==================== i2c_byte_ctrl
i2c_byte_ctrl, sequential cells colored by netlist name:
Bar = 20 um.
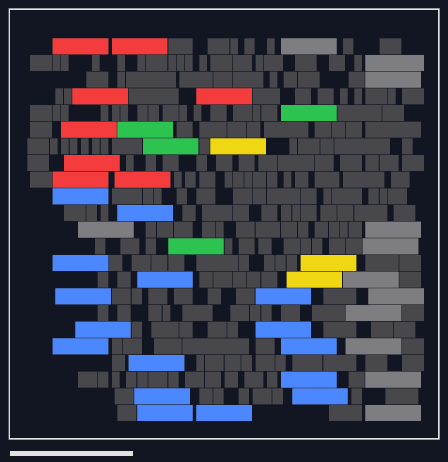
$ cat src/rtl/i2c_byte_ctrl.sv
// i2c_byte_ctrl
//   Byte-level sequencer in front of the I2C bit generator. Accepts START /
//   STOP / WRITE / READ commands over a valid/ready handshake. A byte becomes
//   nine single-bit requests (8 data bits MSB first, then the ACK bit).
//   START and STOP are passed to the bus-condition generator.
//
// Parameters
//   TIMEOUT_CYCLES  cycles allowed in any single wait state before aborting
//
// Ports
//   i_clk, i_rst_n        clock, asynchronous active-low reset
//   i_cmd_valid/o_cmd_ready, i_cmd, i_wr_data, i_rd_ack   command handshake
//   o_done, o_rd_data, o_ack_rcvd, o_err                  completion status
//   o_bit_req, o_bit_we, o_bit_wr, i_bit_ready,
//   i_bit_rd_valid, i_bit_rd                              bit generator side
//   o_cond_req, o_cond_stop, i_cond_done                  bus-condition side
module i2c_byte_ctrl #(
  parameter int unsigned TIMEOUT_CYCLES = 65535
) (
  input  logic       i_clk,
  input  logic       i_rst_n,
  input  logic       i_cmd_valid,
  output logic       o_cmd_ready,
  input  logic [1:0] i_cmd,
  input  logic [7:0] i_wr_data,
  input  logic       i_rd_ack,
  output logic       o_done,
  output logic [7:0] o_rd_data,
  output logic       o_ack_rcvd,
  output logic       o_err,
  output logic       o_bit_req,
  output logic       o_bit_we,
  output logic       o_bit_wr,
  input  logic       i_bit_ready,
  input  logic       i_bit_rd_valid,
  input  logic       i_bit_rd,
  output logic       o_cond_req,
  output logic       o_cond_stop,
  input  logic       i_cond_done
);

  typedef enum logic [2:0] {
    S_IDLE,
    S_COND,
    S_BIT_REQ,
    S_BIT_BUSY,
    S_BIT_DONE,
    S_DONE
  } state_t;

  localparam int unsigned WD_W = $clog2(TIMEOUT_CYCLES + 1);
  localparam logic [WD_W-1:0] WD_LAST = WD_W'(TIMEOUT_CYCLES - 1);

  state_t          state_q, state_d;
  logic [1:0]      cmd_q;
  logic [7:0]      data_q;
  logic            rd_ack_q;
  logic [3:0]      cnt_q;
  logic [WD_W-1:0] wdog_q;
  logic [7:0]      rd_data_q;
  logic            ack_rcvd_q;
  logic            err_q;

  logic accept;
  logic abort;
  logic wait_st;
  logic timeout;
  logic in_bit;
  logic last_bit;
  logic is_read;

  assign last_bit = (cnt_q == 4'd8);
  // Only WRITE (10) and READ (11) reach the bit states, so bit 0 tells them apart.
  assign is_read  = cmd_q[0];

  always_comb begin
    wait_st = (state_q == S_COND) || (state_q == S_BIT_REQ) ||
              (state_q == S_BIT_BUSY) || (state_q == S_BIT_DONE);
    in_bit  = (state_q == S_BIT_REQ) || (state_q == S_BIT_BUSY) ||
              (state_q == S_BIT_DONE);
    timeout = wait_st && (wdog_q == WD_LAST);
  end

  // Next state. A normal exit condition takes priority over a timeout that
  // expires in the same cycle.
  always_comb begin
    state_d = state_q;
    accept  = 1'b0;
    abort   = 1'b0;
    case (state_q)
      S_IDLE: begin
        if (i_cmd_valid) begin
          accept  = 1'b1;
          state_d = i_cmd[1] ? S_BIT_REQ : S_COND;
        end
      end
      S_COND: begin
        if (i_cond_done) begin
          state_d = S_DONE;
        end else if (timeout) begin
          state_d = S_DONE;
          abort   = 1'b1;
        end
      end
      S_BIT_REQ: begin
        if (i_bit_ready) begin
          state_d = S_BIT_BUSY;
        end else if (timeout) begin
          state_d = S_DONE;
          abort   = 1'b1;
        end
      end
      S_BIT_BUSY: begin
        if (!i_bit_ready) begin
          state_d = S_BIT_DONE;
        end else if (timeout) begin
          state_d = S_DONE;
          abort   = 1'b1;
        end
      end
      S_BIT_DONE: begin
        if (i_bit_ready) begin
          state_d = last_bit ? S_DONE : S_BIT_REQ;
        end else if (timeout) begin
          state_d = S_DONE;
          abort   = 1'b1;
        end
      end
      S_DONE:  state_d = S_IDLE;
      default: state_d = S_IDLE;
    endcase
  end

  // Outputs decoded from the registered state so that an asynchronous reset
  // returns them to their idle values immediately.
  always_comb begin
    o_cmd_ready = (state_q == S_IDLE);
    o_done      = (state_q == S_DONE);
    o_bit_req   = (state_q == S_BIT_REQ);
    o_cond_req  = (state_q == S_COND);
    o_cond_stop = (state_q == S_COND) && cmd_q[0];
    o_bit_we    = 1'b0;
    o_bit_wr    = 1'b0;
    if (in_bit) begin
      if (!is_read) begin
        if (!last_bit) begin
          o_bit_we = 1'b1;
          o_bit_wr = data_q[3'd7 - cnt_q[2:0]];
        end
      end else if (last_bit) begin
        o_bit_we = 1'b1;
        o_bit_wr = ~rd_ack_q;
      end
    end
    o_rd_data  = rd_data_q;
    o_ack_rcvd = ack_rcvd_q;
    o_err      = err_q;
  end

  always_ff @(posedge i_clk or negedge i_rst_n) begin
    if (!i_rst_n) begin
      state_q    <= S_IDLE;
      cmd_q      <= '0;
      data_q     <= '0;
      rd_ack_q   <= 1'b0;
      cnt_q      <= '0;
      wdog_q     <= '0;
      rd_data_q  <= '0;
      ack_rcvd_q <= 1'b0;
      err_q      <= 1'b0;
    end else begin
      state_q <= state_d;

      if ((state_d != state_q) || !wait_st) begin
        wdog_q <= '0;
      end else begin
        wdog_q <= wdog_q + WD_W'(1);
      end

      if (accept) begin
        cmd_q    <= i_cmd;
        data_q   <= i_wr_data;
        rd_ack_q <= i_rd_ack;
        cnt_q    <= '0;
        err_q    <= 1'b0;
      end

      if ((state_q == S_BIT_DONE) && i_bit_ready && !last_bit) begin
        cnt_q <= cnt_q + 4'd1;
      end

      if (abort) begin
        err_q <= 1'b1;
      end

      if (((state_q == S_BIT_BUSY) || (state_q == S_BIT_DONE)) && i_bit_rd_valid) begin
        if (is_read && !last_bit) begin
          rd_data_q <= {rd_data_q[6:0], i_bit_rd};
        end
        if (!is_read && last_bit) begin
          ack_rcvd_q <= ~i_bit_rd;
        end
      end
    end
  end

endmodule

$ cat config.mk
export PLATFORM = sky130hd
export DESIGN_NAME = i2c_byte_ctrl
export DESIGN_NICKNAME = d
export VERILOG_FILES = /design/src/rtl/i2c_byte_ctrl.sv
export SDC_FILE = /design/constraint.sdc
export NUM_CORES = 1
export LEC_CHECK = 0
export CORE_MARGIN = 2
export CORE_UTILIZATION = 54
export CTS_CLUSTER_DIAMETER = 120
export CTS_CLUSTER_SIZE = 28
export DETAILED_ROUTE_END_ITERATION = 7
export GPL_ROUTABILITY_DRIVEN = 0
export PLACE_DENSITY_LB_ADDON = 0.25
export SLEW_MARGIN = 20
export SYNTH_ARGS = -nofsm -noshare
export SYNTH_HDL_FRONTEND = slang
export SYNTH_SLANG_ARGS = --single-unit
$ cat constraint.sdc
create_clock -name i_clk -period 1.9 [get_ports i_clk]
set_input_delay 0.38 -clock i_clk [delete_from_list [all_inputs] [get_ports i_clk]]
set_output_delay 0.38 -clock i_clk [all_outputs]
set_load 0.005 [all_outputs]
==> impl_metrics.toml <==
# flow metrics
[run_status]
status = "finished with violations"
failed_checks = "negative setup slack"

[synth]
fa_ha_area_frac = 0.0321
syn-num-nets = 258
synth-edff-count = 0
synth_top_area_share = 0.459
synth-simple-area-share = 0.255
synthAoiAreaFrac = 0.0694

[power]
p_seq_mw = 1.30
p_clk_mw = 0.758
clkPwrFrac = 0.197
ir_drop_uv = 626
combinationalPowerShare = 0.466

[timing]
grt_setup_unrepaired = "yes"
drv_slew = 0
setup_viol = 2
fin_ws_ns = -0.178
max_slew_margin = 0.720

[clock_network]
insertion_delay_ns = 0.30
cts_max_level = 2
ctsResizeCount = 32
hold_buffers = 1
cts.sinks = 43

[drt]
wl_met2_mm = 2.50
drt_wl_total_mm = 5.29
drt-pass1-iter-count = 5
drt_iter0_drc = 135

[place]
placed_cells_incl_taps = 328

[critical_path]
crit_start = "cnt_q[0]"
critical_path.endpoint = "o_bit_we"
rr_startpoint = "state_q[1]"
slowest_stage = "dfrtp_1"

[die]
dieArea_sq_mm = 0.00488
fp_util = 0.573

[global_routing]
grt_max_degree = 18

[job]
warning_count = 31

[hold_path]
holdPathStages = 2
min-delay-start = "data_q[6]"

[finish]
largest-register = "wdog_q"
## Picture notes: 'sequential cells colored by netlist name' of i2c_byte_ctrl
green -> `cnt_q`  # placed flops 4
yellow -> `state_q`  # placed flops 3
red -> `data_q`  # placed flops 8, where top left
blue -> `wdog_q`  # placed flops 16

[metrics by stage]
stage | total power, mW | TNS, ns | utilization
after global routing | 4.11 | -0.488 | 0.760
after CTS | 3.80 | -1.15 | 0.766
after detailed placement | 2.92 | -0.300 | 0.697
after floorplan | 2.24 | 0 | -
final | 3.85 | -0.302 | 0.760
after global placement | 2.87 | -0.281 | 0.697
[worst register-to-register path, cell delays in order (launching register included)]
cell,delay (ns)
dfrtp_1,0.39
buf_4,0.13
buf_4,0.15
or3b_4,0.40
a21boi_4,0.22
nand2_8,0.12
mux2_4,0.31
[final cells by class]
| type | count | area, sq um | share of cell area |
|---|---|---|---|
| clock buffer | 6 | 82.6 | 0.0266 |
| clock inverter | 2 | 38.8 | 0.0125 |
| inverter | 10 | 40.0 | 0.0129 |
| multi-input combinational | 169 | 1230 | 0.397 |
| sequential | 43 | 1080 | 0.347 |
| tap | 50 | 62.6 | 0.0202 |
| timing repair buffer | 65 | 571 | 0.184 |
[logic make-up (layout without fill, tap and decap cells)]
kind of cell | after synthesis | count (layout)
fa+ha+maj | 6 | 6
simple gates | 110 | 110
buf+inv | 22 | 83
mux | 12 | 12
compound gates | 25 | 25
flops | 43 | 43
xor+xnor | 16 | 16

==================== uart_mem_loader
uart_mem_loader, clock routing:
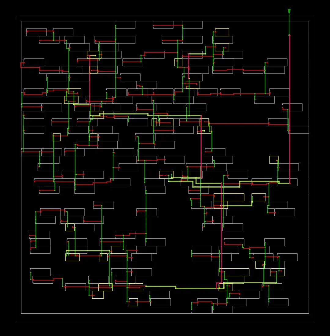
File: src/rtl/uart_mem_loader.sv
// Serial IMEM loader: UART RX front end plus a frame parser that writes
// little-endian 32-bit words and holds the CPU in reset during a transfer.
module uart_mem_loader #(
  parameter int CLK_FREQ       = 12_000_000,
  parameter int BAUD           = 115_200,
  parameter int ADDR_WIDTH     = 9,
  parameter int TIMEOUT_CYCLES = 16 * (CLK_FREQ / BAUD) * 10
) (
  input  logic                  i_clk,
  input  logic                  i_rst,
  input  logic                  i_uart_rx,
  output logic                  o_mem_we,
  output logic [ADDR_WIDTH-1:0] o_mem_addr,
  output logic [31:0]           o_mem_wdata,
  output logic                  o_cpu_rst,
  output logic                  o_busy,
  output logic                  o_done,
  output logic                  o_err,
  output logic [2:0]            o_dbg_state
);

  localparam int CPB   = CLK_FREQ / BAUD;
  localparam int CNT_W = $clog2(CPB + 1);
  localparam int TMO_W = $clog2(TIMEOUT_CYCLES + 1);
  localparam logic [16:0] CAP = 17'(1) << ADDR_WIDTH;

  typedef enum logic [1:0] {RX_IDLE, RX_START, RX_DATA, RX_STOP} rx_state_t;
  typedef enum logic [2:0] {S_IDLE, S_LEN0, S_LEN1, S_DATA, S_CSUM, S_DONE, S_ERR} state_t;

  // Receiver: one-cycle byte_valid_q / frame_err_q pulses mark byte completion.
  logic             rx_meta_q, rx_sync_q, rx_prev_q;
  rx_state_t        rx_state_q, rx_state_d;
  logic [CNT_W-1:0] rx_cnt_q, rx_cnt_d;
  logic [2:0]       rx_bit_q, rx_bit_d;
  logic [7:0]       rx_shift_q, rx_shift_d;
  logic [7:0]       rx_byte_q, rx_byte_d;
  logic             byte_valid_q, byte_valid_d;
  logic             frame_err_q, frame_err_d;

  always_ff @(posedge i_clk) begin
    if (i_rst) begin
      rx_meta_q    <= 1'b1;
      rx_sync_q    <= 1'b1;
      rx_prev_q    <= 1'b1;
      rx_state_q   <= RX_IDLE;
      rx_cnt_q     <= '0;
      rx_bit_q     <= '0;
      rx_shift_q   <= '0;
      rx_byte_q    <= '0;
      byte_valid_q <= 1'b0;
      frame_err_q  <= 1'b0;
    end else begin
      rx_meta_q    <= i_uart_rx;
      rx_sync_q    <= rx_meta_q;
      rx_prev_q    <= rx_sync_q;
      rx_state_q   <= rx_state_d;
      rx_cnt_q     <= rx_cnt_d;
      rx_bit_q     <= rx_bit_d;
      rx_shift_q   <= rx_shift_d;
      rx_byte_q    <= rx_byte_d;
      byte_valid_q <= byte_valid_d;
      frame_err_q  <= frame_err_d;
    end
  end

  always_comb begin
    rx_state_d   = rx_state_q;
    rx_cnt_d     = rx_cnt_q + CNT_W'(1);
    rx_bit_d     = rx_bit_q;
    rx_shift_d   = rx_shift_q;
    rx_byte_d    = rx_byte_q;
    byte_valid_d = 1'b0;
    frame_err_d  = 1'b0;
    unique case (rx_state_q)
      RX_IDLE: begin
        rx_cnt_d = '0;
        if (rx_prev_q && !rx_sync_q) rx_state_d = RX_START;
      end
      RX_START: begin
        // Re-check mid start bit; a short glitch returns here to idle.
        if (rx_cnt_q == CNT_W'(CPB / 2 - 1)) begin
          rx_cnt_d   = '0;
          rx_bit_d   = '0;
          rx_state_d = rx_sync_q ? RX_IDLE : RX_DATA;
        end
      end
      RX_DATA: begin
        if (rx_cnt_q == CNT_W'(CPB - 1)) begin
          rx_cnt_d   = '0;
          rx_shift_d = {rx_sync_q, rx_shift_q[7:1]};
          rx_bit_d   = rx_bit_q + 3'd1;
          if (rx_bit_q == 3'd7) rx_state_d = RX_STOP;
        end
      end
      RX_STOP: begin
        if (rx_cnt_q == CNT_W'(CPB - 1)) begin
          rx_cnt_d   = '0;
          rx_state_d = RX_IDLE;
          if (rx_sync_q) begin
            byte_valid_d = 1'b1;
            rx_byte_d    = rx_shift_q;
          end else begin
            frame_err_d = 1'b1;
          end
        end
      end
      default: rx_state_d = RX_IDLE;
    endcase
  end

  // Frame parser
  state_t                state_q, state_d;
  logic [15:0]           len_q, len_d;
  logic [15:0]           words_q, words_d;
  logic [1:0]            bidx_q, bidx_d;
  logic [7:0]            sum_q, sum_d;
  logic [31:0]           word_q, word_d;
  logic [TMO_W-1:0]      tmo_q, tmo_d;
  logic                  mem_we_q, mem_we_d;
  logic [ADDR_WIDTH-1:0] mem_addr_q, mem_addr_d;
  logic [31:0]           mem_wdata_q, mem_wdata_d;
  logic                  active;
  logic [15:0]           len_full;

  always_ff @(posedge i_clk) begin
    if (i_rst) begin
      state_q     <= S_IDLE;
      len_q       <= '0;
      words_q     <= '0;
      bidx_q      <= '0;
      sum_q       <= '0;
      word_q      <= '0;
      tmo_q       <= '0;
      mem_we_q    <= 1'b0;
      mem_addr_q  <= '0;
      mem_wdata_q <= '0;
    end else begin
      state_q     <= state_d;
      len_q       <= len_d;
      words_q     <= words_d;
      bidx_q      <= bidx_d;
      sum_q       <= sum_d;
      word_q      <= word_d;
      tmo_q       <= tmo_d;
      mem_we_q    <= mem_we_d;
      mem_addr_q  <= mem_addr_d;
      mem_wdata_q <= mem_wdata_d;
    end
  end

  assign active   = (state_q == S_LEN0) || (state_q == S_LEN1) ||
                    (state_q == S_DATA) || (state_q == S_CSUM);
  assign len_full = {rx_byte_q, len_q[7:0]};

  always_comb begin
    state_d     = state_q;
    len_d       = len_q;
    words_d     = words_q;
    bidx_d      = bidx_q;
    sum_d       = sum_q;
    word_d      = word_q;
    tmo_d       = active ? tmo_q + TMO_W'(1) : '0;
    mem_we_d    = 1'b0;
    mem_addr_d  = mem_addr_q;
    mem_wdata_d = mem_wdata_q;
    if (byte_valid_q) tmo_d = '0;
    unique case (state_q)
      S_IDLE, S_DONE, S_ERR: begin
        if (byte_valid_q && rx_byte_q == 8'hA5) begin
          state_d = S_LEN0;
          words_d = '0;
          bidx_d  = '0;
          sum_d   = '0;
        end
      end
      S_LEN0: if (byte_valid_q) begin
        len_d[7:0] = rx_byte_q;
        state_d    = S_LEN1;
      end
      S_LEN1: if (byte_valid_q) begin
        len_d = len_full;
        if ({1'b0, len_full} > CAP) state_d = S_ERR;
        else if (len_full == 16'd0)  state_d = S_CSUM;
        else                         state_d = S_DATA;
      end
      S_DATA: if (byte_valid_q) begin
        sum_d  = sum_q + rx_byte_q;
        word_d = {rx_byte_q, word_q[31:8]};
        bidx_d = bidx_q + 2'd1;
        if (bidx_q == 2'd3) begin
          mem_we_d    = 1'b1;
          mem_addr_d  = words_q[ADDR_WIDTH-1:0];
          mem_wdata_d = word_d;
          words_d     = words_q + 16'd1;
          if (words_d == len_q) state_d = S_CSUM;
        end
      end
      S_CSUM: if (byte_valid_q) state_d = (rx_byte_q == sum_q) ? S_DONE : S_ERR;
      default: state_d = S_IDLE;
    endcase
    if (active && frame_err_q) state_d = S_ERR;
    if (active && !byte_valid_q && tmo_q == TMO_W'(TIMEOUT_CYCLES - 1)) state_d = S_ERR;
  end

  assign o_mem_we    = mem_we_q;
  assign o_mem_addr  = mem_addr_q;
  assign o_mem_wdata = mem_wdata_q;
  assign o_busy      = active;
  assign o_cpu_rst   = active;
  assign o_done      = (state_q == S_DONE);
  assign o_err       = (state_q == S_ERR);
  assign o_dbg_state = state_q;

endmodule

File: config.mk
export PLATFORM = sky130hd
export DESIGN_NAME = uart_mem_loader
export DESIGN_NICKNAME = d
export VERILOG_FILES = /design/src/rtl/uart_mem_loader.sv
export SDC_FILE = /design/constraint.sdc
export NUM_CORES = 1
export LEC_CHECK = 0
export CAP_MARGIN = 20
export CORE_AREA = 2 2 107 109
export CTS_BUF_LIST = sky130_fd_sc_hd__clkbuf_4 sky130_fd_sc_hd__clkbuf_8
export CTS_CLUSTER_DIAMETER = 60
export DETAILED_ROUTE_END_ITERATION = 8
export DIE_AREA = 0 0 109 111
export GPL_ROUTABILITY_DRIVEN = 0
export PLACE_DENSITY = 0.87
export SKIP_CTS_REPAIR_TIMING = 1
export SYNTH_ARGS = -nofsm -noshare
export SYNTH_HDL_FRONTEND = slang
export SYNTH_SLANG_ARGS = --single-unit
File: constraint.sdc
create_clock -name i_clk -period 6.95 [get_ports i_clk]
set_clock_uncertainty 0.15 [all_clocks]
set_input_delay 1.39 -clock i_clk [delete_from_list [all_inputs] [get_ports i_clk]]
set_output_delay 1.39 -clock i_clk [all_outputs]
set_load 0.005 [all_outputs]
==> impl_metrics.toml <==
# flow metrics
[synth]
yosys-mux-area-fraction = 0.0386
flop_cell = "dfxtp_1"
ys_top_logic_family = "simple AND/OR/NAND/NOR gates"
syn_avg_cell_area_sq_um = 8.38

[finish]
syn2layout_area_growth_pct = 12.2
largest_class = "multi-input combinational cells"
comb_area_sq_mm = 0.00349
register_area_sq_mm = 0.00318
inv_count = 6
num_antenna_cells = 0
logic_gate_count = 614

[global_routing]
grt_max_degree = 96

[timing]
fin_ws_ns = 3.38
setup_viol = 0
setup_tns_ns = 0
holdWs_ns = 0.272
hold_viol = 0

[clock_network]
cts-root-buf = "clkbuf_8"
cts_tree = "yes"
cts.sinks = 159
insertion_delay_ns = 0.45

[power]
pg_comb_mw = 0.176
p_leak_nw = 2.77
top_power_group = "sequential cells"
clkPwrFrac = 0.384
p_sw_frac = 0.263
power.switching_mw = 0.474
power_density_mw_per_mm2 = 230
p_seq_frac = 0.518

[hold_path]
hold-path-endpoint = "rx_sync_q"
min-delay-start = "rx_meta_q"

[place]
placed_cells_incl_taps = 977

[drt]
vias = 5900
drt_wl_total_mm = 15.3

[critical_path]
critical_path.endpoint = "o_err"
worstSetupPathType = "reg -> out"
worst_setup_path_end_kind = "output pin"
rrSetupSlack_ns = 3.70
cpPeakStageDelay_ns = 0.58
worstRegToRegCells = 9

[die]
core_sq_mm = 0.0111

[run_status]
status = "complete, no violations"
## Picture notes: 'clock routing' of uart_mem_loader
clock buffers: 22
CTS Buf Count: 17

==> critical path, delay by kind of cell (launching register included) <==
family,cells,cell delay [ns]
flip-flops,1,0.58
buffers and inverters,1,0.55
AND/OR/NAND/NOR,2,0.46
==> synthesized netlist by cell type (all sizes together), types with 15 or more instances <==
library cell,count
nand2,164
dfxtp,159
a21oi,106
nor2,89
clkbuf,40
xnor2,31
mux2i,27
nand3,22
o21ai,22
xor2,18
buf,16
and3,15
==> placed cells by master (no fill, tap or decap), types with 10 or more instances in the layout <==
| cell | Yosys | layout |
|---|---|---|
| or3_1 | 10 | 10 |
| a21oi_1 | 106 | 106 |
| ha_1 | 13 | 13 |
| xnor2_1 | 31 | 31 |
| a22oi_1 | 11 | 11 |
| nand2_1 | 164 | 164 |
| nor2_1 | 89 | 88 |
| o21ai_0 | 15 | 15 |
| dfxtp_1 | 159 | 159 |
| clkbuf_8 | 4 | 18 |
| clkdlybuf4s50_1 | 0 | 50 |
| nor3_1 | 10 | 10 |
| mux2i_1 | 27 | 27 |
| and3_1 | 13 | 13 |
| xor2_1 | 18 | 18 |
| nand3_1 | 21 | 21 |

==================== rq_request_arbiter_flat
`config.mk`:
```
export PLATFORM = sky130hd
export DESIGN_NAME = rq_request_arbiter_flat
export DESIGN_NICKNAME = d
export VERILOG_FILES = /design/src/rtl/rq_request_arbiter_if.sv /design/src/rtl/rq_request_arbiter.sv /design/src/flat_wrapper.sv
export SDC_FILE = /design/constraint.sdc
export NUM_CORES = 1
export LEC_CHECK = 0
export ABC_AREA = 1
export ABC_CLOCK_PERIOD_IN_PS = 3100
export CELL_PAD_IN_SITES_DETAIL_PLACEMENT = 0
export CELL_PAD_IN_SITES_GLOBAL_PLACEMENT = 1
export CORE_AREA = 3 3 467 469
export CTS_CLUSTER_SIZE = 24
export DETAILED_ROUTE_END_ITERATION = 16
export DIE_AREA = 0 0 470 472
export PLACE_DENSITY = 0.44
export SLEW_MARGIN = 20
export SYNTH_ARGS = -nofsm -noshare
export SYNTH_HDL_FRONTEND = slang
export SYNTH_SLANG_ARGS = --single-unit
```
`constraint.sdc`:
```
create_clock -name clk -period 3.1 [get_ports clk]
set_input_delay 0.775 -clock clk [delete_from_list [all_inputs] [get_ports clk]]
set_output_delay 0.775 -clock clk [all_outputs]
set_load 0.005 [all_outputs]
```
`src/rtl/rq_request_arbiter_if.sv`:
```
// Bundle between the DMA requesters, the request arbiter and the RQ gearbox.
// The slave modport is the arbiter's view; master is the surrounding environment.
interface rq_request_arbiter_if #(
    parameter int N_REQ   = 2,
    parameter int GRANT_W = 3
);
    logic [N_REQ-1:0]        req_valid;
    logic [N_REQ-1:0]        req_sop;
    logic [N_REQ-1:0]        req_last;
    logic [N_REQ*128-1:0]    req_descriptor;
    logic [N_REQ*256-1:0]    req_data;
    logic [N_REQ*11-1:0]     req_dword_count;
    logic [N_REQ-1:0]        req_ready;

    logic [127:0]            rq_descriptor;
    logic [255:0]            rq_wr_data;
    logic [10:0]             rq_dword_count;
    logic                    rq_sop;
    logic                    rq_last;
    logic                    rq_valid;
    logic                    rq_ready;

    logic [GRANT_W-1:0]      grant_id;
    logic                    busy;
    logic [N_REQ-1:0]        proto_err;
    logic                    err_clear;

    modport slave (
        input  req_valid, req_sop, req_last, req_descriptor, req_data, req_dword_count,
        input  rq_ready, err_clear,
        output req_ready, rq_descriptor, rq_wr_data, rq_dword_count, rq_sop, rq_last, rq_valid,
        output grant_id, busy, proto_err
    );

    modport master (
        output req_valid, req_sop, req_last, req_descriptor, req_data, req_dword_count,
        output rq_ready, err_clear,
        input  req_ready, rq_descriptor, rq_wr_data, rq_dword_count, rq_sop, rq_last, rq_valid,
        input  grant_id, busy, proto_err
    );
endinterface

```
`src/rtl/rq_request_arbiter.sv`:
```
// Packet-locked round-robin arbiter in front of the RQ gearbox: one SOP..LAST packet at a time,
// with per-requester sticky protocol error flags for beat-count and framing violations.
module rq_request_arbiter #(
    parameter int N_REQ   = 2,
    parameter int GRANT_W = 3
) (
    input  logic                 clk,
    input  logic                 rst_n,
    rq_request_arbiter_if.slave  bus
);
    localparam int BEAT_W = 9;

    typedef enum logic {IDLE, LOCK} state_t;

    state_t               state_q;
    logic [GRANT_W-1:0]   grant_q;
    logic [GRANT_W-1:0]   rr_q;
    logic [GRANT_W-1:0]   rr_d;
    logic [10:0]          dw_hold_q;
    logic [BEAT_W-1:0]    beat_cnt_q;
    logic [BEAT_W-1:0]    exp_beats_q;
    logic [N_REQ-1:0]     err_q;
    logic [N_REQ-1:0]     err_d;
    logic                 busy_q;

    logic                 arb_hit;
    logic [GRANT_W-1:0]   arb_win;
    logic [10:0]          arb_dw;
    int                   arb_idx;

    logic                 rq_valid_c;
    logic                 rq_sop_c;
    logic                 rq_last_c;
    logic [127:0]         rq_desc_c;
    logic [255:0]         rq_data_c;
    logic [N_REQ-1:0]     req_ready_c;
    logic                 xfer;
    logic                 beat_bad;
    logic [N_REQ-1:0]     err_set;

    // Payload beats are 8 DWs wide; an empty payload still occupies one beat.
    function automatic logic [BEAT_W-1:0] beats_of(input logic [10:0] dw);
        logic [11:0] sum;
        sum = {1'b0, dw} + 12'd7;
        return (dw == 11'd0) ? BEAT_W'(1) : sum[11:3];
    endfunction

    // Rotating priority search starting at rr_q; only SOP beats may win.
    always_comb begin
        arb_hit = 1'b0;
        arb_win = '0;
        arb_dw  = '0;
        arb_idx = 0;
        for (int k = 0; k < N_REQ; k++) begin
            arb_idx = int'(rr_q) + k;
            if (arb_idx >= N_REQ) arb_idx = arb_idx - N_REQ;
            for (int i = 0; i < N_REQ; i++) begin
                if (!arb_hit && (i == arb_idx) && bus.req_valid[i] && bus.req_sop[i]) begin
                    arb_hit = 1'b1;
                    arb_win = GRANT_W'(i);
                end
            end
        end
        for (int i = 0; i < N_REQ; i++) begin
            if (arb_win == GRANT_W'(i)) arb_dw = bus.req_dword_count[11*i +: 11];
        end
    end

    // Zero-latency datapath: the locked requester drives the gearbox directly.
    always_comb begin
        rq_valid_c  = 1'b0;
        rq_sop_c    = 1'b0;
        rq_last_c   = 1'b0;
        rq_desc_c   = '0;
        rq_data_c   = '0;
        req_ready_c = '0;
        for (int i = 0; i < N_REQ; i++) begin
            if (state_q == LOCK && grant_q == GRANT_W'(i)) begin
                rq_valid_c     = bus.req_valid[i];
                rq_sop_c       = bus.req_sop[i];
                rq_last_c      = bus.req_last[i];
                rq_desc_c      = bus.req_descriptor[128*i +: 128];
                rq_data_c      = bus.req_data[256*i +: 256];
                req_ready_c[i] = bus.rq_ready;
            end
        end
    end

    assign xfer     = rq_valid_c & bus.rq_ready;
    assign beat_bad = (rq_last_c && ((beat_cnt_q + BEAT_W'(1)) != exp_beats_q)) ||
                      (rq_sop_c && (beat_cnt_q != '0));

    always_comb begin
        err_set = '0;
        for (int i = 0; i < N_REQ; i++) begin
            if (state_q == IDLE && bus.req_valid[i] && !bus.req_sop[i]) err_set[i] = 1'b1;
            if (state_q == LOCK && grant_q == GRANT_W'(i) && xfer && beat_bad) err_set[i] = 1'b1;
        end
    end

    // A new error in the clearing cycle survives the clear.
    assign err_d = (bus.err_clear ? '0 : err_q) | err_set;
    assign rr_d  = (grant_q == GRANT_W'(N_REQ - 1)) ? '0 : grant_q + GRANT_W'(1);

    always_ff @(posedge clk or negedge rst_n) begin
        if (!rst_n) begin
            state_q     <= IDLE;
            grant_q     <= '0;
            rr_q        <= '0;
            dw_hold_q   <= '0;
            beat_cnt_q  <= '0;
            exp_beats_q <= BEAT_W'(1);
            err_q       <= '0;
            busy_q      <= 1'b0;
        end else begin
            err_q <= err_d;
            case (state_q)
                IDLE: begin
                    if (arb_hit) begin
                        state_q     <= LOCK;
                        busy_q      <= 1'b1;
                        grant_q     <= arb_win;
                        dw_hold_q   <= arb_dw;
                        exp_beats_q <= beats_of(arb_dw);
                        beat_cnt_q  <= '0;
                    end
                end
                LOCK: begin
                    if (xfer) begin
                        beat_cnt_q <= beat_cnt_q + BEAT_W'(1);
                        if (rq_last_c) begin
                            state_q <= IDLE;
                            busy_q  <= 1'b0;
                            rr_q    <= rr_d;
                        end
                    end
                end
                default: state_q <= IDLE;
            endcase
        end
    end

    assign bus.rq_valid       = rq_valid_c;
    assign bus.rq_sop         = rq_sop_c;
    assign bus.rq_last        = rq_last_c;
    assign bus.rq_descriptor  = rq_desc_c;
    assign bus.rq_wr_data     = rq_data_c;
    assign bus.req_ready      = req_ready_c;
    // Held from grant to the next grant so the gearbox tail cycle still sees it.
    assign bus.rq_dword_count = dw_hold_q;
    assign bus.grant_id       = grant_q;
    assign bus.busy           = busy_q;
    assign bus.proto_err      = err_q;
endmodule

```
`src/flat_wrapper.sv`:
```
// flat-port wrapper written by rule: the top's interface ports become plain ports
module rq_request_arbiter_flat 
#(
    parameter int N_REQ   = 2,
    parameter int GRANT_W = 3
)
  (clk, rst_n, bus_req_valid, bus_req_sop, bus_req_last, bus_req_descriptor, bus_req_data, bus_req_dword_count, bus_rq_ready, bus_err_clear, bus_req_ready, bus_rq_descriptor, bus_rq_wr_data, bus_rq_dword_count, bus_rq_sop, bus_rq_last, bus_rq_valid, bus_grant_id, bus_busy, bus_proto_err);
  rq_request_arbiter_if #(.N_REQ(N_REQ), .GRANT_W(GRANT_W)) bus_i ();
  input  logic clk;
  input  logic rst_n;
  input wire logic [$bits(bus_i.req_valid)-1:0] bus_req_valid;
  input wire logic [$bits(bus_i.req_sop)-1:0] bus_req_sop;
  input wire logic [$bits(bus_i.req_last)-1:0] bus_req_last;
  input wire logic [$bits(bus_i.req_descriptor)-1:0] bus_req_descriptor;
  input wire logic [$bits(bus_i.req_data)-1:0] bus_req_data;
  input wire logic [$bits(bus_i.req_dword_count)-1:0] bus_req_dword_count;
  input wire logic [$bits(bus_i.rq_ready)-1:0] bus_rq_ready;
  input wire logic [$bits(bus_i.err_clear)-1:0] bus_err_clear;
  output wire logic [$bits(bus_i.req_ready)-1:0] bus_req_ready;
  output wire logic [$bits(bus_i.rq_descriptor)-1:0] bus_rq_descriptor;
  output wire logic [$bits(bus_i.rq_wr_data)-1:0] bus_rq_wr_data;
  output wire logic [$bits(bus_i.rq_dword_count)-1:0] bus_rq_dword_count;
  output wire logic [$bits(bus_i.rq_sop)-1:0] bus_rq_sop;
  output wire logic [$bits(bus_i.rq_last)-1:0] bus_rq_last;
  output wire logic [$bits(bus_i.rq_valid)-1:0] bus_rq_valid;
  output wire logic [$bits(bus_i.grant_id)-1:0] bus_grant_id;
  output wire logic [$bits(bus_i.busy)-1:0] bus_busy;
  output wire logic [$bits(bus_i.proto_err)-1:0] bus_proto_err;
  assign bus_i.req_valid = bus_req_valid;
  assign bus_i.req_sop = bus_req_sop;
  assign bus_i.req_last = bus_req_last;
  assign bus_i.req_descriptor = bus_req_descriptor;
  assign bus_i.req_data = bus_req_data;
  assign bus_i.req_dword_count = bus_req_dword_count;
  assign bus_i.rq_ready = bus_rq_ready;
  assign bus_i.err_clear = bus_err_clear;
  assign bus_req_ready = bus_i.req_ready;
  assign bus_rq_descriptor = bus_i.rq_descriptor;
  assign bus_rq_wr_data = bus_i.rq_wr_data;
  assign bus_rq_dword_count = bus_i.rq_dword_count;
  assign bus_rq_sop = bus_i.rq_sop;
  assign bus_rq_last = bus_i.rq_last;
  assign bus_rq_valid = bus_i.rq_valid;
  assign bus_grant_id = bus_i.grant_id;
  assign bus_busy = bus_i.busy;
  assign bus_proto_err = bus_i.proto_err;
  rq_request_arbiter #(.N_REQ(N_REQ), .GRANT_W(GRANT_W)) u_core (.clk(clk), .rst_n(rst_n), .bus(bus_i));
endmodule
```
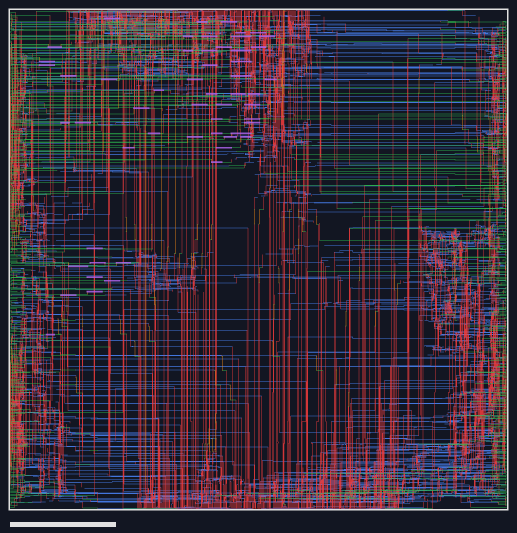
rq_request_arbiter_flat: routed metal, one color a layer
Bar = 100 um.
green -> M3  # wire length 25.7 mm
red -> M2  # wire length 87.6 mm
purple -> M5  # wire length 700 um
blue -> M1  # wire length 65.1 mm
orange -> M4  # wire length 2600 um

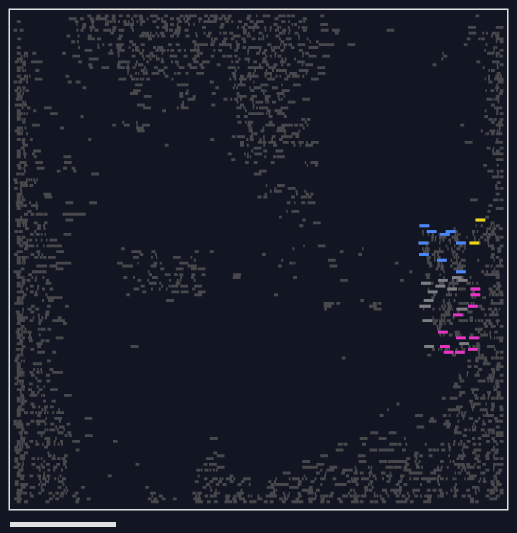
rq_request_arbiter_flat: sequential cells colored by netlist name
Bar = 100 um.
blue -> `u_core.beat_cnt_q`  # placed flops 9, where right middle
magenta -> `u_core.bus.rq_dword_count`  # placed flops 11
yellow -> `u_core.bus.proto_err`  # placed flops 2

==> impl_metrics.toml <==
# flow metrics
[power]
ir_drop_uv = 338
power_density_mw_per_mm2 = 915

[die]
dieArea_sq_mm = 0.222
placementRows = 170
core_sq_mm = 0.214
io_pins = 1206

[drt]
routed.top_layer = "met5"
drt_wl_total_mm = 182
vias = 17100
postRouteAntennaNets = 0
drcViolationCount = 0
wl_met3_mm = 25.7

[hold_path]
hold-path-endpoint = "u_core.bus.busy"

[timing]
fin_crit_sh = 0.974
worst_slew_pin_slew_ns = 0.774
hold_viol = 0
drv_slew = 0
holdWs_ns = 0.483

[synth]
syn_inst = 1630
syn_avg_cell_area_sq_um = 4.99
ys_top_logic_family = "simple AND/OR/NAND/NOR gates"
top_cells_by_count = "nand3_1 (797), nand2_1 (484), clkbuf_1 (150)"
synth-xor-area-share = 0.00492
synthesis.area_sq_mm = 0.00814
synth-simple-area-share = 0.746
ys_seq_frac = 0.108
synth_top_area_share = 0.490
synth-edff-count = 0
yosysMostFrequentCell = "nand3_1"
synth_cell_types = 35
topCellsByArea = "nand3_1 (49%), nand2_1 (22%), dfrtp_1 (10%)"
netlist.top_cell.by_area = "nand3_1"
flop_cell = "dfrtp_1"

[clock_network]
ctsResizeCount = 14
clk_pin_slew_ns = 0.06
cts_buffer_depth = 2

[critical_path]
start_kind = "flop"
crit_buf_inv = 3
cpPeakStageDelay_ns = 0.59
worstRegToRegCells = 9
rr_startpoint = "u_core.bus.grant_id[0]"
arrival_ns = 2.24
worstPathCellList = "buf_12 -> buf_16 -> nand3_1 -> nand2_2 -> clkdlybuf4s50_1"
worst_setup_path_end_kind = "output pin"
rrSetupSlack_ns = 0.82
worstSetupPathType = "reg -> out"

[place]
hpwl_mm = 168
place.gp.congestion = 0.879
placed_cells_incl_taps = 5563
placed_cell_area_sq_mm = 0.0256
port_buffers = 1203

[global_routing]
antenna_found_initial = 166
busiest_layer = "met2"
grt_util_met1 = 0.164
gr-usage-met3 = 0.0948
grt_usage = 0.156

[finish]
fin_cells = 5606
num_antenna_cells = 26
largest_class = "buffers"
drive_above_1_share = 0.116
post-route-util = 0.122
comb_area_sq_mm = 0.00645
seq_cells = 35
syn2layout_area_growth_pct = 221

[run_status]
status = "complete, no violations"
==> cell usage in the layout, fill, tap and decap left out, drive strengths merged <==
cell type | Yosys | layout
nand3 | 798 | 798
nor2 | 22 | 22
xor2 | 2 | 2
dlymetal6s2s | 0 | 3
a31oi | 1 | 1
clkinv | 1 | 2
xnor3 | 1 | 1
clkdlybuf4s50 | 0 | 1003
nand2 | 497 | 497
diode | 0 | 26
buf | 28 | 267
o21ai | 32 | 32
conb | 1 | 2
dlygate4sd2 | 0 | 3
ha | 2 | 2
nor3 | 2 | 2
inv | 39 | 40
clkbuf | 150 | 8
dfstp | 1 | 1
o31ai | 1 | 1
nand3b | 2 | 2
o22ai | 7 | 7
dfrtp | 34 | 34
bufbuf | 0 | 3
a21oi | 4 | 4
nand4 | 5 | 5
==> power by group <==
| part | total (mW) | internal [mW] | leakage, nW | switching, mW |
|---|---|---|---|---|
| Combinational | 22.5 | 10.3 | 10.0 | 12.2 |
| Sequential | 0.858 | 0.647 | 0.442 | 0.211 |
| Clock | 0.502 | 0.298 | 0.0680 | 0.204 |
| Total | 23.9 | 11.2 | 10.5 | 12.7 |

==================== spy_capture_ctrl
spy_capture_ctrl, sizing map:
Bar = 20 um.
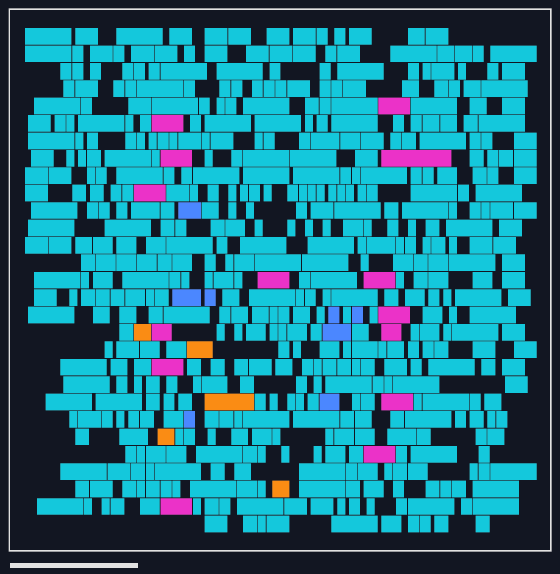
spy_capture_ctrl, routed metal, one color a layer:
Bar = 20 um.
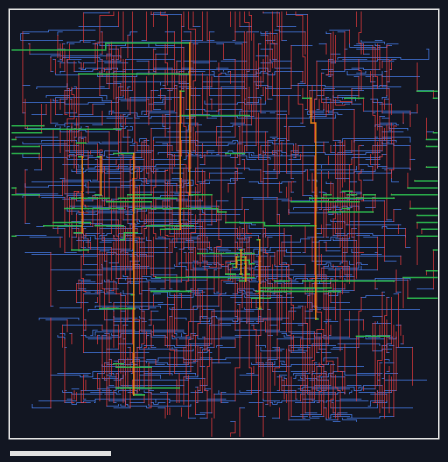
### config.mk
export PLATFORM = sky130hd
export DESIGN_NAME = spy_capture_ctrl
export DESIGN_NICKNAME = d
export VERILOG_FILES = /design/src/rtl/spy_pkg.sv /design/src/rtl/spy_capture_ctrl.sv
export SDC_FILE = /design/constraint.sdc
export NUM_CORES = 1
export LEC_CHECK = 0
export CORE_MARGIN = 2
export CORE_UTILIZATION = 58
export DETAILED_ROUTE_END_ITERATION = 6
export GPL_TIMING_DRIVEN = 0
export PLACE_DENSITY = 0.83
export SLEW_MARGIN = 20
export SYNTH_ARGS = -nofsm -noshare
export SYNTH_HDL_FRONTEND = slang
export SYNTH_SLANG_ARGS = --single-unit
### constraint.sdc
create_clock -name clk -period 5.9 [get_ports clk]
set_input_delay 1.18 -clock clk [delete_from_list [all_inputs] [get_ports clk]]
set_output_delay 1.18 -clock clk [all_outputs]
set_load 0.005 [all_outputs]
### src/rtl/spy_pkg.sv
// Shared types and constants for the spy-buffer capture controller.
package spy_pkg;

  typedef enum logic [2:0] {
    S_IDLE,
    S_PRETRIG,
    S_ARMED,
    S_POST,
    S_FULL
  } state_e;

  localparam int DEF_ADDR_W      = 11;
  localparam int DEF_PRE_SAMPLES = 256;

  // Samples written from the trigger sample onward so a capture fills the RAM exactly once.
  function automatic int post_samples(input int addr_w, input int pre);
    return (1 << addr_w) - pre;
  endfunction

endpackage

### src/rtl/spy_capture_ctrl.sv
// Write-side controller for a circular spy RAM: pre-trigger fill, trigger accept,
// fixed post-trigger run, then freeze and report the oldest-sample address.
module spy_capture_ctrl
  import spy_pkg::*;
#(
  parameter int ADDR_W      = DEF_ADDR_W,
  parameter int PRE_SAMPLES = DEF_PRE_SAMPLES,
  parameter int TCNT_W      = 16
) (
  input  logic              clk,
  input  logic              reset,
  input  logic              arm,
  input  logic              abort,
  input  logic              trig_in,
  output logic              wren,
  output logic [ADDR_W-1:0] waddr,
  output logic              b_full,
  output logic              busy,
  output logic [ADDR_W-1:0] trig_addr,
  output logic [ADDR_W-1:0] start_addr,
  output logic              trig_early,
  output logic [TCNT_W-1:0] trig_cnt
);

  localparam int DEPTH = 1 << ADDR_W;
  localparam int CW    = ADDR_W + 1;

  if (PRE_SAMPLES < 0 || PRE_SAMPLES >= DEPTH) begin : g_bad_pre
    $error("spy_capture_ctrl: PRE_SAMPLES must lie in 0..DEPTH-1");
  end

  localparam logic [CW-1:0]     PRE_C  = CW'(PRE_SAMPLES);
  localparam logic [CW-1:0]     POST_C = CW'(post_samples(ADDR_W, PRE_SAMPLES));
  localparam logic [ADDR_W-1:0] PRE_A  = ADDR_W'(PRE_SAMPLES);

  state_e              state_q;
  logic                wren_q;
  logic [ADDR_W-1:0]   waddr_q;
  logic                b_full_q;
  logic                busy_q;
  logic [ADDR_W-1:0]   trig_addr_q;
  logic [ADDR_W-1:0]   start_addr_q;
  logic                trig_early_q;
  logic [TCNT_W-1:0]   trig_cnt_q;
  logic [CW-1:0]       pre_cnt_q;
  logic [CW-1:0]       post_cnt_q;

  always_ff @(posedge clk) begin
    if (reset) begin
      state_q      <= S_IDLE;
      wren_q       <= 1'b0;
      waddr_q      <= '0;
      b_full_q     <= 1'b0;
      busy_q       <= 1'b0;
      trig_addr_q  <= '0;
      start_addr_q <= '0;
      trig_early_q <= 1'b0;
      trig_cnt_q   <= '0;
      pre_cnt_q    <= '0;
      post_cnt_q   <= '0;
    end else if (abort) begin
      state_q  <= S_IDLE;
      wren_q   <= 1'b0;
      b_full_q <= 1'b0;
      busy_q   <= 1'b0;
    end else begin
      unique case (state_q)
        S_IDLE, S_FULL: begin
          // trig_in is dropped here, including when it coincides with arm
          if (arm) begin
            state_q      <= (PRE_SAMPLES == 0) ? S_ARMED : S_PRETRIG;
            wren_q       <= 1'b1;
            waddr_q      <= '0;
            pre_cnt_q    <= '0;
            trig_early_q <= 1'b0;
            b_full_q     <= 1'b0;
            busy_q       <= 1'b1;
          end
        end
        S_PRETRIG: begin
          waddr_q   <= waddr_q + ADDR_W'(1);
          pre_cnt_q <= pre_cnt_q + CW'(1);
          if (trig_in) trig_early_q <= 1'b1;
          if (pre_cnt_q == PRE_C - CW'(1)) state_q <= S_ARMED;
        end
        S_ARMED: begin
          if (trig_in) begin
            trig_addr_q <= waddr_q;
            trig_cnt_q  <= trig_cnt_q + TCNT_W'(1);
            post_cnt_q  <= CW'(1);
            if (POST_C == CW'(1)) begin
              state_q      <= S_FULL;
              wren_q       <= 1'b0;
              b_full_q     <= 1'b1;
              busy_q       <= 1'b0;
              start_addr_q <= waddr_q - PRE_A;
            end else begin
              state_q <= S_POST;
              waddr_q <= waddr_q + ADDR_W'(1);
            end
          end else begin
            waddr_q <= waddr_q + ADDR_W'(1);
          end
        end
        S_POST: begin
          // Last write leaves waddr on the final address written
          if (post_cnt_q == POST_C - CW'(1)) begin
            state_q      <= S_FULL;
            wren_q       <= 1'b0;
            b_full_q     <= 1'b1;
            busy_q       <= 1'b0;
            start_addr_q <= trig_addr_q - PRE_A;
          end else begin
            post_cnt_q <= post_cnt_q + CW'(1);
            waddr_q    <= waddr_q + ADDR_W'(1);
          end
        end
        default: begin
          state_q <= S_IDLE;
          wren_q  <= 1'b0;
          busy_q  <= 1'b0;
        end
      endcase
    end
  end

  assign wren       = wren_q;
  assign waddr      = waddr_q;
  assign b_full     = b_full_q;
  assign busy       = busy_q;
  assign trig_addr  = trig_addr_q;
  assign start_addr = start_addr_q;
  assign trig_early = trig_early_q;
  assign trig_cnt   = trig_cnt_q;

endmodule

==> impl_metrics.toml <==
# flow metrics
[finish]
largest_class = "multi-input combinational cells"
final_cell_mix = "dfxtp_1 (79), clkdlybuf4s50_1 (56), nand2_1 (49), a21oi_1 (49), o21ai_0 (32)"
sh_comb_area = 0.438
register_area_sq_mm = 0.00158
bufAreaShareNonClock = 0.144

[clock_network]
insertion_delay_ns = 0.36
cts-root-buf = "clkbuf_8"
cts_buffer_depth = 2
cts.sinks = 79

[place]
port_buffers = 56

[die]
taps = 77
core_sq_mm = 0.00631
placementRows = 29
die_h_um = 84.4

[power]
p_leak_nw = 1.43
p_seq_mw = 0.535
pg_comb_mw = 0.0388
p_sw_frac = 0.239
p_int_mw = 0.767

[critical_path]
cpPeakStageDelay_ns = 0.82
crit_buf_inv = 2
path_delay_family = "simple AND/OR/NAND/NOR gates"
worstRegToRegCells = 6
crit_fanout = 10
rr_startpoint = "post_cnt_q[0]"
worstPathCellList = "clkdlybuf4s50_1 -> clkbuf_1 -> nor3_1 -> nand2_1 -> o41ai_1"
r2r_end = "start_addr[1]"

[timing]
clock-skew-final_ns = 0.0101
max_freq_mhz = 328
worst_slew_pin_slew_ns = 1.03
hold_viol = 0

[synth]
ys_ff = 79
syn-num-nets = 462
yosysMostFrequentCell = "dfxtp_1"
synth-xor-area-share = 0.0257
fa_ha_area_frac = 0.0167
ys_warn_count = 0
synth_chip_area_sq_mm = 0.00375
synth-edff-count = 0
yosys-mux-area-fraction = 0.0134

[global_routing]
grt_max_degree = 15
antenna_found_initial = 0

[hold_path]
hold-path-endpoint = "start_addr[5]"

[job]
warning_count = 26

[run_status]
status = "complete, no violations"
About 'sizing map' of spy_capture_ctrl:
orange -> x3 and x4  # cells 5
cyan -> x1 and smaller  # cells 497
magenta -> x6 and larger  # cells 14
blue -> x2  # cells 8
Area Overhead vs Synth: 23.2%
Design Area, Final: 0.00462 sq mm
Final WS setup: 2.85 ns

About 'routed metal, one color a layer' of spy_capture_ctrl:
orange -> M4  # wire length 197 um
blue -> M1  # wire length 4340 um
red -> M2  # wire length 4500 um
green -> M3  # wire length 523 um
via count: 3738
DRT Wirelength: 9.56 mm
routed wire length per instance: 15.9 um
All-Layer GR Usage: 0.268

per-stage QoR:
| step | cell area, sq um | cells | worst slack [ns] | power, mW |
|---|---|---|---|---|
| floorplan | 3750 | 452 | 3.26 | 0.571 |
| global placement | 4400 | 585 | 2.62 | 0.585 |
| detailed placement | 4400 | 585 | 2.60 | 0.586 |
| CTS | 4620 | 601 | 2.91 | 1.01 |
| global route | 4620 | 601 | 2.74 | 1.04 |
| finish | 4620 | 601 | 2.85 | 1.01 |
flip-flops by register name (all words and copies together) (netlist names):
| register | flops |
|---|---|
| trig_cnt | 16 |
| b_full | 1 |
| post_cnt_q | 12 |
| pre_cnt_q | 12 |
| start_addr | 11 |
| state_q | 3 |
| busy | 1 |
| trig_addr | 11 |
| trig_early | 1 |
| waddr | 11 |
layer usage:
metal	vias to the layer above	routed length [um]	global-route usage
li1	1822	-	-
met1	1751	4340	0.360
met2	141	4500	0.440
met3	24	522	0.0403
met5	-	0	0
met4	0	196	0.101
worst reg2reg max path: cells and delay by family (launching register included):
family	cells	cell delay, ns
flip-flops	1	0.40
adder cells (fa/ha/maj)	1	0.25
AND-OR/OR-AND	1	0.19
AND/OR/NAND/NOR	3	1.41
buffers and inverters	1	0.17

==================== fifo_stream_reader
fifo_stream_reader, routed metal, one color a layer:
Bar = 20 um.
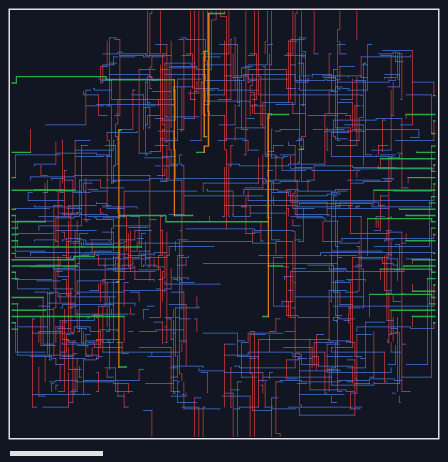
## config.mk

```make
export PLATFORM = sky130hd
export DESIGN_NAME = fifo_stream_reader
export DESIGN_NICKNAME = d
export VERILOG_FILES = /design/src/rtl/fifo_stream_reader.sv
export SDC_FILE = /design/constraint.sdc
export NUM_CORES = 1
export LEC_CHECK = 0
export CORE_MARGIN = 4
export CORE_UTILIZATION = 48
export CTS_CLUSTER_SIZE = 16
export DETAILED_ROUTE_END_ITERATION = 7
export PLACE_DENSITY = 0.88
export SETUP_SLACK_MARGIN = 0.3
export SLEW_MARGIN = 20
export SYNTH_ARGS = -nofsm -noshare
export SYNTH_HDL_FRONTEND = slang
export SYNTH_SLANG_ARGS = --single-unit
```

## constraint.sdc

```tcl
create_clock -name clk -period 5.1 [get_ports clk]
set_input_delay 1.275 -clock clk [delete_from_list [all_inputs] [get_ports clk]]
set_output_delay 1.275 -clock clk [all_outputs]
set_load 0.005 [all_outputs]
```

## src/rtl/fifo_stream_reader.sv

```systemverilog
// Reads a registered-output FIFO and re-presents its words on a valid/ready stream.
// A 2-entry buffer absorbs the one-cycle read latency so back-pressure never drops a word.
module fifo_stream_reader #(
  parameter int unsigned DATA_BUS_SIZE = 32,
  parameter int unsigned CNT_WIDTH     = 16
) (
  input  logic                     clk,
  input  logic                     rst,
  input  logic                     en,
  input  logic                     fifo_empt,
  input  logic [DATA_BUS_SIZE-1:0] fifo_data,
  output logic                     fifo_rd,
  output logic [DATA_BUS_SIZE-1:0] out_data,
  output logic                     out_valid,
  input  logic                     out_ready,
  output logic [CNT_WIDTH-1:0]     words_cnt,
  output logic                     busy
);

  logic [DATA_BUS_SIZE-1:0] buf_q [2];
  logic                     head_q;
  logic                     tail_q;
  logic [1:0]               count_q;
  logic [1:0]               count_d;
  logic                     inflight_q;
  logic [CNT_WIDTH-1:0]     cnt_q;
  logic                     pop;

  // count_q + inflight_q never exceeds 2, and a pop needs count_q != 0, so 2 bits suffice.
  always_comb begin
    pop       = 1'b0;
    count_d   = count_q;
    fifo_rd   = 1'b0;
    out_valid = (count_q != 2'd0);
    out_data  = '0;
    pop       = out_valid && out_ready;
    count_d   = count_q + {1'b0, inflight_q} - {1'b0, pop};
    fifo_rd   = !rst && en && !fifo_empt && (count_d < 2'd2);
    if (out_valid) begin
      out_data = buf_q[head_q];
    end
  end

  assign words_cnt = cnt_q;
  assign busy      = (count_q != 2'd0) || inflight_q;

  always_ff @(posedge clk) begin
    if (rst) begin
      head_q     <= 1'b0;
      tail_q     <= 1'b0;
      count_q    <= 2'd0;
      inflight_q <= 1'b0;
      cnt_q      <= '0;
    end else begin
      inflight_q <= fifo_rd;
      count_q    <= count_d;
      // The FIFO presents the word one cycle after the accepted read.
      if (inflight_q) begin
        buf_q[tail_q] <= fifo_data;
        tail_q        <= ~tail_q;
      end
      if (pop) begin
        head_q <= ~head_q;
        cnt_q  <= cnt_q + CNT_WIDTH'(1);
      end
    end
  end

endmodule
```

==> impl_metrics.toml <==
# flow metrics
[timing]
max_slew_margin = 0.327

[critical_path]
crit_buf_inv = 4
worstPathCellList = "dlygate4sd2_1 -> nand2_2 -> inv_1 -> ha_1 -> inv_1 -> ha_1 -> xnor2_1 -> xnor2_1 -> nor4b_1 -> clkdlybuf4s50_1"
slowest_stage = "clkdlybuf4s50_1"
worst_setup_path_end_kind = "output pin"

[finish]
final_cell_area_sq_mm = 0.00457
buffers = 91
clkCellAreaFrac = 0.0378

[global_routing]
grt_pass1_wl_mm = 11.3
busiest_layer = "met2"

[drt]
wl_met3_um = 380
wl_met1_mm = 3.03

[die]
io_pins = 88

[power]
combinationalPowerShare = 0.241

[clock_network]
cts.sinks = 86
hold_buffers = 0

[run_status]
status = "complete, no violations"

[synth]
async_flop_share = 0
ys_cells = 246
synth_chip_area_sq_mm = 0.00340
Notes on 'routed metal, one color a layer' of fifo_stream_reader above:
orange -> M4  # wire length 173 um
green -> M3  # wire length 381 um
blue -> M1  # wire length 3030 um
red -> M2  # wire length 3370 um

## Yosys cell counts (2+ instances only)
| cell | count | area share |
|---|---|---|
| nand3_1 | 5 | 0.0073 |
| mux2_2 | 2 | 0.0066 |
| nand2_1 | 6 | 0.0066 |
| ha_1 | 3 | 0.011 |
| or3_1 | 2 | 0.0037 |
| and4_1 | 2 | 0.0051 |
| o21ai_0 | 2 | 0.0029 |
| clkbuf_1 | 7 | 0.0077 |
| nor4b_1 | 2 | 0.0051 |
| nand4_1 | 4 | 0.0073 |
| mux2i_1 | 32 | 0.094 |
| edfxtp_1 | 64 | 0.56 |
| xor2_1 | 8 | 0.021 |
| xnor2_1 | 5 | 0.013 |
| nor3_1 | 3 | 0.0044 |
| dfxtp_1 | 22 | 0.13 |
| inv_1 | 6 | 0.0066 |
| nor2_1 | 49 | 0.054 |
| nor2b_1 | 5 | 0.0092 |
| buf_2 | 3 | 0.0044 |
| a21oi_1 | 4 | 0.0059 |
## worst paths after layout
| path | startpoint | to | cells past startpoint |
|---|---|---|---|
| worst max-delay path | out_ready | fifo_rd | 10 |
| worst min-delay path | head_q | flop | 2 |
| worst max register to register | count_q[1] | inflight_q | 10 |
| worst min register to register | head_q | flop | 2 |

==================== mdio_generador
$ cat config.mk
export PLATFORM = sky130hd
export DESIGN_NAME = mdio_generador
export DESIGN_NICKNAME = d
export VERILOG_FILES = /design/src/rtl/mdio_pkg.sv /design/src/rtl/mdio_generador_clkdiv.sv /design/src/rtl/mdio_generador.sv
export SDC_FILE = /design/constraint.sdc
export NUM_CORES = 1
export LEC_CHECK = 0
export CAP_MARGIN = 20
export CORE_AREA = 2 2 113 82
export DETAILED_ROUTE_END_ITERATION = 10
export DIE_AREA = 0 0 115 84
export PLACE_DENSITY = 0.79
export RECOVER_POWER = 100
export SLEW_MARGIN = 40
export SYNTH_ARGS = -nofsm -noshare
export SYNTH_HDL_FRONTEND = slang
export SYNTH_SLANG_ARGS = --single-unit
$ cat constraint.sdc
create_clock -name clk -period 2.8 [get_ports clk]
set_input_delay 0.56 -clock clk [delete_from_list [all_inputs] [get_ports clk]]
set_output_delay 0.56 -clock clk [all_outputs]
set_load 0.05 [all_outputs]
$ cat src/rtl/mdio_pkg.sv
// Shared definitions for the MDIO station-management generator and the PHY-side receiver.
package mdio_pkg;

    localparam int unsigned CMD_W  = 32;
    localparam int unsigned DATA_W = 16;
    localparam int unsigned CNT_W  = 6;

    // Bit positions of the Clause-22 fields inside t_data
    localparam int unsigned ST_POS    = 30;
    localparam int unsigned OP_POS    = 28;
    localparam int unsigned PHYAD_POS = 23;
    localparam int unsigned REGAD_POS = 18;
    localparam int unsigned TA_POS    = 16;
    localparam int unsigned WDATA_POS = 0;

    localparam logic [1:0] ST_START = 2'b01;
    localparam logic [1:0] OP_WRITE = 2'b01;
    localparam logic [1:0] OP_READ  = 2'b10;

    typedef enum logic [6:0] {
        S_IDLE    = 7'b000_0001,
        S_PRE     = 7'b000_0010,
        S_CMD     = 7'b000_0100,
        S_WR      = 7'b000_1000,
        S_RD_TA   = 7'b001_0000,
        S_RD_DATA = 7'b010_0000,
        S_DONE    = 7'b100_0000
    } mdio_state_e;

    typedef struct packed {
        logic [1:0]        st;
        logic [1:0]        op;
        logic [4:0]        phyad;
        logic [4:0]        regad;
        logic [1:0]        ta;
        logic [DATA_W-1:0] wdata;
    } mdio_cmd_t;

    // Split a raw command word into its fields
    function automatic mdio_cmd_t unpack_cmd(input logic [CMD_W-1:0] w);
        mdio_cmd_t c;
        c.st    = w[ST_POS +: 2];
        c.op    = w[OP_POS +: 2];
        c.phyad = w[PHYAD_POS +: 5];
        c.regad = w[REGAD_POS +: 5];
        c.ta    = w[TA_POS +: 2];
        c.wdata = w[WDATA_POS +: DATA_W];
        return c;
    endfunction

    // Only Clause-22 write and read frames are generated
    function automatic logic cmd_valid(input mdio_cmd_t c);
        return (c.st == ST_START) && ((c.op == OP_WRITE) || (c.op == OP_READ));
    endfunction

endpackage

$ cat src/rtl/mdio_generador_clkdiv.sv
// MDC divider: toggles every DIV clks while enabled, starting low, with edge strobes.
module mdio_clkdiv #(
    parameter int unsigned DIV = 1
) (
    input  logic clk,
    input  logic rst,
    input  logic en_i,
    output logic mdc_o,
    output logic rise_evt_c,
    output logic fall_evt_c
);

    localparam int unsigned DIV_W = 8;

    logic [DIV_W-1:0] cnt_q, cnt_d;
    logic             mdc_q, mdc_d;
    logic             wrap_c;

    assign wrap_c     = en_i && (cnt_q == DIV_W'(DIV - 1));
    assign rise_evt_c = wrap_c && !mdc_q;
    assign fall_evt_c = wrap_c && mdc_q;
    assign mdc_o      = mdc_q;

    // Next divider count and MDC level; idle forces MDC low and clears the count
    always_comb begin
        cnt_d = cnt_q;
        mdc_d = mdc_q;
        if (!en_i) begin
            cnt_d = '0;
            mdc_d = 1'b0;
        end else if (wrap_c) begin
            cnt_d = '0;
            mdc_d = !mdc_q;
        end else begin
            cnt_d = cnt_q + DIV_W'(1);
        end
    end

    // Divider state register
    always_ff @(posedge clk or negedge rst) begin
        if (!rst) begin
            cnt_q <= '0;
            mdc_q <= 1'b0;
        end else begin
            cnt_q <= cnt_d;
            mdc_q <= mdc_d;
        end
    end

endmodule

$ cat src/rtl/mdio_generador.sv
// MDIO station-management frame generator: MDC, serial command/data out, read-data capture.
module mdio_generador
    import mdio_pkg::*;
#(
    parameter int unsigned DIV     = 1,
    parameter int unsigned PRE_LEN = 32
) (
    input  logic              clk,
    input  logic              rst,
    input  logic              mdio_start,
    input  logic [CMD_W-1:0]  t_data,
    input  logic              mdio_in,
    output logic              MDC,
    output logic              mdio_oe,
    output logic              mdio_out,
    output logic              mdio_done,
    output logic [DATA_W-1:0] rd_data,
    output logic              data_rdy,
    output logic              busy
);

    mdio_state_e       state_q, state_d;
    logic [CNT_W-1:0]  bit_cnt_q, bit_cnt_d;
    logic [CMD_W-1:0]  shreg_q, shreg_d;
    logic [DATA_W-1:0] rd_shift_q, rd_shift_d;
    logic [DATA_W-1:0] rd_data_q, rd_data_d;
    logic              is_read_q, is_read_d;
    logic              oe_q, oe_d;
    logic              out_q, out_d;
    logic              done_q, done_d;
    logic              rdy_q, rdy_d;
    logic              busy_q, busy_d;

    mdio_cmd_t         cmd_c;
    logic              div_en_c;
    logic              rise_c, fall_c;
    logic              last_pre_c, last_word_c;

    assign cmd_c       = unpack_cmd(t_data);
    assign div_en_c    = (state_q != S_IDLE) && (state_q != S_DONE);
    assign last_pre_c  = (bit_cnt_q == CNT_W'(PRE_LEN - 1));
    assign last_word_c = (bit_cnt_q == CNT_W'(DATA_W - 1));

    mdio_clkdiv #(
        .DIV (DIV)
    ) u_clkdiv (
        .clk        (clk),
        .rst        (rst),
        .en_i       (div_en_c),
        .mdc_o      (MDC),
        .rise_evt_c (rise_c),
        .fall_evt_c (fall_c)
    );

    // Frame sequencing: bits advance on MDC falling strobes, read data sampled on rising strobes
    always_comb begin
        state_d    = state_q;
        bit_cnt_d  = bit_cnt_q;
        shreg_d    = shreg_q;
        rd_shift_d = rd_shift_q;
        rd_data_d  = rd_data_q;
        is_read_d  = is_read_q;
        oe_d       = oe_q;
        out_d      = out_q;
        done_d     = 1'b0;
        rdy_d      = 1'b0;
        busy_d     = busy_q;

        unique case (state_q)
            S_IDLE: begin
                if (mdio_start && cmd_valid(cmd_c)) begin
                    shreg_d   = cmd_c;
                    is_read_d = (cmd_c.op == OP_READ);
                    busy_d    = 1'b1;
                    bit_cnt_d = '0;
                    oe_d      = 1'b1;
                    if (PRE_LEN > 0) begin
                        state_d = S_PRE;
                        out_d   = 1'b1;
                    end else begin
                        state_d = S_CMD;
                        out_d   = cmd_c.st[1];
                    end
                end
            end
            S_PRE: begin
                if (fall_c) begin
                    if (last_pre_c) begin
                        state_d   = S_CMD;
                        bit_cnt_d = '0;
                        out_d     = shreg_q[CMD_W-1];
                    end else begin
                        bit_cnt_d = bit_cnt_q + CNT_W'(1);
                    end
                end
            end
            S_CMD: begin
                if (fall_c) begin
                    shreg_d = shreg_q << 1;
                    if (last_word_c) begin
                        bit_cnt_d = '0;
                        if (is_read_q) begin
                            state_d = S_RD_TA;
                            oe_d    = 1'b0;
                            out_d   = 1'b0;
                        end else begin
                            state_d = S_WR;
                            out_d   = shreg_q[CMD_W-2];
                        end
                    end else begin
                        bit_cnt_d = bit_cnt_q + CNT_W'(1);
                        out_d     = shreg_q[CMD_W-2];
                    end
                end
            end
            S_WR: begin
                if (fall_c) begin
                    shreg_d = shreg_q << 1;
                    if (last_word_c) begin
                        state_d   = S_DONE;
                        bit_cnt_d = '0;
                        oe_d      = 1'b0;
                        out_d     = 1'b0;
                    end else begin
                        bit_cnt_d = bit_cnt_q + CNT_W'(1);
                        out_d     = shreg_q[CMD_W-2];
                    end
                end
            end
            S_RD_TA: begin
                // PHY owns the line during turnaround; mdio_in is not looked at
                if (fall_c) begin
                    if (bit_cnt_q == CNT_W'(1)) begin
                        state_d   = S_RD_DATA;
                        bit_cnt_d = '0;
                    end else begin
                        bit_cnt_d = bit_cnt_q + CNT_W'(1);
                    end
                end
            end
            S_RD_DATA: begin
                if (rise_c) begin
                    rd_shift_d = {rd_shift_q[DATA_W-2:0], mdio_in};
                end
                if (fall_c) begin
                    if (last_word_c) begin
                        state_d   = S_DONE;
                        bit_cnt_d = '0;
                    end else begin
                        bit_cnt_d = bit_cnt_q + CNT_W'(1);
                    end
                end
            end
            S_DONE: begin
                state_d = S_IDLE;
                done_d  = 1'b1;
                busy_d  = 1'b0;
                oe_d    = 1'b0;
                out_d   = 1'b0;
                if (is_read_q) begin
                    rd_data_d = rd_shift_q;
                    rdy_d     = 1'b1;
                end
            end
            default: begin
                state_d = S_IDLE;
                busy_d  = 1'b0;
                oe_d    = 1'b0;
                out_d   = 1'b0;
            end
        endcase
    end

    // State and output registers; reset aborts any frame in flight
    always_ff @(posedge clk or negedge rst) begin
        if (!rst) begin
            state_q    <= S_IDLE;
            bit_cnt_q  <= '0;
            shreg_q    <= '0;
            rd_shift_q <= '0;
            rd_data_q  <= '0;
            is_read_q  <= 1'b0;
            oe_q       <= 1'b0;
            out_q      <= 1'b0;
            done_q     <= 1'b0;
            rdy_q      <= 1'b0;
            busy_q     <= 1'b0;
        end else begin
            state_q    <= state_d;
            bit_cnt_q  <= bit_cnt_d;
            shreg_q    <= shreg_d;
            rd_shift_q <= rd_shift_d;
            rd_data_q  <= rd_data_d;
            is_read_q  <= is_read_d;
            oe_q       <= oe_d;
            out_q      <= out_d;
            done_q     <= done_d;
            rdy_q      <= rdy_d;
            busy_q     <= busy_d;
        end
    end

    assign mdio_oe   = oe_q;
    assign mdio_out  = out_q;
    assign mdio_done = done_q;
    assign rd_data   = rd_data_q;
    assign data_rdy  = rdy_q;
    assign busy      = busy_q;

endmodule
==> impl_metrics.toml <==
# flow metrics
[finish]
fin_nets = 517
drive_above_1_share = 0.112
fin_cells = 589
post-route-util = 0.609

[timing]
setup_tns_ns = 0
clock-skew-final_ns = 0.00667

[synth]
synth-simple-area-share = 0.178
syn_avg_cell_area_sq_um = 10.3
top_cells_by_count = "dfrtp_1 (91), nand2_1 (60), nor2_1 (47)"
synthAoiAreaFrac = 0.100
syn-num-nets = 458
synth-xor-area-share = 0.0244

[critical_path]
required_ns = 3.04
worstRegToRegCells = 5
arrival_ns = 2.81
cpPeakStageDelay_ns = 0.56

[global_routing]
grt_pass1_vias = 3141
grt_usage = 0.199

[drt]
vias = 3231
drt-pass1-iter-count = 6

[job]
timing.max_cap.violations = 0

[hold_path]
holdPathStages = 2

[place]
port_buffers = 57
placed_cells_incl_taps = 573

[run_status]
status = "complete, no violations"

[clock_network]
ctsResizeCount = 0

[power]
p_sw_frac = 0.222
==> area by class of cell <==
cell class | count | area, sq um
Multi-Input combinational cell | 295 | 1870
Timing Repair Buffer | 68 | 669
Clock buffer | 9 | 225
Tap cell | 108 | 135
Fill cell | 717 | 3400
Inverter | 10 | 37.5
Clock inverter | 7 | 58.8
Sequential cell | 92 | 2300
==> kinds of logic after synthesis <==
kind of cell,count (synthesis)
compound gates,70
xor+xnor,12
fa+ha+maj,5
buf+inv,30
flops,92
mux,48
simple gates,160
==> per-layer routing <==
| metal | global-route usage | wire, um |
|---|---|---|
| met1 | 0.257 | 3850 |
| met5 | 0 | 0 |
| met3 | 0.0646 | 630 |
| met2 | 0.310 | 4160 |
| met4 | 0.0789 | 187 |
==> worst min-delay path, stage by stage (launching register included) <==
cell and delay (ns):
dfrtp_1 0.34, nand2_1 0.05, nand2_1 0.05
==> sequential cells by signal, summed over array words and instances (netlist names), 6 cells and up <==
name            flops
shreg_q            32
rd_data            16
rd_shift_q         16
u_clkdiv.cnt_q      8
state_q             7
bit_cnt_q           6
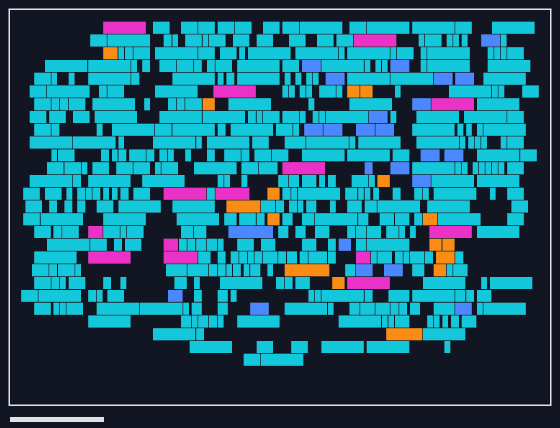
mdio_generador: sizing map
Bar = 20 um.
cyan -> x1 and smaller  # cells 427
orange -> x3 and x4  # cells 16
magenta -> x6 and larger  # cells 14
blue -> x2  # cells 24
Area Overhead vs Synth: 23.0%
Design Area, Final: 0.00530 sq mm


==================== mem_arb_4_3
mem_arb_4_3, nets reached from selected ports:
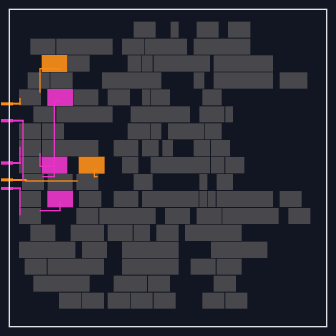
===== src/rtl/mem_arb_4_3_pkg.sv =====
// Shared widths, FSM state encodings and request payload for the mem_4_3 arbiter.
package mem_arb_4_3_pkg;

  localparam int unsigned ADDR_W  = 2;
  localparam int unsigned DATA_W  = 3;
  localparam int unsigned STATE_W = 3;

  typedef enum logic [STATE_W-1:0] {
    IDLE    = 3'd0,
    W_SETUP = 3'd1,
    W_PULSE = 3'd2,
    W_HOLD  = 3'd3,
    R_EN    = 3'd4,
    R_DONE  = 3'd5
  } state_t;

  typedef struct packed {
    logic              we;
    logic [ADDR_W-1:0] addr;
    logic [DATA_W-1:0] wdata;
  } req_t;

endpackage


===== src/rtl/mem_arb_4_3_rr_arb_2.sv =====
// 2-way round-robin picker; MEM_ARB_FIXED_PRIO_EN makes requester 0 always win a tie.
module rr_arb_2 (
  input  logic [1:0] req,
  input  logic       last_grant,
  output logic       gnt_valid,
  output logic       gnt_id
);

  assign gnt_valid = |req;

`ifdef MEM_ARB_FIXED_PRIO_EN
  logic unused_last_grant;
  assign unused_last_grant = last_grant;
  assign gnt_id            = ~req[0];
`else
  // On a tie the port that did not win last time goes next.
  assign gnt_id = (&req) ? ~last_grant : req[1];
`endif

endmodule


===== src/rtl/mem_arb_4_3.sv =====
// Two-port arbiter/sequencer driving the mem_4_3 latch memory with setup/pulse/hold timing.
// Build option: MEM_ARB_FIXED_PRIO_EN selects fixed priority instead of round-robin.
module mem_arb_4_3
  import mem_arb_4_3_pkg::*;
(
  input  logic              clk,
  input  logic              rst_n,
  input  logic              req0,
  input  logic              req1,
  input  logic              we0,
  input  logic              we1,
  input  logic [ADDR_W-1:0] addr0,
  input  logic [ADDR_W-1:0] addr1,
  input  logic [DATA_W-1:0] wdata0,
  input  logic [DATA_W-1:0] wdata1,
  output logic              ack0,
  output logic              ack1,
  output logic [DATA_W-1:0] rdata0,
  output logic [DATA_W-1:0] rdata1,
  output logic              mem_cs,
  output logic              mem_rd,
  output logic              mem_oe,
  output logic [ADDR_W-1:0] mem_a,
  output logic [DATA_W-1:0] mem_i,
  input  logic [DATA_W-1:0] mem_o
);

  state_t state_q, state_d;
  logic   owner_q, owner_d;
  logic   last_grant_q;
  logic   load_c;
  logic   gnt_valid, gnt_id;
  req_t   sel_req;

  rr_arb_2 u_arb (
    .req        ({req1, req0}),
    .last_grant (last_grant_q),
    .gnt_valid  (gnt_valid),
    .gnt_id     (gnt_id)
  );

  // Payload of whichever requester the picker selected.
  always_comb begin
    sel_req.we    = we0;
    sel_req.addr  = addr0;
    sel_req.wdata = wdata0;
    if (gnt_id) begin
      sel_req.we    = we1;
      sel_req.addr  = addr1;
      sel_req.wdata = wdata1;
    end
  end

  always_ff @(posedge clk or negedge rst_n) begin
    if (!rst_n) begin
      state_q <= IDLE;
      owner_q <= 1'b0;
    end else begin
      state_q <= state_d;
      owner_q <= owner_d;
    end
  end

  always_comb begin
    state_d = state_q;
    owner_d = owner_q;
    load_c  = 1'b0;
    unique case (state_q)
      IDLE: begin
        if (gnt_valid) begin
          load_c  = 1'b1;
          owner_d = gnt_id;
          state_d = sel_req.we ? W_SETUP : R_EN;
        end
      end
      W_SETUP: state_d = W_PULSE;
      W_PULSE: state_d = W_HOLD;
      W_HOLD:  state_d = IDLE;
      R_EN:    state_d = R_DONE;
      R_DONE:  state_d = IDLE;
      default: state_d = IDLE;
    endcase
  end

  // Pins are flops decoded from the next state, so they track the state register glitch-free.
  always_ff @(posedge clk or negedge rst_n) begin
    if (!rst_n) begin
      mem_cs <= 1'b0;
      mem_rd <= 1'b1;
      mem_oe <= 1'b0;
      ack0   <= 1'b0;
      ack1   <= 1'b0;
    end else begin
      mem_cs <= (state_d == W_PULSE) || (state_d == R_EN);
      mem_rd <= (state_d != W_PULSE);
      mem_oe <= (state_d == R_EN);
      ack0   <= ((state_d == W_HOLD) || (state_d == R_DONE)) && !owner_d;
      ack1   <= ((state_d == W_HOLD) || (state_d == R_DONE)) && owner_d;
    end
  end

  // Address/data only move when an operation is launched from IDLE.
  always_ff @(posedge clk or negedge rst_n) begin
    if (!rst_n) begin
      mem_a        <= '0;
      mem_i        <= '0;
      last_grant_q <= 1'b1;
    end else if (load_c) begin
      mem_a        <= sel_req.addr;
      mem_i        <= sel_req.wdata;
      last_grant_q <= gnt_id;
    end
  end

  always_ff @(posedge clk or negedge rst_n) begin
    if (!rst_n) begin
      rdata0 <= '0;
      rdata1 <= '0;
    end else if (state_q == R_EN) begin
      if (owner_q) rdata1 <= mem_o;
      else         rdata0 <= mem_o;
    end
  end

endmodule

===== config.mk =====
export PLATFORM = sky130hd
export DESIGN_NAME = mem_arb_4_3
export DESIGN_NICKNAME = d
export VERILOG_FILES = /design/src/rtl/mem_arb_4_3_pkg.sv /design/src/rtl/mem_arb_4_3_rr_arb_2.sv /design/src/rtl/mem_arb_4_3.sv
export SDC_FILE = /design/constraint.sdc
export NUM_CORES = 1
export LEC_CHECK = 0
export CAP_MARGIN = 20
export CORE_UTILIZATION = 37
export CTS_CLUSTER_SIZE = 24
export DETAILED_ROUTE_END_ITERATION = 6
export GPL_TIMING_DRIVEN = 0
export HOLD_SLACK_MARGIN = 0.12
export PLACE_DENSITY = 0.73
export SLEW_MARGIN = 20
export SYNTH_ARGS = -nofsm -noshare
export SYNTH_HDL_FRONTEND = slang
export SYNTH_SLANG_ARGS = --single-unit

===== constraint.sdc =====
create_clock -name clk -period 1.5 [get_ports clk]
set_input_delay 0.15 -clock clk [delete_from_list [all_inputs] [get_ports clk]]
set_output_delay 0.15 -clock clk [all_outputs]
set_load 0.01 [all_outputs]

==> impl_metrics.toml <==
# flow metrics
[timing]
finalCriticalPeriod_ns = 1.49
holdWs_ns = 0.346

[run_status]
status = "complete, no violations"

[place]
placed_cell_area_sq_mm = 0.00125

[synth]
synth_cell_types = 20
synthesis.area_sq_um = 880
yosys-mux-area-fraction = 0.229
ys_top_logic_family = "multiplexers"
ys_ff = 21
fa_ha_area_frac = 0
syn-num-nets = 79

[global_routing]
grt_util_met1 = 0.198
met2_usage = 0.238
grt_max_degree = 22

[die]
dieArea_sq_mm = 0.00258
fp_util = 0.394
die_w_um = 50.8

[clock_network]
cts-buffers-inserted = 3
cts_buffer_depth = 2
clk_pin_slew_ns = 0.11
cts_tree = "yes"

[critical_path]
crit_buf_inv = 0

[drt]
drt_wl_total_mm = 1.57
postRouteAntennaNets = 0
drt-pass1-iter-count = 3

[job]
timing.max_cap.violations = 0
About 'nets reached from selected ports' of mem_arb_4_3:
orange -> `addr1`  # direction input, end cells 2, wire 21.4 um
magenta -> `wdata0`  # direction input, end cells 3, wire 44.3 um

## cell usage after synthesis
master	count	area, sq um
a31oi_1	1	6.26
nor2_1	4	15.0
nor2_4	2	22.5
or3b_2	1	8.76
a22o_1	1	8.76
mux2_1	3	33.8
o21ai_2	1	8.76
dfstp_2	2	52.6
o21ai_0	3	15.0
mux2_2	14	158
a21boi_2	1	11.3
nor3_2	1	10.0
nand2b_1	1	6.26
xnor2_1	1	8.76
inv_1	1	3.75
dfrtp_1	19	475
a21oi_1	1	5.00
or3b_4	1	11.3
xor2_1	1	8.76
mux2i_1	1	10.0
## layout make-up
class                           count  area (sq um)  area share
Sequential cell                    21           532       0.399
Inverter                            1          3.75     0.00282
Tap cell                           28          35.0      0.0263
Multi-Input combinational cell     38           369       0.277
Timing Repair Buffer               37           365       0.274
Clock buffer                        4          26.3      0.0197
## power by group
group | switching, mW | internal, mW
combinational | 0.442 | 0.739
sequential | 0.180 | 0.857
clock | 0.153 | 0.103
total | 0.776 | 1.70
## placed cells by master, fill, tap and decap left out, drive strengths merged, types with 2 or more instances in the layout
cell type,count
dfstp,2
mux2,17
buf,3
dfrtp,19
clkdlybuf4s50,33
o21ai,4
nor2,6
clkbuf,4
or3b,2

==================== uart_tx
[config.mk]
export PLATFORM = sky130hd
export DESIGN_NAME = uart_tx
export DESIGN_NICKNAME = d
export VERILOG_FILES = /design/src/rtl/uart_tx.sv
export SDC_FILE = /design/constraint.sdc
export NUM_CORES = 1
export LEC_CHECK = 0
export CAP_MARGIN = 20
export CORE_AREA = 2 2 68 70
export DETAILED_ROUTE_END_ITERATION = 16
export DIE_AREA = 0 0 70 72
export MAX_ROUTING_LAYER = met4
export PLACE_DENSITY = 0.72
export RECOVER_POWER = 25
export SLEW_MARGIN = 20
export SYNTH_ARGS = -nofsm -noshare
export SYNTH_HDL_FRONTEND = slang
export SYNTH_SLANG_ARGS = --single-unit
[constraint.sdc]
create_clock -name clk -period 2.6 [get_ports clk]
set_clock_uncertainty 0.1 [all_clocks]
set_input_delay 0.65 -clock clk [delete_from_list [all_inputs] [get_ports clk]]
set_output_delay 0.65 -clock clk [all_outputs]
set_load 0.05 [all_outputs]
[src/rtl/uart_tx.sv]
// uart_tx: byte FIFO feeding a UART serialiser.
// Frame: start bit, 8 data bits LSB first, optional parity, 1 or 2 stop bits.
// Queued bytes go out back-to-back; every bit boundary is a bd_rate cycle.
//
// Handshake: a byte is pushed on any clk edge where tx_valid && tx_ready.
// tx_ready is combinational (FIFO not full). tx_valid may be held across
// cycles, and a push attempted while full is dropped with no side effects.
module uart_tx #(
    parameter int FIFO_DEPTH = 4,
    parameter int PARITY_EN  = 0,
    parameter int PARITY_ODD = 0,
    parameter int STOP_BITS  = 1
) (
    input  logic       clk,
    input  logic       rst,
    input  logic       bd_rate,
    input  logic [7:0] tx_data,
    input  logic       tx_valid,
    output logic       tx_ready,
    output logic       tx,
    output logic       tx_busy
);

    localparam int            AW        = $clog2(FIFO_DEPTH);
    localparam logic [AW:0]   DEPTH_C   = FIFO_DEPTH[AW:0];
    localparam logic [AW:0]   CNT_ONE   = 1;
    localparam logic [AW-1:0] PTR_ONE   = 1;
    localparam logic          ODD_BIT   = (PARITY_ODD != 0);
    localparam logic          STOP_LAST = (STOP_BITS == 2);

    typedef enum logic [2:0] {
        IDLE   = 3'd0,
        START  = 3'd1,
        DATA   = 3'd2,
        PARITY = 3'd3,
        STOP   = 3'd4
    } state_t;

    // FIFO storage and bookkeeping
    logic [7:0]    mem [FIFO_DEPTH];
    logic [AW-1:0] wr_ptr;
    logic [AW-1:0] rd_ptr;
    logic [AW:0]   count;
    logic          push;
    logic          pop;
    logic          fifo_nonempty;
    logic [7:0]    fifo_head;

    // FSM and frame datapath (state is kept visible for checker binding)
    state_t     state, state_d;
    logic [7:0] shift, shift_d;
    logic [2:0] bit_idx, bit_idx_d;
    logic       stop_cnt, stop_cnt_d;
    logic       par_bit, par_bit_d;
    logic       tx_d;

    assign push          = tx_valid && tx_ready;
    assign fifo_nonempty = (count != '0);
    assign fifo_head     = mem[rd_ptr];

    // FIFO data write; contents need no reset because count gates reads
    always_ff @(posedge clk) begin
        if (push) begin
            mem[wr_ptr] <= tx_data;
        end
    end

    // FIFO pointers and occupancy; pointers wrap naturally at the power-of-two depth
    always_ff @(posedge clk or posedge rst) begin
        if (rst) begin
            wr_ptr <= '0;
            rd_ptr <= '0;
            count  <= '0;
        end else begin
            if (push) wr_ptr <= wr_ptr + PTR_ONE;
            if (pop)  rd_ptr <= rd_ptr + PTR_ONE;
            case ({push, pop})
                2'b10:   count <= count + CNT_ONE;
                2'b01:   count <= count - CNT_ONE;
                default: count <= count;
            endcase
        end
    end

    // State register; tx is a flop that only moves on bit boundaries
    always_ff @(posedge clk or posedge rst) begin
        if (rst) begin
            state    <= IDLE;
            shift    <= '0;
            bit_idx  <= '0;
            stop_cnt <= 1'b0;
            par_bit  <= 1'b0;
            tx       <= 1'b1;
        end else begin
            state    <= state_d;
            shift    <= shift_d;
            bit_idx  <= bit_idx_d;
            stop_cnt <= stop_cnt_d;
            par_bit  <= par_bit_d;
            if (bd_rate) begin
                tx <= tx_d;
            end
        end
    end

    // Next-state logic: everything advances only on bd_rate cycles
    always_comb begin
        state_d    = state;
        shift_d    = shift;
        bit_idx_d  = bit_idx;
        stop_cnt_d = stop_cnt;
        par_bit_d  = par_bit;
        pop        = 1'b0;
        if (bd_rate) begin
            case (state)
                IDLE: begin
                    if (fifo_nonempty) begin
                        pop       = 1'b1;
                        state_d   = START;
                        shift_d   = fifo_head;
                        par_bit_d = (^fifo_head) ^ ODD_BIT;
                    end
                end
                START: begin
                    // bit 0 goes on the line at this edge, so drop it from the shifter
                    state_d   = DATA;
                    bit_idx_d = 3'd0;
                    shift_d   = {1'b0, shift[7:1]};
                end
                DATA: begin
                    shift_d = {1'b0, shift[7:1]};
                    if (bit_idx == 3'd7) begin
                        state_d    = (PARITY_EN != 0) ? PARITY : STOP;
                        stop_cnt_d = 1'b0;
                    end else begin
                        bit_idx_d = bit_idx + 3'd1;
                    end
                end
                PARITY: begin
                    state_d    = STOP;
                    stop_cnt_d = 1'b0;
                end
                STOP: begin
                    if (stop_cnt == STOP_LAST) begin
                        if (fifo_nonempty) begin
                            pop       = 1'b1;
                            state_d   = START;
                            shift_d   = fifo_head;
                            par_bit_d = (^fifo_head) ^ ODD_BIT;
                        end else begin
                            state_d = IDLE;
                        end
                    end else begin
                        stop_cnt_d = 1'b1;
                    end
                end
                default: state_d = IDLE;
            endcase
        end
    end

    // Outputs: line level for the state being entered, plus status flags
    always_comb begin
        case (state_d)
            START:   tx_d = 1'b0;
            DATA:    tx_d = shift[0];
            PARITY:  tx_d = par_bit;
            default: tx_d = 1'b1;
        endcase
        tx_ready = (count < DEPTH_C);
        tx_busy  = (state != IDLE) || fifo_nonempty;
    end

endmodule
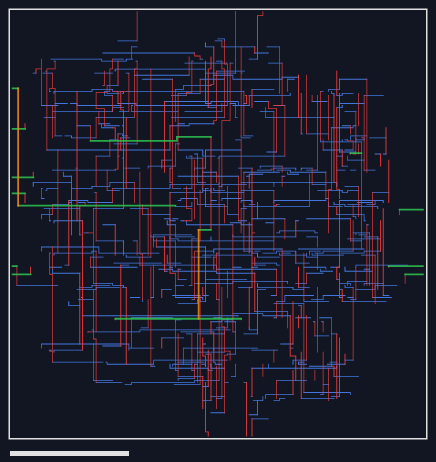
uart_tx: routed metal, one color a layer
Bar = 20 um.
green -> M3  # wire length 97.3 um
blue -> M1  # wire length 1610 um
red -> M2  # wire length 1740 um
orange -> M4  # wire length 34.7 um
routed wire length per instance: 15.4 um
All-Layer GR Usage: 0.163
DRT Wirelength: 3.49 mm
via count: 1216

==> impl_metrics.toml <==
# flow metrics
[run_status]
status = "complete, no violations"

[critical_path]
r2r_end = "count[2]"
start_kind = "flop"
crit_buf_inv = 1
cp.depth = 1

[synth]
synth_cell_types = 30
synth-simple-area-share = 0.0637
synthesis.area_sq_mm = 0.00228
ys_cells = 152
synth_chip_area_sq_mm = 0.00228
ys_warn_count = 0

[clock_network]
clk_pin_slew_ns = 0.10
post_cts_buffers = 0
cts-buffers-inserted = 5

[global_routing]
met2_usage = 0.262

[hold_path]
min-delay-start = "shift[2]"

[job]
timing.max_cap.violations = 0

[die]
io_pins = 15

[drt]
routed.top_layer = "met4"
## sequential cells by signal (all words and copies together) (netlist names)
signal	count
wr_ptr	2
shift	8
bit_idx	3
state	3
tx	1
mem	32
count	3
rd_ptr	2
## synth_stat cells, drive strengths merged (2+ instances only)
library cell  number
edfxtp            32
mux2i              8
nand2             14
nand3              2
nor2               4
inv               13
and2               4
o21ai             15
xnor2              6
ha                 7
clkbuf             3
dfrtp             21
buf                2
mux4               8
## metrics by stage
step	std cells	utilization	instance area (sq um)	setup slack [ns]	power (mW)
after floorplan	152	-	2280	0.254	2.13
final	227	0.606	2580	0.214	2.83
after global placement	219	0.585	2490	0.145	2.33
after CTS	227	0.607	2590	0.202	2.87
after detailed placement	219	0.585	2490	0.102	2.40
after global routing	227	0.606	2580	0.167	3.03
## where the power goes
group / internal [mW] / switching, mW / total [mW]
clock network: 0.195 / 0.280 / 0.475
logic: 0.499 / 0.524 / 1.02
registers: 1.15 / 0.184 / 1.33
## cell type report
cell class,count,area (sq um),share of cell area
flip-flops and latches,54,1510,0.585
multi-input cells,80,686,0.265
repair buffers,20,179,0.0692
clock buffers,5,68.8,0.0266
well taps,52,65.1,0.0252
inverters,13,48.8,0.0189
clock inverters,3,25.0,0.00968

==================== axis_packet_mux
$ cat src/rtl/axis_packet_mux.sv
// Packet-locked stream mux: holds the granted input for a whole packet and
// forwards its beats through a 2-entry registered buffer to one master port.
module axis_packet_mux #(
  parameter int NUM_REQUEST  = 2,
  parameter int T_DATA_WIDTH = 32,
  parameter int CNT_WIDTH    = 16
) (
  input  logic                                clk,
  input  logic                                rst_n,
  input  logic [NUM_REQUEST*T_DATA_WIDTH-1:0] s_tdata_i,
  input  logic [NUM_REQUEST-1:0]              s_tvalid_i,
  input  logic [NUM_REQUEST-1:0]              s_tlast_i,
  output logic [NUM_REQUEST-1:0]              s_tready_o,
  output logic [NUM_REQUEST-1:0]              request_o,
  output logic [NUM_REQUEST-1:0]              s_last_o,
  input  logic [NUM_REQUEST-1:0]              grant_i,
  output logic [T_DATA_WIDTH-1:0]             m_tdata_o,
  output logic                                m_tvalid_o,
  output logic                                m_tlast_o,
  input  logic                                m_tready_i,
  output logic [CNT_WIDTH-1:0]                pkt_cnt_o
);

  localparam int SEL_W = $clog2(NUM_REQUEST);

  typedef enum logic {IDLE = 1'b0, LOCK = 1'b1} state_t;

  state_t                  state, state_next;
  logic [SEL_W-1:0]        sel, sel_next;
  logic [T_DATA_WIDTH-1:0] in_data, head_data, tail_data;
  logic                    in_valid, in_last, head_last, tail_last;
  logic [1:0]              count;
  logic [CNT_WIDTH-1:0]    pkt_cnt;
  logic                    full, push, pop;

  // Slave handshake: a beat moves when s_tvalid_i[sel] and s_tready_o[sel]
  // are both high at a posedge; master beat moves on m_tvalid_o & m_tready_i.
  always_comb begin
    in_data  = '0;
    in_valid = 1'b0;
    in_last  = 1'b0;
    for (int k = 0; k < NUM_REQUEST; k++) begin
      if (sel == SEL_W'(k)) begin
        in_data  = s_tdata_i[k*T_DATA_WIDTH +: T_DATA_WIDTH];
        in_valid = s_tvalid_i[k];
        in_last  = s_tlast_i[k];
      end
    end
  end

  // Ready only looks at local occupancy, never at m_tready_i.
  assign full = (count == 2'd2);
  assign push = (state == LOCK) && in_valid && !full;
  assign pop  = (count != 2'd0) && m_tready_i;

  always_ff @(posedge clk) begin
    if (!rst_n) begin
      state <= IDLE;
      sel   <= '0;
    end else begin
      state <= state_next;
      sel   <= sel_next;
    end
  end

  always_comb begin
    state_next = state;
    sel_next   = sel;
    case (state)
      IDLE: begin
        if (|grant_i) begin
          state_next = LOCK;
          for (int k = NUM_REQUEST - 1; k >= 0; k--) begin
            if (grant_i[k]) sel_next = SEL_W'(k);
          end
        end
      end
      LOCK: begin
        if (push && in_last) state_next = IDLE;
      end
      default: state_next = IDLE;
    endcase
  end

  always_comb begin
    s_tready_o = '0;
    s_last_o   = '0;
    if (state == LOCK) begin
      s_tready_o[sel] = !full;
      s_last_o[sel]   = push && in_last;
    end
  end

  // Head always holds the oldest beat; tail is only occupied at count 2.
  always_ff @(posedge clk) begin
    if (!rst_n) begin
      count     <= 2'd0;
      head_data <= '0;
      head_last <= 1'b0;
      tail_data <= '0;
      tail_last <= 1'b0;
      pkt_cnt   <= '0;
    end else begin
      case ({push, pop})
        2'b10: begin
          if (count == 2'd0) begin
            head_data <= in_data;
            head_last <= in_last;
          end else begin
            tail_data <= in_data;
            tail_last <= in_last;
          end
          count <= count + 2'd1;
        end
        2'b01: begin
          head_data <= tail_data;
          head_last <= tail_last;
          count     <= count - 2'd1;
        end
        2'b11: begin
          if (count == 2'd1) begin
            head_data <= in_data;
            head_last <= in_last;
          end else begin
            head_data <= tail_data;
            head_last <= tail_last;
            tail_data <= in_data;
            tail_last <= in_last;
          end
        end
        default: ;
      endcase
      if (pop && head_last) pkt_cnt <= pkt_cnt + 1'b1;
    end
  end

  assign request_o  = s_tvalid_i;
  assign m_tdata_o  = head_data;
  assign m_tlast_o  = head_last;
  assign m_tvalid_o = (count != 2'd0);
  assign pkt_cnt_o  = pkt_cnt;

endmodule
$ cat config.mk
export PLATFORM = sky130hd
export DESIGN_NAME = axis_packet_mux
export DESIGN_NICKNAME = d
export VERILOG_FILES = /design/src/rtl/axis_packet_mux.sv
export SDC_FILE = /design/constraint.sdc
export NUM_CORES = 1
export LEC_CHECK = 0
export ABC_AREA = 1
export CAP_MARGIN = 40
export CORE_UTILIZATION = 50
export CTS_BUF_LIST = sky130_fd_sc_hd__clkbuf_4
export CTS_CLUSTER_SIZE = 10
export DETAILED_ROUTE_END_ITERATION = 8
export PLACE_DENSITY = 0.78
export REMOVE_ABC_BUFFERS = 1
export SYNTH_ARGS = -nofsm -noshare
export SYNTH_HDL_FRONTEND = slang
export SYNTH_SLANG_ARGS = --single-unit
$ cat constraint.sdc
create_clock -name clk -period 2.1 [get_ports clk]
set_input_delay 0.21 -clock clk [delete_from_list [all_inputs] [get_ports clk]]
set_output_delay 0.21 -clock clk [all_outputs]
set_load 0.1 [all_outputs]
==> impl_metrics.toml <==
# flow metrics
[finish]
drive_above_1_share = 0.192
fin_nets = 975
fin_cells = 1036
num_antenna_cells = 0
logic_gate_count = 584
n_fill_cell = 887
largest_class = "multi-input combinational cells"

[hold_path]
worstHoldPathType = "in -> reg"
holdPathStages = 4

[job]
warning_count = 29

[power]
power_density_mw_per_mm2 = 1160
p_leak_nw = 2.86

[drt]
vias = 5369
drcViolationCount = 0
drt_wl_total_mm = 13.1
drt_iter0_drc = 240
drt-pass1-iter-count = 4
postRouteAntennaNets = 0

[place]
placed_cell_area_sq_mm = 0.00638
placed_cells_incl_taps = 1014

[die]
die_w_um = 103
core_sq_mm = 0.00982
dieArea_sq_mm = 0.0106

[clock_network]
clk_pin_slew_ns = 0.13
cts-buffers-inserted = 9
cts_buffer_depth = 2

[synth]
netlist.top_cell.by_area = "dfxtp_1"
syn_inst = 788
syn_avg_cell_area_sq_um = 6.47
async_flop_share = 0
synth_top_area_share = 0.338

[critical_path]
worstRegToRegCells = 13
rr_startpoint = "count[0]"

[timing]
finalCriticalPeriod_ns = 2.01
holdWs_ns = 0.280
drv_slew = 0
grt_setup_unrepaired = "yes"
fin_crit_sh = 0.959

[global_routing]
grt_pass1_vias = 5106
grt_util_met1 = 0.296

[run_status]
status = "complete, no violations"
report_power, final:
group / internal (mW) / switching [mW]
Sequential: 1.97 / 0.234
Combinational: 1.28 / 3.18
Clock: 0.521 / 0.571
sequential cells by signal, indices dropped and copies added (netlist names):
register   cells
count          2
m_tdata_o     32
m_tlast_o      1
pkt_cnt_o     16
sel            1
state          1
tail_data     32
tail_last      1
through the flow:
step	TNS, ns	utilization	worst slack (ns)
6_report	0	0.682	0.0853
2_1_floorplan	-163.87	-	-3.16
3_3_place_gp	0	0.650	0.0746
3_5_place_dp	-0.00314	0.650	-0.00314
5_1_grt	-0.0165	0.682	-0.0165
4_1_cts	-0.00456	0.677	-0.00456
logic make-up after synthesis:
family,share of synthesized area
buf+inv,0.107
fa+ha+maj,0.00982
xor+xnor,0.00172
flops,0.338
compound gates,0.197
simple gates,0.346
worst reg2reg max path: cells and delay by family (launching register included):
kind                       cells  cell delay, ns
AOI/OAI and AO/OA              1            0.18
and+or+nand+nor                6            0.51
adders and majority gates      1            0.16
DFF                            1            0.35
buffers and inverters          5            0.66
timing repair:
action                     CTS  global route
cloned                       1             0
pin swaps                    3             3
setup endpoints to repair    5            34
resized                     11            10
setup buffers                5             0
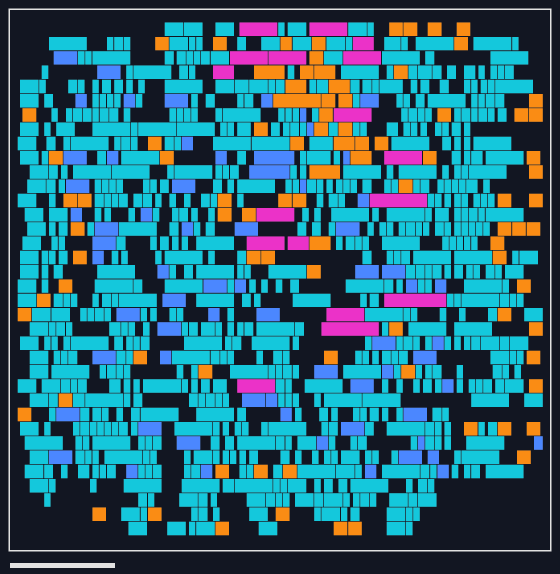
axis_packet_mux: sizing map
Bar = 20 um.
magenta -> x6 and larger  # cells 17
cyan -> x1 and smaller  # cells 730
blue -> x2  # cells 67
orange -> x3 and x4  # cells 89
Design Area, Final: 0.00670 sq mm
Signal buffers: 153
Area Overhead vs Synth: 31.4%
Final WS setup: 0.0853 ns

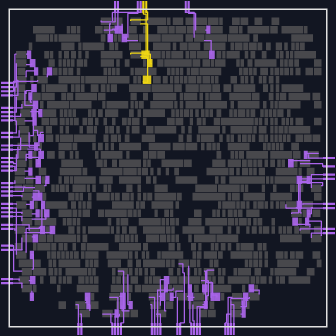
axis_packet_mux: nets reached from selected ports
yellow -> `grant_i`  # direction input, end cells 3, wire 59.7 um
purple -> `s_tdata_i`  # direction input, end cells 64, wire 862 um

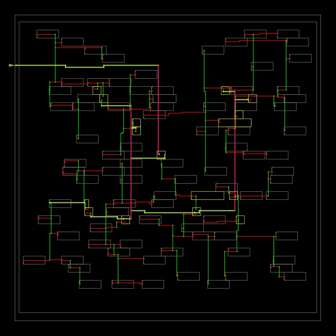
axis_packet_mux: clock routing
Clk. pwr: 1.09 mW
clock buffers: 12
CTS Sinks: 86
Fin Clk Skew: 0.0161 ns
registers: 86


==================== cmp_swap_stage
cmp_swap_stage, nets reached from selected ports:
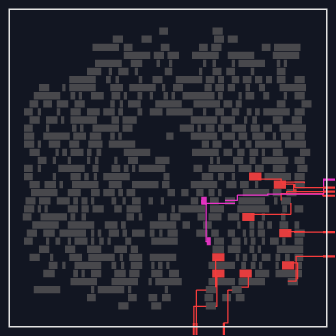
cmp_swap_stage, routed metal, one color a layer:
Bar = 20 um.
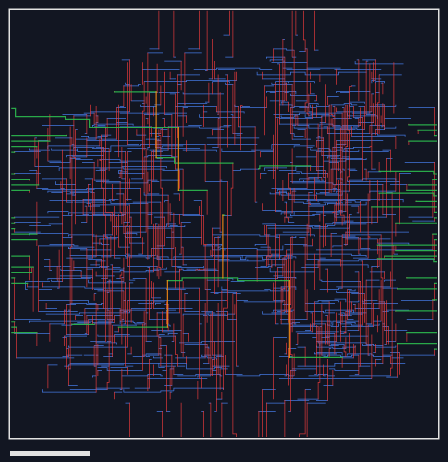
cmp_swap_stage, clock routing:
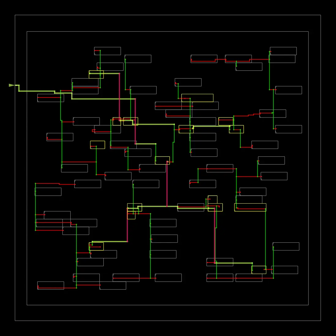
**src/rtl/cmp_swap_stage.sv**
```systemverilog
// -----------------------------------------------------------------------------
// cmp_swap_stage
//
// Compare-and-swap datapath stage for the bubble-sort controller. It sits
// directly after the inner-loop j generator. For each start pulse carrying
// index j, the stage:
//   1. reads mem[j] and mem[j+1] from a single-port synchronous RAM,
//   2. compares the two words (unsigned),
//   3. writes them back exchanged if they are out of order,
//   4. pulses o_done, which feeds the j generator's enable.
//
// Build option:
//   CMP_SWAP_DESCEND_EN  defined   -> swap when a < b (descending sort)
//                        undefined -> swap when a > b (ascending sort)
//   Timing and interface are the same in both builds.
//
// Ports:
//   clk          rising-edge clock
//   rst_n        asynchronous active-low reset
//   i_start      one-cycle start pulse; i_value_j is valid in the same cycle
//   i_value_j    index j; the stage processes the pair (j, j+1)
//   i_clr_cnt    synchronous clear of o_swap_cnt (wins over an increment)
//   o_mem_addr   RAM address (0 when neither enable is active)
//   o_mem_re     RAM read enable
//   o_mem_we     RAM write enable (never high together with o_mem_re)
//   o_mem_wdata  RAM write data (0 when o_mem_we is low)
//   i_mem_rdata  RAM read data, valid one cycle after o_mem_re
//   o_busy       high in every state except IDLE
//   o_done       one-cycle pulse when the pair has been processed
//   o_swapped    valid with o_done: 1 if the pair was exchanged
//   o_swap_cnt   saturating count of swaps performed
// -----------------------------------------------------------------------------
module cmp_swap_stage #(
  parameter int SIZE_ADDR = 8,
  parameter int DATA_W    = 16,
  parameter int CNT_W     = 16
) (
  input  logic                 clk,
  input  logic                 rst_n,
  input  logic                 i_start,
  input  logic [SIZE_ADDR-1:0] i_value_j,
  input  logic                 i_clr_cnt,
  output logic [SIZE_ADDR-1:0] o_mem_addr,
  output logic                 o_mem_re,
  output logic                 o_mem_we,
  output logic [DATA_W-1:0]    o_mem_wdata,
  input  logic [DATA_W-1:0]    i_mem_rdata,
  output logic                 o_busy,
  output logic                 o_done,
  output logic                 o_swapped,
  output logic [CNT_W-1:0]     o_swap_cnt
);

  typedef enum logic [2:0] {
    IDLE = 3'd0,
    RD0  = 3'd1,
    RD1  = 3'd2,
    CMP  = 3'd3,
    WR0  = 3'd4,
    WR1  = 3'd5,
    DONE = 3'd6
  } state_t;

  state_t               state, state_nx;
  logic [SIZE_ADDR-1:0] j_r;
  logic [SIZE_ADDR-1:0] j_p1;
  logic [DATA_W-1:0]    a_r, b_r;
  logic                 swap_r;
  logic                 swap_c;

  // Address of the second element; wraps modulo 2^SIZE_ADDR. Range keeping
  // is the upstream generator's job.
  assign j_p1 = j_r + {{(SIZE_ADDR-1){1'b0}}, 1'b1};

  // The compare uses the registered first word against the second word
  // straight off the RAM bus during CMP, saving a cycle.
`ifdef CMP_SWAP_DESCEND_EN
  assign swap_c = (a_r < i_mem_rdata);
`else
  assign swap_c = (a_r > i_mem_rdata);
`endif

  // ---------------------------------------------------------------------------
  // State register
  // ---------------------------------------------------------------------------
  always_ff @(posedge clk or negedge rst_n) begin
    if (!rst_n) state <= IDLE;
    else        state <= state_nx;
  end

  // ---------------------------------------------------------------------------
  // Next state and outputs. All outputs decode from the state alone, so an
  // asynchronous reset drops every enable in the same instant and a pending
  // write can never reach the RAM.
  // ---------------------------------------------------------------------------
  always_comb begin
    state_nx    = state;
    o_mem_addr  = '0;
    o_mem_re    = 1'b0;
    o_mem_we    = 1'b0;
    o_mem_wdata = '0;
    o_busy      = 1'b1;
    o_done      = 1'b0;
    o_swapped   = 1'b0;
    case (state)
      IDLE: begin
        o_busy = 1'b0;
        if (i_start) state_nx = RD0;
      end
      RD0: begin
        o_mem_addr = j_r;
        o_mem_re   = 1'b1;
        state_nx   = RD1;
      end
      RD1: begin
        o_mem_addr = j_p1;
        o_mem_re   = 1'b1;
        state_nx   = CMP;
      end
      CMP: begin
        state_nx = swap_c ? WR0 : DONE;
      end
      WR0: begin
        o_mem_addr  = j_r;
        o_mem_we    = 1'b1;
        o_mem_wdata = b_r;
        state_nx    = WR1;
      end
      WR1: begin
        o_mem_addr  = j_p1;
        o_mem_we    = 1'b1;
        o_mem_wdata = a_r;
        state_nx    = DONE;
      end
      DONE: begin
        o_done    = 1'b1;
        o_swapped = swap_r;
        state_nx  = IDLE;
      end
      default: begin
        state_nx = IDLE;
      end
    endcase
  end

  // ---------------------------------------------------------------------------
  // Datapath registers: index, both operands and the swap decision.
  // ---------------------------------------------------------------------------
  always_ff @(posedge clk or negedge rst_n) begin
    if (!rst_n) begin
      j_r    <= '0;
      a_r    <= '0;
      b_r    <= '0;
      swap_r <= 1'b0;
    end else begin
      case (state)
        IDLE: if (i_start) j_r <= i_value_j;
        // RAM returns mem[j] in the cycle after RD0, i.e. during RD1.
        RD1:  a_r <= i_mem_rdata;
        // mem[j+1] arrives during CMP.
        CMP: begin
          b_r    <= i_mem_rdata;
          swap_r <= swap_c;
        end
        default: ;
      endcase
    end
  end

  // ---------------------------------------------------------------------------
  // Swap counter: clear wins, then saturating increment while in DONE.
  // ---------------------------------------------------------------------------
  always_ff @(posedge clk or negedge rst_n) begin
    if (!rst_n) begin
      o_swap_cnt <= '0;
    end else if (i_clr_cnt) begin
      o_swap_cnt <= '0;
    end else if (state == DONE && swap_r && o_swap_cnt != {CNT_W{1'b1}}) begin
      o_swap_cnt <= o_swap_cnt + {{(CNT_W-1){1'b0}}, 1'b1};
    end
  end

endmodule

```
**config.mk**
```make
export PLATFORM = sky130hd
export DESIGN_NAME = cmp_swap_stage
export DESIGN_NICKNAME = d
export VERILOG_FILES = /design/src/rtl/cmp_swap_stage.sv
export SDC_FILE = /design/constraint.sdc
export NUM_CORES = 1
export LEC_CHECK = 0
export ABC_CLOCK_PERIOD_IN_PS = 2500
export CELL_PAD_IN_SITES_DETAIL_PLACEMENT = 1
export CELL_PAD_IN_SITES_GLOBAL_PLACEMENT = 1
export CORE_MARGIN = 4
export CORE_UTILIZATION = 35
export CTS_CLUSTER_SIZE = 8
export DETAILED_ROUTE_END_ITERATION = 16
export PLACE_DENSITY = 0.8
export REMOVE_ABC_BUFFERS = 1
export SLEW_MARGIN = 20
export SYNTH_ARGS = -nofsm -noshare
export SYNTH_HDL_FRONTEND = slang
export SYNTH_SLANG_ARGS = --single-unit
```
**constraint.sdc**
```tcl
create_clock -name clk -period 2.5 [get_ports clk]
set_input_delay 0.5 -clock clk [delete_from_list [all_inputs] [get_ports clk]]
set_output_delay 0.5 -clock clk [all_outputs]
set_load 0.02 [all_outputs]
```
==> impl_metrics.toml <==
# flow metrics
[timing]
drv_slew = 0
fin_ws_ns = 0.0811
grt_setup_unrepaired = "yes"

[clock_network]
cts_buffer_depth = 2
post_cts_buffers = 0

[global_routing]
grt_max_degree = 37

[drt]
routed_via_density = 4.92
wl_per_cell_um = 15.7
drcViolationCount = 0

[run_status]
status = "complete, no violations"

[finish]
logic_gate_count = 244

[power]
p_leak_nw = 2.11
p_clk_mw = 1.03

[place]
dpl_worst_slack_ns = 0.101
placed_cell_area_sq_mm = 0.00427

[synth]
fa_ha_area_frac = 0.0665

[critical_path]
rrSetupSlack_ns = 0.57
About 'nets reached from selected ports' of cmp_swap_stage:
red -> `i_value_j`  # direction input, end cells 8, wire 196 um
magenta -> `i_start`  # direction input, end cells 2, wire 66.1 um

About 'routed metal, one color a layer' of cmp_swap_stage:
red -> M2  # wire length 4090 um
orange -> M4  # wire length 78.2 um
blue -> M1  # wire length 4010 um
green -> M3  # wire length 444 um

About 'clock routing' of cmp_swap_stage:
clk latency late pin: 0.35 ns
CTS Sinks: 60

[layout by cell type, fill, tap and decap left out, types with 3 or more instances in the layout]
cell | synthesis | routed
nand3_1 | 8 | 8
buf_4 | 1 | 9
and3_1 | 3 | 3
nor2_1 | 37 | 36
o211ai_1 | 6 | 6
mux2_2 | 25 | 25
and4_1 | 5 | 5
and2_1 | 3 | 3
mux2i_1 | 17 | 17
nand2_1 | 32 | 32
clkdlybuf4s50_1 | 0 | 44
nor3_1 | 3 | 3
a21oi_1 | 9 | 9
o21ai_0 | 26 | 26
ha_1 | 18 | 18
xor2_1 | 16 | 16
dfrtp_1 | 60 | 60
clkbuf_8 | 0 | 11
inv_1 | 19 | 19
xnor2_1 | 3 | 3
nand4_1 | 5 | 5
dlygate4sd2_1 | 0 | 23
[routing by layer]
layer / track usage / vias up
li1: - / 1332
met1: 0.196 / 1302
met2: 0.271 / 62
met3: 0.0492 / 10
met4: 0.0444 / 0
met5: 0 / -
[state kept, by name, summed over array words and instances (netlist names)]
name	cells
b_r	16
a_r	16
o_swap_cnt	16
j_r	8
swap_r	1
state	3

==================== gcd_result_fifo
File: src/rtl/gcd_result_fifo.sv
// Result capture FIFO behind the GCD engine: absorbs one-cycle result pulses and
// re-presents them on a valid/ready stream, counting results lost while full.
module gcd_result_fifo #(
  parameter int WIDTH  = 16,
  parameter int DEPTH  = 4,
  parameter int DROP_W = 8
) (
  input  logic                       clk,
  input  logic                       reset,
  input  logic                       in_valid,
  input  logic [WIDTH-1:0]           in_data,
  output logic                       out_valid,
  input  logic                       out_ready,
  output logic [WIDTH-1:0]           out_data,
  output logic [$clog2(DEPTH):0]     count,
  output logic                       full,
  input  logic                       ovf_clear,
  output logic                       overflow,
  output logic [DROP_W-1:0]          drop_count
);

  localparam int AW = $clog2(DEPTH);
  localparam logic [AW:0] FULL_CNT = (AW+1)'(DEPTH);
  localparam logic [DROP_W-1:0] DROP_MAX = {DROP_W{1'b1}};

  logic [WIDTH-1:0] mem [DEPTH];
  logic [AW-1:0]    rd_ptr;
  logic [AW-1:0]    wr_ptr;
  logic             pop;
  logic             push;
  logic             drop;

  always_comb begin
    out_valid = (count != '0);
    full      = (count == FULL_CNT);
    out_data  = out_valid ? mem[rd_ptr] : '0;
    pop       = out_valid & out_ready;
    push      = in_valid & (~full | pop);
    drop      = in_valid & full & ~pop;
  end

  // Storage has no reset; occupancy alone decides what is visible.
  always_ff @(posedge clk) begin
    if (push) begin
      mem[wr_ptr] <= in_data;
    end
  end

  always_ff @(posedge clk or negedge reset) begin
    if (!reset) begin
      rd_ptr <= '0;
      wr_ptr <= '0;
      count  <= '0;
    end else begin
      if (pop) begin
        rd_ptr <= rd_ptr + 1'b1;
      end
      if (push) begin
        wr_ptr <= wr_ptr + 1'b1;
      end
      if (push && !pop) begin
        count <= count + 1'b1;
      end else if (pop && !push) begin
        count <= count - 1'b1;
      end
    end
  end

  // A drop in the same cycle as a clear wins, leaving a fresh count of one.
  always_ff @(posedge clk or negedge reset) begin
    if (!reset) begin
      overflow   <= 1'b0;
      drop_count <= '0;
    end else if (drop) begin
      overflow <= 1'b1;
      if (ovf_clear) begin
        drop_count <= DROP_W'(1);
      end else if (drop_count != DROP_MAX) begin
        drop_count <= drop_count + 1'b1;
      end
    end else if (ovf_clear) begin
      overflow   <= 1'b0;
      drop_count <= '0;
    end
  end

endmodule
File: config.mk
export PLATFORM = sky130hd
export DESIGN_NAME = gcd_result_fifo
export DESIGN_NICKNAME = d
export VERILOG_FILES = /design/src/rtl/gcd_result_fifo.sv
export SDC_FILE = /design/constraint.sdc
export NUM_CORES = 1
export LEC_CHECK = 0
export CORE_ASPECT_RATIO = 1.4
export CORE_MARGIN = 1.5
export CORE_UTILIZATION = 57
export CTS_CLUSTER_SIZE = 10
export DETAILED_ROUTE_END_ITERATION = 6
export PLACE_DENSITY = 0.84
export SLEW_MARGIN = 0
export SYNTH_ARGS = -nofsm -noshare
export SYNTH_HDL_FRONTEND = slang
export SYNTH_SLANG_ARGS = --single-unit
export TNS_END_PERCENT = 50
File: constraint.sdc
create_clock -name clk -period 5.67 [get_ports clk]
set_input_delay 1.134 -clock clk [delete_from_list [all_inputs] [get_ports clk]]
set_output_delay 1.134 -clock clk [all_outputs]
set_load 0.01 [all_outputs]
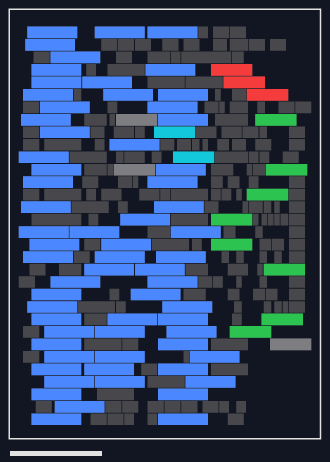
gcd_result_fifo: sequential cells colored by netlist name
Bar = 20 um.
cyan -> `rd_ptr`  # placed flops 2
blue -> `mem`  # placed flops 64
green -> `drop_count`  # placed flops 8, where right middle
red -> `count`  # placed flops 3
sequential cell power: 0.867 mW
FF/Latch Area: 0.00232 sq mm
Core Util, Final: 0.736
sequential share of cell area: 0.567

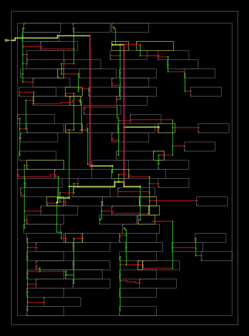
gcd_result_fifo: clock routing
Fin Clk Skew: 0.00434 ns
clock buffers: 9
CTS Sinks: 80

==> impl_metrics.toml <==
# flow metrics
[run_status]
status = "complete, no violations"

[synth]
async_flop_share = 0.200
synth_chip_area_sq_mm = 0.00332
synth_cell_types = 37
flop_cell = "edfxtp_1"
ys_cells = 191
synth-edff-count = 64
top_cells_by_count = "edfxtp_1 (64), and2_1 (20), dfrtp_1 (16), mux4_2 (16)"
ys_warn_count = 0
ys_seq_frac = 0.700
topCellsByArea = "edfxtp_1 (58%), dfrtp_1 (12%), mux4_2 (11%)"
netlist.top_cell.by_area = "edfxtp_1"
syn_avg_cell_area_sq_um = 17.4
yosysMostFrequentCell = "edfxtp_1"
synth_top_area_share = 0.579

[die]
die_h_um = 93.3
die_w_um = 67.5
io_pins = 51

[global_routing]
busiest_layer = "met2"
grt_pass1_vias = 1872
grt_util_met1 = 0.261
gr-usage-met3 = 0.0493
antenna_found_initial = 0

[critical_path]
crit_fanout = 18
arrival_ns = 2.64
required_ns = 4.54
start_kind = "flop"

[power]
combinationalPowerShare = 0.338
power_density_mw_per_mm2 = 484
p_clk_mw = 0.446
power.switching_mw = 0.564
p_leak_nw = 1.43
pg_comb_mw = 0.669
p_seq_frac = 0.437
p_int_mw = 1.42
clkPwrFrac = 0.225
power_mw = 1.98

[drt]
wl_met3_um = 235
routed.top_layer = "met4"
drt_wl_total_mm = 5.54
wl_met1_mm = 2.15
routed_via_density = 5.64
drt-pass1-iter-count = 4
wl_met2_mm = 3.07

[hold_path]
holdPathStages = 1
min-delay-start = "count[2]"

[place]
hpwl_mm = 3.76
port_buffers = 50

[finish]
final_cell_area_sq_mm = 0.00410
fin_nets = 273
layout.cells.most_common = "edfxtp_1"
final_cell_mix = "edfxtp_1 (64), clkdlybuf4s50_1 (50), and2_1 (20)"
num_antenna_cells = 0

[job]
warning_count = 29
timing.max_cap.violations = 0

[timing]
fin_ws_ns = 1.90
setup_tns_ns = 0
fin_crit_sh = 0.665
finalCriticalPeriod_ns = 3.77
max_slew_margin = 0.302

[clock_network]
cts_buffer_depth = 2
hold_buffers = 0
cts-buffers-inserted = 9
cts-root-buf = "clkbuf_8"
post_cts_buffers = 0
cts_max_level = 3
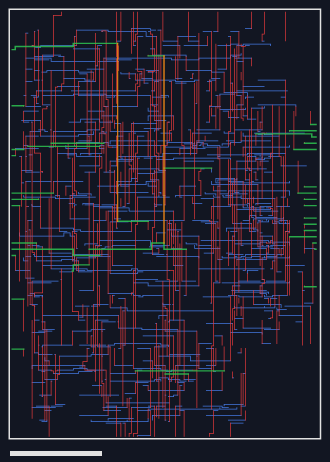
gcd_result_fifo: routed metal, one color a layer
Bar = 20 um.
orange -> M4  # wire length 79.6 um
blue -> M1  # wire length 2150 um
red -> M2  # wire length 3070 um
green -> M3  # wire length 235 um
via count: 1792
routed wire length per instance: 17.4 um

kinds of logic (layout without fill, tap and decap cells):
group	after synthesis	after routing	share of synthesized area
flops	80	80	0.700
buf+inv	14	73	0.0181
mux	17	17	0.112
simple gates	50	50	0.0942
fa+ha+maj	7	7	0.0286
xor+xnor	6	6	0.0158
compound gates	17	17	0.0317
worst max-delay path, cell delays in order (launching register included):
cell	delay [ns]
dfrtp_1	1.04
mux4_2	0.60
and2_1	0.18
clkdlybuf4s50_1	0.48
layout make-up:
type | instances | area (sq um) | share of cell area
Sequential cell | 80 | 2320 | 0.567
Multi-Input combinational cell | 97 | 937 | 0.229
Timing Repair Buffer | 50 | 500 | 0.122
Clock buffer | 9 | 124 | 0.0302
Clock inverter | 7 | 95.1 | 0.0232
Tap cell | 68 | 85.1 | 0.0208
Inverter | 7 | 31.3 | 0.00764
state kept, by name, summed over array words and instances, names as in the netlist:
register / cells
rd_ptr: 2
mem: 64
drop_count: 8
wr_ptr: 2
overflow: 1
count: 3

==================== mem_stage_ctrl
mem_stage_ctrl, sequential cells colored by netlist name:
Bar = 20 um.
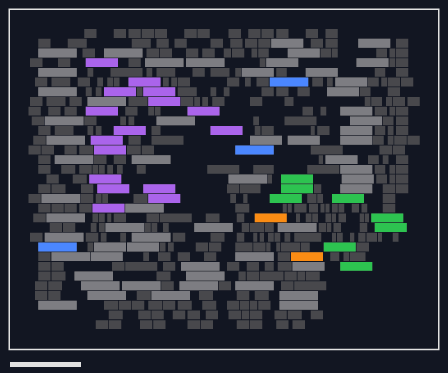
## config.mk

```make
export PLATFORM = sky130hd
export DESIGN_NAME = mem_stage_ctrl
export DESIGN_NICKNAME = d
export VERILOG_FILES = /design/src/rtl/pipe_pkg.sv /design/src/rtl/mem_wait_counter.sv /design/src/rtl/mem_stage_ctrl.sv
export SDC_FILE = /design/constraint.sdc
export NUM_CORES = 1
export LEC_CHECK = 0
export ABC_CLOCK_PERIOD_IN_PS = 7230
export CORE_AREA = 5 5 115 90
export DETAILED_ROUTE_END_ITERATION = 8
export DIE_AREA = 0 0 120 95
export PLACE_DENSITY = 0.78
export SYNTH_ARGS = -nofsm -noshare
export SYNTH_HDL_FRONTEND = slang
export SYNTH_SLANG_ARGS = --single-unit
```

## constraint.sdc

```tcl
create_clock -name clk -period 7.23 [get_ports clk]
set_input_delay 1.446 -clock clk [delete_from_list [all_inputs] [get_ports clk]]
set_output_delay 1.446 -clock clk [all_outputs]
set_load 0.005 [all_outputs]
```

## src/rtl/pipe_pkg.sv

```systemverilog
// Shared pipeline definitions: state encodings and default datapath widths
// for the MEM-stage controller.
package pipe_pkg;

  localparam int DATA_W_DEF = 16;
  localparam int REG_AW_DEF = 3;

  localparam logic [1:0] ST_IDLE = 2'd0;
  localparam logic [1:0] ST_WAIT = 2'd1;
  localparam logic [1:0] ST_ERR  = 2'd2;

  typedef enum logic [1:0] {
    S_IDLE = ST_IDLE,
    S_WAIT = ST_WAIT,
    S_ERR  = ST_ERR
  } state_t;

endpackage

```

## src/rtl/mem_wait_counter.sv

```systemverilog
// Saturating wait-cycle counter for the MEM stage; at_limit flags that the
// outstanding access has used up its MAX_WAIT cycle budget.
module mem_wait_counter #(
  parameter int MAX_WAIT = 15
) (
  input  logic clk,
  input  logic rst,
  input  logic clr,
  input  logic inc,
  output logic at_limit
);

  localparam logic [7:0] LIMIT = 8'(MAX_WAIT);

  logic [7:0] count;

  function automatic logic [7:0] sat_inc(input logic [7:0] v);
    return (v == 8'hFF) ? v : v + 8'd1;
  endfunction

  always_ff @(posedge clk or negedge rst) begin
    if (!rst)     count <= 8'd0;
    else if (clr) count <= 8'd0;
    else if (inc) count <= sat_inc(count);
  end

  assign at_limit = (count >= LIMIT);

endmodule

```

## src/rtl/mem_stage_ctrl.sv

```systemverilog
// MEM-stage controller: issues EX/MEM accesses to a multi-cycle data memory,
// stalls upstream until completion and registers the MEM/WB bundle.
// Optional build macro: MEM_ALIGN_CHECK_EN (trap odd addresses on memory ops).
module mem_stage_ctrl
  import pipe_pkg::*;
#(
  parameter int DATA_W   = DATA_W_DEF,
  parameter int REG_AW   = REG_AW_DEF,
  parameter int MAX_WAIT = 15
) (
  input  logic              clk,
  input  logic              rst,
  input  logic              ex_valid,
  input  logic              ex_regwrite,
  input  logic              ex_memtoreg,
  input  logic              ex_dmem_en,
  input  logic              ex_dmem_wr,
  input  logic              ex_dump,
  input  logic [REG_AW-1:0] ex_writereg,
  input  logic [DATA_W-1:0] ex_alu,
  input  logic [DATA_W-1:0] ex_b,
  output logic [DATA_W-1:0] mem_addr,
  output logic [DATA_W-1:0] mem_wdata,
  output logic              mem_rd,
  output logic              mem_wr,
  output logic              mem_dump,
  input  logic [DATA_W-1:0] mem_rdata,
  input  logic              mem_done,
  output logic              stall_out,
  output logic              wb_valid,
  output logic              wb_regwrite,
  output logic              wb_memtoreg,
  output logic [REG_AW-1:0] wb_writereg,
  output logic [DATA_W-1:0] wb_alu,
  output logic [DATA_W-1:0] wb_memdata,
  output logic              err
);

  state_t state;

  logic              idle;
  logic              in_wait;
  logic              mem_op;
  logic              misalign;
  logic              issue;
  logic              cnt_inc;
  logic              cnt_clr;
  logic              at_limit;

  logic              hold_regwrite_p1;
  logic              hold_memtoreg_p1;
  logic              hold_wr_p1;
  logic [REG_AW-1:0] hold_writereg_p1;
  logic [DATA_W-1:0] hold_alu_p1;
  logic [DATA_W-1:0] hold_b_p1;

  assign idle    = (state == S_IDLE);
  assign in_wait = (state == S_WAIT);

  // A dump is a halt marker, never a memory access, even if dmem_en is set.
  assign mem_op = ex_valid & ex_dmem_en & ~ex_dump;

`ifdef MEM_ALIGN_CHECK_EN
  assign misalign = mem_op & ex_alu[0];
`else
  assign misalign = 1'b0;
`endif

  assign issue = idle & mem_op & ~misalign;

  assign mem_rd    = issue & ~ex_dmem_wr;
  assign mem_wr    = issue & ex_dmem_wr;
  assign mem_dump  = idle & ex_valid & ex_dump;
  assign mem_addr  = idle ? ex_alu : hold_alu_p1;
  assign mem_wdata = idle ? ex_b   : hold_b_p1;

  always_comb begin
    stall_out = 1'b1;
    case (state)
      S_IDLE:  stall_out = misalign | (issue & ~mem_done);
      S_WAIT:  stall_out = ~mem_done;
      default: stall_out = 1'b1;
    endcase
  end

  assign cnt_inc = (issue | in_wait) & ~mem_done;
  assign cnt_clr = ~cnt_inc;

  mem_wait_counter #(
    .MAX_WAIT (MAX_WAIT)
  ) u_wait_cnt (
    .clk      (clk),
    .rst      (rst),
    .clr      (cnt_clr),
    .inc      (cnt_inc),
    .at_limit (at_limit)
  );

  // Stage p1: bundle parked while the memory is busy
  always_ff @(posedge clk) begin
    if (issue) begin
      hold_regwrite_p1 <= ex_regwrite;
      hold_memtoreg_p1 <= ex_memtoreg;
      hold_wr_p1       <= ex_dmem_wr;
      hold_writereg_p1 <= ex_writereg;
      hold_alu_p1      <= ex_alu;
      hold_b_p1        <= ex_b;
    end
  end

  // Stage wb: FSM and registered MEM/WB bundle
  always_ff @(posedge clk or negedge rst) begin
    if (!rst) begin
      state       <= S_IDLE;
      err         <= 1'b0;
      wb_valid    <= 1'b0;
      wb_regwrite <= 1'b0;
      wb_memtoreg <= 1'b0;
      wb_writereg <= '0;
      wb_alu      <= '0;
      wb_memdata  <= '0;
    end else begin
      case (state)
        S_IDLE: begin
          wb_valid <= 1'b0;
          if (misalign) begin
            state <= S_ERR;
            err   <= 1'b1;
          end else if (mem_op) begin
            if (mem_done) begin
              wb_valid    <= 1'b1;
              wb_regwrite <= ex_regwrite;
              wb_memtoreg <= ex_memtoreg;
              wb_writereg <= ex_writereg;
              wb_alu      <= ex_alu;
              wb_memdata  <= ex_dmem_wr ? '0 : mem_rdata;
            end else begin
              state <= S_WAIT;
            end
          end else if (ex_valid) begin
            wb_valid    <= 1'b1;
            wb_regwrite <= ex_regwrite;
            wb_memtoreg <= ex_memtoreg;
            wb_writereg <= ex_writereg;
            wb_alu      <= ex_alu;
            wb_memdata  <= '0;
          end
        end
        S_WAIT: begin
          wb_valid <= 1'b0;
          if (mem_done) begin
            state       <= S_IDLE;
            wb_valid    <= 1'b1;
            wb_regwrite <= hold_regwrite_p1;
            wb_memtoreg <= hold_memtoreg_p1;
            wb_writereg <= hold_writereg_p1;
            wb_alu      <= hold_alu_p1;
            wb_memdata  <= hold_wr_p1 ? '0 : mem_rdata;
          end else if (at_limit) begin
            state <= S_ERR;
            err   <= 1'b1;
          end
        end
        S_ERR: begin
          wb_valid <= 1'b0;
          err      <= 1'b1;
        end
        default: begin
          state    <= S_IDLE;
          wb_valid <= 1'b0;
        end
      endcase
    end
  end

endmodule

```

==> impl_metrics.toml <==
# flow metrics
[run_status]
status = "complete, no violations"

[timing]
holdWs_ns = 0.475
setup_viol = 0
max_freq_mhz = 198
worst_slew_pin_slew_ns = 1.08
grt_setup_unrepaired = "no"
clock-skew-final_ns = 0.00435
finalCriticalPeriod_ns = 5.06
max_slew_margin = 0.280
fin_crit_sh = 0.700
drv_slew = 0

[critical_path]
cpPeakStageDelay_ns = 0.51
rrSetupSlack_ns = 4.85
worstPathCellList = "clkdlybuf4s50_1 -> nand3b_1 -> inv_1 -> nand2_1 -> inv_1 -> buf_4 -> and2_1 -> clkdlybuf4s50_1"
path_delay_family = "buffers and inverters"
required_ns = 5.78
worst_setup_path_end_kind = "output pin"
crit_fanout = 39
slowest_stage = "clkdlybuf4s50_1"

[power]
ir_drop_uv = 93.8
p_clk_mw = 0.416
power_density_mw_per_mm2 = 219
combinationalPowerShare = 0.191
p_int_mw = 0.929
power.switching_mw = 0.295
p_leak_nw = 2.09
clkPwrFrac = 0.340
p_sw_frac = 0.241

[finish]
syn2layout_area_growth_pct = 40.7
final_cell_area_sq_mm = 0.00559
drive_above_1_share = 0.140
fin_cells = 544

[synth]
yosysMostFrequentCell = "dfrtp_1"
syn_avg_cell_area_sq_um = 13.4
ys_seq_frac = 0.596
synth-edff-count = 38
syn-num-nets = 358
async_flop_share = 0.563
ys_warn_count = 0
top_cells_by_count = "dfrtp_1 (49), o21ai_0 (41), edfxtp_1 (38)"
topCellsByArea = "dfrtp_1 (31%), edfxtp_1 (29%), mux2_2 (6.5%)"
synthesis.area_sq_mm = 0.00397
synth_cell_types = 41

[job]
warning_count = 26
timing.max_cap.violations = 0

[clock_network]
hold_buffers = 0
cts.sinks = 87
cts-root-buf = "clkbuf_16"
post_cts_buffers = 0
insertion_delay_ns = 0.33

[drt]
drt_iter0_drc = 118
postRouteAntennaNets = 0
drt-pass1-iter-count = 4
drt_wl_total_mm = 9.57

[global_routing]
grt_pass1_wl_mm = 15.3
grt_usage = 0.172
antenna_found_initial = 0

[place]
place.gp.congestion = 0.820
port_buffers = 134
placed_cell_area_sq_mm = 0.00532
dpl_worst_slack_ns = 2.14
placed_cells_incl_taps = 528

[die]
die_w_um = 120
placementRows = 31
core_sq_mm = 0.00927
About 'sequential cells colored by netlist name' of mem_stage_ctrl:
purple -> `wb_alu`  # placed flops 16
green -> `u_wait_cnt.count`  # placed flops 8, where right middle
blue -> `hold_writereg_p1`  # placed flops 3
orange -> `state`  # placed flops 2

## area by class of cell
type | instances | area (sq um)
fill | 760 | 3680
sequential | 87 | 2370
timing repair buffer | 136 | 1350
multi-input combinational | 185 | 1440
tap | 115 | 144
clock inverter | 6 | 38.8
clock buffer | 10 | 229
inverter | 5 | 18.8
## kinds of logic (layout without fill, tap and decap cells)
family / Yosys count / count (layout) / synth area share
xor+xnor: 1 / 1 / 0.00221
simple gates: 57 / 57 / 0.0829
mux: 56 / 56 / 0.161
flops: 87 / 87 / 0.596
compound gates: 70 / 70 / 0.113
buf+inv: 25 / 157 / 0.0413
fa+ha+maj: 1 / 1 / 0.00315
## per-layer routing
metal / wire length, um / vias up / GRT usage
met5: 0 / - / 0
met4: 64 / 0 / 0.0562
met3: 677 / 8 / 0.0611
met2: 4680 / 94 / 0.285
met1: 4140 / 1418 / 0.211
li1: - / 1356 / -
## worst paths after layout
path,endpoint,cells after the start
max,mem_wr,8
min,err,1
max reg2reg,hold_alu_p1[12],4
min reg2reg,err,1
max in group asynchronous,wb_alu[1],1
min in group asynchronous,state[1],1

==================== wb_sequencer
wb_sequencer, routed metal, one color a layer:
Bar = 50 um.
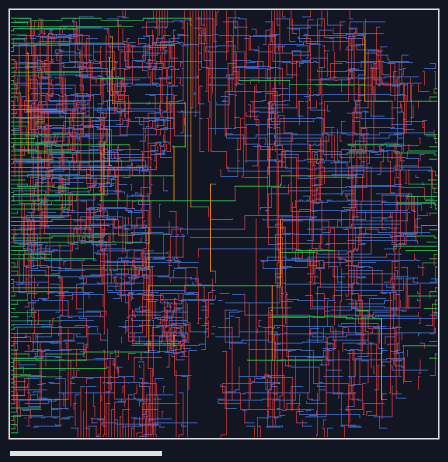
wb_sequencer, nets reached from selected ports:
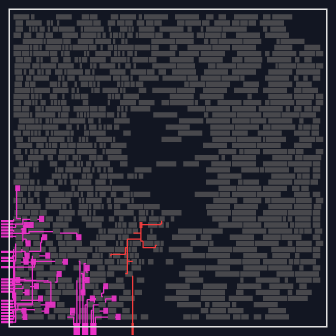
**config.mk**
```make
export PLATFORM = sky130hd
export DESIGN_NAME = wb_sequencer
export DESIGN_NICKNAME = d
export VERILOG_FILES = /design/src/rtl/wb_sequencer_pkg.sv /design/src/rtl/wb_fifo.sv /design/src/rtl/wb_sequencer.sv
export SDC_FILE = /design/constraint.sdc
export NUM_CORES = 1
export LEC_CHECK = 0
export CAP_MARGIN = 20
export CORE_UTILIZATION = 50
export DETAILED_ROUTE_END_ITERATION = 8
export PLACE_DENSITY = 0.77
export RECOVER_POWER = 50
export SYNTH_ARGS = -nofsm -noshare
export SYNTH_HDL_FRONTEND = slang
export SYNTH_SLANG_ARGS = --single-unit
```
**constraint.sdc**
```tcl
create_clock -name clk -period 3.57 [get_ports clk]
set_clock_uncertainty 0.05 [all_clocks]
set_input_delay 0.714 -clock clk [delete_from_list [all_inputs] [get_ports clk]]
set_output_delay 0.714 -clock clk [all_outputs]
set_load 0.01 [all_outputs]
```
**src/rtl/wb_sequencer_pkg.sv**
```systemverilog
// Shared constants and helpers for the write-back sequencer.
// Holds the fixed register indices and the FIFO occupancy-count width function.
package wb_sequencer_pkg;

    localparam int DATA_W_DEF = 32;

    localparam logic [4:0] ZERO_IDX = 5'd0;
    localparam logic [4:0] S8_IDX   = 5'd30;
    localparam logic [4:0] RA_IDX   = 5'd31;

    // The count must represent 0..depth inclusive.
    function automatic int cnt_w(input int depth);
        return $clog2(depth + 1);
    endfunction

endpackage

```
**src/rtl/wb_fifo.sv**
```systemverilog
// Synchronous FIFO with registered occupancy count and a combinational head.
// DEPTH must be a power of two so the pointers wrap naturally.
module wb_fifo
    import wb_sequencer_pkg::*;
#(
    parameter int W     = 32,
    parameter int DEPTH = 4,
    localparam int CW   = cnt_w(DEPTH)
) (
    input  logic          clk,
    input  logic          reset,
    input  logic          push,
    input  logic          pop,
    input  logic [W-1:0]  din,
    output logic [W-1:0]  dout,
    output logic [CW-1:0] count,
    output logic          full,
    output logic          empty
);

    localparam int PW = $clog2(DEPTH);

    logic [W-1:0]  mem [DEPTH];
    logic [PW-1:0] wr_ptr;
    logic [PW-1:0] rd_ptr;
    logic          do_push;
    logic          do_pop;

    assign full    = (count == CW'(DEPTH));
    assign empty   = (count == '0);
    assign do_push = push && !full;
    assign do_pop  = pop && !empty;
    assign dout    = mem[rd_ptr];

    always_ff @(posedge clk) begin
        if (do_push) begin
            mem[wr_ptr] <= din;
        end
    end

    always_ff @(posedge clk) begin
        if (reset) begin
            wr_ptr <= '0;
            rd_ptr <= '0;
            count  <= '0;
        end else begin
            if (do_push) wr_ptr <= wr_ptr + PW'(1);
            if (do_pop)  rd_ptr <= rd_ptr + PW'(1);
            count <= count + CW'(do_push) - CW'(do_pop);
        end
    end

endmodule

```
**src/rtl/wb_sequencer.sv**
```systemverilog
// Write-back initiator: general, s8 (MDU FIFO) and ra (link hold) channels, all registered.
// Optional forwarding lookup is enabled by defining WB_SEQ_FWD_EN.
module wb_sequencer
    import wb_sequencer_pkg::*;
#(
    parameter int DATA_W    = DATA_W_DEF,
    parameter int MDU_DEPTH = 4,
    parameter int OUTS_W    = 3
) (
    input  logic              clk,
    input  logic              reset,
    input  logic              alu_valid,
    input  logic [4:0]        alu_idx,
    input  logic [DATA_W-1:0] alu_data,
    input  logic              jal_valid,
    input  logic [DATA_W-1:0] jal_data,
    input  logic              mdu_issue,
    // MDU handshake: a result transfers at an edge where mdu_valid and mdu_ready are both 1;
    // mdu_ready depends only on registered occupancy, never on mdu_valid.
    input  logic              mdu_valid,
    output logic              mdu_ready,
    input  logic [DATA_W-1:0] mdu_data,
    output logic              write,
    output logic [4:0]        RzIndex,
    output logic [DATA_W-1:0] Data_o,
    output logic              Special_En,
    output logic [DATA_W-1:0] Special_o,
    output logic              ra_En,
    output logic [DATA_W-1:0] jal_o,
`ifdef WB_SEQ_FWD_EN
    input  logic [4:0]        fwd_idx,
    output logic              fwd_hit,
    output logic [DATA_W-1:0] fwd_data,
`endif
    output logic              s8_busy
);

    localparam int CW = cnt_w(MDU_DEPTH);

    logic              fifo_full, fifo_empty, push, pop;
    logic [CW-1:0]     fifo_count, count_n;
    logic [DATA_W-1:0] fifo_head;
    logic              gen_wr_n, conflict30, conflict31, ra_en_n, busy_n;
    logic [DATA_W-1:0] ra_data_n;
    logic              hold_valid, hold_valid_n;
    logic [DATA_W-1:0] hold_data, hold_data_n;
    logic [OUTS_W-1:0] outs, outs_n;

    assign mdu_ready = !fifo_full;

    wb_fifo #(.W(DATA_W), .DEPTH(MDU_DEPTH)) u_mdu_fifo (
        .clk   (clk),
        .reset (reset),
        .push  (push),
        .pop   (pop),
        .din   (mdu_data),
        .dout  (fifo_head),
        .count (fifo_count),
        .full  (fifo_full),
        .empty (fifo_empty)
    );

    always_comb begin
        gen_wr_n     = alu_valid && (alu_idx != ZERO_IDX);
        conflict30   = alu_valid && (alu_idx == S8_IDX);
        conflict31   = alu_valid && (alu_idx == RA_IDX);
        push         = mdu_valid && mdu_ready;
        pop          = !fifo_empty && !conflict30;
        ra_en_n      = 1'b0;
        ra_data_n    = '0;
        hold_valid_n = hold_valid;
        hold_data_n  = hold_data;
        // A fresh jal is the newer r31 write, so it replaces anything held.
        if (jal_valid) begin
            if (conflict31) begin
                hold_valid_n = 1'b1;
                hold_data_n  = jal_data;
            end else begin
                ra_en_n      = 1'b1;
                ra_data_n    = jal_data;
                hold_valid_n = 1'b0;
            end
        end else if (hold_valid && !conflict31) begin
            ra_en_n      = 1'b1;
            ra_data_n    = hold_data;
            hold_valid_n = 1'b0;
        end
        outs_n = outs;
        if (mdu_issue && !push) begin
            if (outs != '1) outs_n = outs + OUTS_W'(1);
        end else if (push && !mdu_issue) begin
            if (outs != '0) outs_n = outs - OUTS_W'(1);
        end
        count_n = fifo_count + CW'(push) - CW'(pop);
        busy_n  = (count_n != '0) || (outs_n != '0) || pop;
    end

    always_ff @(posedge clk) begin
        if (reset) begin
            write      <= 1'b0;
            RzIndex    <= '0;
            Data_o     <= '0;
            Special_En <= 1'b0;
            Special_o  <= '0;
            ra_En      <= 1'b0;
            jal_o      <= '0;
            s8_busy    <= 1'b0;
            hold_valid <= 1'b0;
            hold_data  <= '0;
            outs       <= '0;
        end else begin
            write      <= gen_wr_n;
            RzIndex    <= gen_wr_n ? alu_idx : ZERO_IDX;
            Data_o     <= gen_wr_n ? alu_data : '0;
            Special_En <= pop;
            Special_o  <= pop ? fifo_head : '0;
            ra_En      <= ra_en_n;
            jal_o      <= ra_data_n;
            s8_busy    <= busy_n;
            hold_valid <= hold_valid_n;
            hold_data  <= hold_data_n;
            outs       <= outs_n;
        end
    end

`ifdef WB_SEQ_FWD_EN
    // Youngest value for a register wins.
    always_comb begin
        fwd_hit  = 1'b0;
        fwd_data = '0;
        if (fwd_idx != ZERO_IDX) begin
            if (hold_valid && fwd_idx == RA_IDX) begin
                fwd_hit = 1'b1; fwd_data = hold_data;
            end else if (write && fwd_idx == RzIndex) begin
                fwd_hit = 1'b1; fwd_data = Data_o;
            end else if (ra_En && fwd_idx == RA_IDX) begin
                fwd_hit = 1'b1; fwd_data = jal_o;
            end else if (!fifo_empty && fwd_idx == S8_IDX) begin
                fwd_hit = 1'b1; fwd_data = fifo_head;
            end else if (Special_En && fwd_idx == S8_IDX) begin
                fwd_hit = 1'b1; fwd_data = Special_o;
            end
        end
    end
`endif

endmodule

```
==> impl_metrics.toml <==
# flow metrics
[finish]
clkCellAreaFrac = 0.0709
register_area_sq_mm = 0.00681
syn2layout_area_growth_pct = 35.0
n_fill_cell = 1299
inv_count = 16
post-route-util = 0.689

[clock_network]
cts.sinks = 276
cts_max_level = 1
cts-root-buf = "clkbuf_16"
cts_tree = "yes"

[synth]
topCellsByArea = "edfxtp_1 (40%), dfxtp_1 (31%), mux4_2 (7.5%)"
ys_seq_frac = 0.710

[die]
die_w_um = 140

[place]
dpl_worst_slack_ns = -0.0258

[drt]
routed_via_density = 5.14

[power]
p_clk_mw = 2.83
ir_drop_uv = 436
p_int_mw = 6.33

[run_status]
status = "complete, no violations"

[critical_path]
crit_buf_inv = 2
crit_fanout = 8
## Picture notes: 'routed metal, one color a layer' of wb_sequencer
orange -> M4  # wire length 405 um
green -> M3  # wire length 2030 um
red -> M2  # wire length 9330 um
blue -> M1  # wire length 7960 um

## Picture notes: 'nets reached from selected ports' of wb_sequencer
red -> `mdu_ready`  # direction output, end cells 1, wire 88.8 um
magenta -> `alu_data`  # direction input, end cells 32, wire 523 um

-- path summary, 6_finish.rpt --
kind,endpoint,cells after the start,from
worst max-delay path,mdu_ready,3,u_mdu_fifo.count[2]
worst min-delay path,hold_data[9],2,hold_data[9]
worst max register to register,s8_busy,8,u_mdu_fifo.count[2]
worst min register to register,hold_data[9],2,hold_data[9]
-- registers in the layout, indices dropped and copies added, names as in the netlist --
| register | count |
|---|---|
| u_mdu_fifo.rd_ptr | 2 |
| Special_o | 32 |
| u_mdu_fifo.mem | 128 |
| jal_o | 32 |
| hold_valid | 1 |
| s8_busy | 1 |
| Data_o | 32 |
| hold_data | 32 |
| ra_En | 1 |
| u_mdu_fifo.wr_ptr | 2 |
| Special_En | 1 |
| u_mdu_fifo.count | 3 |
| RzIndex | 5 |
| outs | 3 |
| write | 1 |
-- routing by layer --
metal  wire length (um)  global-route usage  vias to the layer above
met2               9330               0.332                      224
met4                404              0.0567                        0
li1                   -                   -                     2841
met5                  0                   0                        -
met1               7960               0.244                     2839
met3               2030              0.0786                       38

==================== digital_tube_scan
digital_tube_scan, clock routing:
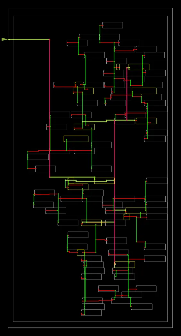
digital_tube_scan, routed metal, one color a layer:
Bar = 20 um.
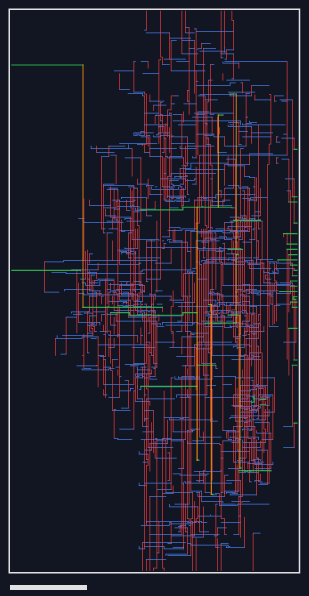
<file path="config.mk">
export PLATFORM = sky130hd
export DESIGN_NAME = digital_tube_scan
export DESIGN_NICKNAME = d
export VERILOG_FILES = /design/src/rtl/digital_tube_scan.sv
export SDC_FILE = /design/constraint.sdc
export NUM_CORES = 1
export LEC_CHECK = 0
export CAP_MARGIN = 20
export CORE_ASPECT_RATIO = 2
export CORE_MARGIN = 2
export CORE_UTILIZATION = 35
export DETAILED_ROUTE_END_ITERATION = 12
export DONT_BUFFER_PORTS = 1
export SYNTH_ARGS = -nofsm -noshare
export SYNTH_HDL_FRONTEND = slang
export SYNTH_SLANG_ARGS = --single-unit
</file>
<file path="constraint.sdc">
create_clock -name clk -period 4.7 [get_ports clk]
set_input_delay 0.94 -clock clk [delete_from_list [all_inputs] [get_ports clk]]
set_output_delay 0.94 -clock clk [all_outputs]
set_load 0.1 [all_outputs]
</file>
<file path="src/rtl/digital_tube_scan.sv">
// digital_tube_scan: time-multiplexed seven-segment driver for DIGITS hex digits
// sharing one segment bus. One digit per slot, one dead-time cycle at every slot
// change, frame-synchronous value loading, leading-zero blanking, per-digit blink
// and decimal points. All outputs are registered from the internal scan state.
module digital_tube_scan #(
  parameter int DIGITS         = 4,
  parameter int SCAN_DIV       = 50000,
  parameter int BLINK_DIV      = 64,
  parameter bit SEG_ACTIVE_LOW = 1'b1,
  parameter bit DIG_ACTIVE_LOW = 1'b1
) (
  input  logic                  clk,
  input  logic                  rst,
  input  logic [4*DIGITS-1:0]   number_BCD,
  input  logic                  load,
  input  logic [DIGITS-1:0]     dp_en,
  input  logic                  blank_lz,
  input  logic [DIGITS-1:0]     blink_mask,
  output logic [7:0]            seg_out,
  output logic [DIGITS-1:0]     dig_sel,
  output logic                  frame_done
);

  localparam int CNT_W = $clog2(SCAN_DIV);
  localparam int IDX_W = (DIGITS > 1) ? $clog2(DIGITS) : 1;
  localparam int BC_W  = (BLINK_DIV > 1) ? $clog2(BLINK_DIV) : 1;

  localparam logic [7:0]        SEG_OFF = SEG_ACTIVE_LOW ? 8'hFF : 8'h00;
  localparam logic [DIGITS-1:0] DIG_OFF = DIG_ACTIVE_LOW ? '1 : '0;

  typedef enum logic {PH_VISIBLE = 1'b0, PH_HIDDEN = 1'b1} blink_phase_e;

  // Active-high a..g pattern for one hex nibble.
  function automatic logic [6:0] seg_decode(input logic [3:0] nib);
    logic [6:0] pat;
    case (nib)
      4'h0:    pat = 7'h3F;
      4'h1:    pat = 7'h06;
      4'h2:    pat = 7'h5B;
      4'h3:    pat = 7'h4F;
      4'h4:    pat = 7'h66;
      4'h5:    pat = 7'h6D;
      4'h6:    pat = 7'h7D;
      4'h7:    pat = 7'h07;
      4'h8:    pat = 7'h7F;
      4'h9:    pat = 7'h6F;
      4'hA:    pat = 7'h77;
      4'hB:    pat = 7'h7C;
      4'hC:    pat = 7'h39;
      4'hD:    pat = 7'h5E;
      4'hE:    pat = 7'h79;
      default: pat = 7'h71;
    endcase
    return pat;
  endfunction

  // Scan state
  logic [CNT_W-1:0]    cnt_q, cnt_d;
  logic [IDX_W-1:0]    idx_q, idx_d;
  logic [4*DIGITS-1:0] shadow_q, shadow_d;
  logic [4*DIGITS-1:0] pending_q, pending_d;
  logic                pend_flag_q, pend_flag_d;
  logic [BC_W-1:0]     blink_cnt_q, blink_cnt_d;
  blink_phase_e        phase_q, phase_d;
  logic                wrap_q, wrap_d;

  // Registered outputs
  logic [7:0]          seg_q, seg_d;
  logic [DIGITS-1:0]   dig_q, dig_d;
  logic                frame_done_q, frame_done_d;

  logic                slot_end;
  logic                frame_end;

  // Next-state: prescaler, digit index, frame-synchronous load and blink phase.
  always_comb begin
    // NOTE: every _d signal gets a default first, so no path leaves it unassigned and no latch is inferred.
    cnt_d       = cnt_q;
    idx_d       = idx_q;
    shadow_d    = shadow_q;
    pending_d   = pending_q;
    pend_flag_d = pend_flag_q;
    blink_cnt_d = blink_cnt_q;
    phase_d     = phase_q;

    slot_end  = (cnt_q == CNT_W'(SCAN_DIV - 1));
    frame_end = slot_end && (idx_q == IDX_W'(DIGITS - 1));
    wrap_d    = frame_end;

    if (slot_end) begin
      cnt_d = '0;
      idx_d = frame_end ? '0 : idx_q + IDX_W'(1);
    end else begin
      cnt_d = cnt_q + CNT_W'(1);
    end

    if (load) begin
      pending_d   = number_BCD;
      pend_flag_d = 1'b1;
    end

    // A load in the wrap cycle itself wins over an older pending value.
    if (frame_end) begin
      if (load) begin
        shadow_d = number_BCD;
      end else if (pend_flag_q) begin
        shadow_d = pending_q;
      end
      pend_flag_d = 1'b0;

      if (blink_cnt_q == BC_W'(BLINK_DIV - 1)) begin
        blink_cnt_d = '0;
        phase_d     = (phase_q == PH_VISIBLE) ? PH_HIDDEN : PH_VISIBLE;
      end else begin
        blink_cnt_d = blink_cnt_q + BC_W'(1);
      end
    end
  end

  // Output pattern for the digit currently addressed by idx_q.
  always_comb begin
    logic             all_zero;
    logic [3:0]       nib;
    logic             lz_hit;
    logic             dp_bit;
    logic             blink_bit;
    logic [DIGITS-1:0] onehot;
    logic [7:0]       pat;

    nib       = 4'h0;
    lz_hit    = 1'b0;
    dp_bit    = 1'b0;
    blink_bit = 1'b0;
    onehot    = '0;
    all_zero  = 1'b1;

    // Walk from the most significant digit down so all_zero means "this and every higher digit is 0".
    for (int i = DIGITS - 1; i >= 0; i--) begin
      all_zero = all_zero && (shadow_q[i*4 +: 4] == 4'h0);
      if (idx_q == IDX_W'(i)) begin
        nib       = shadow_q[i*4 +: 4];
        lz_hit    = all_zero && (i != 0);
        dp_bit    = dp_en[i];
        blink_bit = blink_mask[i];
        onehot[i] = 1'b1;
      end
    end

    pat = {dp_bit, seg_decode(nib)};
    if (blank_lz && lz_hit) begin
      pat[6:0] = 7'h00;
    end
    if (blink_bit && (phase_q == PH_HIDDEN)) begin
      pat = 8'h00;
    end

    seg_d = SEG_ACTIVE_LOW ? ~pat : pat;

    // The cnt=0 cycle of every slot is dead time: no digit enabled while segments settle.
    if (cnt_q == '0) begin
      onehot = '0;
    end
    dig_d = DIG_ACTIVE_LOW ? ~onehot : onehot;

    // Delayed one cycle so the pulse lines up with the new frame's first pattern on seg_out.
    frame_done_d = wrap_q;
  end

  // State and output registers, all cleared asynchronously.
  always_ff @(posedge clk or posedge rst) begin
    // NOTE: sequential state uses non-blocking assignments so every flop samples pre-edge values.
    if (rst) begin
      cnt_q        <= '0;
      idx_q        <= '0;
      shadow_q     <= '0;
      pending_q    <= '0;
      pend_flag_q  <= 1'b0;
      blink_cnt_q  <= '0;
      phase_q      <= PH_VISIBLE;
      wrap_q       <= 1'b0;
      seg_q        <= SEG_OFF;
      dig_q        <= DIG_OFF;
      frame_done_q <= 1'b0;
    end else begin
      cnt_q        <= cnt_d;
      idx_q        <= idx_d;
      shadow_q     <= shadow_d;
      pending_q    <= pending_d;
      pend_flag_q  <= pend_flag_d;
      blink_cnt_q  <= blink_cnt_d;
      phase_q      <= phase_d;
      wrap_q       <= wrap_d;
      seg_q        <= seg_d;
      dig_q        <= dig_d;
      frame_done_q <= frame_done_d;
    end
  end

  assign seg_out    = seg_q;
  assign dig_sel    = dig_q;
  assign frame_done = frame_done_q;

endmodule

</file>
==> impl_metrics.toml <==
# flow metrics
[run_status]
status = "complete, no violations"

[drt]
wl_met1_mm = 2.54
wl_met3_um = 203

[hold_path]
worstHoldPathType = "reg -> reg"

[critical_path]
slowest_stage = "nor4_4"
path_delay_family = "simple AND/OR/NAND/NOR gates"
worstPathCellList = "or4_4 -> nor4_4 -> and2_1 -> o21ai_4 -> mux2_4"

[finish]
seq_cells = 72
syn2layout_area_growth_pct = 12.5
n_fill_cell = 941
sh_comb_area = 0.399
clkCellAreaFrac = 0.0820
comb_area_sq_mm = 0.00157

[timing]
fin_ws_ns = 1.95
worst_slew_pin_slew_ns = 0.870

[synth]
synthesis.area_sq_mm = 0.00348
synth_top_area_share = 0.431
syn_inst = 298
synth-xor-area-share = 0.0377

[place]
port_buffers = 0

[job]
warning_count = 35

[die]
die_w_um = 74.6

[global_routing]
grt_pass1_vias = 2421
About 'clock routing' of digital_tube_scan:
clock buffers: 10
CTS Buf Count: 9

About 'routed metal, one color a layer' of digital_tube_scan:
red -> M2  # wire length 4350 um
blue -> M1  # wire length 2540 um
orange -> M4  # wire length 298 um
green -> M3  # wire length 204 um
DRT Wirelength: 7.40 mm
routed wire length per instance: 17.0 um
via count: 2285
All-Layer GR Usage: 0.151

-- final timing paths --
check | startpoint | cells past startpoint | endpoint
setup / recovery | cnt_q[10] | 5 | shadow_q[12]
hold / removal | frame_done_d | 0 | frame_done
setup reg to reg | cnt_q[10] | 5 | shadow_q[12]
hold reg to reg | frame_done_d | 0 | frame_done
max in group asynchronous | rst | 2 | dig_sel[3]
min in group asynchronous | rst | 1 | pending_q[5]
-- registers in the layout, summed over array words and instances (netlist names), 2 cells and up --
name,flops
blink_cnt_q,6
shadow_q,16
cnt_q,16
dig_sel,4
idx_q,2
seg_out,8
pending_q,16
-- cells in the final DEF (no fill, tap or decap), types with 3 or more instances in the layout --
cell type,count
inv_1,11
dfrtp_1,60
nand2_1,24
nor3_1,5
dfstp_2,12
xnor2_1,9
nand3_1,12
a21oi_1,7
o21ai_0,7
and3_1,4
mux2_2,22
nor2_1,17
mux2i_1,3
clkbuf_16,9
nand3b_1,3
mux2_4,10
o31ai_1,4
xor2_1,6
or3_1,5
nand4_1,6
a31oi_1,3
ha_1,13
nor2b_1,4

==================== load_store_unit
load_store_unit, routed metal, one color a layer:
Bar = 20 um.
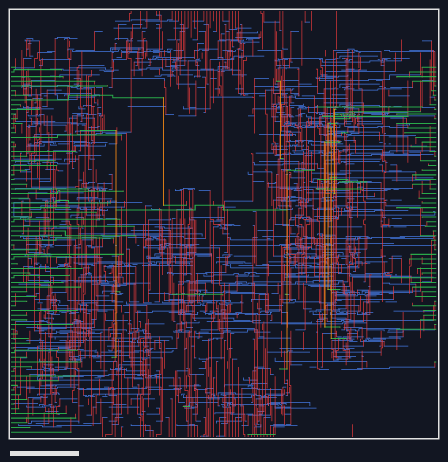
load_store_unit, clock routing:
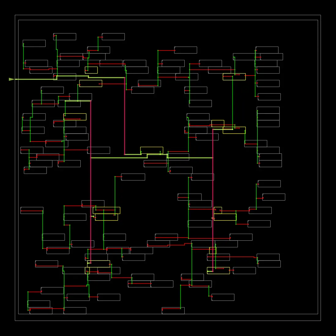
==> config.mk <==
export PLATFORM = sky130hd
export DESIGN_NAME = load_store_unit
export DESIGN_NICKNAME = d
export VERILOG_FILES = /design/src/rtl/load_store_unit.sv
export SDC_FILE = /design/constraint.sdc
export NUM_CORES = 1
export LEC_CHECK = 0
export CAP_MARGIN = 20
export CORE_UTILIZATION = 34
export DETAILED_ROUTE_END_ITERATION = 8
export PLACE_DENSITY = 0.66
export SYNTH_ARGS = -nofsm -noshare
export SYNTH_HDL_FRONTEND = slang
export SYNTH_SLANG_ARGS = --single-unit
export TNS_END_PERCENT = 50
==> constraint.sdc <==
create_clock -name clk -period 2.07 [get_ports clk]
set_input_delay 0.414 -clock clk [delete_from_list [all_inputs] [get_ports clk]]
set_output_delay 0.414 -clock clk [all_outputs]
set_load 0.05 [all_outputs]
==> src/rtl/load_store_unit.sv <==
// load_store_unit
//   Multi-cycle load/store unit. It decodes the core's memory request, checks
//   alignment and size, runs one request/ready transaction on a simple memory
//   bus, and returns the aligned, sign- or zero-extended load result.
//
// Ports
//   clk, rst_n             clock; asynchronous active-low reset
//   mem_read, mem_write    access request from the current instruction
//   funct3                 access size and sign (000 b, 001 h, 010 w, 100 bu, 101 hu)
//   addr, wdata            effective address and store data (rs2)
//   rdata_out              load result, nonzero only in DONE of a load
//   stall                  holds the core PC and pipeline while high
//   misalign               access fault, reported in IDLE only
//   bus_req/we/addr/wdata/be, bus_ready, bus_rdata   memory handshake
module load_store_unit #(
    parameter int WIDTH = 32
) (
    input  logic             clk,
    input  logic             rst_n,
    input  logic             mem_read,
    input  logic             mem_write,
    input  logic [2:0]       funct3,
    input  logic [WIDTH-1:0] addr,
    input  logic [WIDTH-1:0] wdata,
    output logic [WIDTH-1:0] rdata_out,
    output logic             stall,
    output logic             misalign,
    output logic             bus_req,
    output logic             bus_we,
    output logic [WIDTH-1:0] bus_addr,
    output logic [WIDTH-1:0] bus_wdata,
    output logic [3:0]       bus_be,
    input  logic             bus_ready,
    input  logic [WIDTH-1:0] bus_rdata
);

    typedef enum logic [1:0] {IDLE, BUSY, DONE} state_t;

    state_t           state_q, state_d;
    logic [WIDTH-1:0] addr_q, addr_d;
    logic [WIDTH-1:0] wdata_q, wdata_d;
    logic [WIDTH-1:0] rdata_q, rdata_d;
    logic [3:0]       be_q, be_d;
    logic             we_q, we_d;
    logic [2:0]       funct3_q, funct3_d;
    logic [1:0]       off_q, off_d;

    logic             req;
    logic             is_write;
    logic             fault;
    logic [3:0]       be_new;
    logic [WIDTH-1:0] wdata_new;
    logic             stall_c;
    logic             misalign_c;

    // Select the addressed lane of a bus word and extend it to 32 bits.
    function automatic logic [WIDTH-1:0] load_extract(input logic [2:0]       f3,
                                                      input logic [1:0]       off,
                                                      input logic [WIDTH-1:0] d);
        logic [7:0]  b;
        logic [15:0] h;
        b = d[{off, 3'b000} +: 8];
        h = off[1] ? d[31:16] : d[15:0];
        case (f3)
            3'b000:  load_extract = {{24{b[7]}}, b};
            3'b001:  load_extract = {{16{h[15]}}, h};
            3'b100:  load_extract = {24'd0, b};
            3'b101:  load_extract = {16'd0, h};
            default: load_extract = d;
        endcase
    endfunction

    assign req      = mem_read | mem_write;
    // A simultaneous read and write is treated as a write.
    assign is_write = mem_write;

    always_comb begin
        fault     = 1'b0;
        be_new    = 4'b1111;
        wdata_new = wdata;
        case (funct3)
            3'b000, 3'b100: begin
                fault     = is_write && funct3[2];
                be_new    = 4'b0001 << addr[1:0];
                wdata_new = {4{wdata[7:0]}};
            end
            3'b001, 3'b101: begin
                fault     = addr[0] || (is_write && funct3[2]);
                be_new    = addr[1] ? 4'b1100 : 4'b0011;
                wdata_new = {2{wdata[15:0]}};
            end
            3'b010: begin
                fault = (addr[1:0] != 2'b00);
            end
            default: begin
                fault = 1'b1;
            end
        endcase
    end

    always_comb begin
        state_d    = state_q;
        addr_d     = addr_q;
        wdata_d    = wdata_q;
        rdata_d    = rdata_q;
        be_d       = be_q;
        we_d       = we_q;
        funct3_d   = funct3_q;
        off_d      = off_q;
        stall_c    = 1'b0;
        misalign_c = 1'b0;
        case (state_q)
            IDLE: begin
                if (req) begin
                    if (fault) begin
                        misalign_c = 1'b1;
                    end else begin
                        // Stall in the request cycle so the core holds the instruction.
                        stall_c  = 1'b1;
                        addr_d   = {addr[WIDTH-1:2], 2'b00};
                        wdata_d  = wdata_new;
                        be_d     = be_new;
                        we_d     = is_write;
                        funct3_d = funct3;
                        off_d    = addr[1:0];
                        state_d  = BUSY;
                    end
                end
            end
            BUSY: begin
                stall_c = 1'b1;
                if (bus_ready) begin
                    rdata_d = we_q ? '0 : load_extract(funct3_q, off_q, bus_rdata);
                    state_d = DONE;
                end
            end
            DONE: begin
                state_d = IDLE;
            end
            default: begin
                state_d = IDLE;
            end
        endcase
    end

    always_ff @(posedge clk or negedge rst_n) begin
        if (!rst_n) begin
            state_q  <= IDLE;
            addr_q   <= '0;
            wdata_q  <= '0;
            rdata_q  <= '0;
            be_q     <= 4'b0000;
            we_q     <= 1'b0;
            funct3_q <= 3'b000;
            off_q    <= 2'b00;
        end else begin
            state_q  <= state_d;
            addr_q   <= addr_d;
            wdata_q  <= wdata_d;
            rdata_q  <= rdata_d;
            be_q     <= be_d;
            we_q     <= we_d;
            funct3_q <= funct3_d;
            off_q    <= off_d;
        end
    end

    // Request-driven outputs are combinational from the inputs, so they are
    // masked by rst_n to stay quiet while reset is held.
    assign stall     = stall_c & rst_n;
    assign misalign  = misalign_c & rst_n;
    assign bus_req   = (state_q == BUSY);
    assign bus_we    = (state_q == BUSY) & we_q;
    assign bus_be    = (state_q == BUSY) ? be_q : 4'b0000;
    assign bus_addr  = addr_q;
    assign bus_wdata = wdata_q;
    assign rdata_out = ((state_q == DONE) && !we_q) ? rdata_q : '0;

endmodule

==> impl_metrics.toml <==
# flow metrics
[run_status]
status = "finished with violations"
failed_checks = "negative setup slack"

[clock_network]
cts_max_level = 3

[global_routing]
grt_pass1_wl_mm = 24.9

[critical_path]
slowest_stage = "nor4_4"
worstRegToRegCells = 4
start_kind = "input pin"
arrival_ns = 1.66
rrSetupSlack_ns = 0.12

[hold_path]
holdPathStages = 2

[die]
taps = 184

[timing]
max_freq_mhz = 481
setup_viol = 1
fin_ws_ns = -0.00688

[finish]
sh_comb_area = 0.277
drive_above_1_share = 0.186
syn2layout_area_growth_pct = 64.1

[place]
hpwl_mm = 11.7
port_buffers = 205

[synth]
async_flop_share = 1.00
Notes on 'routed metal, one color a layer' of load_store_unit above:
red -> M2  # wire length 7400 um
orange -> M4  # wire length 365 um
green -> M3  # wire length 1420 um
blue -> M1  # wire length 6430 um
DRT Wirelength: 15.6 mm
routed wire length per instance: 16.4 um
All-Layer GR Usage: 0.203

Notes on 'clock routing' of load_store_unit above:
clk latency late pin: 0.35 ns
registers: 106
CTS Buf Count: 9
CTS Sinks: 106

[logic make-up (layout without fill, tap and decap cells)]
logic type | after synthesis | after routing | synth area share
flops | 106 | 106 | 0.521
buf+inv | 54 | 274 | 0.0486
simple gates | 232 | 232 | 0.199
mux | 35 | 35 | 0.0722
compound gates | 115 | 115 | 0.159
other cells | 1 | 4 | 0.000736
[power by group through the flow]
stage	clock network (mW)	registers, mW	logic, mW
floorplan	0	4.67	1.47
global placement	0	3.33	4.55
detailed placement	0	3.37	4.61
CTS	1.80	3.32	4.67
global route	1.88	3.42	4.96
finish	1.76	3.33	4.69
[registers in the layout (all words and copies together) (netlist names)]
name       count
off_q          2
bus_addr      30
funct3_q       3
we_q           1
rdata_q       32
state_q        2
be_q           4
bus_wdata     32
[stage by stage]
step | cells | setup slack [ns] | cell area (sq um) | power [mW] | setup TNS [ns]
after global routing | 949 | -0.0528 | 8360 | 10.3 | -0.196
after CTS | 943 | -0.0250 | 8250 | 9.79 | -0.0250
after global placement | 925 | -0.297 | 7910 | 7.88 | -8.39
after detailed placement | 925 | -0.396 | 7910 | 7.97 | -17.58
final | 950 | -0.00688 | 8360 | 9.78 | -0.00688
after floorplan | 544 | -0.131 | 5130 | 6.14 | -0.227

==================== led_arbiter
File: src/rtl/led_pkg.sv
// Shared encodings for the LED arbiter: per-requester LED modes, arbiter FSM states,
// and the mode-to-drive helper.
package led_pkg;

    typedef enum logic [1:0] {
        LED_OFF   = 2'b00,
        LED_ON    = 2'b01,
        LED_BLINK = 2'b10,
        LED_RAPID = 2'b11
    } led_mode_e;

    typedef enum logic [1:0] {
        IDLE   = 2'b00,
        OWN    = 2'b01,
        SWITCH = 2'b10
    } arb_state_e;

    function automatic logic mode_led(input logic [1:0] m, input logic blink, input logic rapid);
        logic drive;
        case (led_mode_e'(m))
            LED_OFF:   drive = 1'b0;
            LED_ON:    drive = 1'b1;
            LED_BLINK: drive = blink;
            LED_RAPID: drive = rapid;
            default:   drive = 1'b0;
        endcase
        return drive;
    endfunction

endpackage

File: src/rtl/led_timebase.sv
// Free-running blink timebase with synchronous clear. Taps are taken from the next
// count so that a register loaded from them lines up with the counter itself.
module led_timebase #(
    parameter int CNT_W     = 26,
    parameter int BLINK_BIT = 25,
    parameter int RAPID_BIT = 24
) (
    input  logic clk,
    input  logic rst_n,
    input  logic clr,
    output logic blink_next,
    output logic rapid_next
);

    logic [CNT_W-1:0] cnt;
    logic [CNT_W-1:0] cnt_next;

    assign cnt_next   = clr ? '0 : cnt + CNT_W'(1);
    assign blink_next = cnt_next[BLINK_BIT];
    assign rapid_next = cnt_next[RAPID_BIT];

    always_ff @(posedge clk or negedge rst_n) begin
        if (!rst_n) begin
            cnt <= '0;
        end else begin
            cnt <= cnt_next;
        end
    end

endmodule

File: src/rtl/led_arbiter.sv
// Round-robin owner of a single LED pin with minimum hold time before pre-emption.
// Optional dimming: define LED_PWM_EN to add the pwm_duty port and PWM gating.
//
//  state  | meaning
//  IDLE   | no owner, LED dark; grant the first requester at/after rr_ptr
//  OWN    | owner granted, LED follows the owner's mode, hold counter running
//  SWITCH | one-cycle dark gap between a pre-empted owner and the next one
module led_arbiter
    import led_pkg::*;
#(
    parameter int NREQ        = 2,
    parameter int CNT_W       = 26,
    parameter int BLINK_BIT   = 25,
    parameter int RAPID_BIT   = 24,
    parameter int HOLD_CYCLES = 1024
) (
    input  logic              clk,
    input  logic              rst_n,
    input  logic [NREQ-1:0]   req,
    input  logic [2*NREQ-1:0] mode,
`ifdef LED_PWM_EN
    input  logic [7:0]        pwm_duty,
`endif
    output logic [NREQ-1:0]   grant,
    output logic              busy,
    output logic              led
);

    localparam int IDX_W  = (NREQ > 1) ? $clog2(NREQ) : 1;
    localparam int HOLD_W = $clog2(HOLD_CYCLES + 1);
    localparam logic [HOLD_W-1:0] HOLD_MAX = HOLD_W'(HOLD_CYCLES);
    localparam logic [IDX_W-1:0]  LAST_IDX = IDX_W'(NREQ - 1);

    arb_state_e        state;
    logic [IDX_W-1:0]  owner;
    logic [IDX_W-1:0]  rr_ptr;
    logic [IDX_W-1:0]  pick;
    logic [IDX_W-1:0]  rr_after_owner;
    logic              found;
    logic [HOLD_W-1:0] hold;
    logic [HOLD_W-1:0] hold_inc;
    logic              enter_own;
    logic              blink_next;
    logic              rapid_next;
    logic [1:0]        owner_mode;
    logic [1:0]        pick_mode;
    logic [NREQ-1:0]   owner_mask;
    logic              others_req;
    logic              pwm_on;

    // Wrap is an explicit compare, so a non-power-of-2 NREQ never yields an out-of-range index.
    always_comb begin
        int idx;
        found = 1'b0;
        pick  = '0;
        idx   = 0;
        for (int i = 0; i < NREQ; i++) begin
            idx = int'(rr_ptr) + i;
            if (idx >= NREQ) begin
                idx = idx - NREQ;
            end
            if (!found && req[idx]) begin
                found = 1'b1;
                pick  = IDX_W'(idx);
            end
        end
    end

    assign owner_mask     = NREQ'(1) << owner;
    assign others_req     = |(req & ~owner_mask);
    assign hold_inc       = (hold == HOLD_MAX) ? hold : hold + HOLD_W'(1);
    assign rr_after_owner = (owner == LAST_IDX) ? '0 : owner + IDX_W'(1);
    assign owner_mode     = mode[{owner, 1'b0} +: 2];
    assign pick_mode      = mode[{pick, 1'b0} +: 2];
    assign enter_own      = (state != OWN) && found;

    led_timebase #(
        .CNT_W     (CNT_W),
        .BLINK_BIT (BLINK_BIT),
        .RAPID_BIT (RAPID_BIT)
    ) u_timebase (
        .clk        (clk),
        .rst_n      (rst_n),
        .clr        (enter_own),
        .blink_next (blink_next),
        .rapid_next (rapid_next)
    );

`ifdef LED_PWM_EN
    logic [7:0] pwm_cnt;
    logic [7:0] pwm_cnt_next;
    logic [7:0] pwm_duty_q;
    logic [7:0] pwm_duty_next;

    // Duty only changes at the wrap so a period is never cut short or stretched.
    assign pwm_cnt_next  = pwm_cnt + 8'd1;
    assign pwm_duty_next = (pwm_cnt_next == 8'd0) ? pwm_duty : pwm_duty_q;
    assign pwm_on        = pwm_cnt_next < pwm_duty_next;

    always_ff @(posedge clk or negedge rst_n) begin
        if (!rst_n) begin
            pwm_cnt    <= '0;
            pwm_duty_q <= '0;
        end else begin
            pwm_cnt    <= pwm_cnt_next;
            pwm_duty_q <= pwm_duty_next;
        end
    end
`else
    assign pwm_on = 1'b1;
`endif

    // Ownership counts the current cycle, so an owner is visible for exactly HOLD_CYCLES
    // cycles before a waiting requester can take over.
    always_ff @(posedge clk or negedge rst_n) begin
        if (!rst_n) begin
            state  <= IDLE;
            owner  <= '0;
            rr_ptr <= '0;
            hold   <= '0;
            grant  <= '0;
            busy   <= 1'b0;
            led    <= 1'b0;
        end else begin
            case (state)
                IDLE, SWITCH: begin
                    if (found) begin
                        state <= OWN;
                        owner <= pick;
                        hold  <= '0;
                        grant <= NREQ'(1) << pick;
                        busy  <= 1'b1;
                        led   <= mode_led(pick_mode, blink_next, rapid_next) & pwm_on;
                    end else begin
                        state <= IDLE;
                        grant <= '0;
                        busy  <= 1'b0;
                        led   <= 1'b0;
                    end
                end
                OWN: begin
                    if (!req[owner]) begin
                        state  <= IDLE;
                        rr_ptr <= rr_after_owner;
                        grant  <= '0;
                        busy   <= 1'b0;
                        led    <= 1'b0;
                    end else if (others_req && (hold_inc == HOLD_MAX)) begin
                        state  <= SWITCH;
                        rr_ptr <= rr_after_owner;
                        hold   <= hold_inc;
                        grant  <= '0;
                        busy   <= 1'b0;
                        led    <= 1'b0;
                    end else begin
                        hold <= hold_inc;
                        led  <= mode_led(owner_mode, blink_next, rapid_next) & pwm_on;
                    end
                end
                default: begin
                    state <= IDLE;
                    grant <= '0;
                    busy  <= 1'b0;
                    led   <= 1'b0;
                end
            endcase
        end
    end

endmodule

File: config.mk
export PLATFORM = sky130hd
export DESIGN_NAME = led_arbiter
export DESIGN_NICKNAME = d
export VERILOG_FILES = /design/src/rtl/led_pkg.sv /design/src/rtl/led_timebase.sv /design/src/rtl/led_arbiter.sv
export SDC_FILE = /design/constraint.sdc
export NUM_CORES = 1
export LEC_CHECK = 0
export CORE_UTILIZATION = 59
export CTS_CLUSTER_SIZE = 10
export DETAILED_ROUTE_END_ITERATION = 12
export PLACE_DENSITY = 0.78
export SLEW_MARGIN = 20
export SYNTH_ARGS = -nofsm -noshare
export SYNTH_HDL_FRONTEND = slang
export SYNTH_SLANG_ARGS = --single-unit
File: constraint.sdc
create_clock -name clk -period 2.7 [get_ports clk]
set_input_delay 0.54 -clock clk [delete_from_list [all_inputs] [get_ports clk]]
set_output_delay 0.54 -clock clk [all_outputs]
set_load 0.05 [all_outputs]
==> impl_metrics.toml <==
# flow metrics
[run_status]
status = "complete, no violations"

[clock_network]
ctsResizeCount = 0
clk_pin_slew_ns = 0.09
cts_buffer_depth = 2
insertion_delay_ns = 0.30
cts-buffers-inserted = 5
cts-root-buf = "clkbuf_8"
cts.sinks = 44
cts_max_level = 2

[power]
p_sw_frac = 0.363
clkPwrFrac = 0.260
power.switching_mw = 0.747
power_mw = 2.05
p_seq_frac = 0.406
p_leak_nw = 1.16

[critical_path]
crit_buf_inv = 0
arrival_ns = 2.71
required_ns = 2.88
worst_setup_path_end_kind = "flop"
path_delay_family = "simple AND/OR/NAND/NOR gates"
worstSetupPathType = "reg -> reg"
start_kind = "flop"
crit_fanout = 9

[drt]
wl_met1_mm = 2.40
drcViolationCount = 0
routed.top_layer = "met4"
vias = 1911
drt_wl_total_mm = 4.67
wl_per_cell_um = 14.3

[global_routing]
antenna_found_initial = 0
grt_pass1_wl_mm = 7.95
grt-ovfl-total = 0
grt_usage = 0.243
met2_usage = 0.349
gr-usage-met3 = 0.0434

[timing]
finalCriticalPeriod_ns = 2.53
fin_crit_sh = 0.937
worst_slew_pin_slew_ns = 0.596
fin_ws_ns = 0.171
drv_slew = 0
max_slew_margin = 0.600
hold_viol = 0
setup_viol = 0
setup_tns_ns = 0
grt_setup_unrepaired = "no"
max_freq_mhz = 395

[synth]
synth-xor-area-share = 0.0917
synth_top_area_share = 0.461
synthesis.area_sq_mm = 0.00239
syn_avg_cell_area_sq_um = 9.29
yosysMostFrequentCell = "dfrtp_1"
ys_cells = 257
async_flop_share = 1.00
syn_inst = 257
syn-num-nets = 268
synthAoiAreaFrac = 0.129
synth-simple-area-share = 0.259
synth_cell_types = 46
top_cells_by_count = "dfrtp_1 (44), nor2_1 (38), nand2_1 (25)"

[die]
die_w_um = 65.6
fp_util = 0.633
die_h_um = 65.6
core_sq_mm = 0.00377

[place]
placed_cell_area_sq_mm = 0.00260
placed_cells_incl_taps = 318

[finish]
layout.cells.most_common = "dfrtp_1"
n_fill_cell = 288
drive_above_1_share = 0.111

[hold_path]
worstHoldPathType = "in -> async"

[job]
timing.max_cap.violations = 0
path summary, 6_finish.rpt:
path	endpoint	cells past startpoint	slack, ns	startpoint
worst min register to register	u_timebase.cnt[0]	1	0.52	u_timebase.cnt[0]
worst max register to register	led	6	0.17	hold[2]
worst max-delay path	led	6	0.17	hold[2]
min in group clk	u_timebase.cnt[0]	1	0.52	u_timebase.cnt[0]
max in group asynchronous	hold[9]	2	2.06	rst_n
worst min-delay path	u_timebase.cnt[5]	1	0.15	rst_n
area by class of cell:
type,instances,share of cell area
repair buffers,24,0.0784
inverters,6,0.00820
clock buffers,6,0.0301
flip-flops and latches,44,0.401
multi-input cells,197,0.446
clock inverters,2,0.0141
well taps,48,0.0219
state kept, by name, indices dropped and copies added (netlist names):
register        count
state               2
hold               11
owner               1
rr_ptr              1
u_timebase.cnt     26
led                 1
grant               2
power by group through the flow:
| stage | combinational (mW) | clock, mW | sequential (mW) |
|---|---|---|---|
| after detailed placement | 0.679 | 0 | 0.846 |
| after global routing | 0.758 | 0.565 | 0.850 |
| after floorplan | 0.399 | 0 | 0.893 |
| after global placement | 0.674 | 0 | 0.844 |
| after CTS | 0.682 | 0.549 | 0.835 |
| final | 0.686 | 0.534 | 0.835 |
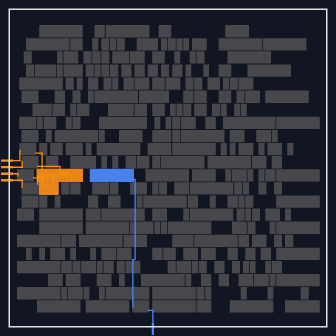
led_arbiter: nets reached from selected ports
orange -> `mode`  # direction input, end cells 4, wire 45.9 um
blue -> `led`  # direction output, end cells 1, wire 31.2 um
Boundary Pins: 12
number of port buffers: 11


==================== lcd_cmd_seq
lcd_cmd_seq, sequential cells colored by netlist name:
Bar = 20 um.
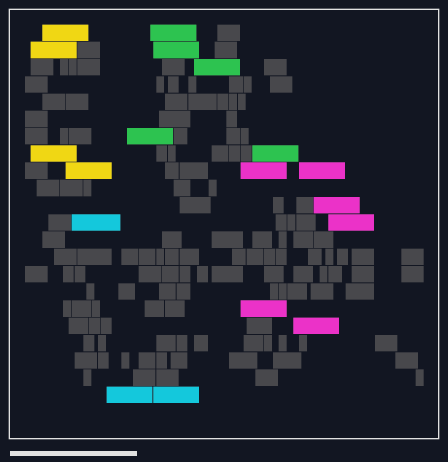
===== src/rtl/lcd_cmd_seq.sv =====
`default_nettype none
// ============================================================================
// Module      : lcd_cmd_seq
// Description : Plays a script of LCD controller opcodes stored in an external
//               command ROM. Each entry is fetched and latched. It is issued
//               once the controller is idle. The block then waits for the
//               controller to accept the command (busy rises) and to finish
//               it (busy falls). A set end-marker bit, or the last ROM
//               address, ends the run.
// Revision    : 1.0 - initial release
//
// Optional feature macro: LCD_SEQ_TIMEOUT_EN
//   When defined, a watchdog counts cycles spent in WAIT_ACK / WAIT_DONE.
//   On reaching TO_LIMIT it sets the sticky to_err flag and ends the run.
//   When undefined, to_err is tied low and the wait states wait forever.
//
// Parameters
//   CMD_AW    : command ROM address width (2**CMD_AW entries)
//   TO_LIMIT  : watchdog limit in cycles (only with LCD_SEQ_TIMEOUT_EN)
//
// Ports
//   clk        in   clock, rising-edge active
//   reset      in   synchronous active-high reset
//   start      in   one-cycle pulse, starts a run from entry 0
//   CMDROM_rd  out  command ROM read enable
//   CMDROM_A   out  command ROM address
//   CMDROM_Q   in   ROM data, valid the cycle after CMDROM_rd
//                   ([4] = end marker, [3:0] = opcode)
//   cmd        out  opcode presented to the LCD controller
//   cmd_valid  out  one-cycle command strobe
//   busy       in   LCD controller busy flag
//   seq_done   out  script finished, held until next start or reset
//   cmd_cnt    out  commands completed in the current run (saturating)
//   to_err     out  watchdog fired (sticky)
// ============================================================================
module lcd_cmd_seq #(
  parameter int CMD_AW   = 5,
  parameter int TO_LIMIT = 255
) (
  input  logic              clk,
  input  logic              reset,
  input  logic              start,
  output logic              CMDROM_rd,
  output logic [CMD_AW-1:0] CMDROM_A,
  input  logic [4:0]        CMDROM_Q,
  output logic [3:0]        cmd,
  output logic              cmd_valid,
  input  logic              busy,
  output logic              seq_done,
  output logic [CMD_AW:0]   cmd_cnt,
  output logic              to_err
);

  localparam logic [2:0] S_IDLE      = 3'd0;
  localparam logic [2:0] S_FETCH     = 3'd1;
  localparam logic [2:0] S_LATCH     = 3'd2;
  localparam logic [2:0] S_WAIT_IDLE = 3'd3;
  localparam logic [2:0] S_ISSUE     = 3'd4;
  localparam logic [2:0] S_WAIT_ACK  = 3'd5;
  localparam logic [2:0] S_WAIT_DONE = 3'd6;
  localparam logic [2:0] S_FINISH    = 3'd7;

  localparam logic [CMD_AW-1:0] c_ADDR_LAST = '1;
  // A run can complete at most 2**CMD_AW commands, so that is the ceiling.
  localparam logic [CMD_AW:0]   c_CNT_MAX   = {1'b1, {CMD_AW{1'b0}}};

  logic [2:0]        r_state;
  logic [CMD_AW-1:0] r_addr;
  logic [3:0]        r_cmd;
  logic [CMD_AW:0]   r_cnt;
  logic              w_to_fire;

`ifdef LCD_SEQ_TIMEOUT_EN
  localparam int            c_TO_W    = (TO_LIMIT < 2) ? 1 : $clog2(TO_LIMIT + 1);
  localparam logic [c_TO_W-1:0] c_TO_LAST = c_TO_W'(TO_LIMIT - 1);

  logic [c_TO_W-1:0] r_to_cnt;
  logic              r_to_err;
  logic              w_waiting;

  // Still waiting means the FSM stays in a wait state this cycle. Any exit,
  // including the timeout itself, restarts the count from zero.
  assign w_waiting = ((r_state == S_WAIT_ACK)  && !busy) ||
                     ((r_state == S_WAIT_DONE) &&  busy);
  // Fires on the TO_LIMIT-th consecutive cycle spent waiting.
  assign w_to_fire = w_waiting && (r_to_cnt == c_TO_LAST);

  always_ff @(posedge clk) begin
    if (reset) begin
      r_to_cnt <= '0;
      r_to_err <= 1'b0;
    end else begin
      if (w_waiting && !w_to_fire) begin
        r_to_cnt <= r_to_cnt + 1'b1;
      end else begin
        r_to_cnt <= '0;
      end
      if ((r_state == S_IDLE) && start) begin
        r_to_err <= 1'b0;
      end else if (w_to_fire) begin
        r_to_err <= 1'b1;
      end
    end
  end

  assign to_err = r_to_err;
`else
  logic w_unused_to_limit;

  // The watchdog limit only matters when the watchdog is built in.
  assign w_unused_to_limit = (TO_LIMIT == 0);
  assign w_to_fire         = 1'b0;
  assign to_err            = 1'b0;
`endif

  always_ff @(posedge clk) begin
    if (reset) begin
      r_state <= S_IDLE;
      r_addr  <= '0;
      r_cmd   <= '0;
      r_cnt   <= '0;
    end else begin
      case (r_state)
        S_IDLE: begin
          if (start) begin
            r_addr  <= '0;
            r_cnt   <= '0;
            r_state <= S_FETCH;
          end
        end
        S_FETCH: begin
          r_state <= S_LATCH;
        end
        S_LATCH: begin
          // ROM data is valid now, one cycle after the read strobe.
          if (CMDROM_Q[4]) begin
            r_state <= S_FINISH;
          end else begin
            r_cmd   <= CMDROM_Q[3:0];
            r_state <= S_WAIT_IDLE;
          end
        end
        S_WAIT_IDLE: begin
          if (!busy) begin
            r_state <= S_ISSUE;
          end
        end
        S_ISSUE: begin
          r_state <= S_WAIT_ACK;
        end
        S_WAIT_ACK: begin
          if (busy) begin
            r_state <= S_WAIT_DONE;
          end else if (w_to_fire) begin
            r_state <= S_FINISH;
          end
        end
        S_WAIT_DONE: begin
          if (!busy) begin
            if (r_cnt != c_CNT_MAX) begin
              r_cnt <= r_cnt + 1'b1;
            end
            // The last ROM entry ends the run. The address never wraps.
            if (r_addr == c_ADDR_LAST) begin
              r_state <= S_FINISH;
            end else begin
              r_addr  <= r_addr + 1'b1;
              r_state <= S_FETCH;
            end
          end else if (w_to_fire) begin
            r_state <= S_FINISH;
          end
        end
        S_FINISH: begin
          if (start) begin
            r_addr  <= '0;
            r_cnt   <= '0;
            r_state <= S_FETCH;
          end
        end
        default: begin
          r_state <= S_IDLE;
        end
      endcase
    end
  end

  assign CMDROM_rd = (r_state == S_FETCH);
  assign CMDROM_A  = r_addr;
  assign cmd       = r_cmd;
  assign cmd_valid = (r_state == S_ISSUE);
  assign seq_done  = (r_state == S_FINISH);
  assign cmd_cnt   = r_cnt;

endmodule
`default_nettype wire


===== config.mk =====
export PLATFORM = sky130hd
export DESIGN_NAME = lcd_cmd_seq
export DESIGN_NICKNAME = d
export VERILOG_FILES = /design/src/rtl/lcd_cmd_seq.sv
export SDC_FILE = /design/constraint.sdc
export NUM_CORES = 1
export LEC_CHECK = 0
export CAP_MARGIN = 25
export CORE_MARGIN = 2
export CORE_UTILIZATION = 25
export DETAILED_ROUTE_END_ITERATION = 10
export PLACE_DENSITY_LB_ADDON = 0.12
export SYNTH_ARGS = -nofsm -noshare
export SYNTH_HDL_FRONTEND = slang
export SYNTH_SLANG_ARGS = --single-unit

===== constraint.sdc =====
create_clock -name clk -period 2.4 [get_ports clk]
set_input_delay 0.24 -clock clk [delete_from_list [all_inputs] [get_ports clk]]
set_output_delay 0.24 -clock clk [all_outputs]
set_load 0.05 [all_outputs]

==> impl_metrics.toml <==
# flow metrics
[drt]
wl_met3_um = 121
routed_via_density = 5.17
drcViolationCount = 0

[synth]
ys_warn_count = 0
syn-num-nets = 134
ys_top_logic_family = "simple AND/OR/NAND/NOR gates"
synth-xor-area-share = 0
ys_seq_frac = 0.357

[finish]
fin_nets = 163

[die]
placementRows = 23

[timing]
worst_slew_pin_slew_ns = 0.592
finalCriticalPeriod_ns = 2.13
drv_slew = 0
max_freq_mhz = 469
setup_viol = 0
fin_ws_ns = 0.269
setup_tns_ns = 0

[place]
dpl_worst_slack_ns = 0.353
place.gp.congestion = 0.819

[power]
power_mw = 0.745
pg_comb_mw = 0.163

[clock_network]
cts_tree = "yes"

[global_routing]
busiest_layer = "met2"

[run_status]
status = "complete, no violations"
Notes on 'sequential cells colored by netlist name' of lcd_cmd_seq above:
yellow -> `cmd`  # placed flops 4, where top left
green -> `CMDROM_A`  # placed flops 5, where top middle
magenta -> `cmd_cnt`  # placed flops 6, where right middle
cyan -> `r_state`  # placed flops 3

[cell type report]
cell class	instances	area (sq um)	share of cell area
multi-input cells	91	597	0.427
inverters	4	15.0	0.0107
repair buffers	32	308	0.220
clock buffers	4	55.1	0.0394
flip-flops and latches	18	362	0.258
well taps	50	62.6	0.0447
[synthesized netlist by cell type, types with 3 or more instances]
library cell	n	share of area
ha_1	4	0.050
nor3_1	7	0.035
inv_1	4	0.015
o21ai_0	4	0.020
a21oi_1	7	0.035
nand2_1	10	0.037
mux2i_1	6	0.060
nor2_1	14	0.052
dfxtp_1	18	0.36
nand3_1	3	0.015
or3_1	3	0.019
clkbuf_1	5	0.019
[worst max path at each step]
stage                from        end  slack (ns)  depth (start not counted)
2_1_floorplan  r_state[2]  cmd_valid        0.33                          3
3_3_place_gp   r_state[2]   seq_done        0.39                          2
3_5_place_dp   r_state[2]   seq_done        0.35                          2
4_1_cts        r_state[2]   seq_done        0.06                          2
5_1_grt        r_state[1]  CMDROM_rd        0.17                          3
6_report       r_state[1]  CMDROM_rd        0.27                          3
[flip-flops by register name, indices dropped and copies added, names as in the netlist]
| register | cells |
|---|---|
| r_state | 3 |
| CMDROM_A | 5 |
| cmd_cnt | 6 |
| cmd | 4 |

==================== pc_sequencer
--- config.mk ---
export PLATFORM = sky130hd
export DESIGN_NAME = pc_sequencer
export DESIGN_NICKNAME = d
export VERILOG_FILES = /design/src/rtl/pc_seq_pkg.sv /design/src/rtl/pc_return_stack.sv /design/src/rtl/pc_sequencer.sv
export SDC_FILE = /design/constraint.sdc
export NUM_CORES = 1
export LEC_CHECK = 0
export CAP_MARGIN = 40
export CORE_MARGIN = 1.5
export CORE_UTILIZATION = 54
export DETAILED_ROUTE_END_ITERATION = 16
export GPL_ROUTABILITY_DRIVEN = 1
export PLACE_DENSITY = 0.79
export SETUP_SLACK_MARGIN = 0.3
export SLEW_MARGIN = 20
export SYNTH_ARGS = -nofsm -noshare
export SYNTH_HDL_FRONTEND = slang
export SYNTH_SLANG_ARGS = --single-unit
export TNS_END_PERCENT = 1
--- constraint.sdc ---
create_clock -name clk -period 2.65 [get_ports clk]
set_clock_uncertainty 0.1 [all_clocks]
set_input_delay 0.3975 -clock clk [delete_from_list [all_inputs] [get_ports clk]]
set_output_delay 0.3975 -clock clk [all_outputs]
set_load 0.05 [all_outputs]
--- src/rtl/pc_seq_pkg.sv ---
// pc_seq_pkg: action encoding and fixed-priority action select for pc_sequencer
package pc_seq_pkg;
   typedef enum logic [2:0] {HALT, RET, CALL, JUMP, BRANCH, INC} action_t;
   function automatic action_t sel_action(input logic halt, input logic ret, input logic call,
                                          input logic jump, input logic branch_taken);
      return halt ? HALT : ret ? RET : call ? CALL : jump ? JUMP : branch_taken ? BRANCH : INC;
   endfunction
endpackage

--- src/rtl/pc_return_stack.sv ---
// pc_return_stack: LIFO of return addresses with registered empty/full status
module pc_return_stack #(
   parameter int ADDR_W = 5,
   parameter int STACK_DEPTH = 4
) (
   input  logic              clk,
   input  logic              reset,
   input  logic              push,
   input  logic              pop,
   input  logic [ADDR_W-1:0] wdata,
   output logic [ADDR_W-1:0] rdata,
   output logic              empty,
   output logic              full
);
   localparam int PW = $clog2(STACK_DEPTH + 1);
   localparam int IW = STACK_DEPTH > 1 ? $clog2(STACK_DEPTH) : 1;
   logic [ADDR_W-1:0] mem [1 << IW];
   logic [PW-1:0] sp, sp_n;
   logic do_push, do_pop;
   assign do_push = push & ~full;
   assign do_pop = pop & ~empty;
   assign sp_n = sp + PW'(do_push) - PW'(do_pop);
   assign rdata = mem[IW'(empty ? '0 : sp - 1'b1)];
   // pointer and status flags track the occupancy after this cycle's push/pop
   always_ff @(posedge clk) begin
      if (reset) begin
         sp <= '0;
         empty <= 1'b1;
         full <= 1'b0;
      end else begin
         sp <= sp_n;
         empty <= sp_n == '0;
         full <= sp_n == PW'(STACK_DEPTH);
      end
   end
   // entry storage is left unreset; only the pointer defines validity
   always_ff @(posedge clk) begin
      if (do_push) mem[IW'(sp)] <= wdata;
   end
endmodule

--- src/rtl/pc_sequencer.sv ---
// pc_sequencer: program counter with jump, relative branch, call/return stack and sticky halt/err
module pc_sequencer
   import pc_seq_pkg::*;
#(
   parameter int ADDR_W = 5,
   parameter int PROG_LEN = 6,
   parameter int OFS_W = 4,
   parameter int STACK_DEPTH = 4
) (
   input  logic              clk,
   input  logic              reset,
   input  logic              step,
   input  logic              halt,
   input  logic              ret,
   input  logic              call,
   input  logic              jump,
   input  logic              branch_taken,
   input  logic [ADDR_W-1:0] target,
   input  logic [OFS_W-1:0]  branch_ofs,
   output logic [ADDR_W-1:0] pc_address,
   output logic              halted,
   output logic              err,
   output logic              stack_empty,
   output logic              stack_full
);
   localparam int SW = ADDR_W + 2;
   action_t act;
   logic [ADDR_W-1:0] pc_inc, pc_n, rdata;
   logic signed [SW-1:0] sum;
   logic jump_ok, br_ok, push, pop, halted_n, err_n;
   assign act = sel_action(halt, ret, call, jump, branch_taken);
   assign pc_inc = pc_address == ADDR_W'(PROG_LEN - 1) ? '0 : pc_address + 1'b1;
   assign jump_ok = {1'b0, target} < (ADDR_W + 1)'(PROG_LEN);
   assign sum = $signed({2'b00, pc_address}) + SW'($signed(branch_ofs));
   assign br_ok = !sum[SW-1] && sum < SW'(PROG_LEN);
   pc_return_stack #(.ADDR_W(ADDR_W), .STACK_DEPTH(STACK_DEPTH)) u_stack (
      .clk(clk), .reset(reset), .push(push), .pop(pop), .wdata(pc_inc),
      .rdata(rdata), .empty(stack_empty), .full(stack_full)
   );
   // select exactly one action per enabled step; out-of-range targets fall back to 0 with err
   always_comb begin
      pc_n = pc_address;
      halted_n = halted;
      err_n = err;
      push = 1'b0;
      pop = 1'b0;
      if (step && !halted) begin
         case (act)
            HALT: halted_n = 1'b1;
            RET: begin
               pop = !stack_empty;
               pc_n = stack_empty ? pc_address : rdata;
               halted_n = halted | stack_empty;
               err_n = err | stack_empty;
            end
            CALL: begin
               push = !stack_full;
               pc_n = stack_full ? pc_address : jump_ok ? target : '0;
               halted_n = halted | stack_full;
               err_n = err | stack_full | !jump_ok;
            end
            JUMP: begin
               pc_n = jump_ok ? target : '0;
               err_n = err | !jump_ok;
            end
            BRANCH: begin
               pc_n = br_ok ? sum[ADDR_W-1:0] : '0;
               err_n = err | !br_ok;
            end
            default: pc_n = pc_inc;
         endcase
      end
   end
   // pc and sticky flags register the selected action; reset wins over everything
   always_ff @(posedge clk) begin
      if (reset) begin
         pc_address <= '0;
         halted <= 1'b0;
         err <= 1'b0;
      end else begin
         pc_address <= pc_n;
         halted <= halted_n;
         err <= err_n;
      end
   end
endmodule

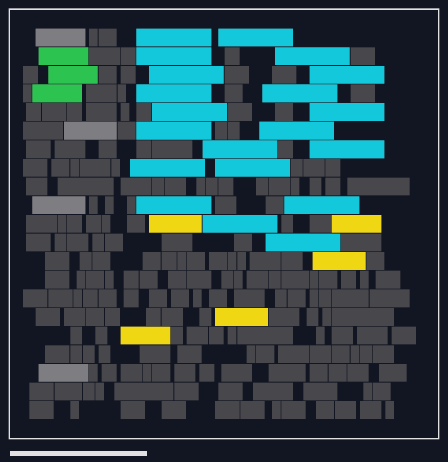
pc_sequencer: sequential cells colored by netlist name
Bar = 20 um.
cyan -> `u_stack.mem`  # placed flops 20
yellow -> `pc_address`  # placed flops 5
green -> `u_stack.sp`  # placed flops 3
not colored = 4
sequential cell power: 0.562 mW
FF/Latch Area: 847 sq um
Core Util, Final: 0.738

==> impl_metrics.toml <==
# flow metrics
[clock_network]
insertion_delay_ns = 0.33
cts-buffers-inserted = 5
cts_max_level = 2
hold_buffers = 0

[place]
hpwl_mm = 3.44
place.gp.congestion = 0.849

[power]
p_int_mw = 0.775
combinationalPowerShare = 0.252
p_sw_frac = 0.317
ir_drop_uv = 379
power.switching_mw = 0.360
power_density_mw_per_mm2 = 457
top_power_group = "sequential cells"
p_leak_nw = 0.951
p_seq_frac = 0.495

[global_routing]
grt_pass1_vias = 1609
met2_usage = 0.438
grt_usage = 0.243
gr-usage-met3 = 0.0613
busiest_layer = "met2"

[finish]
clkCellAreaFrac = 0.0242
largest_class = "multi-input combinational cells"
bufAreaShareNonClock = 0.143
logic_gate_count = 136
top_regs = "u_stack.mem: 20 flops, pc_address: 5 flops, u_stack.sp: 3 flops"
final_cell_area_sq_mm = 0.00248
final_cell_mix = "clkdlybuf4s50_1 (22), edfxtp_1 (20), nor2_1 (18)"
clkbuf_count = 5
seq_cells = 32
inv_count = 14
layout.cells.most_common = "clkdlybuf4s50_1"
comb_area_sq_mm = 0.00111
n_fill_cell = 270

[drt]
drt_iter0_drc = 88
drcViolationCount = 0
vias = 1599
drt-pass1-iter-count = 7
drt_wl_total_mm = 4.46

[synth]
synth-edff-count = 20
syn_avg_cell_area_sq_um = 10.4
synth_chip_area_sq_mm = 0.00191
yosysMostFrequentCell = "edfxtp_1"
synthesis.area_sq_mm = 0.00191
topCellsByArea = "edfxtp_1 (31%), dfxtp_1 (13%), ha_1 (9.2%)"

[timing]
max_freq_mhz = 427
finalCriticalPeriod_ns = 2.34
drv_slew = 0
setup_tns_ns = 0
max_slew_margin = 0.663
hold_viol = 0

[run_status]
status = "complete, no violations"

[critical_path]
required_ns = 2.78
cp.depth = 8
start_kind = "input pin"

[hold_path]
holdPathStages = 2

[die]
die_w_um = 62.5
placementRows = 21
-- logic make-up (layout without fill, tap and decap cells) --
logic type,after synthesis,after routing,share of synthesized area
AND/OR/NAND/NOR,60,60,0.183
AND-OR/OR-AND,47,47,0.168
flip-flops,32,32,0.440
adder cells (fa/ha/maj),16,16,0.113
buffers and inverters,16,61,0.0321
XOR/XNOR,7,7,0.0321
multiplexers,6,6,0.0321
-- worst reg2reg max path, delay by kind of cell (launching register included) --
kind | cells | cell delay, ns
flops | 1 | 0.42
simple gates | 2 | 0.21
fa+ha+maj | 2 | 0.54
buf+inv | 2 | 0.22
xor+xnor | 1 | 0.14
compound gates | 3 | 0.58
-- worst paths after layout --
check | startpoint | end | slack (ns)
worst max-delay path | branch_ofs[1] | err | 0.31
worst min-delay path | halted | halted | 0.38
worst max register to register | pc_address[0] | err | 0.39
worst min register to register | halted | halted | 0.38
-- through the flow --
step	total power, mW	hold WS [ns]	setup WS [ns]
floorplan	0.728	0.362	0.227
global placement	0.817	0.356	-0.0707
detailed placement	0.829	0.366	-0.218
CTS	1.12	0.393	0.286
global route	1.18	0.438	0.251
finish	1.14	0.384	0.309

==================== fixed_point_iterative_mac
===== src/rtl/fixed_point_iterative_mac.sv =====
// Iterative shift-add fixed-point multiply-accumulate behind a val/rdy stream interface.
// Optional build macro FIXED_POINT_MAC_SATURATE_EN clamps c to the representable range on overflow.
module fixed_point_iterative_mac #(
  parameter int unsigned n    = 8,
  parameter int unsigned d    = 4,
  parameter int unsigned sign = 1
) (
  input  logic         clk,
  input  logic         reset,
  input  logic         recv_val,
  output logic         recv_rdy,
  input  logic [n-1:0] a,
  input  logic [n-1:0] b,
  input  logic         acc_en,
  output logic         send_val,
  input  logic         send_rdy,
  output logic [n-1:0] c,
  output logic         ovf
);

  localparam int unsigned AW = 2 * n;
  localparam int unsigned CW = $clog2(n);
  localparam int unsigned HW = n - d + 1;
  localparam int unsigned UW = n - d;

  typedef enum logic [1:0] {IDLE, CALC, DONE} state_t;

  state_t          state;
  logic [AW-1:0]   acc;
  logic [AW-1:0]   mcand;
  logic [n-1:0]    mplier;
  logic [CW-1:0]   cnt;

  logic [AW-1:0]   term_c;
  logic            last_c;
  logic [AW-1:0]   acc_nxt_c;
  logic [HW-1:0]   top_s_c;
  logic [UW-1:0]   top_u_c;
  logic            ovf_c;
  logic [n-1:0]    res_c;

  // One partial product per cycle; the multiplier MSB carries negative weight when signed.
  always_comb begin
    term_c    = mplier[0] ? mcand : '0;
    last_c    = (cnt == CW'(n - 1));
    acc_nxt_c = (last_c && (sign != 0)) ? acc - term_c : acc + term_c;
    top_s_c   = acc_nxt_c[AW-1:n+d-1];
    top_u_c   = acc_nxt_c[AW-1:n+d];
    ovf_c     = (sign != 0) ? !((top_s_c == '0) || (top_s_c == '1)) : (top_u_c != '0);
    res_c     = acc_nxt_c[n+d-1:d];
`ifdef FIXED_POINT_MAC_SATURATE_EN
    if (ovf_c) begin
      if (sign == 0)
        res_c = '1;
      else
        res_c = acc_nxt_c[AW-1] ? {1'b1, {(n-1){1'b0}}} : {1'b0, {(n-1){1'b1}}};
    end
`endif
  end

  // Partial products land directly in acc; a non-accumulating op clears it at accept.
  always_ff @(posedge clk or posedge reset) begin
    if (reset) begin
      state    <= IDLE;
      recv_rdy <= 1'b1;
      send_val <= 1'b0;
      c        <= '0;
      ovf      <= 1'b0;
      acc      <= '0;
      mcand    <= '0;
      mplier   <= '0;
      cnt      <= '0;
    end else begin
      case (state)
        IDLE: begin
          if (recv_val) begin
            mcand    <= (sign != 0) ? {{n{a[n-1]}}, a} : {{n{1'b0}}, a};
            mplier   <= b;
            cnt      <= '0;
            if (!acc_en) acc <= '0;
            recv_rdy <= 1'b0;
            state    <= CALC;
          end
        end
        CALC: begin
          acc    <= acc_nxt_c;
          mcand  <= mcand << 1;
          mplier <= mplier >> 1;
          cnt    <= cnt + CW'(1);
          if (last_c) begin
            c        <= res_c;
            ovf      <= ovf_c;
            send_val <= 1'b1;
            state    <= DONE;
          end
        end
        DONE: begin
          if (send_rdy) begin
            send_val <= 1'b0;
            recv_rdy <= 1'b1;
            state    <= IDLE;
          end
        end
        default: state <= IDLE;
      endcase
    end
  end

endmodule


===== config.mk =====
export PLATFORM = sky130hd
export DESIGN_NAME = fixed_point_iterative_mac
export DESIGN_NICKNAME = d
export VERILOG_FILES = /design/src/rtl/fixed_point_iterative_mac.sv
export SDC_FILE = /design/constraint.sdc
export NUM_CORES = 1
export LEC_CHECK = 0
export CORE_MARGIN = 3
export CORE_UTILIZATION = 25
export DETAILED_ROUTE_END_ITERATION = 12
export PLACE_DENSITY = 0.41
export SETUP_SLACK_MARGIN = 0.2
export SLEW_MARGIN = 30
export SYNTH_ARGS = -nofsm -noshare
export SYNTH_HDL_FRONTEND = slang
export SYNTH_SLANG_ARGS = --single-unit

===== constraint.sdc =====
create_clock -name clk -period 7.1 [get_ports clk]
set_input_delay 1.42 -clock clk [delete_from_list [all_inputs] [get_ports clk]]
set_output_delay 1.42 -clock clk [all_outputs]
set_load 0.02 [all_outputs]

==> impl_metrics.toml <==
# flow metrics
[timing]
max_freq_mhz = 241
grt_setup_unrepaired = "no"
max_slew_margin = 0.503

[synth]
fa_ha_area_frac = 0.0703
synthesis.area_sq_mm = 0.00349
synth_cell_types = 53
async_flop_share = 1.00
syn_avg_cell_area_sq_um = 8.97
synth-edff-count = 0
ys_ff = 56
yosysMostFrequentCell = "nand2_1"
synth-simple-area-share = 0.169
synth_top_area_share = 0.394

[run_status]
status = "complete, no violations"

[global_routing]
antenna_found_initial = 0
grt_pass1_vias = 2832

[hold_path]
holdPathStages = 2

[finish]
final_cell_mix = "nand2_1 (61), dfrtp_1 (55), o21ai_0 (38)"
clkCellAreaFrac = 0.0364
seq_cells = 56
drive_above_1_share = 0.0797
comb_area_sq_mm = 0.00197
bufAreaShareNonClock = 0.0824
seq_share = 0.340
largest_class = "multi-input combinational cells"

[drt]
drt-pass1-iter-count = 4
postRouteAntennaNets = 0
drcViolationCount = 0
drt_iter0_drc = 94

[critical_path]
rrSetupSlack_ns = 2.96
start_kind = "flop"
rr_startpoint = "cnt[0]"
worst_setup_path_end_kind = "flop"
r2r_end = "ovf"
slowest_stage = "ha_1"
crit_top_cell = "ha_1"
arrival_ns = 4.31
critical_path.endpoint = "ovf"

[clock_network]
post_cts_buffers = 0
cts_buffer_depth = 2
cts-buffers-inserted = 5

[die]
io_pins = 32
core_sq_mm = 0.0135
placementRows = 42
die_w_um = 124
taps = 176

[place]
place.gp.congestion = 0.785
## worst reg2reg max path, cell delays in order (launching register included)
cell	delay, ns
dfrtp_1	0.40
ha_1	0.21
ha_1	0.42
nand2b_1	0.31
a31oi_1	0.32
o21bai_1	0.23
xor2_1	0.25
ha_1	0.35
and2_1	0.25
a22o_4	0.24
a311oi_4	0.32
a21oi_1	0.16
xnor2_2	0.16
nor4_1	0.31
o31ai_2	0.10
## through the flow
stage / util / cells / setup slack, ns / hold slack, ns
after floorplan: - / 389 / 3.37 / 0.449
after global placement: 0.296 / 582 / 3.16 / 0.463
after detailed placement: 0.296 / 582 / 2.98 / 0.470
after CTS: 0.307 / 590 / 2.95 / 0.487
after global routing: 0.307 / 590 / 2.65 / 0.503
final: 0.307 / 590 / 2.96 / 0.477
## metal layers
metal  vias to the layer above  GRT usage  wire length, um
li1                       1412          -                -
met1                      1318      0.158             4100
met2                        28      0.196             4050
met3                         9     0.0286              193
met4                         0     0.0376              138
met5                         -          0                0
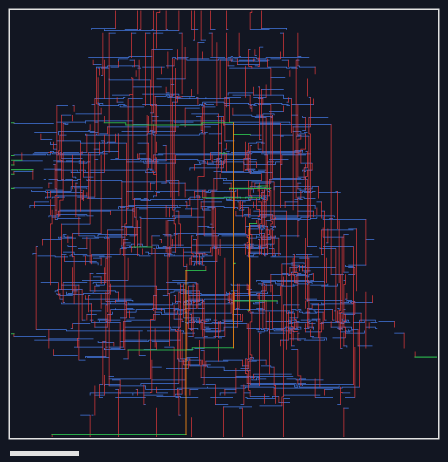
fixed_point_iterative_mac: routed metal, one color a layer
Bar = 20 um.
red -> M2  # wire length 4050 um
blue -> M1  # wire length 4100 um
green -> M3  # wire length 193 um
orange -> M4  # wire length 138 um
DRT Wirelength: 8.48 mm
All-Layer GR Usage: 0.120
routed wire length per instance: 14.4 um
via count: 2767

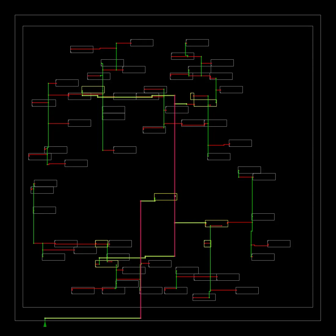
fixed_point_iterative_mac: clock routing
Fin Clk Skew: 0.00589 ns
clk latency late pin: 0.30 ns
CTS Sinks: 56

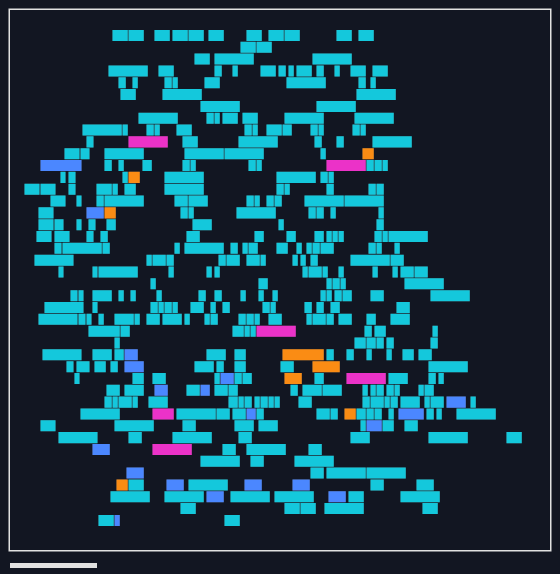
fixed_point_iterative_mac: sizing map
Bar = 20 um.
orange -> x3 and x4  # cells 8
blue -> x2  # cells 19
magenta -> x6 and larger  # cells 6
cyan -> x1 and smaller  # cells 381
Signal buffers: 35
Area Overhead vs Synth: 18.3%
Design Area, Final: 0.00413 sq mm
Final WS setup: 2.96 ns


==================== div_sequencer_flat
div_sequencer_flat, sizing map:
Bar = 50 um.
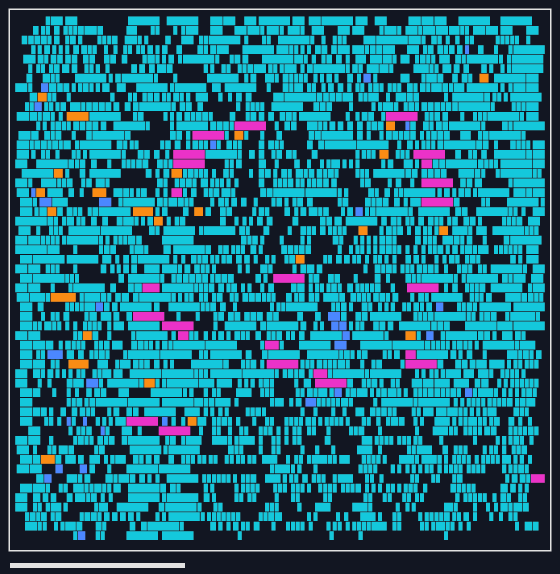
div_sequencer_flat, routed metal, one color a layer:
Bar = 50 um.
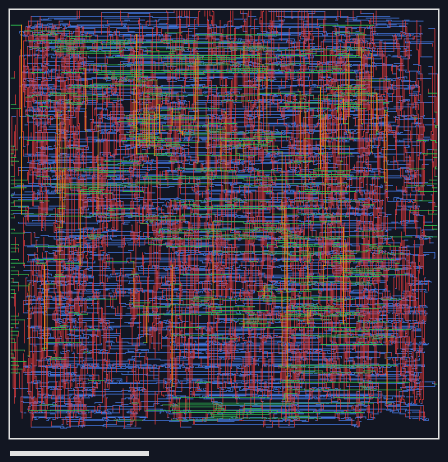
===== src/rtl/div_sequencer_if.sv =====
// Request/response bundle between the EX stage and the iterative divide sequencer.
interface div_sequencer_if #(
    parameter int XLEN  = 32,
    parameter int TAG_W = 5
);
    logic             req_valid;
    logic [1:0]       req_op;
    logic [XLEN-1:0]  req_a;
    logic [XLEN-1:0]  req_b;
    logic [TAG_W-1:0] req_tag;
    logic             flush;
    logic             stall;
    logic             busy;
    logic             done;
    logic [XLEN-1:0]  result;
    logic [TAG_W-1:0] done_tag;

    modport master (
        output req_valid, req_op, req_a, req_b, req_tag, flush,
        input  stall, busy, done, result, done_tag
    );

    modport slave (
        input  req_valid, req_op, req_a, req_b, req_tag, flush,
        output stall, busy, done, result, done_tag
    );
endinterface


===== src/rtl/div_sequencer.sv =====
// Multi-cycle RISC-V DIV/DIVU/REM/REMU sequencer around a radix-2 restoring divider.
// Divide-by-zero and signed overflow bypass the iteration and complete in one cycle.
module div_sequencer #(
    parameter int XLEN  = 32,
    parameter int TAG_W = 5
) (
    input  logic            clk,
    input  logic            rst_n,
    div_sequencer_if.slave  bus
);
    localparam int CW = $clog2(XLEN + 1);
    localparam logic [XLEN-1:0] ONE     = {{(XLEN-1){1'b0}}, 1'b1};
    localparam logic [XLEN-1:0] INT_MIN = {1'b1, {(XLEN-1){1'b0}}};

    typedef enum logic [1:0] {IDLE, CALC, FIX, DONE} state_t;

    state_t           state_q;
    logic             op_rem_q;
    logic             neg_quo_q;
    logic             neg_rem_q;
    logic [TAG_W-1:0] tag_q;
    logic [XLEN-1:0]  rem_q;
    logic [XLEN-1:0]  quo_q;
    logic [XLEN-1:0]  dvs_q;
    logic [CW-1:0]    cnt_q;
    logic             busy_q;
    logic             done_q;
    logic [XLEN-1:0]  result_q;
    logic [TAG_W-1:0] done_tag_q;

    function automatic logic [XLEN-1:0] negate(input logic [XLEN-1:0] v);
        return ~v + ONE;
    endfunction

    function automatic logic [XLEN-1:0] cond_neg(input logic [XLEN-1:0] v, input logic neg);
        return neg ? negate(v) : v;
    endfunction

    logic             accept;
    logic             is_signed;
    logic             a_neg;
    logic             b_neg;
    logic             b_zero;
    logic             ovf;
    logic [XLEN-1:0]  special_res;
    logic [XLEN:0]    shift_d;
    logic [XLEN:0]    diff_d;
    logic             ge_d;
    logic [XLEN-1:0]  rem_d;
    logic [XLEN-1:0]  quo_d;
    logic [XLEN-1:0]  result_d;

    always_comb begin
        accept      = (state_q == IDLE) && bus.req_valid && !bus.flush;
        is_signed   = ~bus.req_op[0];
        a_neg       = is_signed & bus.req_a[XLEN-1];
        b_neg       = is_signed & bus.req_b[XLEN-1];
        b_zero      = (bus.req_b == '0);
        ovf         = is_signed && (bus.req_a == INT_MIN) && (bus.req_b == '1);
        if (b_zero)
            special_res = bus.req_op[1] ? bus.req_a : '1;
        else
            special_res = bus.req_op[1] ? '0 : INT_MIN;

        // Partial remainder never exceeds the divisor, so bit XLEN of the
        // difference is a clean borrow flag.
        shift_d  = {rem_q, quo_q[XLEN-1]};
        diff_d   = shift_d - {1'b0, dvs_q};
        ge_d     = ~diff_d[XLEN];
        rem_d    = ge_d ? diff_d[XLEN-1:0] : shift_d[XLEN-1:0];
        quo_d    = {quo_q[XLEN-2:0], ge_d};

        result_d = op_rem_q ? cond_neg(rem_q, neg_rem_q) : cond_neg(quo_q, neg_quo_q);
    end

    always_ff @(posedge clk or negedge rst_n) begin
        if (!rst_n) begin
            state_q    <= IDLE;
            op_rem_q   <= 1'b0;
            neg_quo_q  <= 1'b0;
            neg_rem_q  <= 1'b0;
            tag_q      <= '0;
            rem_q      <= '0;
            quo_q      <= '0;
            dvs_q      <= '0;
            cnt_q      <= '0;
            busy_q     <= 1'b0;
            done_q     <= 1'b0;
            result_q   <= '0;
            done_tag_q <= '0;
        end else begin
            case (state_q)
                IDLE: begin
                    done_q <= 1'b0;
                    if (accept) begin
                        op_rem_q  <= bus.req_op[1];
                        neg_quo_q <= a_neg ^ b_neg;
                        neg_rem_q <= a_neg;
                        tag_q     <= bus.req_tag;
                        rem_q     <= '0;
                        quo_q     <= cond_neg(bus.req_a, a_neg);
                        dvs_q     <= cond_neg(bus.req_b, b_neg);
                        cnt_q     <= CW'(XLEN);
                        busy_q    <= 1'b1;
                        if (b_zero || ovf) begin
                            result_q   <= special_res;
                            done_tag_q <= bus.req_tag;
                            done_q     <= 1'b1;
                            state_q    <= DONE;
                        end else begin
                            state_q    <= CALC;
                        end
                    end
                end
                CALC: begin
                    if (bus.flush) begin
                        busy_q  <= 1'b0;
                        state_q <= IDLE;
                    end else begin
                        rem_q <= rem_d;
                        quo_q <= quo_d;
                        cnt_q <= cnt_q - CW'(1);
                        if (cnt_q == CW'(1))
                            state_q <= FIX;
                    end
                end
                FIX: begin
                    if (bus.flush) begin
                        busy_q  <= 1'b0;
                        state_q <= IDLE;
                    end else begin
                        result_q   <= result_d;
                        done_tag_q <= tag_q;
                        done_q     <= 1'b1;
                        state_q    <= DONE;
                    end
                end
                DONE: begin
                    // Result is already committed; flush and new requests wait for IDLE.
                    done_q  <= 1'b0;
                    busy_q  <= 1'b0;
                    state_q <= IDLE;
                end
                default: begin
                    busy_q  <= 1'b0;
                    done_q  <= 1'b0;
                    state_q <= IDLE;
                end
            endcase
        end
    end

    assign bus.stall    = accept || (state_q == CALC) || (state_q == FIX);
    assign bus.busy     = busy_q;
    assign bus.done     = done_q;
    assign bus.result   = result_q;
    assign bus.done_tag = done_tag_q;
endmodule


===== src/flat_wrapper.sv =====
// flat-port wrapper written by rule: the top's interface ports become plain ports
module div_sequencer_flat 
#(
    parameter int XLEN  = 32,
    parameter int TAG_W = 5
)
  (clk, rst_n, bus_req_valid, bus_req_op, bus_req_a, bus_req_b, bus_req_tag, bus_flush, bus_stall, bus_busy, bus_done, bus_result, bus_done_tag);
  div_sequencer_if #(.XLEN(XLEN), .TAG_W(TAG_W)) bus_i ();
  input  logic clk;
  input  logic rst_n;
  input wire logic [$bits(bus_i.req_valid)-1:0] bus_req_valid;
  input wire logic [$bits(bus_i.req_op)-1:0] bus_req_op;
  input wire logic [$bits(bus_i.req_a)-1:0] bus_req_a;
  input wire logic [$bits(bus_i.req_b)-1:0] bus_req_b;
  input wire logic [$bits(bus_i.req_tag)-1:0] bus_req_tag;
  input wire logic [$bits(bus_i.flush)-1:0] bus_flush;
  output wire logic [$bits(bus_i.stall)-1:0] bus_stall;
  output wire logic [$bits(bus_i.busy)-1:0] bus_busy;
  output wire logic [$bits(bus_i.done)-1:0] bus_done;
  output wire logic [$bits(bus_i.result)-1:0] bus_result;
  output wire logic [$bits(bus_i.done_tag)-1:0] bus_done_tag;
  assign bus_i.req_valid = bus_req_valid;
  assign bus_i.req_op = bus_req_op;
  assign bus_i.req_a = bus_req_a;
  assign bus_i.req_b = bus_req_b;
  assign bus_i.req_tag = bus_req_tag;
  assign bus_i.flush = bus_flush;
  assign bus_stall = bus_i.stall;
  assign bus_busy = bus_i.busy;
  assign bus_done = bus_i.done;
  assign bus_result = bus_i.result;
  assign bus_done_tag = bus_i.done_tag;
  div_sequencer #(.XLEN(XLEN), .TAG_W(TAG_W)) u_core (.clk(clk), .rst_n(rst_n), .bus(bus_i));
endmodule

===== config.mk =====
export PLATFORM = sky130hd
export DESIGN_NAME = div_sequencer_flat
export DESIGN_NICKNAME = d
export VERILOG_FILES = /design/src/rtl/div_sequencer_if.sv /design/src/rtl/div_sequencer.sv /design/src/flat_wrapper.sv
export SDC_FILE = /design/constraint.sdc
export NUM_CORES = 1
export LEC_CHECK = 0
export ABC_AREA = 1
export CAP_MARGIN = 15
export CORE_UTILIZATION = 60
export DETAILED_ROUTE_END_ITERATION = 8
export GPL_ROUTABILITY_DRIVEN = 1
export HOLD_SLACK_MARGIN = 0.02
export PLACE_DENSITY = 0.86
export SETUP_SLACK_MARGIN = 0.4
export SYNTH_ARGS = -nofsm -noshare
export SYNTH_HDL_FRONTEND = slang
export SYNTH_SLANG_ARGS = --single-unit
export TNS_END_PERCENT = 10

===== constraint.sdc =====
create_clock -name clk -period 5.3 [get_ports clk]
set_input_delay 0.53 -clock clk [delete_from_list [all_inputs] [get_ports clk]]
set_output_delay 0.53 -clock clk [all_outputs]
set_load 0.02 [all_outputs]

==> impl_metrics.toml <==
# flow metrics
[synth]
topCellsByArea = "dfrtp_1 (27%), nand2_1 (21%), nand3_1 (11%)"
synth-xor-area-share = 0.0316
ys_warn_count = 0
synthAoiAreaFrac = 0.113
yosys-mux-area-fraction = 0
flop_cell = "dfrtp_1"

[critical_path]
rrSetupSlack_ns = 1.95
arrival_ns = 3.18
slowest_stage = "inv_1"

[finish]
layout.cells.most_common = "nand2_1"

[global_routing]
grt_pass1_wl_mm = 75.5

[clock_network]
clk_pin_slew_ns = 0.07
ctsResizeCount = 0

[place]
port_buffers = 114

[run_status]
status = "complete, no violations"

[die]
placementRows = 55

[drt]
drcViolationCount = 0

[job]
warning_count = 32

[power]
p_leak_nw = 8.44
combinationalPowerShare = 0.558
## Picture notes: 'sizing map' of div_sequencer_flat
orange -> x3 and x4  # cells 24
cyan -> x1 and smaller  # cells 2354
blue -> x2  # cells 31
magenta -> x6 and larger  # cells 25

## Picture notes: 'routed metal, one color a layer' of div_sequencer_flat
green -> M3  # wire length 5080 um
red -> M2  # wire length 20.7 mm
blue -> M1  # wire length 20.2 mm
orange -> M4  # wire length 1510 um
routed wire length per instance: 17.5 um
DRT Wirelength: 47.5 mm
All-Layer GR Usage: 0.405

==> per-stage QoR <==
step | power (mW) | std cells | setup WS [ns]
floorplan | 4.38 | 2355 | 3.10
global placement | 5.52 | 2687 | 1.86
detailed placement | 5.61 | 2687 | 1.78
CTS | 6.82 | 2719 | 1.63
global route | 7.39 | 2719 | 1.47
finish | 6.94 | 2719 | 1.59
==> per-layer routing <==
| metal | routed length [um] | track usage |
|---|---|---|
| met2 | 20700 | 0.627 |
| met3 | 5080 | 0.0834 |
| met4 | 1510 | 0.135 |
| met5 | 0 | 0 |
| met1 | 20200 | 0.563 |
==> final cells by class <==
| cell class | count | area (sq um) |
|---|---|---|
| inverter | 324 | 1220 |
| fill | 2055 | 6950 |
| multi-input combinational | 1801 | 8550 |
| sequential | 151 | 3780 |
| clock inverter | 14 | 116 |
| clock buffer | 18 | 439 |
| tap | 285 | 357 |
| timing repair buffer | 126 | 1230 |
==> sequential cells by signal (all words and copies together), names as in the netlist, 2 cells and up <==
name                 count
u_core.bus.result       32
u_core.dvs_q            32
u_core.quo_q            32
u_core.rem_q            32
u_core.cnt_q             6
u_core.bus.done_tag      5
u_core.tag_q             5
u_core.state_q           2

==================== dmme_mac_seq
dmme_mac_seq, routed metal, one color a layer:
Bar = 20 um.
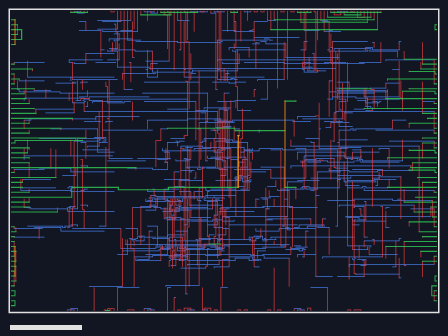
dmme_mac_seq, clock routing:
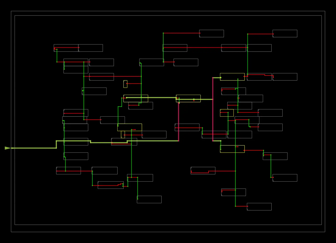
dmme_mac_seq, sizing map:
Bar = 20 um.
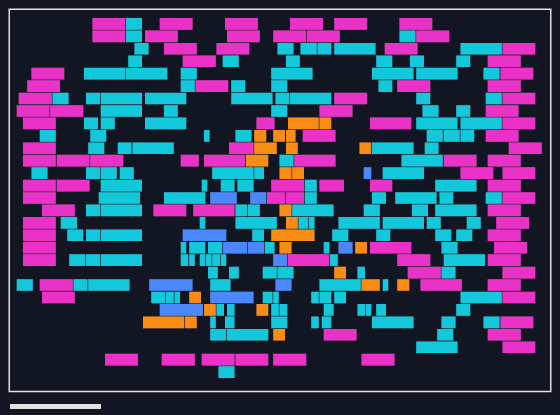
===== src/rtl/dmme_pkg.sv =====
// dmme_pkg: shared widths, sequencer state encoding and result record for the dmme MAC path
package dmme_pkg;
  localparam int DW_DEF = 16;
  localparam int AW_DEF = 32;
  localparam int MAX_BEATS_DEF = 256;
  localparam int CW_DEF = $clog2(MAX_BEATS_DEF + 1);
  typedef enum logic [1:0] {IDLE, RUN, HOLD} state_t;
  typedef struct packed {
    logic [AW_DEF-1:0] data;
    logic [CW_DEF-1:0] beats;
    logic              err;
  } res_t;
endpackage


===== src/rtl/dmme_mac_seq.sv =====
// dmme_mac_seq: streams operand beats through an external dual-pair MAC and accumulates one dot product per vector
module dmme_mac_seq
  import dmme_pkg::*;
#(
  parameter int DW = DW_DEF,
  parameter int AW = AW_DEF,
  parameter int MAX_BEATS = MAX_BEATS_DEF,
  localparam int CW = $clog2(MAX_BEATS + 1)
) (
  input  logic          clk,
  input  logic          rst_n,
  input  logic          clr,
  input  logic          in_valid,
  output logic          in_ready,
  input  logic [DW-1:0] in_a0,
  input  logic [DW-1:0] in_a1,
  input  logic [DW-1:0] in_b0,
  input  logic [DW-1:0] in_b1,
  input  logic          in_last,
  output logic [DW-1:0] mac_ain0,
  output logic [DW-1:0] mac_ain1,
  output logic [DW-1:0] mac_bin0,
  output logic [DW-1:0] mac_bin1,
  output logic [AW-1:0] mac_csumin,
  input  logic [AW-1:0] mac_csumout,
  output logic          res_valid,
  input  logic          res_ready,
  output logic [AW-1:0] res_data,
  output logic [CW-1:0] res_beats,
  output logic          res_err
);
  state_t state, state_nxt;
  logic [AW-1:0] acc, acc_nxt;
  logic [CW-1:0] cnt, cnt_nxt, cnt_inc;
  logic err, err_nxt, fire, hit;
  assign fire = in_valid & in_ready;
  assign cnt_inc = cnt + 1'b1;
  assign hit = cnt_inc == CW'(MAX_BEATS);
  // state, accumulator, beat count and truncation flag registers
  always_ff @(posedge clk or negedge rst_n) begin
    if (!rst_n) begin
      state <= IDLE;
      acc <= '0;
      cnt <= '0;
      err <= 1'b0;
    end else begin
      state <= state_nxt;
      acc <= acc_nxt;
      cnt <= cnt_nxt;
      err <= err_nxt;
    end
  end
  // next state: clr wins, then an accepted beat, then the result handshake; IDLE relies on acc being zero
  always_comb begin
    state_nxt = state;
    acc_nxt = acc;
    cnt_nxt = cnt;
    err_nxt = err;
    if (clr) begin
      state_nxt = IDLE;
      acc_nxt = '0;
      cnt_nxt = '0;
      err_nxt = 1'b0;
    end else if (fire) begin
      acc_nxt = mac_csumout;
      cnt_nxt = cnt_inc;
      err_nxt = ~in_last & hit;
      state_nxt = (in_last | hit) ? HOLD : RUN;
    end else if (state == HOLD && res_ready) begin
      state_nxt = IDLE;
      acc_nxt = '0;
      cnt_nxt = '0;
      err_nxt = 1'b0;
    end
  end
  // outputs: MAC pass-through, handshake flags and the registered result
  always_comb begin
    in_ready = rst_n & ~clr & (state != HOLD);
    res_valid = state == HOLD;
    res_data = acc;
    res_beats = cnt;
    res_err = err;
    mac_ain0 = in_a0;
    mac_ain1 = in_a1;
    mac_bin0 = in_b0;
    mac_bin1 = in_b1;
    mac_csumin = acc;
  end
endmodule


===== config.mk =====
export PLATFORM = sky130hd
export DESIGN_NAME = dmme_mac_seq
export DESIGN_NICKNAME = d
export VERILOG_FILES = /design/src/rtl/dmme_pkg.sv /design/src/rtl/dmme_mac_seq.sv
export SDC_FILE = /design/constraint.sdc
export NUM_CORES = 1
export LEC_CHECK = 0
export CAP_MARGIN = 20
export CORE_ASPECT_RATIO = 0.7
export CORE_UTILIZATION = 28
export CTS_CLUSTER_SIZE = 8
export DETAILED_ROUTE_END_ITERATION = 10
export PLACE_DENSITY_LB_ADDON = 0.1
export SYNTH_ARGS = -nofsm -noshare
export SYNTH_HDL_FRONTEND = slang
export SYNTH_SLANG_ARGS = --single-unit

===== constraint.sdc =====
create_clock -name clk -period 1.55 [get_ports clk]
set_input_delay 0.3875 -clock clk [delete_from_list [all_inputs] [get_ports clk]]
set_output_delay 0.3875 -clock clk [all_outputs]
set_load 0.05 [all_outputs]

==> impl_metrics.toml <==
# flow metrics
[run_status]
status = "finished with violations"
failed_checks = "negative setup slack"

[timing]
holdWs_ns = 0.161
hold_viol = 0
worst_slew_pin_slew_ns = 0.423
setup_tns_ns = -0.129
clock-skew-final_ns = 0.00399
setup_viol = 8
fin_ws_ns = -0.0381
max_slew_margin = 0.718
drv_slew = 0

[power]
p_seq_frac = 0.384
power_density_mw_per_mm2 = 757
ir_drop_uv = 445
clkPwrFrac = 0.316

[critical_path]
worstRegToRegCells = 7
crit_buf_inv = 3
rrSetupSlack_ns = -0.04
critical_path.endpoint = "res_beats[7]"
required_ns = 1.75
start_kind = "flop"

[synth]
netlist.top_cell.by_area = "dfrtp_1"
syn-num-nets = 356
syn_inst = 252
yosys-mux-area-fraction = 0.0227
synth-edff-count = 0
fa_ha_area_frac = 0.00947
async_flop_share = 1.00
topCellsByArea = "dfrtp_1 (42%), buf_4 (28%), a22o_1 (11%)"
synth-simple-area-share = 0.0734
synthAoiAreaFrac = 0.173

[die]
io_pins = 242
fp_util = 0.290
placementRows = 29
dieArea_sq_mm = 0.00984
die_h_um = 83.3

[finish]
seq_share = 0.251
sh_comb_area = 0.182
largest_class = "buffers"
num_antenna_cells = 0
clkCellAreaFrac = 0.0332
drive_above_1_share = 0.440
fin_nets = 396

[global_routing]
grt-ovfl-total = 0

[clock_network]
insertion_delay_ns = 0.28
post_cts_buffers = 4

[place]
hpwl_mm = 4.93
place.gp.congestion = 0.671
port_buffers = 113

[job]
timing.max_cap.violations = 0
warning_count = 30

[drt]
routed_via_density = 4.56
drt_wl_total_mm = 6.73
drcViolationCount = 0

[hold_path]
worstHoldPathType = "in -> async"
About 'routed metal, one color a layer' of dmme_mac_seq:
orange -> M4  # wire length 53.0 um
red -> M2  # wire length 2670 um
green -> M3  # wire length 771 um
blue -> M1  # wire length 3240 um

About 'clock routing' of dmme_mac_seq:
CTS Buf Count: 5
registers: 44

About 'sizing map' of dmme_mac_seq:
orange -> x3 and x4  # cells 25
blue -> x2  # cells 12
cyan -> x1 and smaller  # cells 164
magenta -> x6 and larger  # cells 92
Area Overhead vs Synth: 66.8%
Final WS setup: -0.0381 ns
Design Area, Final: 0.00441 sq mm
Signal buffers: 141

==> placed cells by master, fill, tap and decap left out, types with 2 or more instances in the layout <==
cell type / n
inv_1: 2
mux2i_1: 6
buf_4: 18
dfrtp_2: 4
and2_1: 2
a21o_1: 3
nor3_2: 2
nand2_1: 9
a22o_1: 33
nand3_1: 5
buf_8: 2
nand4_1: 3
nor2_1: 2
a21oi_1: 4
clkbuf_16: 7
clkbuf_1: 2
clkdlybuf4s50_1: 35
buf_6: 4
o21ai_0: 2
and3_1: 2
dfrtp_1: 40
a21oi_2: 2
buf_12: 78
==> per-layer routing <==
layer / vias to the layer above / wire length [um] / track usage
met5: - / 0 / 0
li1: 869 / - / -
met1: 903 / 3240 / 0.194
met2: 120 / 2670 / 0.178
met3: 9 / 770 / 0.0735
met4: 0 / 53 / 0.0396
==> flip-flops by register name (all words and copies together), names as in the netlist <==
name,flops
res_beats,9
res_err,1
state,2
mac_csumin,32
==> stage by stage <==
step                utilization  instances  area (sq um)  setup slack (ns)
floorplan                     -        252          2690            -0.178
global placement          0.450        402          4100            -0.285
detailed placement        0.450        402          4100            -0.332
CTS                       0.474        414          4320           -0.0553
global route              0.484        417          4410            -0.113
finish                    0.484        417          4410           -0.0381

==================== vec_lane_sequencer
vec_lane_sequencer, routed metal, one color a layer:
Bar = 50 um.
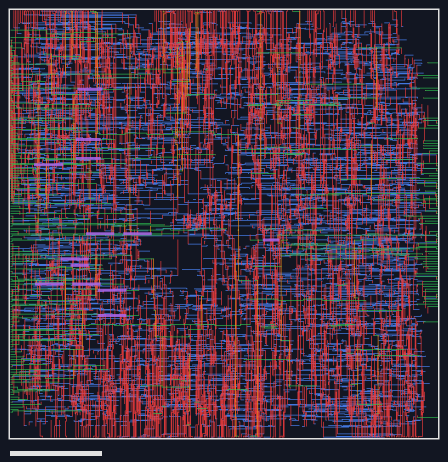
vec_lane_sequencer, sizing map:
Bar = 50 um.
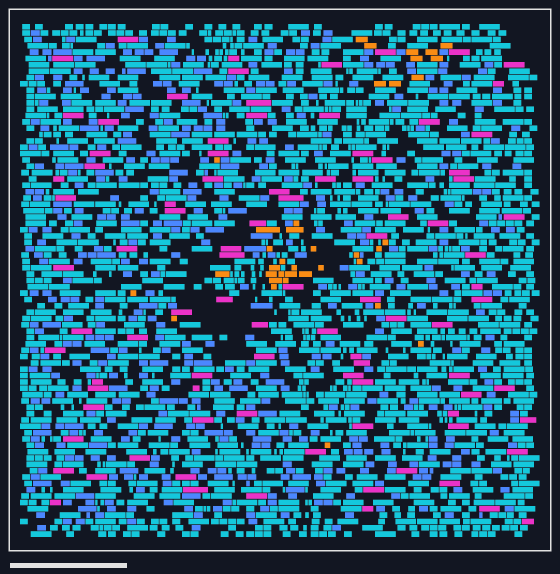
<file path="src/rtl/vec_lane_sequencer.sv">
`default_nettype none
// vec_lane_sequencer: steps a latched operand pair through a shared lane ALU one element per cycle,
// accumulating flags and committing the whole result vector together with a one-cycle done pulse.
module vec_lane_sequencer #(
  parameter int N = 24,
  parameter int M = 6
) (
  input  logic         clk,
  input  logic         rst,
  input  logic         start_valid,
  output logic         start_ready,
  input  logic         modeSel,
  input  logic [3:0]   aluControl,
  input  logic [N*M-1:0] srcA,
  input  logic [N*M-1:0] srcB,
  output logic [N-1:0] lane_a,
  output logic [N-1:0] lane_b,
  output logic [3:0]   lane_ctrl,
  output logic         lane_valid,
  input  logic [N-1:0] lane_result,
  input  logic         lane_neg,
  input  logic         lane_zero,
  output logic [N*M-1:0] result,
  output logic         neg_any,
  output logic         zero_all,
  output logic         done,
  output logic         busy,
  input  logic         flush
);

  localparam int IDXW = (M > 1) ? $clog2(M) : 1;
  localparam logic [IDXW-1:0] c_last_vec = IDXW'(M - 1);

  typedef enum logic [1:0] {
    IDLE = 2'd0,
    RUN  = 2'd1,
    DONE = 2'd2
  } state_t;

  state_t            r_state;
  state_t            w_state_nxt;
  logic [IDXW-1:0]   r_idx;
  logic [IDXW-1:0]   r_last;
  logic [N*M-1:0]    r_a;
  logic [N*M-1:0]    r_b;
  logic [3:0]        r_ctrl;
  logic              r_zacc;
  logic              r_nacc;
  logic              r_neg;
  logic              r_zero;
  logic              w_accept;
  logic              w_step;
  logic              w_commit;
  logic [N-1:0]      w_a_el [M];
  logic [N-1:0]      w_b_el [M];

  assign w_accept = (r_state == IDLE) && start_valid && !flush;
  assign w_step   = (r_state == RUN) && !flush;
  assign w_commit = w_step && (r_idx == r_last);

  always_ff @(posedge clk or negedge rst) begin
    if (!rst) begin
      r_state <= IDLE;
    end else begin
      r_state <= w_state_nxt;
    end
  end

  always_comb begin
    w_state_nxt = r_state;
    start_ready = 1'b0;
    busy        = 1'b0;
    lane_valid  = 1'b0;
    done        = 1'b0;
    unique case (r_state)
      IDLE: begin
        start_ready = 1'b1;
        if (w_accept) begin
          w_state_nxt = RUN;
        end
      end
      RUN: begin
        busy       = 1'b1;
        lane_valid = 1'b1;
        if (w_commit) begin
          w_state_nxt = DONE;
        end
      end
      DONE: begin
        busy        = 1'b1;
        done        = 1'b1;
        w_state_nxt = IDLE;
      end
      default: begin
        w_state_nxt = IDLE;
      end
    endcase
    // Abort wins over acceptance and completion alike.
    if (flush) begin
      w_state_nxt = IDLE;
    end
  end

  assign lane_a    = lane_valid ? w_a_el[r_idx] : '0;
  assign lane_b    = lane_valid ? w_b_el[r_idx] : '0;
  assign lane_ctrl = lane_valid ? r_ctrl : '0;
  assign neg_any   = r_neg;
  assign zero_all  = r_zero;

  always_ff @(posedge clk or negedge rst) begin
    if (!rst) begin
      r_a    <= '0;
      r_b    <= '0;
      r_ctrl <= '0;
      r_idx  <= '0;
      r_last <= '0;
      r_zacc <= 1'b1;
      r_nacc <= 1'b0;
      r_neg  <= 1'b0;
      r_zero <= 1'b0;
    end else begin
      if (w_accept) begin
        r_a    <= srcA;
        r_b    <= srcB;
        r_ctrl <= aluControl;
        r_idx  <= '0;
        r_last <= modeSel ? c_last_vec : '0;
        r_zacc <= 1'b1;
        r_nacc <= 1'b0;
      end else if (w_step) begin
        r_zacc <= r_zacc & lane_zero;
        r_nacc <= r_nacc | lane_neg;
        if (r_idx != r_last) begin
          r_idx <= r_idx + 1'b1;
        end
      end else if (flush) begin
        r_idx  <= '0;
        r_zacc <= 1'b1;
        r_nacc <= 1'b0;
      end
      // The final element's flags arrive in the commit cycle itself, so fold them in directly.
      if (w_commit) begin
        r_zero <= r_zacc & lane_zero;
        r_neg  <= r_nacc | lane_neg;
      end
    end
  end

  for (genvar g = 0; g < M; g++) begin : g_lane
    localparam logic [IDXW-1:0] c_idx = IDXW'(g);
    logic [N-1:0] r_sh;
    logic [N-1:0] r_res;
    logic [N-1:0] w_sh_nxt;

    assign w_a_el[g] = r_a[g*N +: N];
    assign w_b_el[g] = r_b[g*N +: N];
    assign w_sh_nxt  = (r_idx == c_idx) ? lane_result : r_sh;

    always_ff @(posedge clk or negedge rst) begin
      if (!rst) begin
        r_sh <= '0;
      end else if (w_step) begin
        r_sh <= w_sh_nxt;
      end
    end

    always_ff @(posedge clk or negedge rst) begin
      if (!rst) begin
        r_res <= '0;
      end else if (w_commit) begin
        r_res <= (c_idx <= r_last) ? w_sh_nxt : '0;
      end
    end

    assign result[g*N +: N] = r_res;
  end

endmodule
`default_nettype wire

</file>
<file path="config.mk">
export PLATFORM = sky130hd
export DESIGN_NAME = vec_lane_sequencer
export DESIGN_NICKNAME = d
export VERILOG_FILES = /design/src/rtl/vec_lane_sequencer.sv
export SDC_FILE = /design/constraint.sdc
export NUM_CORES = 1
export LEC_CHECK = 0
export CORE_MARGIN = 4
export CORE_UTILIZATION = 51
export CTS_CLUSTER_SIZE = 16
export DETAILED_ROUTE_END_ITERATION = 10
export PLACE_DENSITY_LB_ADDON = 0.05
export SYNTH_ARGS = -nofsm -noshare
export SYNTH_HDL_FRONTEND = slang
export SYNTH_SLANG_ARGS = --single-unit
</file>
<file path="constraint.sdc">
create_clock -name clk -period 7.79 [get_ports clk]
set_input_delay 1.558 -clock clk [delete_from_list [all_inputs] [get_ports clk]]
set_output_delay 1.558 -clock clk [all_outputs]
set_load 0.01 [all_outputs]
</file>
==> impl_metrics.toml <==
# flow metrics
[synth]
synthesis.area_sq_mm = 0.0255
syn_avg_cell_area_sq_um = 14.4
syn-num-nets = 2099
netlist.top_cell.by_area = "dfrtp_1"
ys_warn_count = 0
syn_inst = 1768

[power]
ir_drop_uv = 187
p_int_mw = 7.28
p_leak_nw = 14.2

[finish]
drive_above_1_share = 0.285
final_cell_mix = "dfrtp_1 (586), clkdlybuf4s50_1 (523), mux2_2 (452)"
n_fill_cell = 3590

[drt]
routed.top_layer = "met5"
drt-pass1-iter-count = 5
routed_via_density = 5.64
drcViolationCount = 0

[critical_path]
crit_start = "r_state[1]"
worstRegToRegCells = 6
worstPathCellList = "inv_1 -> ha_1 -> nand3_2 -> o21ai_0 -> clkdlybuf4s50_1"
cp.depth = 5
arrival_ns = 4.02
start_kind = "flop"
cpPeakStageDelay_ns = 1.06

[clock_network]
cts_max_level = 3
insertion_delay_ns = 0.59
clk_pin_slew_ns = 0.06
cts.sinks = 590

[hold_path]
worstHoldPathType = "reg -> reg"
holdPathStages = 2

[run_status]
status = "complete, no violations"

[die]
fp_util = 0.519
Notes on 'routed metal, one color a layer' of vec_lane_sequencer above:
red -> M2  # wire length 36.4 mm
blue -> M1  # wire length 28.5 mm
green -> M3  # wire length 5410 um
purple -> M5  # wire length 162 um
orange -> M4  # wire length 1720 um
DRT Wirelength: 72.2 mm
routed wire length per instance: 24.5 um
via count: 16600

Notes on 'sizing map' of vec_lane_sequencer above:
orange -> x3 and x4  # cells 37
cyan -> x1 and smaller  # cells 1632
blue -> x2  # cells 520
magenta -> x6 and larger  # cells 92

==> cell usage after synthesis, types with 2 or more instances <==
cell       count
a21oi_1        4
and2_1         4
and3_1         2
buf_1         13
buf_2         67
buf_4         10
buf_6          4
clkbuf_1      54
dfrtp_1      589
ha_1           8
inv_1         57
mux2_1        23
mux2_2       452
mux2_4        10
mux2i_1      122
mux4_2        48
nand2_1       53
nand2b_1       2
nand3_1        5
nand4_1       48
nor2_1         2
nor2b_1        2
nor3_1         2
o21ai_0       99
o2bb2ai_1     72
==> final cells by class <==
cell class | instances | area [sq um] | share of cell area
sequential | 590 | 14800 | 0.443
multi-input combinational | 972 | 9850 | 0.295
timing repair buffer | 547 | 5490 | 0.165
clock buffer | 99 | 1980 | 0.0595
tap | 664 | 831 | 0.0249
inverter | 57 | 214 | 0.00642
clock inverter | 16 | 186 | 0.00559
antenna | 6 | 15.0 | 0.000450
==> logic make-up after synthesis <==
group,Yosys count,share of synthesized area
AOI/OAI and AO/OA,183,0.0477
and+or+nand+nor,126,0.0266
buffers and inverters,206,0.0367
adders and majority gates,8,0.00393
muxes,655,0.306
DFF,590,0.579

==================== mp_add_seq
### src/rtl/mp_add_seq.sv
// Multi-precision add/subtract sequencer: streams WORDS chunks of N bits through
// one shared full_add, LS chunk first, chaining the carry through a register.

module full_add #(
  parameter int N = 8
) (
  input  logic [N-1:0] in_a,
  input  logic [N-1:0] in_b,
  input  logic         in_carry,
  output logic [N-1:0] output_sum,
  output logic         output_carry
);

  assign {output_carry, output_sum} = {1'b0, in_a} + {1'b0, in_b} + {{N{1'b0}}, in_carry};

endmodule

module mp_add_seq #(
  parameter int N     = 8,
  parameter int WORDS = 4
) (
  input  logic               clk,
  input  logic               rst_n,
  input  logic               in_valid,
  output logic               in_ready,
  input  logic [N*WORDS-1:0] in_a,
  input  logic [N*WORDS-1:0] in_b,
  input  logic               in_carry,
  input  logic               op_sub,
  output logic               out_valid,
  input  logic               out_ready,
  output logic [N*WORDS-1:0] out_sum,
  output logic               out_carry,
  output logic               out_overflow
);

  localparam int W  = N * WORDS;
  localparam int IW = (WORDS > 1) ? $clog2(WORDS) : 1;

  typedef enum logic [1:0] {IDLE, RUN, DONE} state_e;

  state_e        state_q;
  logic [W-1:0]  a_q;
  logic [W-1:0]  b_q;
  logic [W-1:0]  sum_q;
  logic          carry_q;
  logic [IW-1:0] idx_q;
  logic          out_carry_q;
  logic          overflow_q;

  logic [N-1:0]  fa_a;
  logic [N-1:0]  fa_b;
  logic [N-1:0]  fa_sum;
  logic          fa_carry;
  logic          last_chunk;

  assign fa_a       = a_q[int'(idx_q)*N +: N];
  assign fa_b       = b_q[int'(idx_q)*N +: N];
  assign last_chunk = (idx_q == IW'(WORDS - 1));

  full_add #(.N(N)) u_full_add (
    .in_a         (fa_a),
    .in_b         (fa_b),
    .in_carry     (carry_q),
    .output_sum   (fa_sum),
    .output_carry (fa_carry)
  );

  // Handshake flags come straight from the state register: no input-to-output path.
  assign in_ready     = (state_q == IDLE);
  assign out_valid    = (state_q == DONE);
  assign out_sum      = sum_q;
  assign out_carry    = out_carry_q;
  assign out_overflow = overflow_q;

  // NOTE: sequential state uses non-blocking assignments so every register samples
  // pre-edge values; blocking here would make ordering inside the block matter.
  always_ff @(posedge clk or negedge rst_n) begin
    if (!rst_n) begin
      state_q     <= IDLE;
      a_q         <= '0;
      b_q         <= '0;
      sum_q       <= '0;
      carry_q     <= 1'b0;
      idx_q       <= '0;
      out_carry_q <= 1'b0;
      overflow_q  <= 1'b0;
    end else begin
      unique case (state_q)
        IDLE: begin
          if (in_valid) begin
            // Subtract is A + ~B + ~borrow, so invert once here and reuse the adder.
            a_q     <= in_a;
            b_q     <= op_sub ? ~in_b : in_b;
            carry_q <= op_sub ? ~in_carry : in_carry;
            idx_q   <= '0;
            state_q <= RUN;
          end
        end
        RUN: begin
          sum_q[int'(idx_q)*N +: N] <= fa_sum;
          carry_q                   <= fa_carry;
          if (last_chunk) begin
            out_carry_q <= fa_carry;
            overflow_q  <= (a_q[W-1] == b_q[W-1]) && (fa_sum[N-1] != a_q[W-1]);
            idx_q       <= '0;
            state_q     <= DONE;
          end else begin
            idx_q <= idx_q + 1'b1;
          end
        end
        DONE: begin
          if (out_ready) state_q <= IDLE;
        end
        default: state_q <= IDLE;
      endcase
    end
  end

endmodule
### config.mk
export PLATFORM = sky130hd
export DESIGN_NAME = mp_add_seq
export DESIGN_NICKNAME = d
export VERILOG_FILES = /design/src/rtl/mp_add_seq.sv
export SDC_FILE = /design/constraint.sdc
export NUM_CORES = 1
export LEC_CHECK = 0
export ABC_AREA = 0
export CELL_PAD_IN_SITES_DETAIL_PLACEMENT = 1
export CELL_PAD_IN_SITES_GLOBAL_PLACEMENT = 1
export CORE_MARGIN = 3
export CORE_UTILIZATION = 41
export CTS_CLUSTER_SIZE = 20
export DETAILED_ROUTE_END_ITERATION = 8
export PLACE_DENSITY_LB_ADDON = 0.3
export RECOVER_POWER = 100
export SLEW_MARGIN = 10
export SYNTH_ARGS = -nofsm -noshare
export SYNTH_HDL_FRONTEND = slang
export SYNTH_SLANG_ARGS = --single-unit
### constraint.sdc
create_clock -name clk -period 4.3 [get_ports clk]
set_input_delay 1.29 -clock clk [delete_from_list [all_inputs] [get_ports clk]]
set_output_delay 1.29 -clock clk [all_outputs]
set_load 0.02 [all_outputs]
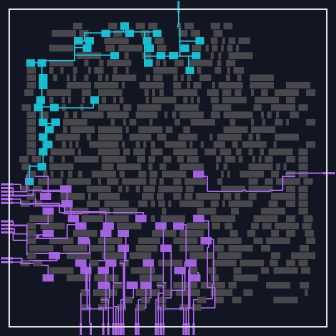
mp_add_seq: nets reached from selected ports
purple -> `in_a`  # direction input, end cells 32, wire 960 um
cyan -> `op_sub`  # direction input, end cells 33, wire 226 um
Boundary Pins: 106
number of port buffers: 105

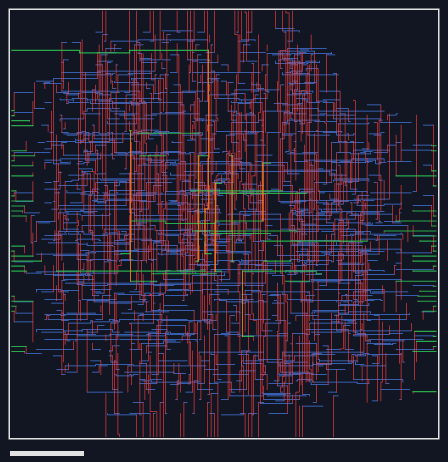
mp_add_seq: routed metal, one color a layer
Bar = 20 um.
orange -> M4  # wire length 211 um
green -> M3  # wire length 581 um
red -> M2  # wire length 7210 um
blue -> M1  # wire length 5210 um

==> impl_metrics.toml <==
# flow metrics
[die]
core_sq_mm = 0.0116

[finish]
fin_nets = 580
buffers = 111
final_cell_area_sq_mm = 0.00641

[timing]
drv_slew = 45
finalCriticalPeriod_ns = 3.52

[drt]
wl_met1_mm = 5.21
wl_met2_mm = 7.21

[critical_path]
rr_startpoint = "idx_q[0]"
critical_path.endpoint = "b_q[28]"
start_kind = "input pin"
path_delay_family = "buffers and inverters"
cpPeakStageDelay_ns = 0.99
required_ns = 4.56
crit_buf_inv = 2

[clock_network]
cts.sinks = 103
ctsResizeCount = 0

[run_status]
status = "finished with violations"
failed_checks = "max-capacitance violations, max-slew violations"

[global_routing]
grt_max_degree = 59
grt_util_met1 = 0.251
gr-usage-met3 = 0.0319

[power]
power_mw = 5.72

[synth]
ys_ff = 103
ys_warn_count = 0
ys_cells = 393

[job]
timing.max_cap.violations = 1
## sequential cells by signal, indices dropped and copies added, names as in the netlist
name          count
a_q              32
b_q              32
carry_q           1
idx_q             2
out_carry         1
out_overflow      1
out_sum          32
state_q           2
## worst reg2reg max path, cell delays in order (launching register included)
cell      delay [ns]
dfrtp_1         0.61
buf_4           0.40
mux4_2          0.59
ha_1            0.31
a211o_1         0.28
a21oi_1         0.24
o211ai_1        0.29
nor3b_1         0.25
a211o_1         0.29
## logic make-up after synthesis
| kind of cell | Yosys count | synth area share |
|---|---|---|
| compound gates | 92 | 0.128 |
| xor+xnor | 38 | 0.0671 |
| fa+ha+maj | 15 | 0.0408 |
| buf+inv | 26 | 0.0255 |
| flops | 103 | 0.519 |
| mux | 49 | 0.147 |
| simple gates | 70 | 0.0724 |
## where the power goes
part	internal, mW	total [mW]	switching, mW
clock	0.536	0.922	0.386
combinational	1.33	3.12	1.79
sequential	1.38	1.68	0.296
total	3.25	5.72	2.48
## through the flow
step           std cells   util
6_report             643  0.552
3_5_place_dp         627  0.528
3_3_place_gp         627  0.528
5_1_grt              643  0.552
4_1_cts              643  0.557
2_1_floorplan        393      -

==================== spawn_scheduler
spawn_scheduler, clock routing:
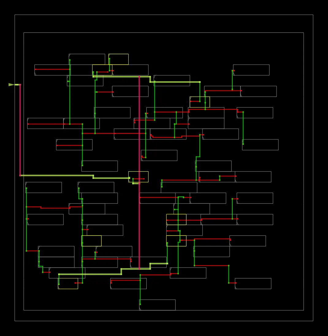
spawn_scheduler, sequential cells colored by netlist name:
Bar = 20 um.
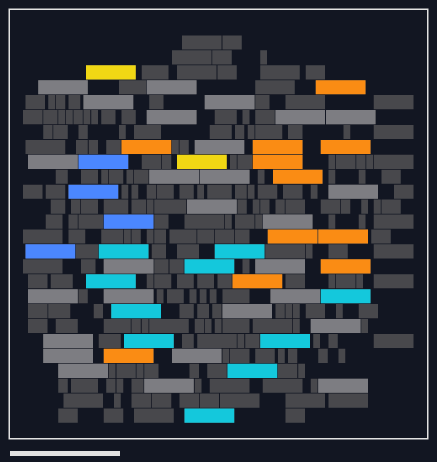
==> src/rtl/spawn_scheduler.sv <==
// Two-requester spawn-location scheduler: samples a free-running LFSR, range-checks
// each sample against the playfield and grants one validated (or fallback) coordinate.
module spawn_scheduler #(
    parameter int unsigned X_MIN      = 16,
    parameter int unsigned X_MAX      = 623,
    parameter int unsigned Y_MIN      = 16,
    parameter int unsigned Y_MAX      = 239,
    parameter int unsigned MAX_TRIES  = 8,
    parameter int unsigned FALLBACK_X = 320,
    parameter int unsigned FALLBACK_Y = 120
) (
    input  logic        clk,
    input  logic        rst_n,
    input  logic [10:0] lfsr_x,
    input  logic [9:0]  lfsr_y,
    input  logic [1:0]  req,
    output logic [1:0]  ack,
    output logic [10:0] loc_x,
    output logic [9:0]  loc_y,
    output logic        fallback,
    output logic        busy
);

    localparam int unsigned XW = 11;
    localparam int unsigned YW = 10;
    localparam int unsigned TW = 4;

    localparam logic [XW-1:0] X_MIN_T  = XW'(X_MIN);
    localparam logic [XW-1:0] X_MAX_T  = XW'(X_MAX);
    localparam logic [YW-1:0] Y_MIN_T  = YW'(Y_MIN);
    localparam logic [YW-1:0] Y_MAX_T  = YW'(Y_MAX);
    localparam logic [XW-1:0] FB_X_T   = XW'(FALLBACK_X);
    localparam logic [YW-1:0] FB_Y_T   = YW'(FALLBACK_Y);
    localparam logic [TW-1:0] TRIES_T  = TW'(MAX_TRIES);

    localparam logic [1:0] IDLE   = 2'd0;
    localparam logic [1:0] SAMPLE = 2'd1;
    localparam logic [1:0] CHECK  = 2'd2;
    localparam logic [1:0] GRANT  = 2'd3;

    logic [1:0]    state_q, state_d;
    logic          owner_q, owner_d;
    logic          rr_q, rr_d;
    logic [TW-1:0] tries_q, tries_d;
    logic [XW-1:0] cand_x_q, cand_x_d;
    logic [YW-1:0] cand_y_q, cand_y_d;
    logic [1:0]    ack_d;
    logic [XW-1:0] loc_x_d;
    logic [YW-1:0] loc_y_d;
    logic          fallback_d;
    logic          busy_d;
    logic          in_range;

    assign in_range = (cand_x_q >= X_MIN_T) && (cand_x_q <= X_MAX_T) &&
                      (cand_y_q >= Y_MIN_T) && (cand_y_q <= Y_MAX_T);

    // Next-state and registered-output decode; ack is staged so it is high exactly in GRANT.
    always_comb begin
        state_d    = state_q;
        owner_d    = owner_q;
        rr_d       = rr_q;
        tries_d    = tries_q;
        cand_x_d   = cand_x_q;
        cand_y_d   = cand_y_q;
        ack_d      = 2'b00;
        loc_x_d    = loc_x;
        loc_y_d    = loc_y;
        fallback_d = fallback;
        case (state_q)
            IDLE: begin
                if (req != 2'b00) begin
                    owner_d = (req == 2'b11) ? rr_q : req[1];
                    tries_d = '0;
                    state_d = SAMPLE;
                end
            end
            SAMPLE: begin
                cand_x_d = lfsr_x;
                cand_y_d = lfsr_y;
                tries_d  = tries_q + TW'(1);
                state_d  = CHECK;
            end
            CHECK: begin
                if (in_range) begin
                    loc_x_d    = cand_x_q;
                    loc_y_d    = cand_y_q;
                    fallback_d = 1'b0;
                    ack_d      = owner_q ? 2'b10 : 2'b01;
                    state_d    = GRANT;
                end else if (tries_q == TRIES_T) begin
                    loc_x_d    = FB_X_T;
                    loc_y_d    = FB_Y_T;
                    fallback_d = 1'b1;
                    ack_d      = owner_q ? 2'b10 : 2'b01;
                    state_d    = GRANT;
                end else begin
                    state_d = SAMPLE;
                end
            end
            GRANT: begin
                rr_d    = ~owner_q;
                state_d = IDLE;
            end
            default: state_d = IDLE;
        endcase
        busy_d = (state_d != IDLE);
    end

    always_ff @(posedge clk or negedge rst_n) begin
        if (!rst_n) begin
            state_q  <= IDLE;
            owner_q  <= 1'b0;
            rr_q     <= 1'b0;
            tries_q  <= '0;
            cand_x_q <= '0;
            cand_y_q <= '0;
            ack      <= 2'b00;
            loc_x    <= '0;
            loc_y    <= '0;
            fallback <= 1'b0;
            busy     <= 1'b0;
        end else begin
            state_q  <= state_d;
            owner_q  <= owner_d;
            rr_q     <= rr_d;
            tries_q  <= tries_d;
            cand_x_q <= cand_x_d;
            cand_y_q <= cand_y_d;
            ack      <= ack_d;
            loc_x    <= loc_x_d;
            loc_y    <= loc_y_d;
            fallback <= fallback_d;
            busy     <= busy_d;
        end
    end

endmodule

==> config.mk <==
export PLATFORM = sky130hd
export DESIGN_NAME = spawn_scheduler
export DESIGN_NICKNAME = d
export VERILOG_FILES = /design/src/rtl/spawn_scheduler.sv
export SDC_FILE = /design/constraint.sdc
export NUM_CORES = 1
export LEC_CHECK = 0
export CAP_MARGIN = 20
export CORE_AREA = 2 2 74 76
export CTS_CLUSTER_SIZE = 14
export DETAILED_ROUTE_END_ITERATION = 6
export DIE_AREA = 0 0 76 78
export PLACE_DENSITY = 0.78
export SYNTH_ARGS = -nofsm -noshare
export SYNTH_HDL_FRONTEND = slang
export SYNTH_SLANG_ARGS = --single-unit
==> constraint.sdc <==
create_clock -name clk -period 1.55 [get_ports clk]
set_clock_uncertainty 0.1 [all_clocks]
set_input_delay 0.31 -clock clk [delete_from_list [all_inputs] [get_ports clk]]
set_output_delay 0.31 -clock clk [all_outputs]
set_load 0.05 [all_outputs]
==> impl_metrics.toml <==
# flow metrics
[finish]
fin_nets = 305
final_cell_area_sq_mm = 0.00339
drive_above_1_share = 0.262
register_area_sq_mm = 0.00135
fin_cells = 349

[place]
place.gp.congestion = 0.813
hpwl_mm = 3.54
dpl_worst_slack_ns = -0.171
placed_cell_area_sq_mm = 0.00325

[die]
fp_util = 0.446
die_h_um = 78
io_pins = 50

[power]
clkPwrFrac = 0.125
combinationalPowerShare = 0.522
p_leak_nw = 1.68
power_density_mw_per_mm2 = 2120

[timing]
fin_ws_ns = -0.177
setup_viol = 25
max_freq_mhz = 579
fin_crit_sh = 1.11

[synth]
synth-simple-area-share = 0.131
ys_top_logic_family = "simple AND/OR/NAND/NOR gates"
yosysMostFrequentCell = "dfrtp_1"
netlist.top_cell.by_area = "dfrtp_1"
syn_avg_cell_area_sq_um = 11.0
ys_seq_frac = 0.600
ys_warn_count = 0

[global_routing]
grt-ovfl-total = 0
met2_usage = 0.294

[clock_network]
cts_buffer_depth = 2

[run_status]
status = "finished with violations"
failed_checks = "negative setup slack"

[drt]
drt_wl_total_mm = 4.81
wl_met2_mm = 2.47
About 'clock routing' of spawn_scheduler:
Clk. pwr: 0.901 mW
CTS Buf Count: 5
clk latency late pin: 0.32 ns
clock buffers: 8

About 'sequential cells colored by netlist name' of spawn_scheduler:
orange -> `loc_x`  # placed flops 11
cyan -> `loc_y`  # placed flops 10
blue -> `tries_q`  # placed flops 4, where left middle
yellow -> `state_q`  # placed flops 2
not colored = 27

==> power by group through the flow <==
stage / clock network (mW) / registers [mW] / logic (mW)
2_1_floorplan: 0 / 3.25 / 1.19
3_3_place_gp: 0 / 2.55 / 3.64
3_5_place_dp: 0 / 2.57 / 3.74
4_1_cts: 0.920 / 2.55 / 3.75
5_1_grt: 0.971 / 2.61 / 4.03
6_report: 0.901 / 2.54 / 3.76
==> sequential cells by signal (all words and copies together), names as in the netlist <==
register / cells
ack: 2
busy: 1
cand_x_q: 11
cand_y_q: 10
fallback: 1
loc_x: 11
loc_y: 10
owner_q: 1
rr_q: 1
state_q: 2
tries_q: 4
==> path summary, 6_finish.rpt <==
path | from | end | slack, ns
min in group asynchronous | rst_n | cand_y_q[6] | 0.41
hold reg to reg | rr_q | rr_q | 0.40
max in group asynchronous | rst_n | ack[0] | 0.70
hold / removal | rr_q | rr_q | 0.40
setup reg to reg | cand_x_q[7] | loc_y[5] | -0.18
setup / recovery | cand_x_q[7] | loc_y[5] | -0.18
==> timing repair <==
action,4_1_cts,5_1_grt
endpoints found under the hold margin,54,0
setup endpoints to repair,25,27
gates resized,1,3
hold buffers,1,0


==> notes/layouts.md <==
Pictures saved along the way, in no particular order.

Sizing map.
Bar = 20 um.
(a)
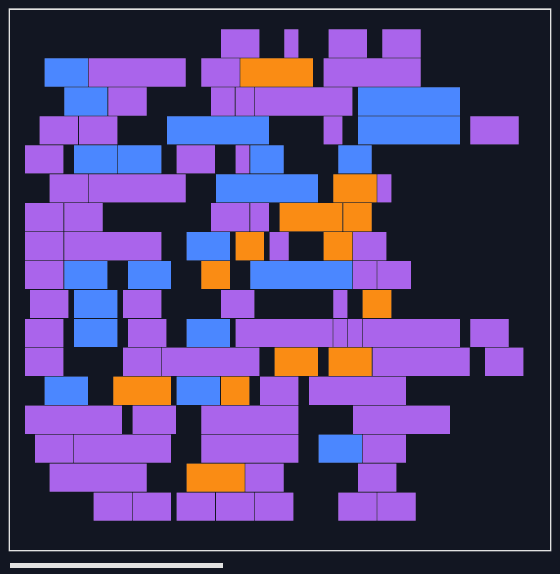
(b)
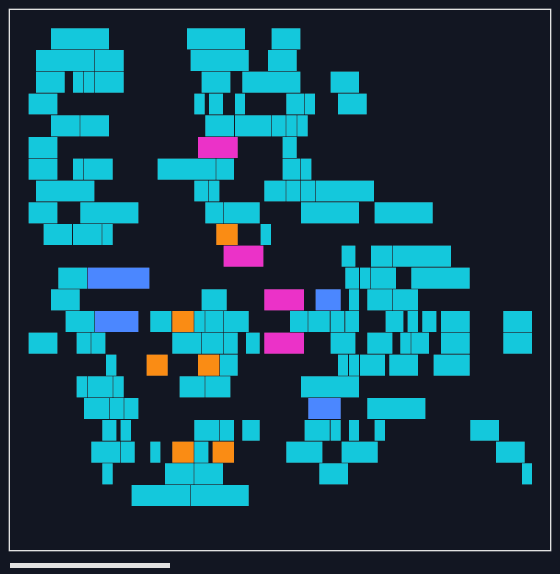
(c)
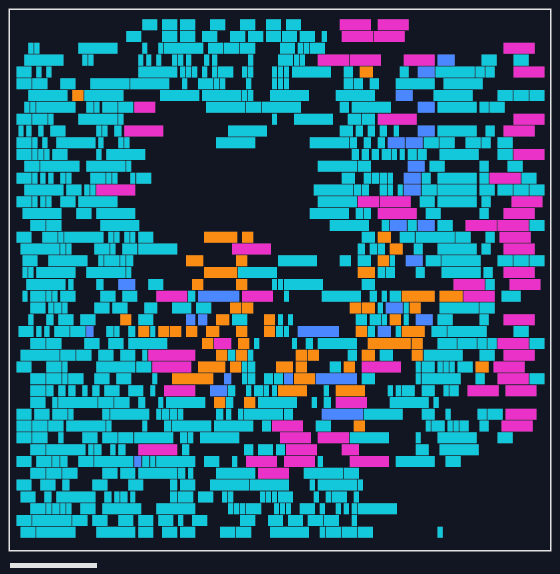
(d)
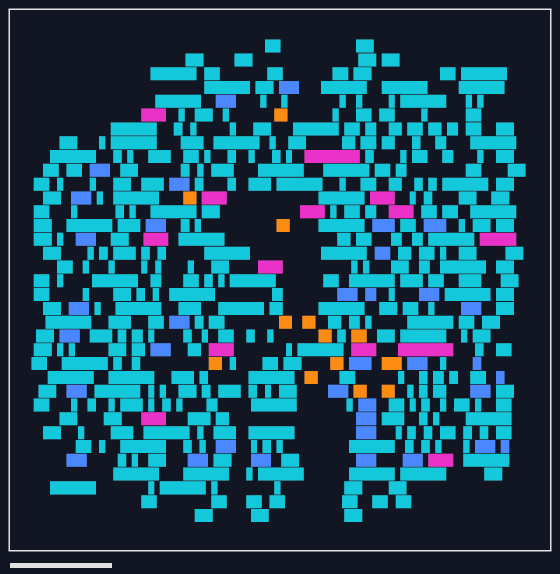
(e)
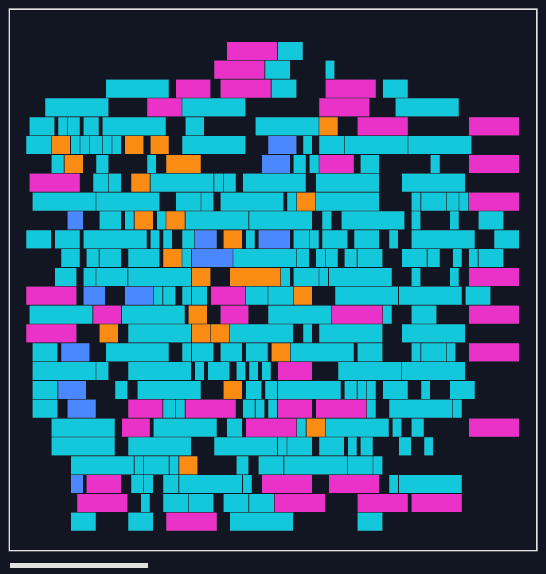
(f)
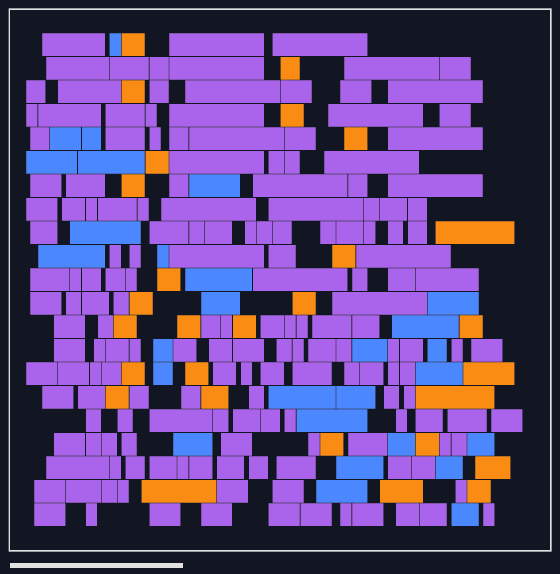
(b) is lcd_cmd_seq.
(f) is pc_sequencer.
(a) is mem_arb_4_3.
(e) is spawn_scheduler.
(c) is load_store_unit.
(d) is cmp_swap_stage.

Key to (f):
purple -> x1 and smaller  # cells 173
orange -> x3 and x4  # cells 28
blue -> x2  # cells 28


## Gallery

Sizing map.
panel A
Bar = 20 um.
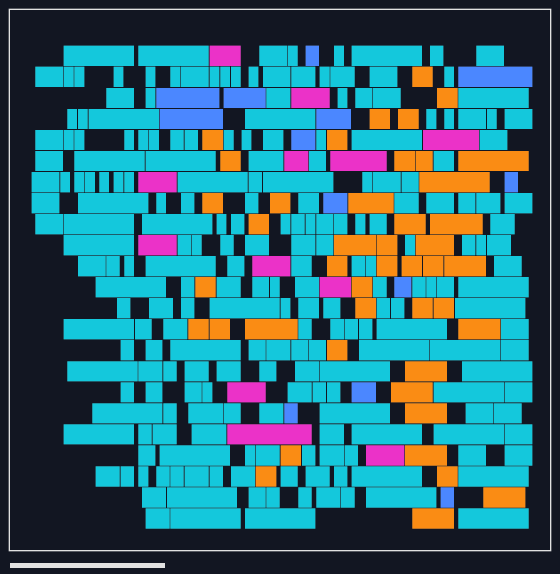
panel B
Bar = 20 um.
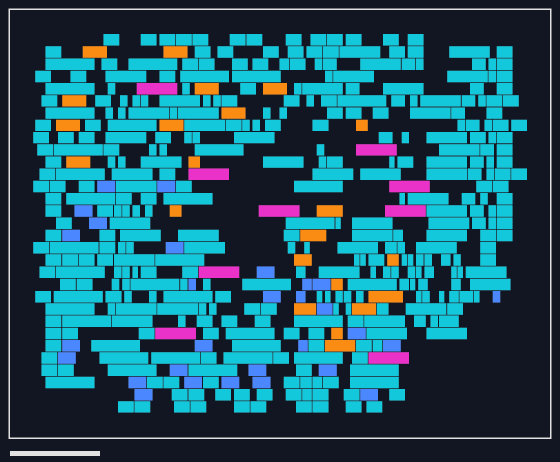
panel C
Bar = 20 um.
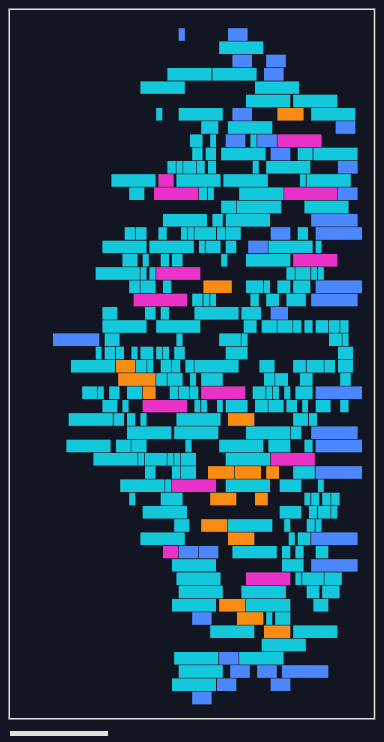
panel D
Bar = 20 um.
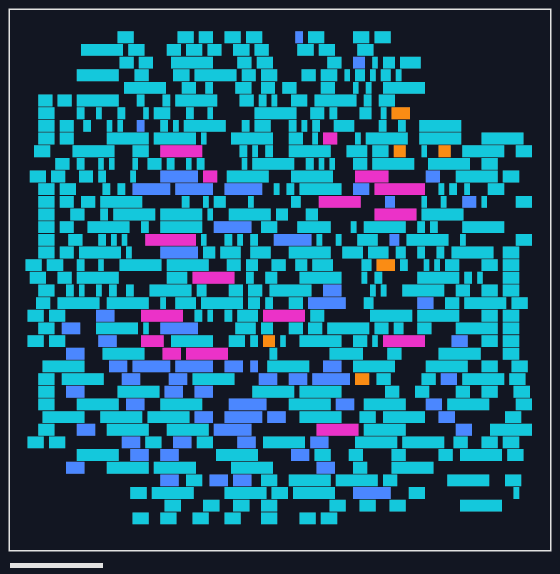
panel E
Bar = 50 um.
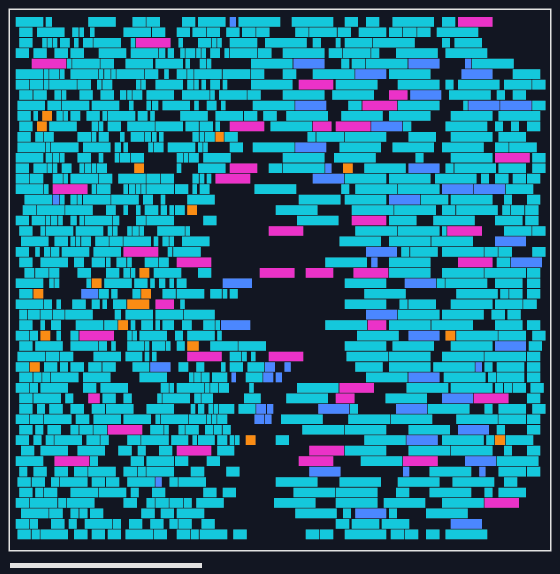
panel F
Bar = 20 um.
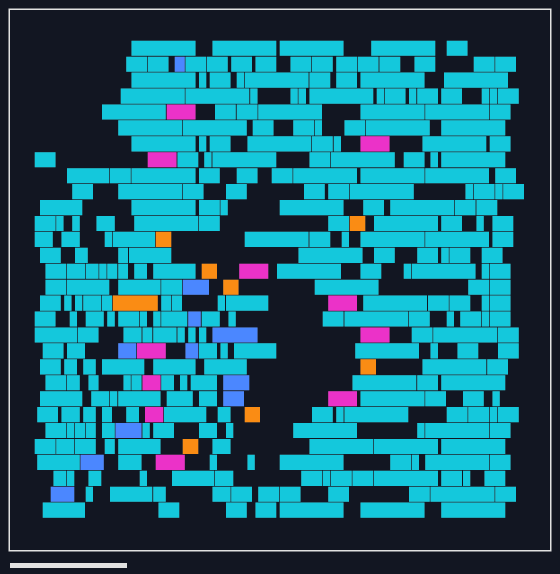
Panel D comes from mp_add_seq.
Panel C comes from digital_tube_scan.
Panel A comes from i2c_byte_ctrl.
Panel F comes from fifo_stream_reader.
Panel B comes from mem_stage_ctrl.
Panel E comes from wb_sequencer.
The one with the smallest die is panel A.

Power and IR drop assume default switching activity.
